# irq_pending_ctrl

Fig. 1: irq_pending_ctrl, routed metal, one color a layer
Bar = 20 um. Two of the layers only.
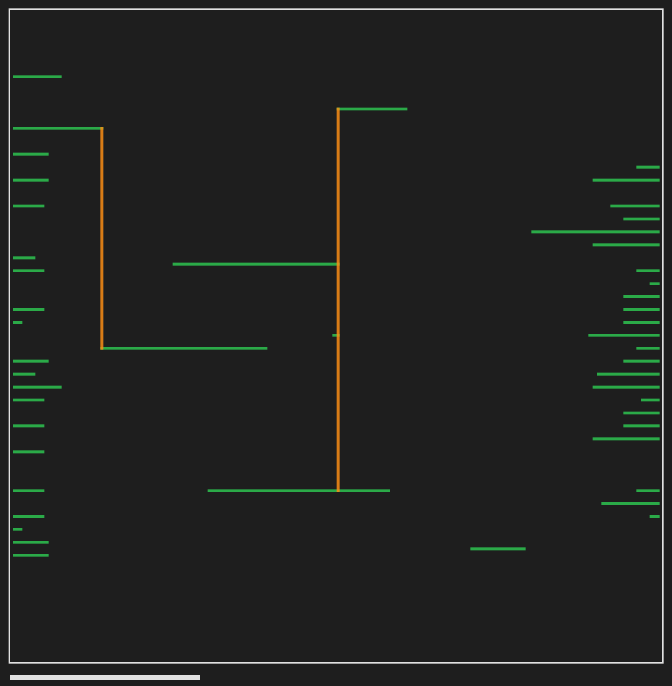

==> src/rtl/irq_pkg.sv <==
// Shared constants and state encoding for the interrupt pending controller.
package irq_pkg;

  localparam int NUM_IRQ = 8;
  localparam int ID_W    = 3;

  // Default base address of the vector table; each entry is 4 bytes.
  localparam logic [31:0] VEC_BASE_DEF = 32'h0000_0100;

  // Controller states.
  typedef enum logic [1:0] {
    ST_IDLE    = 2'd0,
    ST_REQ     = 2'd1,
    ST_SERVICE = 2'd2
  } irq_state_e;

endpackage

==> src/rtl/adder.sv <==
// Plain W-bit adder, wraps modulo 2^W.
module adder #(
  parameter int W = 32
) (
  input  logic [W-1:0] a,
  input  logic [W-1:0] b,
  output logic [W-1:0] sum
);

  // Unsigned sum, carry out discarded.
  always_comb begin
    sum = a + b;
  end

endmodule

==> src/rtl/irq_edge_sync.sv <==
// Per-line two-flop synchronizer followed by a previous-value flop.
// rise pulses for one cycle when a synchronized line goes from 0 to 1.
module irq_edge_sync #(
  parameter int W = 8
) (
  input  logic         clk,
  input  logic         rst_n,
  input  logic [W-1:0] d,
  output logic [W-1:0] rise
);

  logic [W-1:0] sync1;
  logic [W-1:0] sync2;
  logic [W-1:0] prev;

  // Synchronize the raw lines and keep one cycle of history for edge detection.
  always_ff @(posedge clk or negedge rst_n) begin
    if (!rst_n) begin
      sync1 <= '0;
      sync2 <= '0;
      prev  <= '0;
    end else begin
      sync1 <= d;
      sync2 <= sync1;
      prev  <= sync2;
    end
  end

  // Rising edge of each synchronized line.
  always_comb begin
    rise = sync2 & ~prev;
  end

endmodule

==> src/rtl/priority_encoder.sv <==
// N:1 priority encoder, highest index wins. Output is 0 when disabled or
// when no input is set, so callers needing "any" must compute it themselves.
module priority_encoder #(
  parameter int N = 8,
  parameter int W = 3
) (
  input  logic [N-1:0] in,
  input  logic         enable,
  output logic [W-1:0] out
);

  // Scan upward so the highest set index is the one left in out.
  always_comb begin
    out = '0;
    if (enable) begin
      for (int i = 0; i < N; i++) begin
        if (in[i]) out = W'(i);
      end
    end
  end

endmodule

==> src/rtl/irq_pending_ctrl.sv <==
// Interrupt pending controller: latches rising edges of eight interrupt lines,
// masks them, picks the highest-priority eligible one and presents it to the
// CPU, then tracks it as in service until end-of-interrupt.
//
// Handshake: irq_req is held high with irq_id/irq_vector frozen until the
// cycle in which irq_ack is sampled high; that edge is the transfer, which
// clears the pending bit and enters service. irq_ack outside a request and
// eoi outside service are ignored.
module irq_pending_ctrl
  import irq_pkg::*;
#(
  parameter int               VEC_W    = 32,
  parameter logic [VEC_W-1:0] VEC_BASE = VEC_W'(VEC_BASE_DEF)
) (
  input  logic             clk,
  input  logic             rst_n,
  input  logic [7:0]       irq_in,
  input  logic             mask_wr,
  input  logic [7:0]       mask_data,
  output logic [7:0]       mask,
  output logic [7:0]       pending,
  output logic             irq_req,
  input  logic             irq_ack,
  output logic [2:0]       irq_id,
  output logic [VEC_W-1:0] irq_vector,
  output logic             in_service,
  input  logic             eoi
);

  irq_state_e       state;
  logic [7:0]       rise;
  logic [7:0]       eligible;
  logic             any;
  logic [ID_W-1:0]  enc_id;
  logic [VEC_W-1:0] vec_offset;
  logic [VEC_W-1:0] vec_sum;
  logic [7:0]       ack_clr;
  logic             ack_take;

  irq_edge_sync #(.W(NUM_IRQ)) u_edge (
    .clk   (clk),
    .rst_n (rst_n),
    .d     (irq_in),
    .rise  (rise)
  );

  // Masked bits stay pending; only unmasked ones compete.
  always_comb begin
    eligible = pending & ~mask;
    any      = |eligible;
  end

  // Encoder only runs while idle, so a frozen request cannot be retargeted.
  priority_encoder #(.N(NUM_IRQ), .W(ID_W)) u_enc (
    .in     (eligible),
    .enable (state == ST_IDLE),
    .out    (enc_id)
  );

  // Vector table entry offset: 4 bytes per ID.
  always_comb begin
    vec_offset = {{(VEC_W-ID_W-2){1'b0}}, enc_id, 2'b00};
  end

  adder #(.W(VEC_W)) u_vec_add (
    .a   (VEC_BASE),
    .b   (vec_offset),
    .sum (vec_sum)
  );

  // Accepted acknowledge clears exactly the presented ID.
  always_comb begin
    ack_take = (state == ST_REQ) && irq_ack;
    ack_clr  = '0;
    if (ack_take) ack_clr[irq_id] = 1'b1;
  end

  // Pending bits: a new edge wins over a simultaneous clear on the same bit.
  always_ff @(posedge clk or negedge rst_n) begin
    if (!rst_n) begin
      pending <= '0;
    end else begin
      pending <= (pending & ~ack_clr) | rise;
    end
  end

  // Mask register, writable in any state.
  always_ff @(posedge clk or negedge rst_n) begin
    if (!rst_n) begin
      mask <= 8'hFF;
    end else if (mask_wr) begin
      mask <= mask_data;
    end
  end

  // Request/service FSM with registered outputs.
  always_ff @(posedge clk or negedge rst_n) begin
    if (!rst_n) begin
      state      <= ST_IDLE;
      irq_req    <= 1'b0;
      irq_id     <= '0;
      irq_vector <= '0;
      in_service <= 1'b0;
    end else begin
      case (state)
        ST_IDLE: begin
          if (any) begin
            irq_id     <= enc_id;
            irq_vector <= vec_sum;
            irq_req    <= 1'b1;
            state      <= ST_REQ;
          end
        end
        ST_REQ: begin
          if (irq_ack) begin
            irq_req    <= 1'b0;
            in_service <= 1'b1;
            state      <= ST_SERVICE;
          end
        end
        ST_SERVICE: begin
          if (eoi) begin
            in_service <= 1'b0;
            state      <= ST_IDLE;
          end
        end
        default: begin
          irq_req    <= 1'b0;
          in_service <= 1'b0;
          state      <= ST_IDLE;
        end
      endcase
    end
  end

endmodule

==> config.mk <==
export PLATFORM = sky130hd
export DESIGN_NAME = irq_pending_ctrl
export DESIGN_NICKNAME = d
export VERILOG_FILES = /design/src/rtl/irq_pkg.sv /design/src/rtl/adder.sv /design/src/rtl/irq_edge_sync.sv /design/src/rtl/priority_encoder.sv /design/src/rtl/irq_pending_ctrl.sv
export SDC_FILE = /design/constraint.sdc
export NUM_CORES = 1
export LEC_CHECK = 0
export CAP_MARGIN = 20
export CORE_MARGIN = 2
export CORE_UTILIZATION = 47
export CTS_CLUSTER_DIAMETER = 60
export DETAILED_ROUTE_END_ITERATION = 8
export PLACE_DENSITY = 0.85
export SYNTH_ARGS = -nofsm -noshare
export SYNTH_HDL_FRONTEND = slang
export SYNTH_SLANG_ARGS = --single-unit
==> constraint.sdc <==
create_clock -name clk -period 5.1 [get_ports clk]
set_clock_uncertainty 0.2 [all_clocks]
set_input_delay 0.51 -clock clk [delete_from_list [all_inputs] [get_ports clk]]
set_output_delay 0.51 -clock clk [all_outputs]
set_load 0.005 [all_outputs]
# radix4_booth_seq_mult

===== src/rtl/radix4_booth_seq_mult.sv =====
// Sequential radix-4 Booth multiplier: one Booth digit per cycle, valid/ready in and out.
// Define BOOTH_EARLY_TERM_EN to finish as soon as the remaining digits are all zero.
module radix4_booth_seq_mult #(
  parameter int WIDTH = 8
) (
  input  logic               clk,
  input  logic               rst,
  input  logic               in_valid,
  output logic               in_ready,
  input  logic [WIDTH-1:0]   a,
  input  logic [WIDTH-1:0]   b,
  output logic               out_valid,
  input  logic               out_ready,
  output logic [2*WIDTH-1:0] product,
  output logic               busy
);

  localparam int N_DIG = WIDTH / 2;
  localparam int CW    = (N_DIG > 1) ? $clog2(N_DIG) : 1;
  localparam int AW    = WIDTH + 2;
  localparam int PW    = 2 * WIDTH;
  localparam logic [CW-1:0] LAST = CW'(N_DIG - 1);

  typedef enum logic [1:0] {
    IDLE,
    RUN,
    DONE
  } state_t;

  state_t state, state_n;

  logic signed [AW-1:0] a_q, a_n;
  logic [WIDTH:0]       q_q, q_n;
  logic [PW-1:0]        acc_q, acc_n;
  logic [CW-1:0]        cnt_q, cnt_n;

  logic signed [AW-1:0] pp;
  logic [PW-1:0]        ppx;
  logic [WIDTH:0]       q_sh;

  always_comb begin
    pp = '0;
    case (q_q[2:0])
      3'b001, 3'b010: pp = a_q;
      3'b011:         pp = a_q <<< 1;
      3'b100:         pp = -(a_q <<< 1);
      3'b101, 3'b110: pp = -a_q;
      default:        pp = '0;
    endcase
  end

  // Guard bits above 2*WIDTH never reach the product, so the sum is kept modulo 2^(2*WIDTH)
  assign ppx  = {{(PW-AW){pp[AW-1]}}, pp} << {cnt_q, 1'b0};
  assign q_sh = {q_q[WIDTH], q_q[WIDTH], q_q[WIDTH:2]};

  always_ff @(posedge clk or posedge rst) begin
    if (rst) begin
      state <= IDLE;
      a_q   <= '0;
      q_q   <= '0;
      acc_q <= '0;
      cnt_q <= '0;
    end else begin
      state <= state_n;
      a_q   <= a_n;
      q_q   <= q_n;
      acc_q <= acc_n;
      cnt_q <= cnt_n;
    end
  end

  always_comb begin
    state_n = state;
    a_n     = a_q;
    q_n     = q_q;
    acc_n   = acc_q;
    cnt_n   = cnt_q;
    unique case (state)
      IDLE: begin
        if (in_valid) begin
          a_n     = {{2{a[WIDTH-1]}}, a};
          q_n     = {b, 1'b0};
          acc_n   = '0;
          cnt_n   = '0;
          state_n = RUN;
        end
      end
      RUN: begin
        acc_n = acc_q + ppx;
        q_n   = q_sh;
        cnt_n = cnt_q + 1'b1;
`ifdef BOOTH_EARLY_TERM_EN
        if (cnt_q == LAST || q_sh == '0 || q_sh == '1)
          state_n = DONE;
`else
        if (cnt_q == LAST)
          state_n = DONE;
`endif
      end
      DONE: begin
        if (out_ready)
          state_n = IDLE;
      end
      default: state_n = IDLE;
    endcase
  end

  assign in_ready  = (state == IDLE);
  assign out_valid = (state == DONE);
  assign busy      = (state != IDLE);
  assign product   = acc_q;

endmodule


===== config.mk =====
export PLATFORM = sky130hd
export DESIGN_NAME = radix4_booth_seq_mult
export DESIGN_NICKNAME = d
export VERILOG_FILES = /design/src/rtl/radix4_booth_seq_mult.sv
export SDC_FILE = /design/constraint.sdc
export NUM_CORES = 1
export LEC_CHECK = 0
export CAP_MARGIN = 15
export CORE_MARGIN = 3
export CORE_UTILIZATION = 56
export CTS_BUF_LIST = sky130_fd_sc_hd__clkbuf_8 sky130_fd_sc_hd__clkbuf_16
export CTS_CLUSTER_DIAMETER = 120
export CTS_CLUSTER_SIZE = 28
export DETAILED_ROUTE_END_ITERATION = 10
export PLACE_DENSITY_LB_ADDON = 0.1
export SLEW_MARGIN = 20
export SYNTH_ARGS = -nofsm -noshare
export SYNTH_HDL_FRONTEND = slang
export SYNTH_SLANG_ARGS = --single-unit

===== constraint.sdc =====
create_clock -name clk -period 4.2 [get_ports clk]
set_input_delay 0.84 -clock clk [delete_from_list [all_inputs] [get_ports clk]]
set_output_delay 0.84 -clock clk [all_outputs]
set_load 0.02 [all_outputs]

Fig. 2: irq_pending_ctrl, routed metal per tile
14 x 14 tiles, from white (low) to dark blue (high), scaled to the fullest tile. Values are wire area over tile area, all layers added.
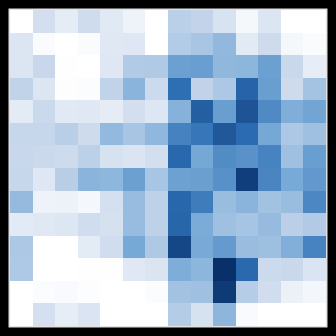
emptiest ninth of the die	lower left
densest ninth of the die	middle right
mean over tiles	0.11
all-layer global routing usage: 14.7%
total number of vias: 1129

Fig. 3: irq_pending_ctrl, zoomed window
Bar = 5 um. Window x 41 to 61, y 41 to 61 um. Cells in gray, sequential cells in the stronger gray; small squares are vias.
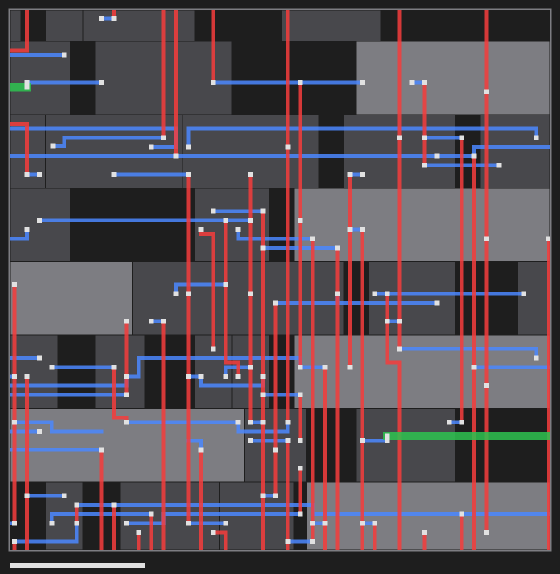
layer	color
met1	blue
met2	red
met3	green
cells with their middle in the window	23
most frequent	dfstp_2 (4), nand2_1 (3)
netlist names of flops here include	mask (4), pending (1)
sequential cells in the window	5

## Picture notes: Fig. 1
layer	color	wire length
met4	orange	63.2 um
met3	green	232 um
total wire length: 3170 um
wire length per cell after detailed routing: 12.5 um

==> run summary, irq_pending_ctrl <==
On the backend side, the flow ran end to end.

The flow ran to the end, and the final reports show no timing, DRC or antenna violations. The clock reaches the later pin of the worst-skew pair after 0.30 ns. Setup slack closes at 3.02 ns. The starting utilization of the core area stands at 49.0%. The highest achievable clock rate stands at 481 MHz. In this run the worst hold path is classified as reg2reg. The synthesized area stands at 0.00196 mm^2. After floorplanning, the core was divided into 23 placement rows. The routed wirelength on the met1 layer is recorded as 1300 um. The detail route stage leaves a number of antenna-violating nets equal to 0. The required time of the critical path stands at 4.39 ns. The storage element area stands at 0.00121 mm^2. On the critical path the largest part of the delay comes from buffers and inverters. Endpoints with negative setup slack in the final report add up to 0. The cell count after synthesis stands at 153. The post-CTS setup-driven buffer insertion count stands at 0.

Looking at the cell usage after synthesis, the top flip-flop cell is sky130_fd_sc_hd__dfrtp_1. The average size of a mapped cell stands at 12.8 um^2. The STA report counts the stages on the worst setup path as 1. STA lists the startpoint of the worst register-to-register path as mask[6]. Looking at the hold checks, the worst path lands on u_edge.sync2[1].

The routed layout reports a DRC error count of 0. The share of async-settable or async-resettable flops after synthesis stands at 100%. For this run, global-route usage on met3 was measured as 5.03%. The clock-pin slew on the worst setup and hold paths stands at 0.09 ns. The number of cells on the worst hold path is listed as 0. In this run, post-CTS hold repair placed 0 buffers.

The number of clock buffers in the layout stands at 5. The number of buffers and inverters on the critical path is 1. The area fraction of the largest cell type after synthesis is 51.1%.

The routing usage on met2 stands at 23.6%. The number of global-route vias before repair is 1028. The area share of buffers outside the clock network stands at 19.2%. The global routing stage identified its most utilized layer as met2.

Per the detailed placement report, the placed cell area equals 0.00233 mm^2. The worst setup path is launched from a register. The total number of tap cells stands at 50. The most common logic cells in the final layout are sky130_fd_sc_hd__clkdlybuf4s50_1, sky130_fd_sc_hd__dfrtp_1, sky130_fd_sc_hd__conb_1.

Signal nets in the final route climb as high as met4. Among the non-sequential cells, buffers and inverters take the most area.

Post-CTS repair changed the size of 0 cells. Among all cell classes, the greatest summed area belongs to registers. The final max-slew violation count recorded for this run is 0. The synthesis run shows multiplexers occupying 5.88% of the cell area. The initial antenna violation count came to 0.
Fig. 4: radix4_booth_seq_mult, the metal 1 layer
Bar = 20 um.
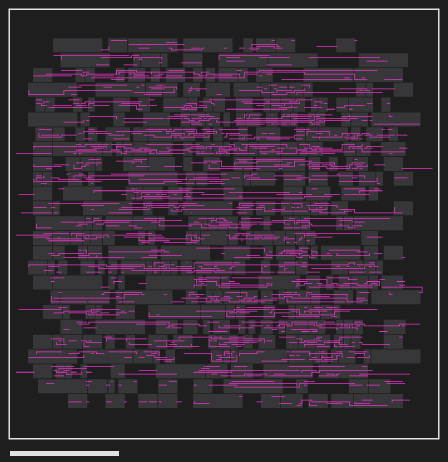
share of all routed wire	45%
nets with wire on the layer	391
met1 track demand over resource in global routing: 34.1%
total wire length: 7160 um

==> run summary, radix4_booth_seq_mult <==
On the backend side, the flow ran end to end.

Cells fill 71.5% of the core in the end. The biggest slice of the area belongs to combinational gates. The worst hold path terminates at q_q[5]. The tree is rooted in a sky130_fd_sc_hd__clkbuf_8. Per the post-CTS timing run, clock transition at the registers of the reported paths is 0.08 ns. Per STA, the startpoint of the critical path is a_q[3]. The cell count after synthesis stands at 347. Yosys shows that the main logic family after synthesis is AND-OR/OR-AND gates. The share of async-settable or async-resettable flops after synthesis stands at 100%. By count the netlist is led by sky130_fd_sc_hd__o21ai_0, sky130_fd_sc_hd__nand2_1, sky130_fd_sc_hd__dfrtp_1. The placed cell area stands at 0.00337 mm^2. The post-cts gate resize count stands at 0. The number of buffer and inverter stages on the critical path stands at 0. The number of clock buffers in the layout stands at 6.

The OpenROAD report gives the critical path a data arrival time of 4.17 ns. The clock buffer and inverter area fraction after layout stands at 3.42%. The number of setup buffers added after CTS is 0.

STA lists the startpoint of the worst hold path as q_q[7]. The number of placed I/O pins stands at 39. CTS added clock buffers totalling 5. The Yosys step of the flow raised 0 warnings. The horizontal die dimension stands at 78.6 um. The share of post-route cells with drive strength above 1 stands at 9.76%. The cell depth of the worst hold path stands at 2. On met2, the global router reports a usage of 40.5%.

Summed over its instances, the top area cell type makes up 31.4% of the synthesized netlist area. The die height stands at 78.6 um. The remaining max-slew budget at the tightest pin stands at 41.2%. The hold-fix buffer count after cts stands at 0.

The insertion delay to the later sink of the worst-skew pair stands at 0.29 ns. STA classifies the critical path startpoint as a register. Per the final timing report, the hold violations number 0. The slowest stage of the critical path is the sky130_fd_sc_hd__or4_4 cell. Measured against the total synthesized area, the mux share comes to 9.33%. The met3 routed wirelength stands at 350 um. The run finished with clean final reports. TritonCTS built the clock tree. The average size of a mapped cell stands at 8.50 um^2. The sequential cells in the finished layout cover a total of 927 um^2. Per the gpl log, the routability congestion estimate is 0.981.

# alu_pipe

Fig. 5: alu_pipe, congestion heat map
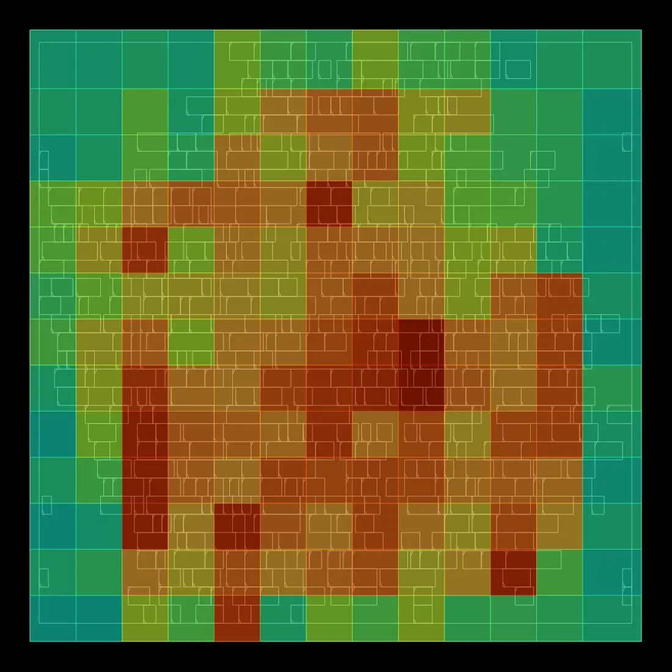

### config.mk
export PLATFORM = sky130hd
export DESIGN_NAME = alu_pipe
export DESIGN_NICKNAME = d
export VERILOG_FILES = /design/src/rtl/alu_pkg.sv /design/src/rtl/alu_mul_seq.sv /design/src/rtl/alu_pipe.sv
export SDC_FILE = /design/constraint.sdc
export NUM_CORES = 1
export LEC_CHECK = 0
export CORE_UTILIZATION = 35
export DETAILED_ROUTE_END_ITERATION = 16
export PLACE_DENSITY = 0.65
export SLEW_MARGIN = 10
export SYNTH_ARGS = -nofsm -noshare
export SYNTH_HDL_FRONTEND = slang
export SYNTH_SLANG_ARGS = --single-unit
### constraint.sdc
create_clock -name clk -period 2.25 [get_ports clk]
set_input_delay 0.3375 -clock clk [delete_from_list [all_inputs] [get_ports clk]]
set_output_delay 0.3375 -clock clk [all_outputs]
set_load 0.03 [all_outputs]
### src/rtl/alu_pkg.sv
// alu_pkg: shared opcode encoding, flag bundle and FSM state for alu_pipe.
package alu_pkg;

  typedef enum logic [3:0] {
    OP_INC   = 4'h0,
    OP_ADD   = 4'h1,
    OP_SUB   = 4'h2,
    OP_DEC   = 4'h3,
    OP_AND   = 4'h4,
    OP_OR    = 4'h5,
    OP_XOR   = 4'h6,
    OP_NOT   = 4'h7,
    OP_SHL   = 4'h8,
    OP_SHR   = 4'h9,
    OP_SAR   = 4'hA,
    OP_ROL   = 4'hB,
    OP_MUL   = 4'hC,
    OP_RSV13 = 4'hD,
    OP_RSV14 = 4'hE,
    OP_RSV15 = 4'hF
  } opcode_e;

  typedef struct packed {
    logic zero;
    logic carry;
    logic negative;
    logic overflow;
    logic illegal;
  } flags_t;

  typedef enum logic {
    IDLE     = 1'b0,
    MUL_BUSY = 1'b1
  } state_e;

endpackage

### src/rtl/alu_mul_seq.sv
// alu_mul_seq: radix-2 shift-add multiplier, one multiplier bit per cycle.
// 'done' is high during the cycle whose closing edge performs the last step;
// 'product' is the combinational next product, complete when 'done' is high,
// so the consumer can capture it on the same edge.
module alu_mul_seq #(
  parameter int WIDTH = 8
) (
  input  logic               clk,
  input  logic               rst_n,
  input  logic               start,
  input  logic [WIDTH-1:0]   a,
  input  logic [WIDTH-1:0]   b,
  output logic               busy,
  output logic               done,
  output logic [2*WIDTH-1:0] product
);
  localparam int CW = $clog2(WIDTH + 1);

  logic [CW-1:0]      cnt;
  logic [WIDTH-1:0]   mcand;
  logic [2*WIDTH-1:0] p_q;
  logic [WIDTH:0]     psum;

  assign busy = (cnt != '0);
  assign done = (cnt == CW'(1));

  // One step: add multiplicand into the upper half if LSB set, then shift right.
  always_comb begin
    psum    = {1'b0, p_q[2*WIDTH-1:WIDTH]} + {1'b0, (p_q[0] ? mcand : '0)};
    product = {psum, p_q[WIDTH-1:1]};
  end

  // Load operands on start, otherwise iterate until the counter empties.
  always_ff @(posedge clk or negedge rst_n) begin
    if (!rst_n) begin
      cnt   <= '0;
      mcand <= '0;
      p_q   <= '0;
    end else if (start) begin
      cnt   <= CW'(WIDTH);
      mcand <= a;
      p_q   <= {{WIDTH{1'b0}}, b};
    end else if (busy) begin
      cnt   <= cnt - 1'b1;
      p_q   <= product;
    end
  end

endmodule

### src/rtl/alu_pipe.sv
// alu_pipe: handshaked ALU with a one-entry registered output stage.
// Build option: define ALU_MUL_EN to include the WIDTH-cycle multiplier for
// opcode 1100; otherwise 1100 is reserved and result_hi is always 0.
module alu_pipe
  import alu_pkg::*;
#(
  parameter int WIDTH = 8
) (
  input  logic             clk,
  input  logic             rst_n,
  input  logic             in_valid,
  output logic             in_ready,
  input  logic [WIDTH-1:0] a,
  input  logic [WIDTH-1:0] b,
  input  logic             c_in,
  input  logic [3:0]       opcode,
  output logic             out_valid,
  input  logic             out_ready,
  output logic [WIDTH-1:0] result,
  output logic [WIDTH-1:0] result_hi,
  output logic             zero,
  output logic             carry,
  output logic             negative,
  output logic             overflow,
  output logic             illegal
);
  localparam int SW = $clog2(WIDTH);

  state_e             state;
  logic               accept, is_mul, mul_done;
  logic [2*WIDTH-1:0] mul_p;
  logic [WIDTH-1:0]   res_q, res_hi_q, r_c;
  flags_t             flg_q, f_c, mf;

  logic [SW-1:0]      sh;
  logic [WIDTH-1:0]   y, rol_w;
  logic               cy;
  logic [WIDTH:0]     sum, shl_w, shr_w, sar_w;

  assign in_ready = (state == IDLE) && (!out_valid || out_ready);
  assign accept   = in_valid && in_ready;
  assign sh       = b[SW-1:0];

`ifdef ALU_MUL_EN
  logic mul_busy;

  assign is_mul = (opcode == OP_MUL);

  alu_mul_seq #(.WIDTH(WIDTH)) u_mul (
    .clk     (clk),
    .rst_n   (rst_n),
    .start   (accept && is_mul),
    .a       (a),
    .b       (b),
    .busy    (mul_busy),
    .done    (mul_done),
    .product (mul_p)
  );

  // Sequencer: park in MUL_BUSY until the multiplier's final step.
  always_ff @(posedge clk or negedge rst_n) begin
    if (!rst_n) state <= IDLE;
    else begin
      case (state)
        IDLE:     if (accept && is_mul) state <= MUL_BUSY;
        MUL_BUSY: if (mul_done || !mul_busy) state <= IDLE;
        default:  state <= IDLE;
      endcase
    end
  end
`else
  assign is_mul   = 1'b0;
  assign mul_done = 1'b0;
  assign mul_p    = '0;
  assign state    = IDLE;
`endif

  // Adder operand select: INC/DEC reuse the adder with a constant second operand.
  always_comb begin
    y  = '0;
    cy = c_in;
    case (opcode)
      OP_ADD:  y = b;
      OP_SUB:  y = ~b;
      OP_DEC:  begin y = c_in ? '0 : '1; cy = 1'b0; end
      default: ;
    endcase
    sum   = {1'b0, a} + {1'b0, y} + {{WIDTH{1'b0}}, cy};
    // Extra bit on each shift catches the last bit shifted out.
    shl_w = {1'b0, a} << sh;
    shr_w = {a, 1'b0} >> sh;
    sar_w = $unsigned($signed({a, 1'b0}) >>> sh);
    rol_w = (a << sh) | (a >> (WIDTH - int'(sh)));
  end

  // Single-cycle result and flags.
  always_comb begin
    r_c = '0;
    f_c = '0;
    case (opcode)
      OP_INC, OP_ADD, OP_SUB, OP_DEC: begin
        r_c          = sum[WIDTH-1:0];
        f_c.carry    = sum[WIDTH];
        f_c.overflow = (a[WIDTH-1] == y[WIDTH-1]) && (sum[WIDTH-1] != a[WIDTH-1]);
      end
      OP_AND: r_c = a & b;
      OP_OR:  r_c = a | b;
      OP_XOR: r_c = a ^ b;
      OP_NOT: r_c = ~a;
      OP_SHL: begin r_c = shl_w[WIDTH-1:0]; f_c.carry = shl_w[WIDTH]; end
      OP_SHR: begin r_c = shr_w[WIDTH:1];   f_c.carry = shr_w[0];     end
      OP_SAR: begin r_c = sar_w[WIDTH:1];   f_c.carry = sar_w[0];     end
      OP_ROL: begin r_c = rol_w; f_c.carry = (sh != '0) && rol_w[0];  end
      default: f_c.illegal = 1'b1;  // reserved, and MUL when not built in
    endcase
    f_c.zero     = (r_c == '0);
    f_c.negative = r_c[WIDTH-1];
  end

  // Flags for a finished product.
  always_comb begin
    mf          = '0;
    mf.zero     = (mul_p == '0);
    mf.negative = mul_p[WIDTH-1];
    mf.overflow = |mul_p[2*WIDTH-1:WIDTH];
  end

  // Output stage: load on completion, drain on consume; load wins over drain.
  always_ff @(posedge clk or negedge rst_n) begin
    if (!rst_n) begin
      out_valid <= 1'b0;
      res_q     <= '0;
      res_hi_q  <= '0;
      flg_q     <= '0;
    end else if (mul_done) begin
      out_valid <= 1'b1;
      res_q     <= mul_p[WIDTH-1:0];
      res_hi_q  <= mul_p[2*WIDTH-1:WIDTH];
      flg_q     <= mf;
    end else if (accept && !is_mul) begin
      out_valid <= 1'b1;
      res_q     <= r_c;
      res_hi_q  <= '0;
      flg_q     <= f_c;
    end else if (out_ready) begin
      out_valid <= 1'b0;
    end
  end

  assign result    = res_q;
  assign result_hi = res_hi_q;
  assign zero      = flg_q.zero;
  assign carry     = flg_q.carry;
  assign negative  = flg_q.negative;
  assign overflow  = flg_q.overflow;
  assign illegal   = flg_q.illegal;

endmodule
# game_sequencer

## config.mk

```make
export PLATFORM = sky130hd
export DESIGN_NAME = game_sequencer
export DESIGN_NICKNAME = d
export VERILOG_FILES = /design/src/rtl/game_pkg.sv /design/src/rtl/bcd_counter4.sv /design/src/rtl/game_sequencer.sv
export SDC_FILE = /design/constraint.sdc
export NUM_CORES = 1
export LEC_CHECK = 0
export CORE_UTILIZATION = 54
export CTS_CLUSTER_SIZE = 24
export DETAILED_ROUTE_END_ITERATION = 16
export PLACE_DENSITY = 0.95
export SLEW_MARGIN = 20
export SYNTH_ARGS = -nofsm -noshare
export SYNTH_HDL_FRONTEND = slang
export SYNTH_SLANG_ARGS = --single-unit
```

## constraint.sdc

```tcl
create_clock -name Clk -period 5.1 [get_ports Clk]
set_clock_uncertainty 0.15 [all_clocks]
set_input_delay 0.765 -clock Clk [delete_from_list [all_inputs] [get_ports Clk]]
set_output_delay 0.765 -clock Clk [all_outputs]
set_load 0.01 [all_outputs]
```

## src/rtl/game_pkg.sv

```systemverilog
// Shared game-flow definitions: state encoding, 4-digit BCD type, HID keycodes
// and the saturating BCD increment.
package game_pkg;

  typedef enum logic [2:0] {
    MENU      = 3'd0,
    COUNTDOWN = 3'd1,
    PLAY      = 3'd2,
    PAUSE     = 3'd3,
    CRASH     = 3'd4,
    OVER      = 3'd5
  } game_state_t;

  typedef struct packed {
    logic [3:0] d3;
    logic [3:0] d2;
    logic [3:0] d1;
    logic [3:0] d0;
  } bcd4_t;

  localparam logic [7:0] KEYCODE_P     = 8'h13;
  localparam logic [7:0] KEYCODE_ENTER = 8'h28;

  // +1 with decimal carry per digit; 9999 stays 9999
  function automatic bcd4_t bcd4_inc(input bcd4_t v);
    logic [15:0] r;
    logic        c;
    r = v;
    c = 1'b1;
    if (r != 16'h9999) begin
      for (int i = 0; i < 4; i++) begin
        if (c) begin
          if (r[i*4 +: 4] == 4'd9) begin
            r[i*4 +: 4] = 4'd0;
          end else begin
            r[i*4 +: 4] = r[i*4 +: 4] + 4'd1;
            c = 1'b0;
          end
        end
      end
    end
    return bcd4_t'(r);
  endfunction

endpackage

```

## src/rtl/bcd_counter4.sv

```systemverilog
// Four-digit BCD counter with synchronous clear and saturating increment.
module bcd_counter4
  import game_pkg::*;
(
  input  logic  clk,
  input  logic  rst_n,
  input  logic  clr,
  input  logic  inc,
  output bcd4_t value
);

  always_ff @(posedge clk) begin
    if (!rst_n || clr) begin
      value <= '0;
    end else if (inc) begin
      value <= bcd4_inc(value);
    end
  end

endmodule

```

## src/rtl/game_sequencer.sv

```systemverilog
// Game-flow controller: MENU -> COUNTDOWN -> PLAY <-> PAUSE -> CRASH -> OVER.
// Define GAME_SEQ_HISCORE_EN to build the best-score register.
module game_sequencer
  import game_pkg::*;
#(
  parameter int unsigned FRAMES_PER_SEC = 60,
  parameter int unsigned COUNT_SECS     = 3,
  parameter int unsigned CRASH_FRAMES   = 120,
  parameter logic [7:0]  KEY_PAUSE      = KEYCODE_P,
  parameter logic [7:0]  KEY_ENTER      = KEYCODE_ENTER
) (
  input  logic        Clk,
  input  logic        Reset_n,
  input  logic        vs,
  input  logic        start_req,
  input  logic        crash,
  input  logic [7:0]  keycode,
  output game_state_t state,
  output logic        run,
  output logic        frame_en,
  output logic [1:0]  count_digit,
  output bcd4_t       score,
  output bcd4_t       hiscore,
  output logic        replay
);

  localparam int unsigned FW = $clog2(FRAMES_PER_SEC > 1 ? FRAMES_PER_SEC : 2);
  localparam int unsigned CW = $clog2(CRASH_FRAMES > 1 ? CRASH_FRAMES : 2);
  localparam logic [FW-1:0] F_LAST = FW'(FRAMES_PER_SEC - 1);
  localparam logic [CW-1:0] C_LAST = CW'(CRASH_FRAMES - 1);

  logic          vs_q;
  logic [7:0]    prev_key;
  logic [FW-1:0] fcnt;
  logic [CW-1:0] ccnt;

  logic tick_c, second_c, pause_ev_c, enter_ev_c, score_clr_c, score_inc_c;

  // tick marks the rising edge of vs (end of the active-low sync pulse)
  assign tick_c      = vs & ~vs_q;
  assign second_c    = tick_c && (fcnt == F_LAST);
  assign pause_ev_c  = (keycode == KEY_PAUSE) && (prev_key != KEY_PAUSE);
  assign enter_ev_c  = (keycode == KEY_ENTER) && (prev_key != KEY_ENTER);
  assign score_clr_c = (state == MENU) || ((state == OVER) && enter_ev_c);
  assign score_inc_c = (state == PLAY) && second_c && !crash;

  bcd_counter4 u_score (
    .clk   (Clk),
    .rst_n (Reset_n),
    .clr   (score_clr_c),
    .inc   (score_inc_c),
    .value (score)
  );

  // run is written together with every transition so it tracks state exactly
  always_ff @(posedge Clk) begin
    if (!Reset_n) begin
      state       <= MENU;
      run         <= 1'b0;
      frame_en    <= 1'b0;
      count_digit <= 2'd0;
      replay      <= 1'b0;
      vs_q        <= 1'b1;
      prev_key    <= 8'h00;
      fcnt        <= '0;
      ccnt        <= '0;
    end else begin
      vs_q     <= vs;
      prev_key <= keycode;
      frame_en <= tick_c && (state == PLAY);
      replay   <= 1'b0;
      run      <= 1'b0;
      case (state)
        MENU: begin
          fcnt        <= '0;
          count_digit <= 2'd0;
          if (start_req) begin
            state       <= COUNTDOWN;
            count_digit <= 2'(COUNT_SECS);
          end
        end
        COUNTDOWN: begin
          if (second_c) begin
            fcnt <= '0;
            if (count_digit == 2'd1) begin
              state       <= PLAY;
              run         <= 1'b1;
              count_digit <= 2'd0;
            end else begin
              count_digit <= count_digit - 2'd1;
            end
          end else if (tick_c) begin
            fcnt <= fcnt + FW'(1);
          end
        end
        PLAY: begin
          if (tick_c) fcnt <= second_c ? '0 : fcnt + FW'(1);
          if (crash) begin
            state <= CRASH;
            ccnt  <= '0;
          end else if (pause_ev_c) begin
            state <= PAUSE;
          end else begin
            run <= 1'b1;
          end
        end
        PAUSE: begin
          if (pause_ev_c) begin
            state <= PLAY;
            run   <= 1'b1;
          end
        end
        CRASH: begin
          if (tick_c) begin
            if (ccnt == C_LAST) begin
              state <= OVER;
              ccnt  <= '0;
            end else begin
              ccnt <= ccnt + CW'(1);
            end
          end
        end
        OVER: begin
          if (enter_ev_c) begin
            state  <= MENU;
            replay <= 1'b1;
          end
        end
        default: state <= MENU;
      endcase
    end
  end

`ifdef GAME_SEQ_HISCORE_EN
  // BCD digits compare correctly as a plain binary vector
  always_ff @(posedge Clk) begin
    if (!Reset_n) begin
      hiscore <= '0;
    end else if ((state == OVER) && enter_ev_c && (score > hiscore)) begin
      hiscore <= score;
    end
  end
`else
  assign hiscore = '0;
`endif

endmodule

```

Fig. 6: alu_pipe, zoomed window
Bar = 5 um. Window x 59 to 79, y 59 to 79 um. Cells in gray, sequential cells in the stronger gray; small squares are vias.
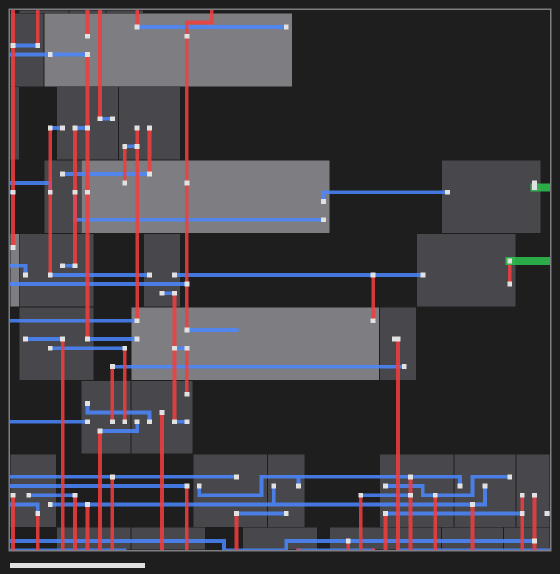
layer	color
met1	blue
met3	green
met2	red
cells with their middle in the window	19
most frequent	buf_4 (4), dfrtp_1 (3)
netlist names of flops here include	result (2), carry (1)
sequential cells in the window	3

Fig. 7: alu_pipe, routed metal per tile
18 x 18 tiles, from white (low) to dark blue (high), scaled to the fullest tile. Values are wire area over tile area, all layers added.
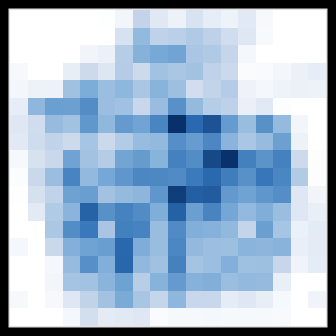
emptiest ninth of the die	upper right
nearly empty tiles	17%
tiles over half the peak	23%
mean over tiles	0.21
densest ninth of the die	center
all-layer global routing usage: 25.5%
total wire length: 10800 um

## Picture notes: Fig. 5
met3 layer usage reported by global route: 2.76%
met1 track demand over resource in global routing: 33.5%
GR met2 Demand/Resource: 44.5%
wire length per cell after detailed routing: 18.0 um

==> run summary, alu_pipe <==
On the backend side, the flow ran end to end.

The largest clock skew in the final design stands at 0.00253 ns. TritonCTS built the clock tree. STA classifies the critical path endpoint as a register. The least setup slack across all paths after layout stands at -0.339 ns. The final-report setup violation count stands at 9.

The footprint of the multi-input gates stands at 0.00254 mm^2. The clock buffer and inverter area fraction after layout stands at 1.00%. On the critical path the largest part of the delay comes from simple AND/OR/NAND/NOR gates. The run finished, with violations left. The synthesized design devotes to its leading area cell type 11.6% of total area. Per the layout report, the design carries 687 filler cells.

The final timing report derives a shortest allowable period of 2.59 ns. The horizontal die dimension stands at 91.6 um. For this run, the top clock speed supported by timing is 386 MHz.

The checks that failed: negative setup slack. For the clock group, total power comes out at 206 uW. The cell row count stands at 32.

The number of buffers and inverters on the critical path is 1. Following the worst setup path forward leads to its endpoint at zero. The first routing iteration left 296 violations. The capture point of the worst register-to-register path is recorded as zero. The min-delay analysis places its worst path in the category in2async. In the final routing, the length of wire on met1 measures 4530 um.
Fig. 8: game_sequencer, routed metal, one color a layer
Bar = 20 um. Two of the layers only.
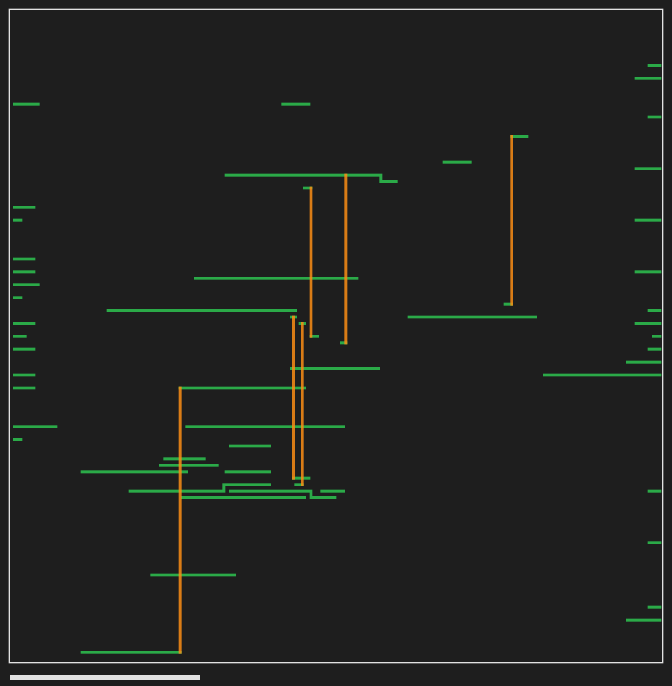
layer	color	wire length
met4	orange	113 um
met3	green	279 um
wire length per cell after detailed routing: 13.6 um
total wire length: 4830 um
all-layer global routing usage: 23.3%
total number of vias: 2045

==> run summary, game_sequencer <==
On the backend side, the flow ran end to end.

The flow ran to the end, and the final reports show no timing, DRC or antenna violations. The pin closest to its max-slew limit shows a slew of 0.705 ns. In the hold report, the worst path ends at ccnt[1]. The worst-case setup slack after placement stands at 2.02 ns. Relative to the synthesized area, the layout overhead comes to 16.7%. Yosys mapped the design onto 52 distinct sky130hd cell types. The share of synthesized cell area in and, or, nand and nor gates stands at 32.7%.

In this run the worst hold path is classified as reg2reg. The routed metal-1 wirelength stands at 2040 um. In the final layout, the multi-input gates occupy 0.00134 mm^2. By instance count, the leading cell after synthesis is sky130_fd_sc_hd__dfxtp_1. Dividing the final minimum period by the clock period gives 55.4%. The met1 track demand over resource in global routing stands at 28.0%. Counting tap cells, the placed design contains a total of 348 instances. The number of logged tool warnings stands at 26. The clock buffer and inverter area fraction after layout stands at 3.88%. The share of cell area taken by muxes after synthesis stands at 0.832%.

The maximum VDD drop stands at 0.000194 V. The script extracted a total leakage power of 0.00101 uW. By area the synthesized netlist is led by sky130_fd_sc_hd__dfxtp_1, sky130_fd_sc_hd__buf_4, sky130_fd_sc_hd__nor2_1, sky130_fd_sc_hd__xor2_1, sky130_fd_sc_hd__xnor2_1. For this run the aggregate overflow at the end of global routing stands at 0. The utilization after layout stands at 67.8%. The post-detailed-placement half-perimeter wirelength stands at 3430 um. Power attributed to combinational cells is 51.3 uW.

# dmem_arbiter

Fig. 9: dmem_arbiter, the metal 1 layer
Bar = 20 um.
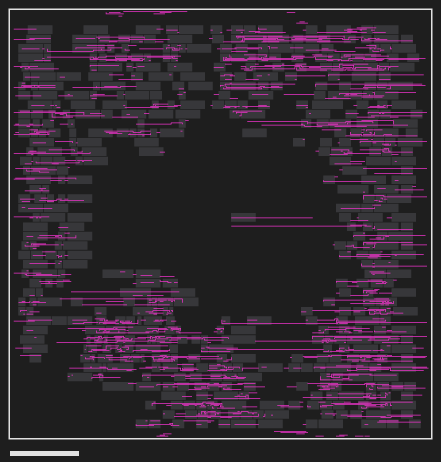

$ cat src/rtl/dmem_arbiter_pkg.sv
// Shared types and defaults for the data-memory arbiter: FSM states, read-owner codes, widths.
package dmem_arbiter_pkg;

   localparam int unsigned STARVE_MAX_DEF = 4;
   localparam int unsigned AW             = 32;
   localparam int unsigned DW             = 32;
   localparam int unsigned BW             = 4;

   typedef enum logic {
      P_OWN  = 1'b0,
      P_LOCK = 1'b1
   } state_e;

   typedef enum logic [1:0] {
      OWN_NONE = 2'd0,
      OWN_PIPE = 2'd1,
      OWN_DMA  = 2'd2
   } owner_e;

endpackage

$ cat src/rtl/dmem_arbiter.sv
// Arbitrates one data-memory port between the pipeline and a DMA/debug requester,
// keeping misaligned pairs together and bounding DMA starvation.
module dmem_arbiter
   import dmem_arbiter_pkg::*;
#(
   parameter int unsigned STARVE_MAX = STARVE_MAX_DEF
) (
   input  logic          clk,
   input  logic          rst,
   input  logic          clk_en,
   input  logic          flush,
   input  logic          p_req,
   input  logic          p_split,
   input  logic [AW-1:0] p_addr,
   input  logic [DW-1:0] p_wdata,
   input  logic [BW-1:0] p_we,
   output logic          p_gnt,
   output logic          p_stall,
   output logic          p_rvalid,
   output logic [DW-1:0] p_rdata,
   input  logic          d_req,
   input  logic [AW-1:0] d_addr,
   input  logic [BW-1:0] d_we,
   input  logic [DW-1:0] d_wdata,
   output logic          d_gnt,
   output logic          d_rvalid,
   output logic [DW-1:0] d_rdata,
   output logic          m_en,
   output logic [AW-1:0] m_addr,
   output logic [DW-1:0] m_wdata,
   output logic [BW-1:0] m_we,
   input  logic [DW-1:0] m_rdata
);

   localparam int unsigned   CW      = $clog2(STARVE_MAX + 1);
   localparam logic [CW-1:0] CNT_MAX = CW'(STARVE_MAX);

   state_e        r_state;
   state_e        w_state_nxt;
   logic [CW-1:0] r_starve_cnt;
   owner_e        r_owner;
   logic          r_adv;
   logic          w_active;
   logic          w_starved;
   logic          w_p_gnt;
   logic          w_d_gnt;
   logic          w_p_rd;
   logic          w_d_rd;

   assign w_active  = clk_en & ~rst;
   assign w_starved = d_req & (r_starve_cnt == CNT_MAX);

   // State register; a frozen cycle keeps the split reservation.
   always_ff @(posedge clk) begin
      if (rst) begin
         r_state <= P_OWN;
      end else if (clk_en) begin
         r_state <= w_state_nxt;
      end
   end

   // Next state: the lock survives only while the pipeline keeps issuing split halves.
   always_comb begin
      w_state_nxt = r_state;
      case (r_state)
         P_OWN:   if (w_p_gnt && p_split) w_state_nxt = P_LOCK;
         P_LOCK:  if (!(w_p_gnt && p_split)) w_state_nxt = P_OWN;
         default: w_state_nxt = P_OWN;
      endcase
   end

   // Grant decode: locked pipeline first, then starved DMA, then pipeline, then DMA.
   always_comb begin
      w_p_gnt = 1'b0;
      w_d_gnt = 1'b0;
      if (w_active) begin
         case (r_state)
            P_LOCK: w_p_gnt = p_req & ~flush;
            default: begin
               if (w_starved) begin
                  w_d_gnt = 1'b1;
               end else if (p_req && !flush) begin
                  w_p_gnt = 1'b1;
               end else begin
                  w_d_gnt = d_req;
               end
            end
         endcase
      end
   end

   // Starvation counter and read-return owner; r_adv marks that the previous cycle advanced.
   always_ff @(posedge clk) begin
      if (rst) begin
         r_starve_cnt <= '0;
         r_owner      <= OWN_NONE;
         r_adv        <= 1'b0;
      end else begin
         r_adv <= clk_en;
         if (clk_en) begin
            if (w_d_gnt || !d_req) begin
               r_starve_cnt <= '0;
            end else if (r_starve_cnt != CNT_MAX) begin
               r_starve_cnt <= r_starve_cnt + CW'(1);
            end
            if (w_p_gnt && (p_we == '0)) begin
               r_owner <= OWN_PIPE;
            end else if (w_d_gnt && (d_we == '0)) begin
               r_owner <= OWN_DMA;
            end else begin
               r_owner <= OWN_NONE;
            end
         end
      end
   end

   // Read return is steered to whoever owned last cycle's read; flush does not cancel it.
   assign w_p_rd = clk_en & r_adv & (r_owner == OWN_PIPE);
   assign w_d_rd = clk_en & r_adv & (r_owner == OWN_DMA);

   assign p_gnt    = w_p_gnt;
   assign p_stall  = p_req & ~w_p_gnt;
   assign d_gnt    = w_d_gnt;
   assign p_rvalid = w_p_rd;
   assign p_rdata  = w_p_rd ? m_rdata : '0;
   assign d_rvalid = w_d_rd;
   assign d_rdata  = w_d_rd ? m_rdata : '0;

   assign m_en    = w_p_gnt | w_d_gnt;
   assign m_addr  = w_p_gnt ? p_addr  : (w_d_gnt ? d_addr  : '0);
   assign m_wdata = w_p_gnt ? p_wdata : (w_d_gnt ? d_wdata : '0);
   assign m_we    = w_p_gnt ? p_we    : (w_d_gnt ? d_we    : '0);

endmodule

$ cat config.mk
export PLATFORM = sky130hd
export DESIGN_NAME = dmem_arbiter
export DESIGN_NICKNAME = d
export VERILOG_FILES = /design/src/rtl/dmem_arbiter_pkg.sv /design/src/rtl/dmem_arbiter.sv
export SDC_FILE = /design/constraint.sdc
export NUM_CORES = 1
export LEC_CHECK = 0
export CAP_MARGIN = 15
export CORE_AREA = 2 2 120 122
export CTS_BUF_LIST = sky130_fd_sc_hd__clkbuf_16
export DETAILED_ROUTE_END_ITERATION = 10
export DIE_AREA = 0 0 122 124
export HOLD_SLACK_MARGIN = 0.06
export PLACE_DENSITY = 0.61
export SLEW_MARGIN = 30
export SYNTH_ARGS = -nofsm -noshare
export SYNTH_HDL_FRONTEND = slang
export SYNTH_SLANG_ARGS = --single-unit
$ cat constraint.sdc
create_clock -name clk -period 2.2 [get_ports clk]
set_input_delay 0.22 -clock clk [delete_from_list [all_inputs] [get_ports clk]]
set_output_delay 0.22 -clock clk [all_outputs]
set_load 0.05 [all_outputs]
# serial_subtractor_flat

$ cat src/rtl/serial_subtractor_pkg.sv
// Shared types and constants for the bit-serial subtractor.
package subtractor_pkg;

  typedef enum logic [1:0] {
    IDLE = 2'd0,
    RUN  = 2'd1,
    DONE = 2'd2
  } state_t;

  localparam int DEFAULT_WIDTH = 4;

  // Bits needed to count 0..value-1; never less than one bit.
  function automatic int clog2(input int value);
    int r;
    r = 1;
    for (int i = 1; i < 31; i++) begin
      if ((1 << i) < value) r = i + 1;
    end
    return r;
  endfunction

endpackage

$ cat src/rtl/serial_subtractor_if.sv
// Operand/result bus of the serial subtractor; mode exists only with ADD_MODE_EN.
interface serial_subtractor_if
  import subtractor_pkg::*;
#(
  parameter int WIDTH = DEFAULT_WIDTH
);

  logic             start;
  logic [WIDTH-1:0] A;
  logic [WIDTH-1:0] B;
  logic [WIDTH-1:0] D;
  logic             Cout;
  logic             V;
  logic             busy;
  logic             done;
`ifdef ADD_MODE_EN
  logic             mode;
`endif

  modport master (
    output start, A, B,
    input  D, Cout, V, busy, done
`ifdef ADD_MODE_EN
    , output mode
`endif
  );

  modport slave (
    input  start, A, B,
    output D, Cout, V, busy, done
`ifdef ADD_MODE_EN
    , input mode
`endif
  );

endinterface

$ cat src/rtl/serial_subtractor_full_adder.sv
// Single one-bit full-adder cell shared by every bit position of the serial datapath.
module full_adder (
  input  logic a,
  input  logic b,
  input  logic cin,
  output logic s,
  output logic cout
);

  assign s    = a ^ b ^ cin;
  assign cout = (a & b) | (cin & (a ^ b));

endmodule

$ cat src/rtl/serial_subtractor.sv
// Bit-serial D = A - B (LSB first) through one full-adder cell, start/busy/done framed.
// Optional macro ADD_MODE_EN adds a mode input selecting A + B.
module serial_subtractor
  import subtractor_pkg::*;
#(
  parameter int WIDTH = DEFAULT_WIDTH
) (
  input  logic                clk,
  input  logic                rst,
  serial_subtractor_if.slave  bus
);

  localparam int              CNT_W    = clog2(WIDTH);
  localparam logic [CNT_W-1:0] LAST_CNT = CNT_W'(WIDTH - 1);

  state_t r_state;
  state_t w_state_next;

  logic w_busy;
  logic w_done;
  logic w_accept;
  logic w_last;

  logic [WIDTH-1:0] r_a_sh;
  logic [WIDTH-1:0] r_b_sh;
  logic [WIDTH-2:0] r_res_sh;
  logic [CNT_W-1:0] r_cnt;
  logic             r_carry;
  logic             r_a_msb;
  logic             r_b_msb;
  logic [WIDTH-1:0] r_d;
  logic             r_cout;
  logic             r_v;

  logic             w_sub;
  logic             w_sub_in;
  logic             w_fa_b;
  logic             w_sum;
  logic             w_carry_out;
  logic [WIDTH-1:0] w_res_full;
  logic             w_v;

  // w_sub: operation of the in-flight op; w_sub_in: operation being requested now.
`ifdef ADD_MODE_EN
  logic r_mode;

  always_ff @(posedge clk) begin
    if (rst) begin
      r_mode <= 1'b0;
    end else if (w_accept) begin
      r_mode <= bus.mode;
    end
  end

  assign w_sub    = ~r_mode;
  assign w_sub_in = ~bus.mode;
`else
  assign w_sub    = 1'b1;
  assign w_sub_in = 1'b1;
`endif

  always_ff @(posedge clk) begin
    if (rst) begin
      r_state <= IDLE;
    end else begin
      r_state <= w_state_next;
    end
  end

  always_comb begin
    w_state_next = r_state;
    case (r_state)
      IDLE:    if (bus.start) w_state_next = RUN;
      RUN:     if (r_cnt == LAST_CNT) w_state_next = DONE;
      DONE:    w_state_next = bus.start ? RUN : IDLE;
      default: w_state_next = IDLE;
    endcase
  end

  always_comb begin
    w_busy   = 1'b0;
    w_done   = 1'b0;
    w_accept = 1'b0;
    w_last   = 1'b0;
    case (r_state)
      IDLE: w_accept = bus.start;
      RUN: begin
        w_busy = 1'b1;
        w_last = (r_cnt == LAST_CNT);
      end
      DONE: begin
        w_done   = 1'b1;
        w_accept = bus.start;
      end
      default: ;
    endcase
  end

  assign w_fa_b = r_b_sh[0] ^ w_sub;

  full_adder u_fa (
    .a    (r_a_sh[0]),
    .b    (w_fa_b),
    .cin  (r_carry),
    .s    (w_sum),
    .cout (w_carry_out)
  );

  assign w_res_full = {w_sum, r_res_sh};

  // Operands of unlike sign (subtract) or like sign (add) overflow when the sign flips.
  assign w_v = ((r_a_msb ^ r_b_msb) == w_sub) & (w_sum != r_a_msb);

  always_ff @(posedge clk) begin
    if (rst) begin
      r_a_sh   <= '0;
      r_b_sh   <= '0;
      r_res_sh <= '0;
      r_cnt    <= '0;
      r_carry  <= 1'b0;
      r_a_msb  <= 1'b0;
      r_b_msb  <= 1'b0;
      r_d      <= '0;
      r_cout   <= 1'b0;
      r_v      <= 1'b0;
    end else if (w_accept) begin
      r_a_sh   <= bus.A;
      r_b_sh   <= bus.B;
      r_res_sh <= '0;
      r_cnt    <= '0;
      r_carry  <= w_sub_in;
      r_a_msb  <= bus.A[WIDTH-1];
      r_b_msb  <= bus.B[WIDTH-1];
    end else if (w_busy) begin
      r_a_sh   <= r_a_sh >> 1;
      r_b_sh   <= r_b_sh >> 1;
      r_res_sh <= w_res_full[WIDTH-1:1];
      r_carry  <= w_carry_out;
      r_cnt    <= r_cnt + CNT_W'(1);
      if (w_last) begin
        r_d    <= w_res_full;
        r_cout <= w_carry_out;
        r_v    <= w_v;
      end
    end
  end

  assign bus.D    = r_d;
  assign bus.Cout = r_cout;
  assign bus.V    = r_v;
  assign bus.busy = w_busy;
  assign bus.done = w_done;

endmodule
$ cat src/flat_wrapper.sv
// flat-port wrapper written by rule: the top's interface ports become plain ports
module serial_subtractor_flat import subtractor_pkg::*;
#(
  parameter int WIDTH = DEFAULT_WIDTH
)
  (clk, rst, bus_start, bus_A, bus_B, bus_D, bus_Cout, bus_V, bus_busy, bus_done);
  serial_subtractor_if #(.WIDTH(WIDTH)) bus_i ();
  input  logic clk;
  input  logic rst;
  input wire logic [$bits(bus_i.start)-1:0] bus_start;
  input wire logic [$bits(bus_i.A)-1:0] bus_A;
  input wire logic [$bits(bus_i.B)-1:0] bus_B;
  output wire logic [$bits(bus_i.D)-1:0] bus_D;
  output wire logic [$bits(bus_i.Cout)-1:0] bus_Cout;
  output wire logic [$bits(bus_i.V)-1:0] bus_V;
  output wire logic [$bits(bus_i.busy)-1:0] bus_busy;
  output wire logic [$bits(bus_i.done)-1:0] bus_done;
  assign bus_i.start = bus_start;
  assign bus_i.A = bus_A;
  assign bus_i.B = bus_B;
  assign bus_D = bus_i.D;
  assign bus_Cout = bus_i.Cout;
  assign bus_V = bus_i.V;
  assign bus_busy = bus_i.busy;
  assign bus_done = bus_i.done;
  serial_subtractor #(.WIDTH(WIDTH)) u_core (.clk(clk), .rst(rst), .bus(bus_i));
endmodule
$ cat config.mk
export PLATFORM = sky130hd
export DESIGN_NAME = serial_subtractor_flat
export DESIGN_NICKNAME = d
export VERILOG_FILES = /design/src/rtl/serial_subtractor_pkg.sv /design/src/rtl/serial_subtractor_if.sv /design/src/rtl/serial_subtractor_full_adder.sv /design/src/rtl/serial_subtractor.sv /design/src/flat_wrapper.sv
export SDC_FILE = /design/constraint.sdc
export NUM_CORES = 1
export LEC_CHECK = 0
export ABC_CLOCK_PERIOD_IN_PS = 3350
export CELL_PAD_IN_SITES_DETAIL_PLACEMENT = 1
export CELL_PAD_IN_SITES_GLOBAL_PLACEMENT = 1
export CORE_UTILIZATION = 50
export CTS_BUF_LIST = sky130_fd_sc_hd__clkbuf_8
export CTS_CLUSTER_DIAMETER = 200
export DETAILED_ROUTE_END_ITERATION = 6
export DONT_BUFFER_PORTS = 1
export PLACE_DENSITY = 0.88
export SETUP_SLACK_MARGIN = 0.2
export SYNTH_ARGS = -nofsm -noshare
export SYNTH_HDL_FRONTEND = slang
export SYNTH_SLANG_ARGS = --single-unit
$ cat constraint.sdc
create_clock -name clk -period 3.35 [get_ports clk]
set_clock_uncertainty 0.1 [all_clocks]
set_input_delay 0.8375 -clock clk [delete_from_list [all_inputs] [get_ports clk]]
set_output_delay 0.8375 -clock clk [all_outputs]
set_load 0.02 [all_outputs]
# accum_display

File: config.mk
export PLATFORM = sky130hd
export DESIGN_NAME = accum_display
export DESIGN_NICKNAME = d
export VERILOG_FILES = /design/src/rtl/accum_display.sv
export SDC_FILE = /design/constraint.sdc
export NUM_CORES = 1
export LEC_CHECK = 0
export ABC_CLOCK_PERIOD_IN_PS = 2700
export CAP_MARGIN = 40
export CORE_AREA = 2 2 93 95
export CTS_CLUSTER_SIZE = 30
export DETAILED_ROUTE_END_ITERATION = 16
export DIE_AREA = 0 0 95 97
export PLACE_DENSITY = 0.81
export SYNTH_ARGS = -nofsm -noshare
export SYNTH_HDL_FRONTEND = slang
export SYNTH_SLANG_ARGS = --single-unit
export TNS_END_PERCENT = 10
File: constraint.sdc
create_clock -name clk -period 2.7 [get_ports clk]
set_input_delay 0.54 -clock clk [delete_from_list [all_inputs] [get_ports clk]]
set_output_delay 0.54 -clock clk [all_outputs]
set_load 0.05 [all_outputs]
File: src/rtl/accum_display.sv
// accum_display: converts an 8-bit accumulator value to BCD with a
// sequential double-dabble engine, then drives a 4-digit multiplexed
// 7-segment display (active-low segments and digit enables) with
// leading-zero blanking.
module accum_display #(
  parameter int REFRESH_BITS = 16
) (
  input  logic       clk,
  input  logic       CLR,
  input  logic [7:0] VAL,
  output logic [6:0] SEG,
  output logic [3:0] AN,
  output logic       BUSY
);

  typedef enum logic [1:0] {
    IDLE  = 2'd0,
    SHIFT = 2'd1,
    LATCH = 2'd2
  } state_t;

  localparam logic [REFRESH_BITS-1:0] REFRESH_ONE  = 1;
  localparam logic [REFRESH_BITS-1:0] REFRESH_LAST = '1;
  localparam logic [6:0]              SEG_BLANK    = 7'h7F;
  localparam logic [6:0]              SEG_ZERO     = 7'h40;

  // Converter state
  state_t      state_q, state_d;
  logic [7:0]  bin_q, bin_d;
  logic [7:0]  cap_q, cap_d;
  logic [7:0]  last_q, last_d;
  logic [11:0] bcd_q, bcd_d;
  logic [2:0]  iter_q, iter_d;

  // Display registers, only ever written from LATCH
  logic [3:0]  hund_q, hund_d;
  logic [3:0]  tens_q, tens_d;
  logic [3:0]  ones_q, ones_d;

  // Refresh / multiplexing state
  logic [REFRESH_BITS-1:0] refresh_q, refresh_d;
  logic [1:0]  digit_q, digit_d;
  logic [6:0]  seg_q, seg_d;
  logic [3:0]  an_q, an_d;

  // Double-dabble step helpers
  logic [11:0] bcd_adj;
  logic [19:0] shifted;

  // Add 3 to a BCD nibble that would overflow past 9 once doubled
  function automatic logic [3:0] bcd_adjust(input logic [3:0] n);
    bcd_adjust = (n >= 4'd5) ? (n + 4'd3) : n;
  endfunction

  // Active-low segment pattern for one decimal digit (gfedcba)
  function automatic logic [6:0] seg_encode(input logic [3:0] d);
    case (d)
      4'd0:    seg_encode = 7'h40;
      4'd1:    seg_encode = 7'h79;
      4'd2:    seg_encode = 7'h24;
      4'd3:    seg_encode = 7'h30;
      4'd4:    seg_encode = 7'h19;
      4'd5:    seg_encode = 7'h12;
      4'd6:    seg_encode = 7'h02;
      4'd7:    seg_encode = 7'h78;
      4'd8:    seg_encode = 7'h00;
      4'd9:    seg_encode = 7'h10;
      default: seg_encode = SEG_BLANK;
    endcase
  endfunction

  // One double-dabble iteration: correct each nibble, then shift {bcd, bin} left
  always_comb begin
    bcd_adj = {bcd_adjust(bcd_q[11:8]), bcd_adjust(bcd_q[7:4]), bcd_adjust(bcd_q[3:0])};
    shifted = {bcd_adj, bin_q} << 1;
  end

  // Converter FSM next-state and datapath; VAL is only looked at in IDLE
  always_comb begin
    state_d = state_q;
    bin_d   = bin_q;
    cap_d   = cap_q;
    last_d  = last_q;
    bcd_d   = bcd_q;
    iter_d  = iter_q;
    hund_d  = hund_q;
    tens_d  = tens_q;
    ones_d  = ones_q;
    case (state_q)
      IDLE: begin
        if (VAL != last_q) begin
          bin_d   = VAL;
          cap_d   = VAL;
          bcd_d   = 12'd0;
          iter_d  = 3'd0;
          state_d = SHIFT;
        end
      end
      SHIFT: begin
        bcd_d  = shifted[19:8];
        bin_d  = shifted[7:0];
        iter_d = iter_q + 3'd1;
        if (iter_q == 3'd7) begin
          state_d = LATCH;
        end
      end
      LATCH: begin
        hund_d  = bcd_q[11:8];
        tens_d  = bcd_q[7:4];
        ones_d  = bcd_q[3:0];
        last_d  = cap_q;
        state_d = IDLE;
      end
      default: begin
        state_d = IDLE;
      end
    endcase
  end

  // Converter and display registers; CLR aborts any conversion in flight
  always_ff @(posedge clk or posedge CLR) begin
    if (CLR) begin
      state_q <= IDLE;
      bin_q   <= 8'd0;
      cap_q   <= 8'd0;
      last_q  <= 8'd0;
      bcd_q   <= 12'd0;
      iter_q  <= 3'd0;
      hund_q  <= 4'd0;
      tens_q  <= 4'd0;
      ones_q  <= 4'd0;
    end else begin
      state_q <= state_d;
      bin_q   <= bin_d;
      cap_q   <= cap_d;
      last_q  <= last_d;
      bcd_q   <= bcd_d;
      iter_q  <= iter_d;
      hund_q  <= hund_d;
      tens_q  <= tens_d;
      ones_q  <= ones_d;
    end
  end

  // Refresh counter, digit rotation and the registered segment/anode drive
  always_comb begin
    refresh_d = refresh_q + REFRESH_ONE;
    digit_d   = digit_q;
    if (refresh_q == REFRESH_LAST) begin
      digit_d = digit_q + 2'd1;
    end
    an_d  = ~(4'b0001 << digit_d);
    seg_d = SEG_BLANK;
    case (digit_d)
      2'd0: seg_d = seg_encode(ones_q);
      2'd1: seg_d = ((hund_q == 4'd0) && (tens_q == 4'd0)) ? SEG_BLANK : seg_encode(tens_q);
      2'd2: seg_d = (hund_q == 4'd0) ? SEG_BLANK : seg_encode(hund_q);
      default: seg_d = SEG_BLANK;
    endcase
  end

  // Display scan registers; reset value shows a single "0" on the ones digit
  always_ff @(posedge clk or posedge CLR) begin
    if (CLR) begin
      refresh_q <= '0;
      digit_q   <= 2'd0;
      seg_q     <= SEG_ZERO;
      an_q      <= 4'b1110;
    end else begin
      refresh_q <= refresh_d;
      digit_q   <= digit_d;
      seg_q     <= seg_d;
      an_q      <= an_d;
    end
  end

  assign SEG  = seg_q;
  assign AN   = an_q;
  assign BUSY = (state_q != IDLE);

endmodule


==> layout pictures side by side <==
Routed metal, one color a layer.
Plate I
Bar = 10 um. Two of the layers only.
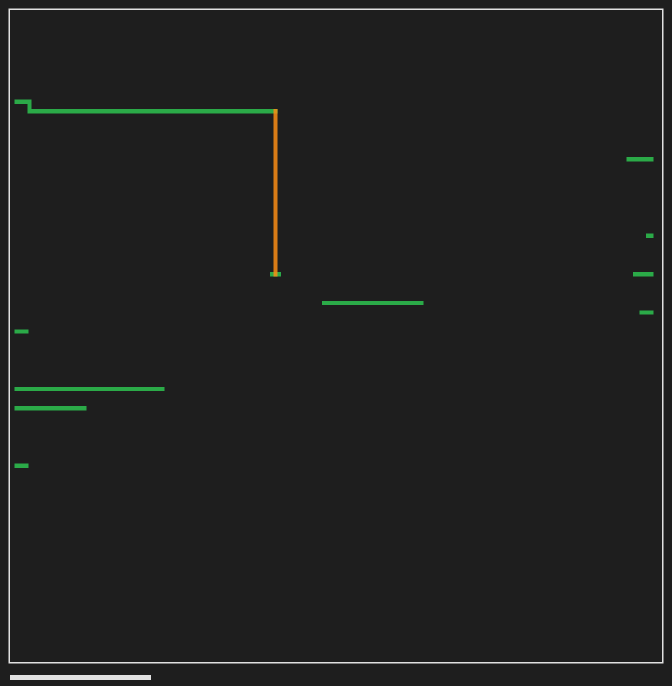
Plate II
Bar = 20 um. Two of the layers only.
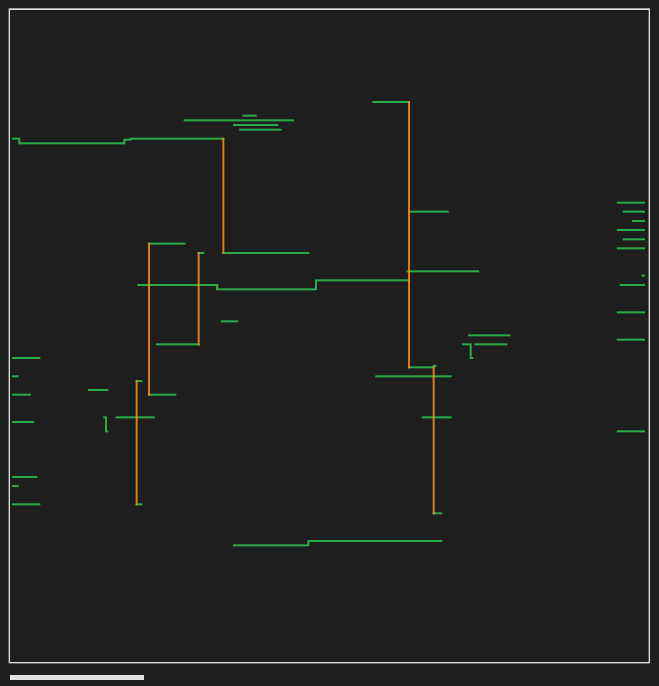
Plate III
Bar = 20 um. Two of the layers only.
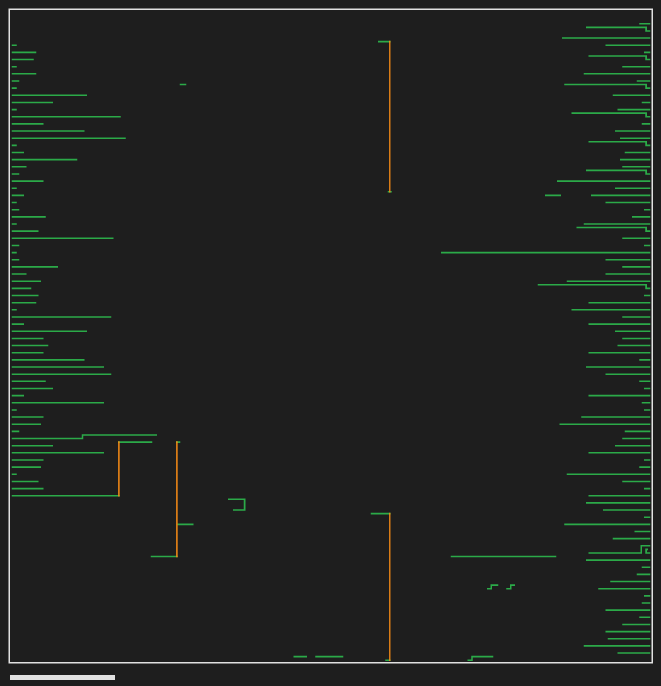
The one with the least wire is Plate I.
The one with the smallest die is Plate I.
dmem_arbiter -> Plate III
serial_subtractor_flat -> Plate I
accum_display -> Plate II

Key to Plate I:
layer	color	wire length
met3	green	46.5 um
met4	orange	11.6 um

Fig. 10: serial_subtractor_flat, the metal 1 layer
Bar = 10 um.
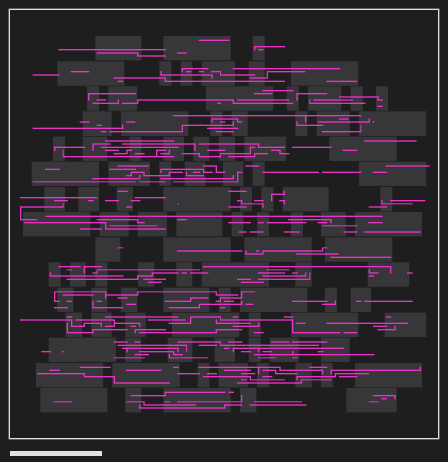
nets with wire on the layer	110
wire length on this layer	1040 um
main direction	horizontal
share of all routed wire	46%
total number of vias: 720
total wire length: 2280 um

==> run summary, serial_subtractor_flat <==
On the backend side, the flow ran end to end.

For the final routed database, the setup TNS stands at 0 ns. CTS built an H-tree with a depth of 1. The run finished with clean final reports. The post-route clock period utilization stands at 65.1%. The required time of the critical path stands at 2.41 ns.

The initial antenna violation count stands at 0. The power consumed by the clock network stands at 198 uW. Summing internal, switching and leakage power gives 569 uW. TritonCTS built the clock tree. The max-slew check reports its worst relative slack as 63.2%.

The count of antenna-violating nets left after detailed routing stands at 0. The post-synthesis to final-layout area growth stands at 3.95%. For this run the aggregate overflow at the end of global routing stands at 0.

The startpoint identified for the worst register-to-register timing path is u_core.r_a_sh[0]. At the pin with the least slew margin, the transition time is 0.552 ns. Non-clock buffers make up 0% of the layout cell area.

The sequential cell area share stands at 47.1%. Total power normalized to cell area comes to 558 mW/mm^2. The post-detailed-route via-to-cell ratio stands at 5.67. The flip-flop and latch count stands at 24. The worst setup path is captured at an output pin. In this run the cell area measured after placement is 965 um^2. The net count of the finished layout is 116. The capture point of the critical path was reported as bus_busy. STA classifies the critical path startpoint as a register. Gates resized during post-CTS repair numbered 0.
Fig. 11: dmem_arbiter, routed metal per tile
24 x 25 tiles, from white (low) to dark blue (high), scaled to the fullest tile. Values are wire area over tile area, all layers added.
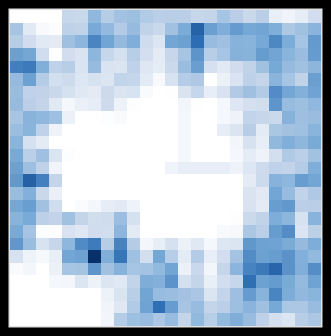
tiles over half the peak	13%
fullest tile	0.54
emptiest ninth of the die	center
densest ninth of the die	lower right
wire length per cell after detailed routing: 17.8 um
total wire length: 12400 um
all-layer global routing usage: 14.3%
total number of vias: 2955

Fig. 12: dmem_arbiter, zoomed window
Bar = 5 um. Window x 82 to 102, y 83 to 103 um. Cells in gray, sequential cells in the stronger gray; small squares are vias.
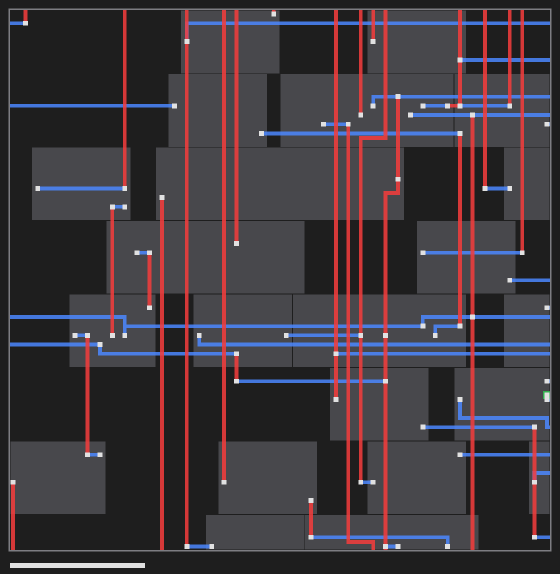
layer	color
met2	red
met1	blue
met3	green
most frequent	clkdlybuf4s50_1 (12), a22o_4 (2)
sequential cells in the window	0
cells with their middle in the window	17

Notes on Fig. 9 above:
longest straight run	37.7 um
share of all routed wire	35%
nets with wire on the layer	559
main direction	horizontal
met1 track demand over resource in global routing: 16.0%

==> run summary, dmem_arbiter <==
On the backend side, the flow ran end to end.

The final net count stands at 695. After Yosys synthesis, XOR and XNOR cells account for 0% of the synthesized area. The biggest slice of the total power is consumed by combinational logic. TritonCTS built the clock tree. The sum of met2 wire segment lengths after detailed routing stands at 6770 um. The area of the placeable core stands at 0.0137 mm^2. The largest clock skew in the final design stands at 0.000778 ns.

Switching power as a fraction of the total was reported as 33.0%. According to the timing report, the critical path is captured at m_addr[10]. Per the OpenROAD floorplan log, the area of the die is 0.0151 mm^2. The tightest min-delay check is of the in2reg type. The post-route clock period utilization stands at 96.5%.

For the worst reg-to-reg path, the startpoint reported by OpenROAD is r_starve_cnt[0]. The part of the total power dissipated in the clock network stands at 22.4%. Of the combinational cells, the family taking the most area is AND-OR/OR-AND gates. The least setup slack across all paths after layout stands at 0.0768 ns. The initial antenna violation count stands at 1.

The run finished with clean final reports. The endpoint of the worst hold path is reported as r_adv. Buffers outside the clock tree occupy 71.8% of the routed design's cell area. The worst-case setup slack after placement stands at 0.0136 ns. The share of cell area taken by muxes after synthesis stands at 0.566%. The floorplan has 43 rows. Leaving out fill and tap cells, the most frequent cell in the layout is sky130_fd_sc_hd__clkdlybuf4s50_1. For this design, the CTS-stage hold fixing added 0 buffers.

The power share of the sequential group stands at 10.0%. According to the CTS report, the clock sink count is 7. CTS placed an instance of sky130_fd_sc_hd__clkbuf_16 at the clock tree root. Signal nets in the final route climb as high as met4. The number of buffers on the longest clock path stands at 2. The violation tally recorded at the end of detailed-routing iteration 0 is 98.

The critical path crosses 7 cells after its start point. The synthesized design spends more area on one cell type than any other, namely sky130_fd_sc_hd__a22o_1. The critical path contains buffers and inverters numbering 3 combined.

The class occupying the most area after layout is reported as non-clock buffers. The post-synthesis sequential area ratio stands at 7.92%. Registers take 141 um^2. In this run, power in the clock network comes to 307 uW. The power report puts the leakage power at 0.00265 uW.

The placed cell area stands at 0.00637 mm^2. Hold is met by 0.456 ns. The total number of tap cells stands at 180.

After layout, the buffer instance count without clock buffers stands at 331. By instance count, the leading cell after synthesis is sky130_fd_sc_hd__a22o_1. Detailed routing placed a total of 1200 um of wire on met3. The post-detailed-placement half-perimeter wirelength stands at 10600 um. The critical path's slowest stage uses the library cell sky130_fd_sc_hd__dfxtp_2. The proportion of netlist area held by the largest area contributor stands at 33.7%. The vertical die dimension reported for this design is 124 um. The worst setup path is launched from a register.

The post-cts gate resize count stands at 2. The arrival time at the worst endpoint stands at 1.90 ns. Per the detail_route report, DRC violations left total 0. The synthesized design contains 0 enable-type register cells. The post-synth area from yosys stat stands at 0.00177 mm^2. In this run the most critical hold path is launched from rst.

Setup repair after global routing left no endpoint under its margin.
Fig. 13: accum_display, congestion heat map
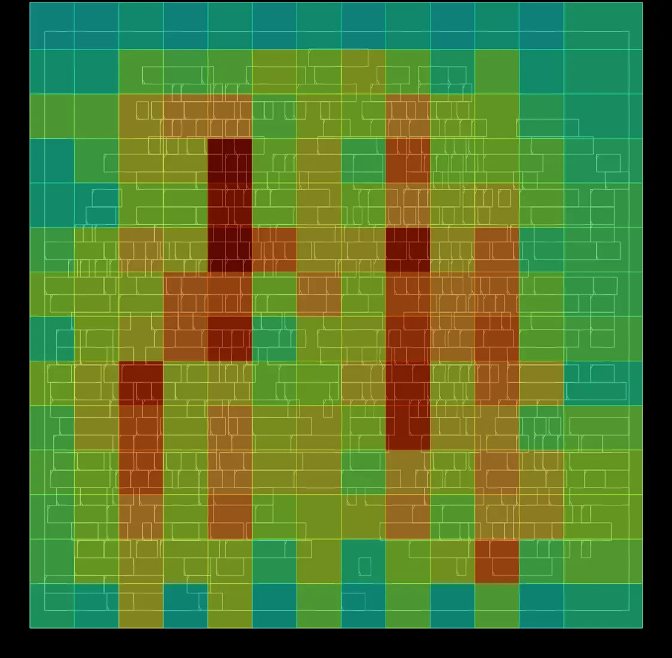
final standard cell utilization of the core: 60.1%
wire length per cell after detailed routing: 13.8 um

==> run summary, accum_display <==
On the backend side, the flow ran end to end.

By area the synthesized netlist is led by sky130_fd_sc_hd__dfrtp_1, sky130_fd_sc_hd__ha_1, sky130_fd_sc_hd__mux2_2, sky130_fd_sc_hd__o21ai_0, sky130_fd_sc_hd__a21oi_1. The register with the most flip-flops in the final layout is refresh_q. By instance count after routing, the leading logic cell type is sky130_fd_sc_hd__dfrtp_1.

The number of hold violations in the final report stands at 0. The register with the most flip-flops in the layout has 16 of them. The switching power stands at 2090 uW.

The first TritonRoute pass finished after 4 iterations. On the final layout, the worst clock skew is 0.00950 ns. The post-route clock period utilization stands at 87.6%.

The leakage component of the power was reported as 0.00216 uW. The number of placed cells counting well taps stands at 549. The final standard cell area without fillers stands at 0.00489 mm^2. Registers represent a cell area share of 42.0%. met2 is the most crowded layer. The flow ran to the end, and the final reports show no timing, DRC or antenna violations. The post-synthesis to final-layout area growth stands at 12.1%. The global-route usage over all layers stands at 18.7%.

The area share of buffers outside the clock network stands at 6.34%. In this run the critical path is formed by or2_2 -> clkdlybuf4s50_1. The detailed router reports a met3 wire length of 288 um. STA classifies the critical path startpoint as a register.

# sad_acc_flat

==> src/rtl/sad_acc_if.sv <==
// SAD result stream in, block result stream out, for the sad_acc block.
interface sad_acc_if #(
    parameter int W     = 8,
    parameter int CNT_W = 4
);
    // Input beat stream from the SAD pipe
    logic                   sad_vld;
    logic [W+1:0]           sad_res;
    logic                   sad_rdy;
    logic [CNT_W-1:0]       blk_len;
    // Block result stream to the decision logic
    logic                   acc_vld;
    logic                   acc_rdy;
    logic [W+1+CNT_W:0]     acc_sum;
    logic [W+1:0]           acc_min;
    logic [CNT_W-1:0]       acc_idx;

    // Environment side: drives beats and result-ready
    modport master (
        output sad_vld, sad_res, blk_len, acc_rdy,
        input  sad_rdy, acc_vld, acc_sum, acc_min, acc_idx
    );

    // Accumulator side
    modport slave (
        input  sad_vld, sad_res, blk_len, acc_rdy,
        output sad_rdy, acc_vld, acc_sum, acc_min, acc_idx
    );
endinterface

==> src/rtl/sad_acc.sv <==
// Block accumulator for SAD results: per block of blk_len beats it reports
// the sum, the minimum and the 0-based index of the first minimum.
module sad_acc #(
    parameter int W     = 8,
    parameter int CNT_W = 4
) (
    input  logic      clk,
    input  logic      rst_n,
    sad_acc_if.slave  bus
);
    localparam int RW = W + 2;
    localparam int SW = W + 2 + CNT_W;

    typedef enum logic {ST_ACC, ST_OUT} state_t;

    state_t             state_q, state_d;
    logic [CNT_W-1:0]   cnt_q, len_q, len_eff, last_k;
    logic [SW-1:0]      sum_q, sum_nxt, acc_sum_q;
    logic [RW-1:0]      min_q, min_nxt, acc_min_q;
    logic [CNT_W-1:0]   idx_q, idx_nxt, acc_idx_q;
    logic               sad_rdy_int, acc_vld_int;
    logic               beat, last, take;

    // First beat always seeds the minimum; afterwards only a strictly
    // smaller value replaces it, so ties keep the earliest index.
    function automatic logic take_min(input logic first,
                                      input logic [RW-1:0] v,
                                      input logic [RW-1:0] cur);
        return first || (v < cur);
    endfunction

    // Beat qualification, last-beat detection and next accumulator values
    always_comb begin
        len_eff = (cnt_q == '0) ? bus.blk_len : len_q;
        // Length 0 wraps to all ones, i.e. last index 2^CNT_W-1
        last_k  = len_eff - CNT_W'(1);
        beat    = bus.sad_vld & sad_rdy_int;
        last    = beat && (cnt_q == last_k);
        sum_nxt = sum_q + SW'(bus.sad_res);
        take    = take_min(cnt_q == '0, bus.sad_res, min_q);
        min_nxt = take ? bus.sad_res : min_q;
        idx_nxt = take ? cnt_q : idx_q;
    end

    // State register
    always_ff @(posedge clk) begin
        if (!rst_n) state_q <= ST_ACC;
        else        state_q <= state_d;
    end

    // Next-state: collect beats until the last one, then hold the result
    always_comb begin
        state_d = state_q;
        case (state_q)
            ST_ACC:  if (last)        state_d = ST_OUT;
            ST_OUT:  if (bus.acc_rdy) state_d = ST_ACC;
            default:                  state_d = ST_ACC;
        endcase
    end

    // Handshake outputs decoded from registered state only
    always_comb begin
        sad_rdy_int = (state_q == ST_ACC);
        acc_vld_int = (state_q == ST_OUT);
    end

    // Accumulator, latched length and result registers
    always_ff @(posedge clk) begin
        if (!rst_n) begin
            cnt_q     <= '0;
            len_q     <= '0;
            sum_q     <= '0;
            min_q     <= '1;
            idx_q     <= '0;
            acc_sum_q <= '0;
            acc_min_q <= '1;
            acc_idx_q <= '0;
        end else if (beat) begin
            if (last) begin
                acc_sum_q <= sum_nxt;
                acc_min_q <= min_nxt;
                acc_idx_q <= idx_nxt;
                cnt_q     <= '0;
                sum_q     <= '0;
                min_q     <= '1;
                idx_q     <= '0;
            end else begin
                if (cnt_q == '0) len_q <= bus.blk_len;
                cnt_q <= cnt_q + CNT_W'(1);
                sum_q <= sum_nxt;
                min_q <= min_nxt;
                idx_q <= idx_nxt;
            end
        end
    end

    assign bus.sad_rdy = sad_rdy_int;
    assign bus.acc_vld = acc_vld_int;
    assign bus.acc_sum = acc_sum_q;
    assign bus.acc_min = acc_min_q;
    assign bus.acc_idx = acc_idx_q;
endmodule

==> src/flat_wrapper.sv <==
// flat-port wrapper written by rule: the top's interface ports become plain ports
module sad_acc_flat 
#(
    parameter int W     = 8,
    parameter int CNT_W = 4
)
  (clk, rst_n, bus_sad_vld, bus_sad_res, bus_blk_len, bus_acc_rdy, bus_sad_rdy, bus_acc_vld, bus_acc_sum, bus_acc_min, bus_acc_idx);
  sad_acc_if #(.W(W), .CNT_W(CNT_W)) bus_i ();
  input  logic clk;
  input  logic rst_n;
  input wire logic [$bits(bus_i.sad_vld)-1:0] bus_sad_vld;
  input wire logic [$bits(bus_i.sad_res)-1:0] bus_sad_res;
  input wire logic [$bits(bus_i.blk_len)-1:0] bus_blk_len;
  input wire logic [$bits(bus_i.acc_rdy)-1:0] bus_acc_rdy;
  output wire logic [$bits(bus_i.sad_rdy)-1:0] bus_sad_rdy;
  output wire logic [$bits(bus_i.acc_vld)-1:0] bus_acc_vld;
  output wire logic [$bits(bus_i.acc_sum)-1:0] bus_acc_sum;
  output wire logic [$bits(bus_i.acc_min)-1:0] bus_acc_min;
  output wire logic [$bits(bus_i.acc_idx)-1:0] bus_acc_idx;
  assign bus_i.sad_vld = bus_sad_vld;
  assign bus_i.sad_res = bus_sad_res;
  assign bus_i.blk_len = bus_blk_len;
  assign bus_i.acc_rdy = bus_acc_rdy;
  assign bus_sad_rdy = bus_i.sad_rdy;
  assign bus_acc_vld = bus_i.acc_vld;
  assign bus_acc_sum = bus_i.acc_sum;
  assign bus_acc_min = bus_i.acc_min;
  assign bus_acc_idx = bus_i.acc_idx;
  sad_acc #(.W(W), .CNT_W(CNT_W)) u_core (.clk(clk), .rst_n(rst_n), .bus(bus_i));
endmodule
==> config.mk <==
export PLATFORM = sky130hd
export DESIGN_NAME = sad_acc_flat
export DESIGN_NICKNAME = d
export VERILOG_FILES = /design/src/rtl/sad_acc_if.sv /design/src/rtl/sad_acc.sv /design/src/flat_wrapper.sv
export SDC_FILE = /design/constraint.sdc
export NUM_CORES = 1
export LEC_CHECK = 0
export CORE_ASPECT_RATIO = 0.5
export CORE_MARGIN = 2
export CORE_UTILIZATION = 43
export DETAILED_ROUTE_END_ITERATION = 16
export DONT_BUFFER_PORTS = 1
export PLACE_DENSITY = 0.56
export SLEW_MARGIN = 5
export SYNTH_ARGS = -nofsm -noshare
export SYNTH_HDL_FRONTEND = slang
export SYNTH_SLANG_ARGS = --single-unit
==> constraint.sdc <==
create_clock -name clk -period 4 [get_ports clk]
set_input_delay 1 -clock clk [delete_from_list [all_inputs] [get_ports clk]]
set_output_delay 1 -clock clk [all_outputs]
set_load 0.01 [all_outputs]
# hazard_unit_multi_pe_flat

==> src/rtl/hazard_pkg.sv <==
// Shared encodings, FSM state type and defaults for the multi-lane hazard unit.
package hazard_pkg;

    localparam int unsigned REG_AW_DEF = 5;

    localparam logic [1:0] FWD_RF = 2'b00;
    localparam logic [1:0] FWD_W  = 2'b01;
    localparam logic [1:0] FWD_M  = 2'b10;

    typedef enum logic {
        IDLE    = 1'b0,
        MC_WAIT = 1'b1
    } mc_state_e;

    // Width of a lane index; a single-lane build still needs one bit.
    function automatic int unsigned lane_w(input int unsigned n);
        return (n > 1) ? $clog2(n) : 1;
    endfunction

endpackage

==> src/rtl/hazard_unit_multi_pe_if.sv <==
// Pipeline <-> hazard unit signal bundle; master is the pipeline, slave the hazard unit.
interface hazard_unit_multi_pe_if
    import hazard_pkg::*;
#(
    parameter int unsigned NUM_PE = 2,
    parameter int unsigned REG_AW = REG_AW_DEF
);
    localparam int unsigned LW = lane_w(NUM_PE);

    logic [NUM_PE-1:0]        RegWriteM, RegWriteW, RegWriteE;
    logic [NUM_PE-1:0]        LoadE, McStartE, McUseD;
    logic [NUM_PE*REG_AW-1:0] RD_M, RD_W, RD_E;
    logic [NUM_PE*REG_AW-1:0] Rs1_E, Rs2_E, Rs1_D, Rs2_D;
    logic [2*NUM_PE-1:0]      ForwardAE, ForwardBE;
    logic [NUM_PE*LW-1:0]     FwdLaneA, FwdLaneB;
    logic                     StallF, StallD, FlushE;
    logic                     McBusy, McDone;

    modport master (
        output RegWriteM, RegWriteW, RegWriteE, LoadE, McStartE, McUseD,
        output RD_M, RD_W, RD_E, Rs1_E, Rs2_E, Rs1_D, Rs2_D,
        input  ForwardAE, ForwardBE, FwdLaneA, FwdLaneB,
        input  StallF, StallD, FlushE, McBusy, McDone
    );

    modport slave (
        input  RegWriteM, RegWriteW, RegWriteE, LoadE, McStartE, McUseD,
        input  RD_M, RD_W, RD_E, Rs1_E, Rs2_E, Rs1_D, Rs2_D,
        output ForwardAE, ForwardBE, FwdLaneA, FwdLaneB,
        output StallF, StallD, FlushE, McBusy, McDone
    );

endinterface

==> src/rtl/fwd_select.sv <==
// Priority search for one E-stage source: M beats W, younger (higher) lane beats older.
module fwd_select
    import hazard_pkg::*;
#(
    parameter int unsigned NUM_PE = 2,
    parameter int unsigned REG_AW = REG_AW_DEF,
    parameter int unsigned LW     = 1
) (
    input  logic [REG_AW-1:0]        src,
    input  logic [NUM_PE-1:0]        wen_m,
    input  logic [NUM_PE*REG_AW-1:0] rd_m,
    input  logic [NUM_PE-1:0]        wen_w,
    input  logic [NUM_PE*REG_AW-1:0] rd_w,
    output logic [1:0]               fwd_c,
    output logic [LW-1:0]            lane_c
);

    logic          m_hit_c, w_hit_c;
    logic [LW-1:0] m_lane_c, w_lane_c;

    // Ascending scan so the last (highest) qualifying lane is the one kept.
    always_comb begin
        m_hit_c  = 1'b0;
        w_hit_c  = 1'b0;
        m_lane_c = '0;
        w_lane_c = '0;
        for (int unsigned i = 0; i < NUM_PE; i++) begin
            if (wen_m[i] && (rd_m[i*REG_AW +: REG_AW] != '0) && (rd_m[i*REG_AW +: REG_AW] == src)) begin
                m_hit_c  = 1'b1;
                m_lane_c = LW'(i);
            end
            if (wen_w[i] && (rd_w[i*REG_AW +: REG_AW] != '0) && (rd_w[i*REG_AW +: REG_AW] == src)) begin
                w_hit_c  = 1'b1;
                w_lane_c = LW'(i);
            end
        end
    end

    always_comb begin
        fwd_c  = FWD_RF;
        lane_c = '0;
        if (m_hit_c) begin
            fwd_c  = FWD_M;
            lane_c = m_lane_c;
        end else if (w_hit_c) begin
            fwd_c  = FWD_W;
            lane_c = w_lane_c;
        end
    end

endmodule

==> src/rtl/hazard_unit_multi_pe.sv <==
// Multi-lane forwarding, load-use stall and multi-cycle-unit scoreboard.
// The scoreboard/FSM is built only when HAZARD_MC_SCOREBOARD_EN is defined.
module hazard_unit_multi_pe
    import hazard_pkg::*;
#(
    parameter int unsigned NUM_PE = 2,
    parameter int unsigned REG_AW = REG_AW_DEF,
    parameter int unsigned MC_LAT = 4
) (
    input logic                   clk,
    input logic                   rst,
    hazard_unit_multi_pe_if.slave hz
);

    localparam int unsigned LW = lane_w(NUM_PE);

    logic load_use_c;
    logic mc_haz_c;
    logic flush_c;

    for (genvar i = 0; i < NUM_PE; i++) begin : g_lane
        logic [1:0]    fa_c, fb_c;
        logic [LW-1:0] la_c, lb_c;

        fwd_select #(.NUM_PE(NUM_PE), .REG_AW(REG_AW), .LW(LW)) u_fwd_a (
            .src    (hz.Rs1_E[i*REG_AW +: REG_AW]),
            .wen_m  (hz.RegWriteM),
            .rd_m   (hz.RD_M),
            .wen_w  (hz.RegWriteW),
            .rd_w   (hz.RD_W),
            .fwd_c  (fa_c),
            .lane_c (la_c)
        );

        fwd_select #(.NUM_PE(NUM_PE), .REG_AW(REG_AW), .LW(LW)) u_fwd_b (
            .src    (hz.Rs2_E[i*REG_AW +: REG_AW]),
            .wen_m  (hz.RegWriteM),
            .rd_m   (hz.RD_M),
            .wen_w  (hz.RegWriteW),
            .rd_w   (hz.RD_W),
            .fwd_c  (fb_c),
            .lane_c (lb_c)
        );

        assign hz.ForwardAE[2*i +: 2]  = rst ? FWD_RF : fa_c;
        assign hz.ForwardBE[2*i +: 2]  = rst ? FWD_RF : fb_c;
        assign hz.FwdLaneA[i*LW +: LW] = rst ? '0 : la_c;
        assign hz.FwdLaneB[i*LW +: LW] = rst ? '0 : lb_c;
    end

    // Any qualifying E-stage load whose destination is read by any D-stage lane.
    always_comb begin
        load_use_c = 1'b0;
        for (int unsigned j = 0; j < NUM_PE; j++) begin
            if (hz.LoadE[j] && hz.RegWriteE[j] && (hz.RD_E[j*REG_AW +: REG_AW] != '0)) begin
                for (int unsigned k = 0; k < NUM_PE; k++) begin
                    if ((hz.RD_E[j*REG_AW +: REG_AW] == hz.Rs1_D[k*REG_AW +: REG_AW]) ||
                        (hz.RD_E[j*REG_AW +: REG_AW] == hz.Rs2_D[k*REG_AW +: REG_AW]))
                        load_use_c = 1'b1;
                end
            end
        end
    end

`ifdef HAZARD_MC_SCOREBOARD_EN
    localparam int unsigned CW = $clog2(MC_LAT);

    mc_state_e   state_q, state_d;
    logic [CW-1:0]     cnt_q, cnt_d;
    logic [REG_AW-1:0] mc_rd_q, mc_rd_d;
    logic              start_c;
    logic [REG_AW-1:0] start_rd_c;
    logic              rd_match_c;

    // Issue detection; the youngest issuing lane supplies the tracked destination.
    always_comb begin
        start_c    = 1'b0;
        start_rd_c = '0;
        rd_match_c = 1'b0;
        for (int unsigned i = 0; i < NUM_PE; i++) begin
            if (hz.McStartE[i]) begin
                start_c    = 1'b1;
                start_rd_c = hz.RD_E[i*REG_AW +: REG_AW];
            end
            if ((hz.Rs1_D[i*REG_AW +: REG_AW] == mc_rd_q) || (hz.Rs2_D[i*REG_AW +: REG_AW] == mc_rd_q))
                rd_match_c = 1'b1;
        end
    end

    // Stall released on the final count so the consumer meets the W-stage forward.
    assign mc_haz_c = (state_q == MC_WAIT) && (cnt_q != '0) &&
                      (((mc_rd_q != '0) && rd_match_c) || (|hz.McUseD));

    always_comb begin
        state_d = state_q;
        cnt_d   = cnt_q;
        mc_rd_d = mc_rd_q;
        case (state_q)
            IDLE: begin
                if (start_c && !flush_c) begin
                    state_d = MC_WAIT;
                    cnt_d   = CW'(MC_LAT - 1);
                    mc_rd_d = start_rd_c;
                end
            end
            MC_WAIT: begin
                if (cnt_q == '0) state_d = IDLE;
                else             cnt_d   = cnt_q - CW'(1);
            end
            default: state_d = IDLE;
        endcase
    end

    always_ff @(posedge clk) begin
        if (rst) begin
            state_q <= IDLE;
            cnt_q   <= '0;
            mc_rd_q <= '0;
        end else begin
            state_q <= state_d;
            cnt_q   <= cnt_d;
            mc_rd_q <= mc_rd_d;
        end
    end

    assign hz.McBusy = !rst && (state_q == MC_WAIT);
    assign hz.McDone = !rst && (state_q == MC_WAIT) && (cnt_q == '0);
`else
    localparam int unsigned UNUSED_MC_LAT = MC_LAT;
    logic unused_mc_c;

    assign unused_mc_c = ^{clk, hz.McStartE, hz.McUseD, UNUSED_MC_LAT[0]};
    assign mc_haz_c    = 1'b0;
    assign hz.McBusy   = 1'b0;
    assign hz.McDone   = 1'b0;
`endif

    assign flush_c   = load_use_c | mc_haz_c;
    assign hz.StallF = !rst && flush_c;
    assign hz.StallD = !rst && flush_c;
    assign hz.FlushE = !rst && flush_c;

endmodule

==> src/flat_wrapper.sv <==
// flat-port wrapper written by rule: the top's interface ports become plain ports
module hazard_unit_multi_pe_flat import hazard_pkg::*;
#(
    parameter int unsigned NUM_PE = 2,
    parameter int unsigned REG_AW = REG_AW_DEF,
    parameter int unsigned MC_LAT = 4
)
  (clk, rst, hz_RegWriteM, hz_RegWriteW, hz_RegWriteE, hz_LoadE, hz_McStartE, hz_McUseD, hz_RD_M, hz_RD_W, hz_RD_E, hz_Rs1_E, hz_Rs2_E, hz_Rs1_D, hz_Rs2_D, hz_ForwardAE, hz_ForwardBE, hz_FwdLaneA, hz_FwdLaneB, hz_StallF, hz_StallD, hz_FlushE, hz_McBusy, hz_McDone);
  hazard_unit_multi_pe_if #(.NUM_PE(NUM_PE), .REG_AW(REG_AW)) hz_i ();
  input logic clk;
  input logic rst;
  input wire logic [$bits(hz_i.RegWriteM)-1:0] hz_RegWriteM;
  input wire logic [$bits(hz_i.RegWriteW)-1:0] hz_RegWriteW;
  input wire logic [$bits(hz_i.RegWriteE)-1:0] hz_RegWriteE;
  input wire logic [$bits(hz_i.LoadE)-1:0] hz_LoadE;
  input wire logic [$bits(hz_i.McStartE)-1:0] hz_McStartE;
  input wire logic [$bits(hz_i.McUseD)-1:0] hz_McUseD;
  input wire logic [$bits(hz_i.RD_M)-1:0] hz_RD_M;
  input wire logic [$bits(hz_i.RD_W)-1:0] hz_RD_W;
  input wire logic [$bits(hz_i.RD_E)-1:0] hz_RD_E;
  input wire logic [$bits(hz_i.Rs1_E)-1:0] hz_Rs1_E;
  input wire logic [$bits(hz_i.Rs2_E)-1:0] hz_Rs2_E;
  input wire logic [$bits(hz_i.Rs1_D)-1:0] hz_Rs1_D;
  input wire logic [$bits(hz_i.Rs2_D)-1:0] hz_Rs2_D;
  output wire logic [$bits(hz_i.ForwardAE)-1:0] hz_ForwardAE;
  output wire logic [$bits(hz_i.ForwardBE)-1:0] hz_ForwardBE;
  output wire logic [$bits(hz_i.FwdLaneA)-1:0] hz_FwdLaneA;
  output wire logic [$bits(hz_i.FwdLaneB)-1:0] hz_FwdLaneB;
  output wire logic [$bits(hz_i.StallF)-1:0] hz_StallF;
  output wire logic [$bits(hz_i.StallD)-1:0] hz_StallD;
  output wire logic [$bits(hz_i.FlushE)-1:0] hz_FlushE;
  output wire logic [$bits(hz_i.McBusy)-1:0] hz_McBusy;
  output wire logic [$bits(hz_i.McDone)-1:0] hz_McDone;
  assign hz_i.RegWriteM = hz_RegWriteM;
  assign hz_i.RegWriteW = hz_RegWriteW;
  assign hz_i.RegWriteE = hz_RegWriteE;
  assign hz_i.LoadE = hz_LoadE;
  assign hz_i.McStartE = hz_McStartE;
  assign hz_i.McUseD = hz_McUseD;
  assign hz_i.RD_M = hz_RD_M;
  assign hz_i.RD_W = hz_RD_W;
  assign hz_i.RD_E = hz_RD_E;
  assign hz_i.Rs1_E = hz_Rs1_E;
  assign hz_i.Rs2_E = hz_Rs2_E;
  assign hz_i.Rs1_D = hz_Rs1_D;
  assign hz_i.Rs2_D = hz_Rs2_D;
  assign hz_ForwardAE = hz_i.ForwardAE;
  assign hz_ForwardBE = hz_i.ForwardBE;
  assign hz_FwdLaneA = hz_i.FwdLaneA;
  assign hz_FwdLaneB = hz_i.FwdLaneB;
  assign hz_StallF = hz_i.StallF;
  assign hz_StallD = hz_i.StallD;
  assign hz_FlushE = hz_i.FlushE;
  assign hz_McBusy = hz_i.McBusy;
  assign hz_McDone = hz_i.McDone;
  hazard_unit_multi_pe #(.NUM_PE(NUM_PE), .REG_AW(REG_AW), .MC_LAT(MC_LAT)) u_core (.clk(clk), .rst(rst), .hz(hz_i));
endmodule
==> config.mk <==
export PLATFORM = sky130hd
export DESIGN_NAME = hazard_unit_multi_pe_flat
export DESIGN_NICKNAME = d
export VERILOG_FILES = /design/src/rtl/hazard_pkg.sv /design/src/rtl/hazard_unit_multi_pe_if.sv /design/src/rtl/fwd_select.sv /design/src/rtl/hazard_unit_multi_pe.sv /design/src/flat_wrapper.sv
export SDC_FILE = /design/constraint.sdc
export NUM_CORES = 1
export LEC_CHECK = 0
export CAP_MARGIN = 5
export CORE_MARGIN = 4
export CORE_UTILIZATION = 43
export DETAILED_ROUTE_END_ITERATION = 12
export PLACE_DENSITY = 0.9
export SYNTH_ARGS = -nofsm -noshare
export SYNTH_HDL_FRONTEND = slang
export SYNTH_SLANG_ARGS = --single-unit
export TNS_END_PERCENT = 10
==> constraint.sdc <==
create_clock -name vclk -period 2.9
set_input_delay 0.435 -clock vclk [all_inputs]
set_output_delay 0.435 -clock vclk [all_outputs]
set_load 0.01 [all_outputs]
Fig. 14: sad_acc_flat, routed metal, one color a layer
Bar = 50 um. Two of the layers only.
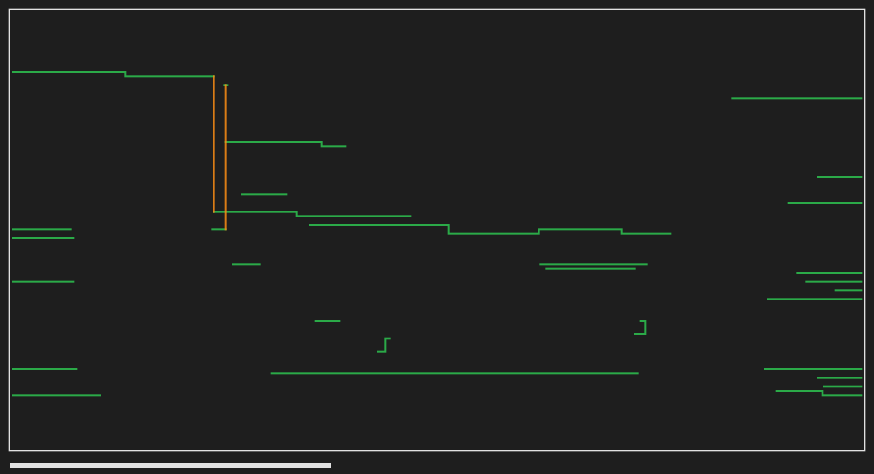
layer	color	wire length
met4	orange	43.5 um
met3	green	422 um
total number of vias: 2853
wire length per cell after detailed routing: 16.8 um
all-layer global routing usage: 19.8%
total wire length: 8700 um

==> run summary, sad_acc_flat <==
On the backend side, the flow ran end to end.

The initial utilization of the core area, before any placement, comes to 44.5%. The design draws 2280 uW. Per the detail_route log, met2 wirelength is 3700 um. The layout has 771 filler cells. The clock network burns 33.9% of the power.

Wire segments on met3 add up to 422 um in the final route. The remaining max-slew budget at the tightest pin stands at 22.3%. The count of library flops with an enable pin stands at 0.

TritonCTS built the clock tree. The final layout contains 441 nets. The flow ran to the end, and the final reports show no timing, DRC or antenna violations. Of the cells placed in the final design, the portion with a size suffix greater than 1 is 9.14%.

The routing usage on met2 stands at 30.1%. By instance count, the leading cell after synthesis is sky130_fd_sc_hd__dfxtp_1. For this design, the sink count on the clock tree is 65.

The biggest slice of the total power is consumed by sequential cells. Across the whole layout, storage elements make up 32.9% of the cell area. The total of buffers placed on input and output ports stands at 0.
Fig. 15: hazard_unit_multi_pe_flat, routed metal per tile
14 x 14 tiles, from white (low) to dark blue (high), scaled to the fullest tile. Values are wire area over tile area, all layers added.
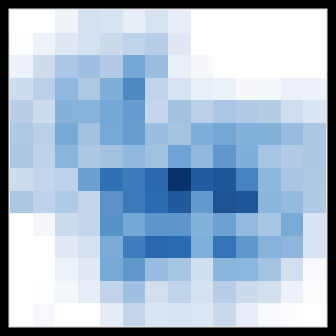
densest ninth of the die	center
nearly empty tiles	16%
mean over tiles	0.22
emptiest ninth of the die	upper right
fullest tile	0.75
tiles over half the peak	18%
total wire length: 6920 um
all-layer global routing usage: 25.5%

==> run summary, hazard_unit_multi_pe_flat <==
On the backend side, the flow ran end to end.

The horizontal die dimension stands at 71.4 um. The number of placed I/O pins stands at 101. The power report lists the clock group at 0 uW. The post-synth area from yosys stat stands at 0.00173 mm^2. The die covers 0.00509 mm^2. The final standard cell area without fillers stands at 0.00295 mm^2.

After detailed routing, the number of vias per cell comes to 5.53. The run finished, with violations left. Entering global routing, the biggest net connects 10 pins. The arrival time at the worst endpoint stands at 2.49 ns. Setup repair after global routing could not meet its margin everywhere.

The hold-fix buffer count after cts stands at 0. Along the worst hold path, the cell count comes to 6. The proportion of netlist area held by the largest area contributor stands at 30.4%.

The checks that failed: negative setup slack. The sequential cell area share stands at 0%. Adding up every negative setup slack in the final design gives -0.0224 ns. The number of global-route vias before repair stands at 2332. The synthesized area stands at 0.00173 mm^2. For reference, XOR and XNOR gates occupy 60.9% of the area reported after synthesis. The total overflow left after global routing is 0.

In the synthesized netlist, mux cells make up 0% of the area. The post-CTS setup-driven buffer insertion count stands at 0. The post-layout minimum cycle time stands at 2.92 ns. Looking at the critical path, the highest net fanout was 4.

The starting utilization of the core area stands at 45.8%. The worst-case setup slack after placement stands at -0.207 ns. The die height stands at 71.4 um. The switching power stands at 192 uW. The count of inverters other than clock inverters in the layout stands at 2. The cell count after synthesis stands at 247. Signal routing reaches up to met4.

Summed over all cells, the static leakage comes to 0.00127 uW. The antenna cell count stands at 0. In the per-layer breakdown of the detailed-route log, met1 shows 2680 um. The least setup slack across all paths after layout stands at -0.0224 ns.

For this design, Yosys synthesis ends with a cell count of 247. The final-report setup violation count stands at 1. Per the cell usage report, the commonest logic cell in the layout is sky130_fd_sc_hd__clkdlybuf4s50_1. The power consumed by sequential cells stands at 0 uW. The design has 0 sequential cells.

# carregador_matrizes

[src/rtl/carregador_matrizes.sv]
// Byte-stream loader for the 5x5 matrix multiplier: assembles A then B row-major
// and holds both stable with a valid flag until the consumer releases them.
module carregador_matrizes #(
  parameter int unsigned N = 5,
  parameter int unsigned W = 8
) (
  input  logic             clock,
  input  logic             reset,
  input  logic [W-1:0]     dado_entrada,
  input  logic             dado_valido,
  output logic             dado_pronto,
  input  logic             cancela,
  input  logic             liberado,
  output logic [N*N*W-1:0] matriz_a,
  output logic [N*N*W-1:0] matriz_b,
  output logic             matrizes_validas,
  output logic [5:0]       contador
);

  localparam int unsigned NN = N * N;
  localparam int unsigned CW = 6;
  localparam logic [CW-1:0] LAST_A = CW'(NN - 1);
  localparam logic [CW-1:0] LAST_B = CW'(2 * NN - 1);

  typedef enum logic [1:0] {
    CARREGA_A,
    CARREGA_B,
    PRONTO
  } estado_t;

  estado_t          r_estado;
  estado_t          w_estado_prox;
  logic [CW-1:0]    r_contador;
  logic [CW-1:0]    w_contador_prox;
  logic             r_dado_pronto;
  logic             r_validas;
  logic [N*N*W-1:0] r_matriz_a;
  logic [N*N*W-1:0] r_matriz_b;
  logic             w_transfere;
  logic             w_escreve_a;
  logic             w_escreve_b;

  // Next-state, counter and write-enable decode; cancela overrides everything but reset.
  always_comb begin
    w_estado_prox   = r_estado;
    w_contador_prox = r_contador;
    w_escreve_a     = 1'b0;
    w_escreve_b     = 1'b0;
    w_transfere     = dado_valido && r_dado_pronto;
    if (cancela) begin
      w_estado_prox   = CARREGA_A;
      w_contador_prox = '0;
    end else begin
      case (r_estado)
        CARREGA_A: begin
          if (w_transfere) begin
            w_escreve_a     = 1'b1;
            w_contador_prox = r_contador + CW'(1);
            if (r_contador == LAST_A) w_estado_prox = CARREGA_B;
          end
        end
        CARREGA_B: begin
          if (w_transfere) begin
            w_escreve_b     = 1'b1;
            w_contador_prox = r_contador + CW'(1);
            if (r_contador == LAST_B) w_estado_prox = PRONTO;
          end
        end
        PRONTO: begin
          if (liberado) begin
            w_estado_prox   = CARREGA_A;
            w_contador_prox = '0;
          end
        end
        default: begin
          w_estado_prox   = CARREGA_A;
          w_contador_prox = '0;
        end
      endcase
    end
  end

  // State register; ready and valid flags are registered from the next state.
  always_ff @(posedge clock) begin
    if (reset) begin
      r_estado      <= CARREGA_A;
      r_contador    <= '0;
      r_dado_pronto <= 1'b1;
      r_validas     <= 1'b0;
    end else begin
      r_estado      <= w_estado_prox;
      r_contador    <= w_contador_prox;
      r_dado_pronto <= (w_estado_prox != PRONTO);
      r_validas     <= (w_estado_prox == PRONTO);
    end
  end

  // Element storage: slot k of A or slot k-NN of B, selected by the counter.
  always_ff @(posedge clock) begin
    if (reset) begin
      r_matriz_a <= '0;
      r_matriz_b <= '0;
    end else begin
      for (int unsigned e = 0; e < NN; e++) begin
        if (w_escreve_a && (r_contador == CW'(e)))
          r_matriz_a[W*e +: W] <= dado_entrada;
        if (w_escreve_b && (r_contador == CW'(NN + e)))
          r_matriz_b[W*e +: W] <= dado_entrada;
      end
    end
  end

  assign dado_pronto      = r_dado_pronto;
  assign matrizes_validas = r_validas;
  assign contador         = r_contador;
  assign matriz_a         = r_matriz_a;
  assign matriz_b         = r_matriz_b;

endmodule

[config.mk]
export PLATFORM = sky130hd
export DESIGN_NAME = carregador_matrizes
export DESIGN_NICKNAME = d
export VERILOG_FILES = /design/src/rtl/carregador_matrizes.sv
export SDC_FILE = /design/constraint.sdc
export NUM_CORES = 1
export LEC_CHECK = 0
export ABC_CLOCK_PERIOD_IN_PS = 5200
export CORE_MARGIN = 5
export CORE_UTILIZATION = 40
export CTS_CLUSTER_DIAMETER = 100
export DETAILED_ROUTE_END_ITERATION = 16
export GPL_TIMING_DRIVEN = 1
export PLACE_DENSITY = 0.76
export SLEW_MARGIN = 25
export SYNTH_ARGS = -nofsm -noshare
export SYNTH_HDL_FRONTEND = slang
export SYNTH_SLANG_ARGS = --single-unit
[constraint.sdc]
create_clock -name clock -period 5.2 [get_ports clock]
set_input_delay 0.52 -clock clock [delete_from_list [all_inputs] [get_ports clock]]
set_output_delay 0.52 -clock clock [all_outputs]
set_load 0.02 [all_outputs]
# pong_game_engine_flat

===== src/rtl/pong_pkg.sv =====
// Shared types and default geometry for the Pong game core.
// Defaults here seed the parameters of the engine and paddle blocks.
package pong_pkg;

  typedef enum logic [1:0] {
    IDLE      = 2'd0,
    SERVE     = 2'd1,
    PLAY      = 2'd2,
    GAME_OVER = 2'd3
  } game_state_t;

  localparam logic [1:0] WIN_NONE  = 2'b00;
  localparam logic [1:0] WIN_LEFT  = 2'b01;
  localparam logic [1:0] WIN_RIGHT = 2'b10;

  localparam int D_SCREEN_W     = 640;
  localparam int D_SCREEN_H     = 480;
  localparam int D_COORD_W      = 11;
  localparam int D_BALL_SIZE    = 25;
  localparam int D_PADDLE_W     = 10;
  localparam int D_PADDLE_H     = 150;
  localparam int D_PADDLE_L_X   = 40;
  localparam int D_PADDLE_R_X   = 600;
  localparam int D_BALL_SPEED   = 4;
  localparam int D_PADDLE_SPEED = 6;
  localparam int D_WIN_SCORE    = 9;
  localparam int D_SERVE_TICKS  = 60;

endpackage


===== src/rtl/pong_game_engine_if.sv =====
// Player-input and game-output bundle of the Pong engine.
// master drives controls and reads positions; slave is the engine.
interface pong_game_engine_if #(
  parameter int COORD_W = 11
);
  logic               tick;
  logic               start;
  logic               p1_up;
  logic               p1_dn;
  logic               p2_up;
  logic               p2_dn;
  logic [COORD_W-1:0] ball_x;
  logic [COORD_W-1:0] ball_y;
  logic [COORD_W-1:0] paddle_l_y;
  logic [COORD_W-1:0] paddle_r_y;
  logic [3:0]         score_l;
  logic [3:0]         score_r;
  logic [1:0]         game_state;
  logic               point_l;
  logic               point_r;
  logic [1:0]         winner;

  modport master (
    output tick, start,
    output p1_up, p1_dn, p2_up, p2_dn,
    input  ball_x, ball_y,
    input  paddle_l_y, paddle_r_y,
    input  score_l, score_r, game_state,
    input  point_l, point_r, winner
  );

  modport slave (
    input  tick, start,
    input  p1_up, p1_dn, p2_up, p2_dn,
    output ball_x, ball_y,
    output paddle_l_y, paddle_r_y,
    output score_l, score_r, game_state,
    output point_l, point_r, winner
  );
endinterface


===== src/rtl/pong_paddle_ctrl.sv =====
// One paddle: tick-driven up/down motion clamped to the screen,
// with a re-centre strobe used when a new game starts.
module pong_paddle_ctrl #(
  parameter int PADDLE_H     = 150,
  parameter int PADDLE_SPEED = 6,
  parameter int SCREEN_H     = 480,
  parameter int COORD_W      = 11
) (
  input  logic               clk,
  input  logic               reset,
  input  logic               i_tick,
  input  logic               i_enable,
  input  logic               i_center,
  input  logic               i_up,
  input  logic               i_dn,
  output logic [COORD_W-1:0] o_y
);
  typedef logic signed [COORD_W:0] sc_t;

  localparam sc_t C_ZERO = '0;
  localparam sc_t C_SPD  = sc_t'(PADDLE_SPEED);
  localparam sc_t C_MAX  = sc_t'(SCREEN_H - PADDLE_H);
  localparam logic [COORD_W-1:0] C_MID =
    COORD_W'((SCREEN_H - PADDLE_H) / 2);

  logic [COORD_W-1:0] r_y;
  sc_t                w_y;
  sc_t                w_ny;
  sc_t                w_cl;

  assign w_y = {1'b0, r_y};

  // Signed step so a move above the top goes negative and clamps.
  always_comb begin
    w_ny = w_y;
    unique case (1'b1)
      (i_up && !i_dn): w_ny = w_y - C_SPD;
      (i_dn && !i_up): w_ny = w_y + C_SPD;
      default: ;
    endcase
    w_cl = w_ny;
    if (w_ny < C_ZERO)
      w_cl = C_ZERO;
    else if (w_ny > C_MAX)
      w_cl = C_MAX;
  end

  always_ff @(posedge clk) begin
    if (reset)
      r_y <= C_MID;
    else if (i_center)
      r_y <= C_MID;
    else if (i_enable && i_tick)
      r_y <= w_cl[COORD_W-1:0];
  end

  assign o_y = r_y;

endmodule


===== src/rtl/pong_game_engine.sv =====
// Pong core: ball physics, paddle hits, scoring and the
// idle/serve/play/game-over sequencing, all stepped by tick.
module pong_game_engine
  import pong_pkg::*;
#(
  parameter int SCREEN_W     = D_SCREEN_W,
  parameter int SCREEN_H     = D_SCREEN_H,
  parameter int COORD_W      = D_COORD_W,
  parameter int BALL_SIZE    = D_BALL_SIZE,
  parameter int PADDLE_W     = D_PADDLE_W,
  parameter int PADDLE_H     = D_PADDLE_H,
  parameter int PADDLE_L_X   = D_PADDLE_L_X,
  parameter int PADDLE_R_X   = D_PADDLE_R_X,
  parameter int BALL_SPEED   = D_BALL_SPEED,
  parameter int PADDLE_SPEED = D_PADDLE_SPEED,
  parameter int WIN_SCORE    = D_WIN_SCORE,
  parameter int SERVE_TICKS  = D_SERVE_TICKS
) (
  input logic               clk,
  input logic               reset,
  pong_game_engine_if.slave bus
);
  typedef logic signed [COORD_W:0] sc_t;
  typedef logic [COORD_W-1:0]      co_t;

  localparam sc_t C_ZERO  = '0;
  localparam sc_t C_S     = sc_t'(BALL_SPEED);
  localparam sc_t C_NS    = sc_t'(-BALL_SPEED);
  localparam sc_t C_BS    = sc_t'(BALL_SIZE);
  localparam sc_t C_PH    = sc_t'(PADDLE_H);
  localparam sc_t C_XMAX  = sc_t'(SCREEN_W - BALL_SIZE);
  localparam sc_t C_YMAX  = sc_t'(SCREEN_H - BALL_SIZE);
  localparam sc_t C_LFACE = sc_t'(PADDLE_L_X + PADDLE_W);
  localparam sc_t C_RFACE = sc_t'(PADDLE_R_X);
  localparam sc_t C_RSTOP = sc_t'(PADDLE_R_X - BALL_SIZE);
  localparam co_t C_BX0   = co_t'((SCREEN_W - BALL_SIZE) / 2);
  localparam co_t C_BY0   = co_t'((SCREEN_H - BALL_SIZE) / 2);
  localparam int  CNT_W   = $clog2(SERVE_TICKS + 1);
  localparam logic [CNT_W-1:0] C_CNT_LAST =
    CNT_W'(SERVE_TICKS - 1);
  localparam logic [3:0] C_WIN = 4'(WIN_SCORE);

  game_state_t      r_state;
  logic [CNT_W-1:0] r_cnt;
  co_t              r_bx;
  co_t              r_by;
  sc_t              r_vx;
  sc_t              r_vy;
  logic [3:0]       r_sl;
  logic [3:0]       r_sr;
  logic [1:0]       r_win;
  logic             r_pt_l;
  logic             r_pt_r;

  co_t        w_pl_y;
  co_t        w_pr_y;
  logic       w_pad_en;
  logic       w_center;
  sc_t        w_bx;
  sc_t        w_by;
  sc_t        w_nx;
  sc_t        w_ny;
  sc_t        w_ply;
  sc_t        w_pry;
  sc_t        w_bx_n;
  sc_t        w_vx_n;
  sc_t        w_by_n;
  sc_t        w_vy_n;
  logic       w_ov_l;
  logic       w_ov_r;
  logic       w_hit_l;
  logic       w_hit_r;
  logic       w_goal_l;
  logic       w_goal_r;
  logic [3:0] w_sl_n;
  logic [3:0] w_sr_n;

  assign w_pad_en = (r_state == SERVE) || (r_state == PLAY);
  assign w_center = (r_state == GAME_OVER) && bus.start;

  pong_paddle_ctrl #(
    .PADDLE_H     (PADDLE_H),
    .PADDLE_SPEED (PADDLE_SPEED),
    .SCREEN_H     (SCREEN_H),
    .COORD_W      (COORD_W)
  ) u_pad_l (
    .clk      (clk),
    .reset    (reset),
    .i_tick   (bus.tick),
    .i_enable (w_pad_en),
    .i_center (w_center),
    .i_up     (bus.p1_up),
    .i_dn     (bus.p1_dn),
    .o_y      (w_pl_y)
  );

  pong_paddle_ctrl #(
    .PADDLE_H     (PADDLE_H),
    .PADDLE_SPEED (PADDLE_SPEED),
    .SCREEN_H     (SCREEN_H),
    .COORD_W      (COORD_W)
  ) u_pad_r (
    .clk      (clk),
    .reset    (reset),
    .i_tick   (bus.tick),
    .i_enable (w_pad_en),
    .i_center (w_center),
    .i_up     (bus.p2_up),
    .i_dn     (bus.p2_dn),
    .o_y      (w_pr_y)
  );

  assign w_bx  = {1'b0, r_bx};
  assign w_by  = {1'b0, r_by};
  assign w_ply = {1'b0, w_pl_y};
  assign w_pry = {1'b0, w_pr_y};
  assign w_nx  = w_bx + r_vx;
  assign w_ny  = w_by + r_vy;

  // Overlap uses pre-tick ball and paddle positions.
  assign w_ov_l = (w_by + C_BS > w_ply) && (w_by < w_ply + C_PH);
  assign w_ov_r = (w_by + C_BS > w_pry) && (w_by < w_pry + C_PH);

  assign w_hit_l = (r_vx < C_ZERO) && (w_bx >= C_LFACE)
                && (w_nx <= C_LFACE) && w_ov_l;
  assign w_hit_r = (r_vx > C_ZERO) && (w_bx + C_BS <= C_RFACE)
                && (w_nx + C_BS >= C_RFACE) && w_ov_r;

  assign w_goal_l = !w_hit_l && !w_hit_r && (w_nx >= C_XMAX);
  assign w_goal_r = !w_hit_l && !w_hit_r && (w_nx <= C_ZERO);

  assign w_sl_n = r_sl + 4'd1;
  assign w_sr_n = r_sr + 4'd1;

  always_comb begin
    w_by_n = w_ny;
    w_vy_n = r_vy;
    if (w_ny <= C_ZERO) begin
      w_by_n = C_ZERO;
      w_vy_n = C_S;
    end else if (w_ny >= C_YMAX) begin
      w_by_n = C_YMAX;
      w_vy_n = C_NS;
    end
  end

  always_comb begin
    w_bx_n = w_nx;
    w_vx_n = r_vx;
    unique case (1'b1)
      w_hit_l: begin
        w_bx_n = C_LFACE;
        w_vx_n = C_S;
      end
      w_hit_r: begin
        w_bx_n = C_RSTOP;
        w_vx_n = C_NS;
      end
      default: ;
    endcase
  end

  always_ff @(posedge clk) begin
    if (reset) begin
      r_state <= IDLE;
      r_cnt   <= '0;
      r_bx    <= C_BX0;
      r_by    <= C_BY0;
      r_vx    <= C_S;
      r_vy    <= C_S;
      r_sl    <= '0;
      r_sr    <= '0;
      r_win   <= WIN_NONE;
      r_pt_l  <= 1'b0;
      r_pt_r  <= 1'b0;
    end else begin
      r_pt_l <= 1'b0;
      r_pt_r <= 1'b0;
      unique case (r_state)
        IDLE: begin
          if (bus.start) begin
            r_state <= SERVE;
            r_cnt   <= '0;
            r_sl    <= '0;
            r_sr    <= '0;
            r_win   <= WIN_NONE;
          end
        end
        SERVE: begin
          if (bus.tick) begin
            r_cnt <= r_cnt + CNT_W'(1);
            if (r_cnt == C_CNT_LAST)
              r_state <= PLAY;
          end
        end
        PLAY: begin
          if (bus.tick) begin
            r_bx <= w_bx_n[COORD_W-1:0];
            r_by <= w_by_n[COORD_W-1:0];
            r_vx <= w_vx_n;
            r_vy <= w_vy_n;
            // Scorer's serve goes toward the player who conceded.
            if (w_goal_l) begin
              r_sl   <= w_sl_n;
              r_pt_l <= 1'b1;
              r_bx   <= C_BX0;
              r_by   <= C_BY0;
              r_vx   <= C_S;
              if (w_sl_n == C_WIN) begin
                r_state <= GAME_OVER;
                r_win   <= WIN_LEFT;
              end else begin
                r_state <= SERVE;
                r_cnt   <= '0;
              end
            end else if (w_goal_r) begin
              r_sr   <= w_sr_n;
              r_pt_r <= 1'b1;
              r_bx   <= C_BX0;
              r_by   <= C_BY0;
              r_vx   <= C_NS;
              if (w_sr_n == C_WIN) begin
                r_state <= GAME_OVER;
                r_win   <= WIN_RIGHT;
              end else begin
                r_state <= SERVE;
                r_cnt   <= '0;
              end
            end
          end
        end
        GAME_OVER: begin
          if (bus.start) begin
            r_state <= SERVE;
            r_cnt   <= '0;
            r_sl    <= '0;
            r_sr    <= '0;
            r_win   <= WIN_NONE;
            r_bx    <= C_BX0;
            r_by    <= C_BY0;
          end
        end
        default: r_state <= IDLE;
      endcase
    end
  end

  assign bus.ball_x     = r_bx;
  assign bus.ball_y     = r_by;
  assign bus.paddle_l_y = w_pl_y;
  assign bus.paddle_r_y = w_pr_y;
  assign bus.score_l    = r_sl;
  assign bus.score_r    = r_sr;
  assign bus.game_state = r_state;
  assign bus.point_l    = r_pt_l;
  assign bus.point_r    = r_pt_r;
  assign bus.winner     = r_win;

endmodule


===== src/flat_wrapper.sv =====
// flat-port wrapper written by rule: the top's interface ports become plain ports
module pong_game_engine_flat import pong_pkg::*;
#(
  parameter int SCREEN_W     = D_SCREEN_W,
  parameter int SCREEN_H     = D_SCREEN_H,
  parameter int COORD_W      = D_COORD_W,
  parameter int BALL_SIZE    = D_BALL_SIZE,
  parameter int PADDLE_W     = D_PADDLE_W,
  parameter int PADDLE_H     = D_PADDLE_H,
  parameter int PADDLE_L_X   = D_PADDLE_L_X,
  parameter int PADDLE_R_X   = D_PADDLE_R_X,
  parameter int BALL_SPEED   = D_BALL_SPEED,
  parameter int PADDLE_SPEED = D_PADDLE_SPEED,
  parameter int WIN_SCORE    = D_WIN_SCORE,
  parameter int SERVE_TICKS  = D_SERVE_TICKS
)
  (clk, reset, bus_tick, bus_start, bus_p1_up, bus_p1_dn, bus_p2_up, bus_p2_dn, bus_ball_x, bus_ball_y, bus_paddle_l_y, bus_paddle_r_y, bus_score_l, bus_score_r, bus_game_state, bus_point_l, bus_point_r, bus_winner);
  pong_game_engine_if #(.COORD_W(COORD_W)) bus_i ();
  input logic clk;
  input logic reset;
  input wire logic [$bits(bus_i.tick)-1:0] bus_tick;
  input wire logic [$bits(bus_i.start)-1:0] bus_start;
  input wire logic [$bits(bus_i.p1_up)-1:0] bus_p1_up;
  input wire logic [$bits(bus_i.p1_dn)-1:0] bus_p1_dn;
  input wire logic [$bits(bus_i.p2_up)-1:0] bus_p2_up;
  input wire logic [$bits(bus_i.p2_dn)-1:0] bus_p2_dn;
  output wire logic [$bits(bus_i.ball_x)-1:0] bus_ball_x;
  output wire logic [$bits(bus_i.ball_y)-1:0] bus_ball_y;
  output wire logic [$bits(bus_i.paddle_l_y)-1:0] bus_paddle_l_y;
  output wire logic [$bits(bus_i.paddle_r_y)-1:0] bus_paddle_r_y;
  output wire logic [$bits(bus_i.score_l)-1:0] bus_score_l;
  output wire logic [$bits(bus_i.score_r)-1:0] bus_score_r;
  output wire logic [$bits(bus_i.game_state)-1:0] bus_game_state;
  output wire logic [$bits(bus_i.point_l)-1:0] bus_point_l;
  output wire logic [$bits(bus_i.point_r)-1:0] bus_point_r;
  output wire logic [$bits(bus_i.winner)-1:0] bus_winner;
  assign bus_i.tick = bus_tick;
  assign bus_i.start = bus_start;
  assign bus_i.p1_up = bus_p1_up;
  assign bus_i.p1_dn = bus_p1_dn;
  assign bus_i.p2_up = bus_p2_up;
  assign bus_i.p2_dn = bus_p2_dn;
  assign bus_ball_x = bus_i.ball_x;
  assign bus_ball_y = bus_i.ball_y;
  assign bus_paddle_l_y = bus_i.paddle_l_y;
  assign bus_paddle_r_y = bus_i.paddle_r_y;
  assign bus_score_l = bus_i.score_l;
  assign bus_score_r = bus_i.score_r;
  assign bus_game_state = bus_i.game_state;
  assign bus_point_l = bus_i.point_l;
  assign bus_point_r = bus_i.point_r;
  assign bus_winner = bus_i.winner;
  pong_game_engine #(.SCREEN_W(SCREEN_W), .SCREEN_H(SCREEN_H), .COORD_W(COORD_W), .BALL_SIZE(BALL_SIZE), .PADDLE_W(PADDLE_W), .PADDLE_H(PADDLE_H), .PADDLE_L_X(PADDLE_L_X), .PADDLE_R_X(PADDLE_R_X), .BALL_SPEED(BALL_SPEED), .PADDLE_SPEED(PADDLE_SPEED), .WIN_SCORE(WIN_SCORE), .SERVE_TICKS(SERVE_TICKS)) u_core (.clk(clk), .reset(reset), .bus(bus_i));
endmodule

===== config.mk =====
export PLATFORM = sky130hd
export DESIGN_NAME = pong_game_engine_flat
export DESIGN_NICKNAME = d
export VERILOG_FILES = /design/src/rtl/pong_pkg.sv /design/src/rtl/pong_game_engine_if.sv /design/src/rtl/pong_paddle_ctrl.sv /design/src/rtl/pong_game_engine.sv /design/src/flat_wrapper.sv
export SDC_FILE = /design/constraint.sdc
export NUM_CORES = 1
export LEC_CHECK = 0
export CAP_MARGIN = 10
export CORE_MARGIN = 5
export CORE_UTILIZATION = 35
export DETAILED_ROUTE_END_ITERATION = 8
export GPL_ROUTABILITY_DRIVEN = 1
export SKIP_CTS_REPAIR_TIMING = 1
export SYNTH_ARGS = -nofsm -noshare
export SYNTH_HDL_FRONTEND = slang
export SYNTH_SLANG_ARGS = --single-unit

===== constraint.sdc =====
create_clock -name clk -period 5.4 [get_ports clk]
set_input_delay 1.08 -clock clk [delete_from_list [all_inputs] [get_ports clk]]
set_output_delay 1.08 -clock clk [all_outputs]
set_load 0.05 [all_outputs]

# alu_seq

==> src/rtl/alu_seq.sv <==
// alu_seq: sequential ALU with a valid/ready operation input, a registered
// result output and a registered N,Z,C,V flag register. Data-processing,
// move/offset and address-add operations complete in one cycle. Multiply is
// an iterative shift-add that takes WIDTH cycles and holds the input closed
// while it runs.
//
// Handshake: an operation transfers on a rising edge where in_valid && in_ready.
// A result transfers on a rising edge where out_valid && out_ready. out_valid
// and ALU_out stay stable until then. A new single-cycle result may replace
// the old one on that same edge.
//
// Ports
//   clk, rst_n          clock, asynchronous active-low reset
//   in_valid/in_ready   operation handshake
//   Aport, Bport        operands (WIDTH bits)
//   OP, cmd, set_flags  operation class, operation code, flag update request
//   out_valid/out_ready result handshake
//   ALU_out             registered result
//   flags               registered {N,Z,C,V}
//   busy                high while a multiply iterates
//   dbg_state_o         current FSM state (0 IDLE, 1 MUL)
module alu_seq #(
  parameter int WIDTH  = 32,
  parameter bit MUL_EN = 1'b1
) (
  input  logic             clk,
  input  logic             rst_n,
  input  logic             in_valid,
  output logic             in_ready,
  input  logic [WIDTH-1:0] Aport,
  input  logic [WIDTH-1:0] Bport,
  input  logic [1:0]       OP,
  input  logic [3:0]       cmd,
  input  logic             set_flags,
  output logic             out_valid,
  input  logic             out_ready,
  output logic [WIDTH-1:0] ALU_out,
  output logic [3:0]       flags,
  output logic             busy,
  output logic             dbg_state_o
);

  localparam int MSB = WIDTH - 1;
  localparam int CW  = $clog2(WIDTH);

  localparam logic [3:0] CMD_AND = 4'd0;
  localparam logic [3:0] CMD_XOR = 4'd1;
  localparam logic [3:0] CMD_SUB = 4'd2;
  localparam logic [3:0] CMD_RSB = 4'd3;
  localparam logic [3:0] CMD_ADD = 4'd4;
  localparam logic [3:0] CMD_ADC = 4'd5;
  localparam logic [3:0] CMD_SBC = 4'd6;
  localparam logic [3:0] CMD_MUL = 4'd9;
  localparam logic [3:0] CMD_CMP = 4'd10;
  localparam logic [3:0] CMD_ORR = 4'd12;

  typedef enum logic {
    IDLE = 1'b0,
    MUL  = 1'b1
  } state_t;

  state_t           state_q;
  logic             out_valid_q;
  logic [WIDTH-1:0] alu_out_q;
  logic [3:0]       flags_q;
  logic             busy_q;
  logic [CW-1:0]    cnt_q;
  logic [WIDTH-1:0] acc_q;
  logic [WIDTH-1:0] mcand_q;
  logic [WIDTH-1:0] mplier_q;
  logic             mul_setf_q;

  logic [WIDTH-1:0] add_x;
  logic [WIDTH-1:0] add_y;
  logic             add_ci;
  logic [WIDTH:0]   sum_d;
  logic [WIDTH-1:0] logic_d;
  logic             is_arith;
  logic             is_logic;
  logic             is_mul;
  logic [WIDTH-1:0] result_d;
  logic             flag_upd;
  logic [3:0]       flags_d;
  logic [WIDTH-1:0] acc_d;
  logic             accept;

  assign in_ready    = (state_q == IDLE) && (!out_valid_q || out_ready);
  assign accept      = in_valid && in_ready;
  assign out_valid   = out_valid_q;
  assign ALU_out     = alu_out_q;
  assign flags       = flags_q;
  assign busy        = busy_q;
  assign dbg_state_o = state_q;

  // Partial-product accumulate for the current multiplier bit.
  assign acc_d = acc_q + (mplier_q[0] ? mcand_q : '0);

  // One shared adder computes x + y + ci. Subtracts feed the inverted
  // subtrahend, so the carry-out is the no-borrow flag and overflow is the
  // same "equal input signs, different result sign" test as for adds.
  always_comb begin
    add_x    = Aport;
    add_y    = Bport;
    add_ci   = 1'b0;
    logic_d  = '0;
    is_arith = 1'b0;
    is_logic = 1'b0;
    is_mul   = 1'b0;
    if (OP == 2'd0) begin
      case (cmd)
        CMD_AND: begin logic_d = Aport & Bport; is_logic = 1'b1; end
        CMD_XOR: begin logic_d = Aport ^ Bport; is_logic = 1'b1; end
        CMD_ORR: begin logic_d = Aport | Bport; is_logic = 1'b1; end
        CMD_SUB, CMD_CMP: begin
          add_y = ~Bport; add_ci = 1'b1; is_arith = 1'b1;
        end
        CMD_RSB: begin
          add_x = Bport; add_y = ~Aport; add_ci = 1'b1; is_arith = 1'b1;
        end
        CMD_ADD: is_arith = 1'b1;
        CMD_ADC: begin add_ci = flags_q[1]; is_arith = 1'b1; end
        CMD_SBC: begin
          add_y = ~Bport; add_ci = flags_q[1]; is_arith = 1'b1;
        end
        CMD_MUL: is_mul = MUL_EN;
        default: ;
      endcase
    end

    sum_d = {1'b0, add_x} + {1'b0, add_y} + {{WIDTH{1'b0}}, add_ci};

    result_d = '0;
    case (OP)
      2'd0: begin
        if (is_arith)      result_d = sum_d[MSB:0];
        else if (is_logic) result_d = logic_d;
      end
      2'd1:    result_d = cmd[3] ? sum_d[MSB:0] : Aport;
      2'd2:    result_d = sum_d[MSB:0];
      default: result_d = '0;
    endcase

    // Undefined commands and non-data-processing classes leave flags alone.
    flag_upd = (OP == 2'd0) && (set_flags || (cmd == CMD_CMP)) &&
               (is_arith || is_logic);
    flags_d = flags_q;
    if (flag_upd) begin
      flags_d[3] = result_d[MSB];
      flags_d[2] = (result_d == '0);
      if (is_arith) begin
        flags_d[1] = sum_d[WIDTH];
        flags_d[0] = (add_x[MSB] == add_y[MSB]) && (sum_d[MSB] != add_x[MSB]);
      end
    end
  end

  always_ff @(posedge clk or negedge rst_n) begin
    if (!rst_n) begin
      state_q     <= IDLE;
      out_valid_q <= 1'b0;
      alu_out_q   <= '0;
      flags_q     <= 4'b0000;
      busy_q      <= 1'b0;
      cnt_q       <= '0;
      acc_q       <= '0;
      mcand_q     <= '0;
      mplier_q    <= '0;
      mul_setf_q  <= 1'b0;
    end else if (state_q == IDLE) begin
      if (out_valid_q && out_ready) begin
        out_valid_q <= 1'b0;
      end
      if (accept) begin
        if (is_mul) begin
          state_q    <= MUL;
          busy_q     <= 1'b1;
          cnt_q      <= '0;
          acc_q      <= '0;
          mcand_q    <= Aport;
          mplier_q   <= Bport;
          mul_setf_q <= set_flags;
        end else begin
          alu_out_q   <= result_d;
          out_valid_q <= 1'b1;
          flags_q     <= flags_d;
        end
      end
    end else begin
      // MUL: one multiplier bit per cycle; the last iteration writes the
      // result directly so it appears WIDTH+1 cycles after accept.
      if (cnt_q == CW'(WIDTH - 1)) begin
        state_q     <= IDLE;
        busy_q      <= 1'b0;
        cnt_q       <= '0;
        alu_out_q   <= acc_d;
        out_valid_q <= 1'b1;
        if (mul_setf_q) begin
          flags_q[3] <= acc_d[MSB];
          flags_q[2] <= (acc_d == '0);
        end
      end else begin
        acc_q    <= acc_d;
        mcand_q  <= mcand_q << 1;
        mplier_q <= mplier_q >> 1;
        cnt_q    <= cnt_q + CW'(1);
      end
    end
  end

endmodule

==> config.mk <==
export PLATFORM = sky130hd
export DESIGN_NAME = alu_seq
export DESIGN_NICKNAME = d
export VERILOG_FILES = /design/src/rtl/alu_seq.sv
export SDC_FILE = /design/constraint.sdc
export NUM_CORES = 1
export LEC_CHECK = 0
export ABC_AREA = 1
export CAP_MARGIN = 30
export CORE_ASPECT_RATIO = 1.25
export CORE_MARGIN = 5
export CORE_UTILIZATION = 56
export CTS_BUF_LIST = sky130_fd_sc_hd__clkbuf_4
export CTS_CLUSTER_SIZE = 16
export DETAILED_ROUTE_END_ITERATION = 12
export GPL_TIMING_DRIVEN = 0
export PLACE_DENSITY_LB_ADDON = 0.12
export SKIP_CTS_REPAIR_TIMING = 1
export SLEW_MARGIN = 20
export SYNTH_ARGS = -nofsm -noshare
export SYNTH_HDL_FRONTEND = slang
export SYNTH_SLANG_ARGS = --single-unit
==> constraint.sdc <==
create_clock -name clk -period 2.85 [get_ports clk]
set_input_delay 0.285 -clock clk [delete_from_list [all_inputs] [get_ports clk]]
set_output_delay 0.285 -clock clk [all_outputs]
set_load 0.005 [all_outputs]
# prefetch_buffer

## src/rtl/prefetch_buffer.sv

```systemverilog
// Instruction prefetch buffer: issues sequential word fetches to instruction
// memory, buffers the in-order responses in a small FIFO and presents the head
// entry to decode. A redirect flushes the FIFO and marks every in-flight
// response as stale so it is dropped on return.
module prefetch_buffer #(
  parameter int unsigned DEPTH    = 4,
  parameter logic [31:0] RESET_PC = 32'h0000_0000
) (
  input  logic        clk,
  input  logic        reset,
  input  logic        run,
  input  logic        branched_i,
  input  logic [31:0] pc_i,
  input  logic        stall_i,
  output logic        mem_req_o,
  output logic [31:0] mem_addr_o,
  input  logic        mem_gnt_i,
  input  logic        mem_rvalid_i,
  input  logic [31:0] mem_rdata_i,
  output logic        self_valid_o,
  input  logic        next_ready_i,
  output logic [31:0] pc_o,
  output logic [31:0] instr_o
);

  localparam int PTR_W = $clog2(DEPTH);
  localparam int CNT_W = PTR_W + 1;

  // Architectural state
  logic [31:0]      fetch_pc_reg, fetch_pc_next;
  logic [31:0]      resp_pc_reg, resp_pc_next;
  logic [CNT_W-1:0] count_reg, count_next;
  logic [1:0]       outstanding_reg, outstanding_next;
  logic [1:0]       discard_reg, discard_next;
  logic [PTR_W-1:0] rd_ptr_reg, rd_ptr_next;
  logic [PTR_W-1:0] wr_ptr_reg, wr_ptr_next;

  // FIFO storage (PC and instruction word per entry)
  logic [31:0] pc_mem    [DEPTH];
  logic [31:0] instr_mem [DEPTH];

  // Handshake decodes
  logic             grant;
  logic             push;
  logic             pop;
  logic             has_head;
  logic             credit_ok;
  logic [CNT_W:0]   occupancy;
  logic [1:0]       outstanding_acc;

  // Redirect targets are word aligned; the low PC bits are intentionally ignored.
  logic unused_pc_bits;
  assign unused_pc_bits = &{1'b0, pc_i[1:0]};

  // Output and handshake decode; reset forces the visible outputs quiet.
  always_comb begin
    has_head     = (count_reg != '0);
    // Buffered entries plus in-flight requests must never exceed the FIFO size,
    // so every response that comes back is guaranteed a free slot.
    occupancy    = {1'b0, count_reg} + (CNT_W+1)'(outstanding_reg);
    credit_ok    = (occupancy < (CNT_W+1)'(DEPTH));
    mem_req_o    = !reset && run && !branched_i && (outstanding_reg < 2'd2) && credit_ok;
    mem_addr_o   = fetch_pc_reg;
    self_valid_o = !reset && has_head && !stall_i;
    pc_o         = (!reset && has_head) ? pc_mem[rd_ptr_reg]    : 32'd0;
    instr_o      = (!reset && has_head) ? instr_mem[rd_ptr_reg] : 32'd0;
    grant        = mem_req_o && mem_gnt_i;
    push         = mem_rvalid_i && (discard_reg == 2'd0) && !branched_i;
    pop          = self_valid_o && next_ready_i && !branched_i;
    // In-flight count once this cycle's grant and response are accounted for.
    outstanding_acc = outstanding_reg + {1'b0, grant} - {1'b0, mem_rvalid_i};
  end

  // Next-state computation; a redirect overrides the normal fetch/FIFO update.
  always_comb begin
    fetch_pc_next    = fetch_pc_reg;
    resp_pc_next     = resp_pc_reg;
    count_next       = count_reg + CNT_W'(push) - CNT_W'(pop);
    outstanding_next = outstanding_acc;
    discard_next     = discard_reg;
    rd_ptr_next      = pop  ? rd_ptr_reg + 1'b1 : rd_ptr_reg;
    wr_ptr_next      = push ? wr_ptr_reg + 1'b1 : wr_ptr_reg;

    if (grant) begin
      fetch_pc_next = fetch_pc_reg + 32'd4;
    end
    if (push) begin
      resp_pc_next = resp_pc_reg + 32'd4;
    end
    if (mem_rvalid_i && (discard_reg != 2'd0)) begin
      discard_next = discard_reg - 2'd1;
    end

    if (branched_i) begin
      // Everything still in flight belongs to the old path and must be dropped.
      fetch_pc_next = {pc_i[31:2], 2'b00};
      resp_pc_next  = {pc_i[31:2], 2'b00};
      discard_next  = outstanding_acc;
      count_next    = '0;
      rd_ptr_next   = '0;
      wr_ptr_next   = '0;
    end
  end

  // State register with synchronous reset taking priority over everything.
  always_ff @(posedge clk) begin
    if (reset) begin
      fetch_pc_reg    <= RESET_PC;
      resp_pc_reg     <= RESET_PC;
      count_reg       <= '0;
      outstanding_reg <= 2'd0;
      discard_reg     <= 2'd0;
      rd_ptr_reg      <= '0;
      wr_ptr_reg      <= '0;
    end else begin
      fetch_pc_reg    <= fetch_pc_next;
      resp_pc_reg     <= resp_pc_next;
      count_reg       <= count_next;
      outstanding_reg <= outstanding_next;
      discard_reg     <= discard_next;
      rd_ptr_reg      <= rd_ptr_next;
      wr_ptr_reg      <= wr_ptr_next;
    end
  end

  // FIFO storage write; contents need no reset because count gates visibility.
  always_ff @(posedge clk) begin
    if (push) begin
      pc_mem[wr_ptr_reg]    <= resp_pc_reg;
      instr_mem[wr_ptr_reg] <= mem_rdata_i;
    end
  end

endmodule

```

## config.mk

```make
export PLATFORM = sky130hd
export DESIGN_NAME = prefetch_buffer
export DESIGN_NICKNAME = d
export VERILOG_FILES = /design/src/rtl/prefetch_buffer.sv
export SDC_FILE = /design/constraint.sdc
export NUM_CORES = 1
export LEC_CHECK = 0
export CAP_MARGIN = 40
export CORE_AREA = 2 2 167 169
export DETAILED_ROUTE_END_ITERATION = 10
export DIE_AREA = 0 0 169 171
export PLACE_DENSITY = 0.71
export SLEW_MARGIN = 20
export SYNTH_ARGS = -nofsm -noshare
export SYNTH_HDL_FRONTEND = slang
export SYNTH_SLANG_ARGS = --single-unit
```

## constraint.sdc

```tcl
create_clock -name clk -period 2.9 [get_ports clk]
set_input_delay 0.58 -clock clk [delete_from_list [all_inputs] [get_ports clk]]
set_output_delay 0.58 -clock clk [all_outputs]
set_load 0.01 [all_outputs]
```


==> layout pictures side by side <==
The metal 1 layer.
Bar = 50 um.
shot_01.png
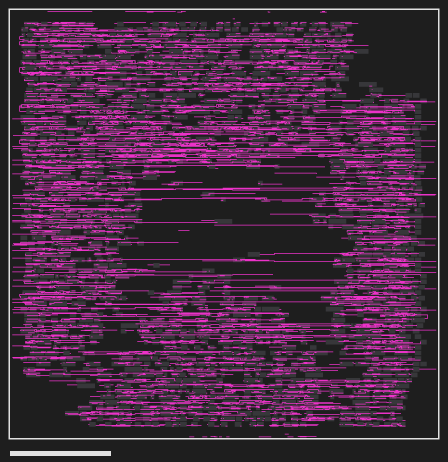
shot_02.png
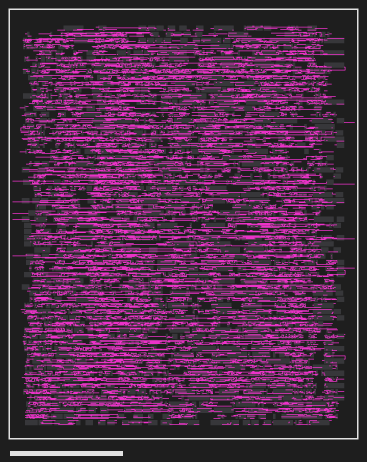
shot_03.png
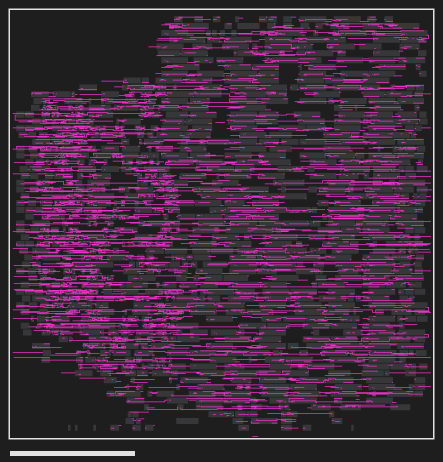
shot_04.png
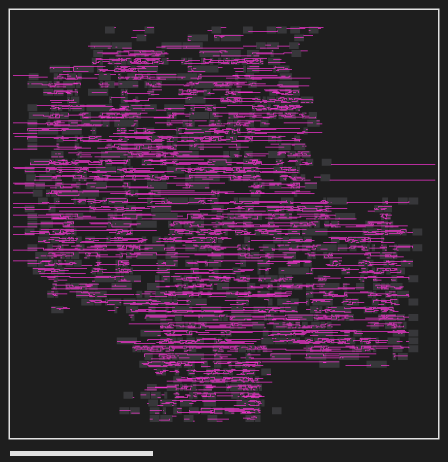
- largest die: shot_01.png
- smallest die: shot_04.png
- carregador_matrizes = shot_01.png
- alu_seq = shot_02.png
- prefetch_buffer = shot_03.png
- pong_game_engine_flat = shot_04.png

Fig. 16: alu_seq, zoomed window
Bar = 5 um. Window x 105 to 125, y 132 to 152 um. Cells in gray, sequential cells in the stronger gray; small squares are vias.
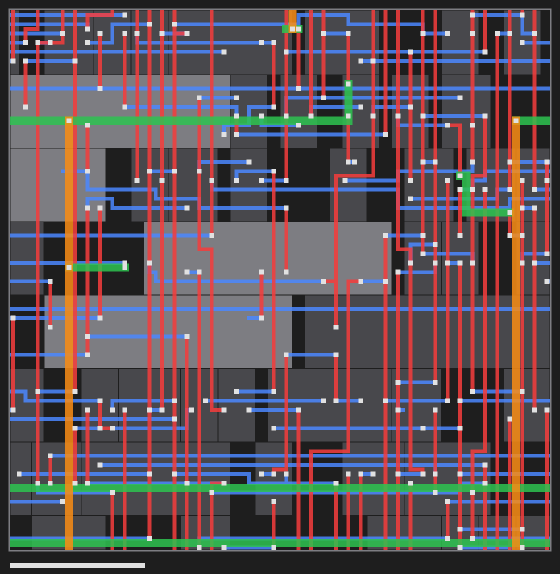
layer	color
met4	orange
met1	blue
met2	red
met3	green
most frequent	nand2_1 (11), nor2_1 (5)
cells with their middle in the window	39
netlist names of flops here include	acc_q (3)
sequential cells in the window	3

==> run summary, alu_seq <==
On the backend side, the flow ran end to end.

The run finished, with violations left. The checks that failed: negative setup slack. The path with the worst hold slack has its endpoint at mplier_q[0].

The number of logged tool warnings stands at 62. STA lists the endpoint of the worst register-to-register path as flags[2]. Before placement the cells fill 56.9% of the core.

The placed cell area stands at 0.0160 mm^2. Entering global routing, the biggest net connects 102 pins. The insertion delay to the later sink of the worst-skew pair stands at 0.55 ns. Per the synthesis report, the single largest cell type by area occupies 24.6% of cell area. The die height stands at 189 um. STA classifies the critical path startpoint as an input pin. The final standard cell area without fillers stands at 0.0181 mm^2. The area of the placeable core stands at 0.0252 mm^2. The power share of the sequential group stands at 26.1%. The number of global-route vias before repair stands at 15200.

The first TritonRoute pass finished after 6 iterations. Per the summary, power density relative to cell area is 757 mW/mm^2. The biggest slice of the area belongs to combinational gates. Sorting the synthesis cell report by count puts at the top sky130_fd_sc_hd__nand2_1. The average size of a mapped cell stands at 6.15 um^2. The post-synthesis to final-layout area growth stands at 26.2%. The top cell types in the final layout, fill and taps aside, are sky130_fd_sc_hd__nand2_1, sky130_fd_sc_hd__inv_1, sky130_fd_sc_hd__nor2_1. In this run the maximum-capacitance check reported violations numbering 0. The layout summary lists the proportion of cells stronger than drive strength 1 as 17.2%. Global routing used 35.1% of the available tracks.

The biggest cell delay along the critical path stands at 0.46 ns. The final report lists the setup-violating endpoint count as 7. The total number of tap cells stands at 335.

After synthesis, flip-flops and latches occupy 24.6% of the total area. The number of buffers on the longest clock path stands at 2. The net switching share of the total power stands at 49.1%. In this run, the clock network consumes 10.6% of the power. The layout report lists the multi-input gate area as 0.0106 mm^2.

For this block, wires on met1 add up to 20000 um. STA puts the critical path data arrival time at 3.71 ns. The average wire length per cell after detail routing stands at 19.3 um.

Summed over all nets, the half-perimeter wirelength after detailed placement is 43300 um. The synthesized instance count is 2332. The clock-pin slew on the worst setup and hold paths stands at 0.12 ns. In the power breakdown, the internal column shows 6970 uW. For this run, global-route usage on met3 was measured as 4.09%. TritonCTS built the clock tree.

In the finished layout, the clock tree contains a buffer count of 18. The least setup slack across all paths after layout stands at -0.368 ns. The register-to-register setup slack stands at -0.31 ns. The total number of clock tree sinks stands at 141.
Fig. 17: pong_game_engine_flat, routed metal, one color a layer
Bar = 50 um. Two of the layers only.
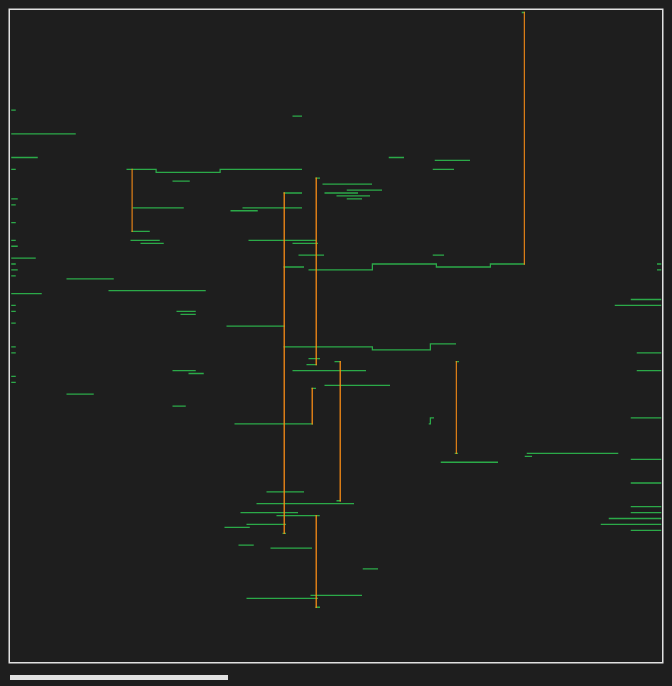
layer	color	wire length
met4	orange	275 um
met3	green	691 um
wire length per cell after detailed routing: 15.9 um
all-layer global routing usage: 17.4%
total wire length: 19200 um
total number of vias: 6769

==> run summary, pong_game_engine_flat <==
On the backend side, the flow ran end to end.

The run finished with clean final reports. Between the synthesized netlist and the finished layout, the area growth was recorded as 17.3%. The timing report shows that the slowest cell on the worst path is sky130_fd_sc_hd__dfxtp_1.

The worst path meets setup with 0.736 ns of slack. Looking at the area split, the leading class of cells is combinational gates. The met1 track demand over resource in global routing stands at 24.7%. The total DRC errors in the routed layout stands at 0.

The global-route track usage on met3 stands at 2.39%. The number of hold violations in the final report stands at 0. The completed layout was analyzed and its total power is 2840 uW. Warnings raised by the tools during the run amount to 38. The clock-pin slew on the worst setup and hold paths stands at 0.06 ns.

The largest clock skew in the final design stands at 0.0111 ns. Per the finish-stage timing summary, setup violations number 0. The initial antenna violation count stands at 0. STA classifies the critical path endpoint as a register. The count of antenna-violating nets left after detailed routing stands at 0. The post-detailed-placement half-perimeter wirelength stands at 14900 um.

After filler insertion, the fill cell instance count of the layout stands at 1973. Per the final report, the share of cell area in non-clock buffers is 8.29%. The endpoint of the worst hold path is reported as u_core.r_cnt[1].

When the netlist entered floorplanning its net count stood at 992.
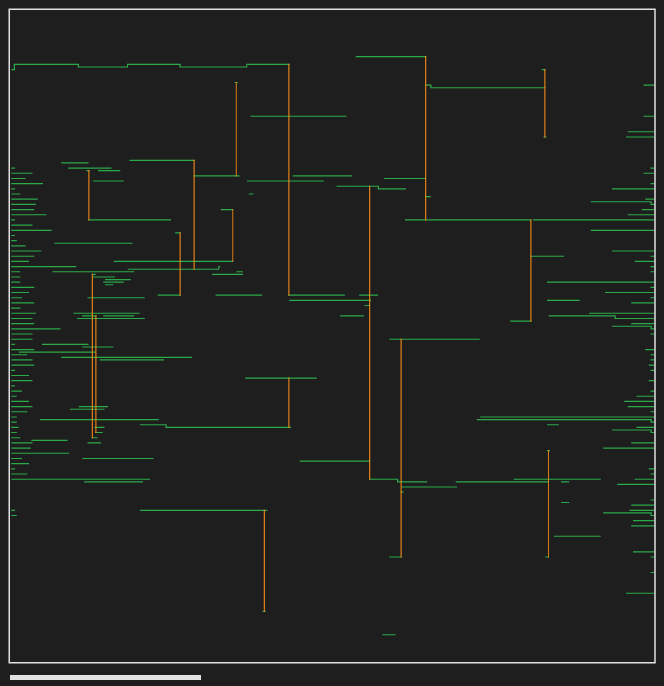
Fig. 18. Routed metal, one color a layer (prefetch_buffer).
Bar = 50 um. Two of the layers only.
layer	color	wire length
met4	orange	518 um
met3	green	1800 um
total wire length: 28500 um
all-layer global routing usage: 19.5%
total number of vias: 8152
wire length per cell after detailed routing: 19.5 um

==> run summary, prefetch_buffer <==
On the backend side, the flow ran end to end.

In the final design database the tool counted 1179 nets. The placed cell area stands at 0.0157 mm^2. The first-pass iteration count of the detailed router stands at 5. The number of buffers on the longest clock path stands at 3. For this run, the register share of the synthesized area comes to 66.4%. The floorplan has 61 rows. The highest clock rate this design can be run at is 356 MHz.

In this run, the synthesized area fraction spent on and/or/nand/nor cells is recorded as 11.3%. The transition time at the pin with the least slew margin stands at 0.679 ns. The design draws 9980 uW. The cell count after synthesis stands at 891.

For reference, full adder, half adder and majority cells occupy 1.27% of the area reported after synthesis. The aggregate negative setup slack stands at 0 ns. For this floorplan the total number of well-tap instances is 346. Before any placement, the netlist area is recorded as 0.0134 mm^2.

The least setup slack across all paths after layout stands at 0.0909 ns. Yosys mapped the design onto 62 distinct sky130hd cell types. The routed metal-1 wirelength stands at 13000 um. The worst setup path is launched from a register. The final-report max-slew violation count stands at 0. The pin count of the biggest net entering global routing stands at 64. Of the total synthesized cell area, the portion taken by AND-OR and OR-AND cells is 5.23%. Counting flops per register, the top entry is instr_mem. Detailed placement ended at an HPWL of 17900 um. The number of placed I/O pins stands at 170. In the finished layout, the clock tree contains a buffer count of 45. The floorplan step set the die width to 169 um. The final instance count without filler cells stands at 1464. The global routing report lists met2 layer usage as 31.5%. Per the layout report, the design carries 2045 filler cells. The post-route clock period utilization stands at 96.9%. The net switching share of the total power stands at 21.2%.

The arrival time at the worst endpoint stands at 2.23 ns. In this run, post-CTS hold repair placed 0 buffers. The report lists the power per cell area as 589 mW/mm^2. The number of global-route vias before repair was 8027. The power consumed by the clock network stands at 4100 uW. The register bit count reported by yosys stands at 321. Counting the warning lines in the Yosys log gives 0. The xor/xnor share of the synthesized area stands at 2.42%. The average size of a mapped cell stands at 15.1 um^2. Listed in order, past its start point the critical path passes clkbuf_16 -> buf_4 -> mux4_2 -> nor2b_1 -> dlygate4sd2_1. The worst-case IR drop observed on VDD is 0.000329 V. The post-layout minimum cycle time stands at 2.81 ns. The flow ran to the end, and the final reports show no timing, DRC or antenna violations. The share of cell area taken by muxes after synthesis stands at 11.0%. The capture point of the critical path was reported as instr_o[15]. The number of standard cells reported by yosys stands at 891.

The clock-pin slew on the worst setup and hold paths stands at 0.06 ns. Sorting the synthesis cell report by count puts at the top sky130_fd_sc_hd__edfxtp_1. The logic depth of the worst path, buffers included stands at 5. The count of library flops with an enable pin stands at 248. The largest part of the power goes to sequential cells. The met3 routed wirelength stands at 1800 um.
Fig. 19: carregador_matrizes, routed metal, one color a layer
Bar = 50 um. Two of the layers only.
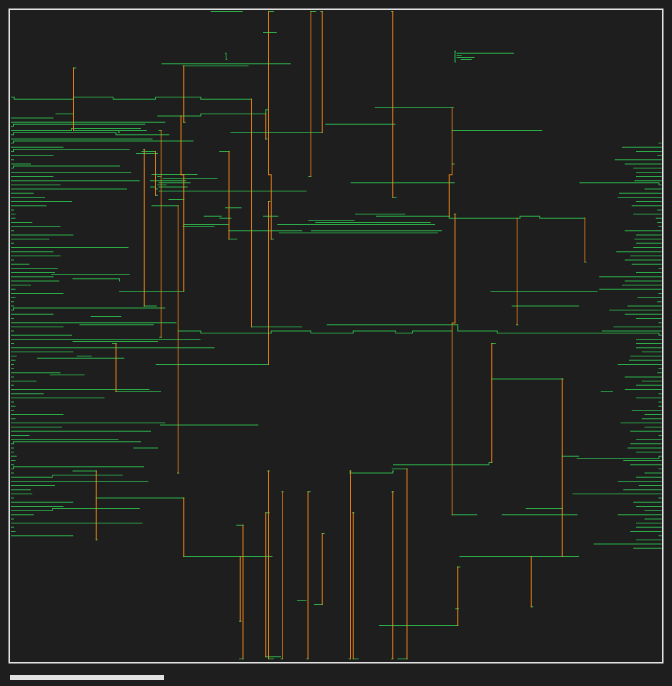
layer	color	wire length
met3	green	4380 um
met4	orange	1610 um
total number of vias: 11900
total wire length: 52400 um
wire length per cell after detailed routing: 22.0 um
all-layer global routing usage: 22.3%

Fig. 20: carregador_matrizes, routed metal per tile
21 x 21 tiles, from white (low) to dark blue (high), scaled to the fullest tile. Values are wire area over tile area, all layers added.
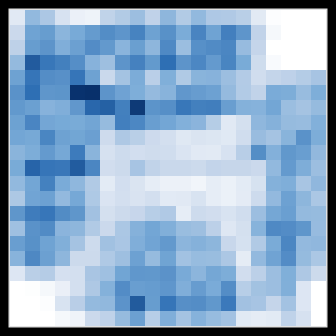
mean over tiles	0.19
nearly empty tiles	5.7%
tiles over half the peak	33%
fullest tile	0.48

==> run summary, carregador_matrizes <==
On the backend side, the flow ran end to end.

The met3 routed wirelength stands at 4380 um. The final-report setup violation count stands at 0. The post-detailed-route via-to-cell ratio stands at 4.99. According to the timing report, the critical path is launched from contador[2]. The clock buffer and inverter area fraction after layout stands at 6.47%. For this design the total switching power over the nets is 1430 uW. Across all setup checks in the final design, the least slack found is 2.51 ns. The number of clock sinks came to 410. By instance count, the leading cell after synthesis is sky130_fd_sc_hd__dfxtp_1. The switching portion of total power comes to 21.8%. Of all nets on the critical path, the largest fanout is 22.

In the hold report, the worst path ends at matriz_a[114]. The leftover overflow at the end of global routing stands at 0. For this design the ratio of total power to cell area is 292 mW/mm^2. The biggest cell delay along the critical path stands at 0.84 ns. The run finished with clean final reports. The die is 212 um wide.

Once the clock tree was built, the setup fixing pass inserted 0 buffers. OpenSTA lists the critical path endpoint as contador[2]. The floorplan step records an initial core utilization of 40.3%. The footprint of the multi-input gates stands at 0.00769 mm^2.

The initial antenna violation count stands at 0. The number of global-route vias before repair came to 12300. Per the placement report, the placed cell count is 2307. The count of library flops with an enable pin stands at 0.


==> layout pictures side by side <==
The metal 1 layer.
(a)
Bar = 20 um.
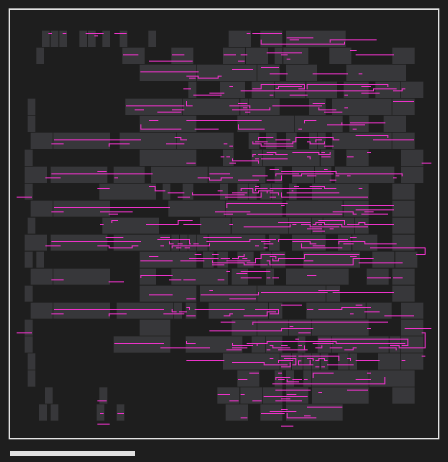
(b)
Bar = 20 um.
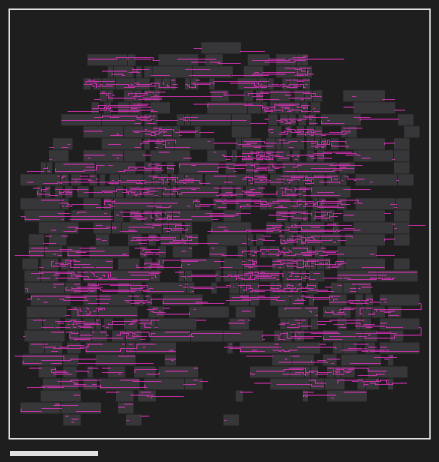
(c)
Bar = 20 um.
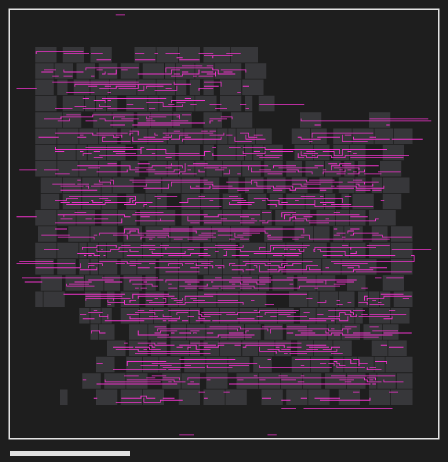
(d)
Bar = 20 um.
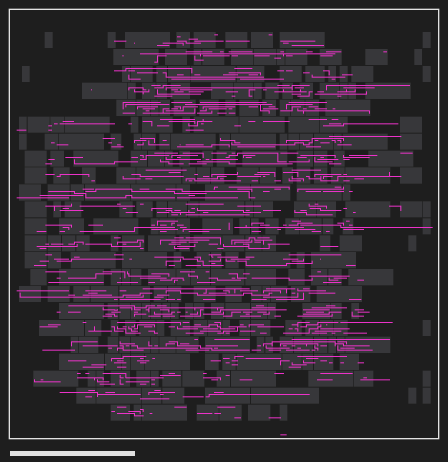
(e)
Bar = 20 um.
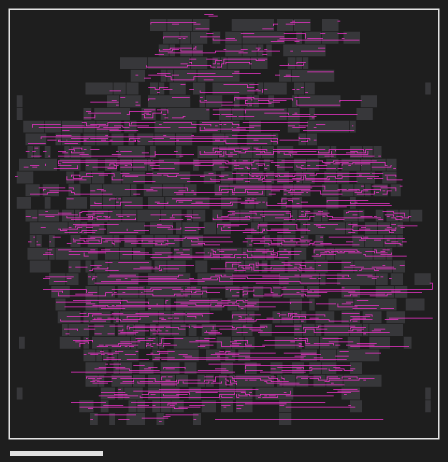
(f)
Bar = 50 um.
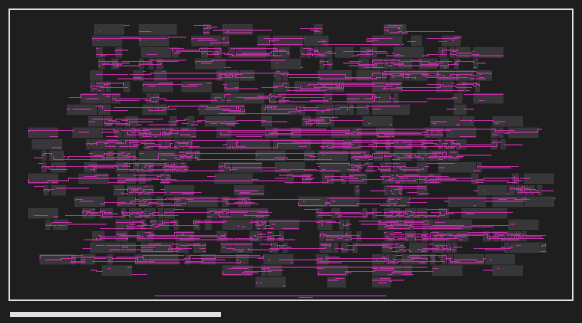
For accum_display, see (b).
For alu_pipe, see (e).
For game_sequencer, see (d).
For hazard_unit_multi_pe_flat, see (c).
For irq_pending_ctrl, see (a).
For sad_acc_flat, see (f).

Key to (e):
share of all routed wire	42%
main direction	horizontal
longest straight run	41.4 um
nets with wire on the layer	497


==> screenshots <==
Routed metal per tile.
image #1
9 x 9 tiles, from white (low) to dark blue (high), scaled to the fullest tile. Values are wire area over tile area, all layers added.
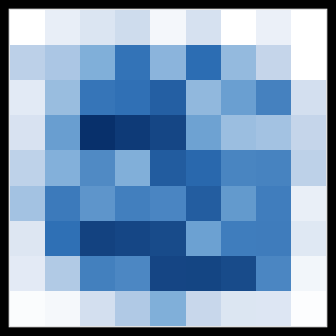
image #2
16 x 16 tiles, from white (low) to dark blue (high), scaled to the fullest tile. Values are wire area over tile area, all layers added.
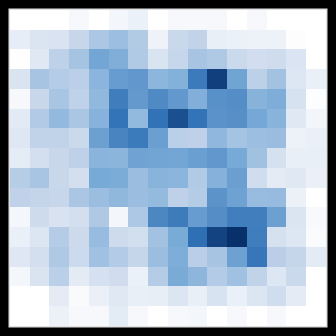
image #3
34 x 34 tiles, from white (low) to dark blue (high), scaled to the fullest tile. Values are wire area over tile area, all layers added.
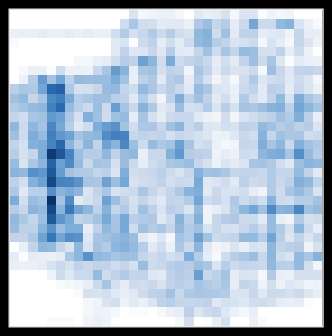
image #4
31 x 38 tiles, from white (low) to dark blue (high), scaled to the fullest tile. Values are wire area over tile area, all layers added.
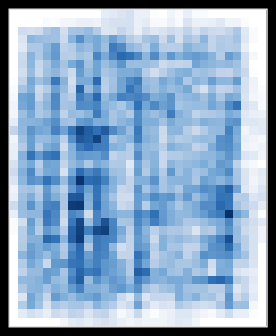
image #5
30 x 30 tiles, from white (low) to dark blue (high), scaled to the fullest tile. Values are wire area over tile area, all layers added.
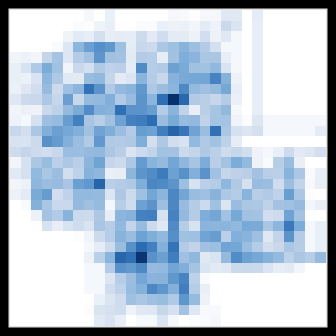
image #6
19 x 19 tiles, from white (low) to dark blue (high), scaled to the fullest tile. Values are wire area over tile area, all layers added.
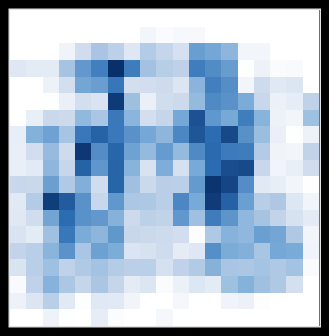
image #3 -> prefetch_buffer
image #2 -> radix4_booth_seq_mult
image #4 -> alu_seq
image #6 -> accum_display
image #1 -> serial_subtractor_flat
image #5 -> pong_game_engine_flat

Power is estimated from default activity; no workload was simulated.
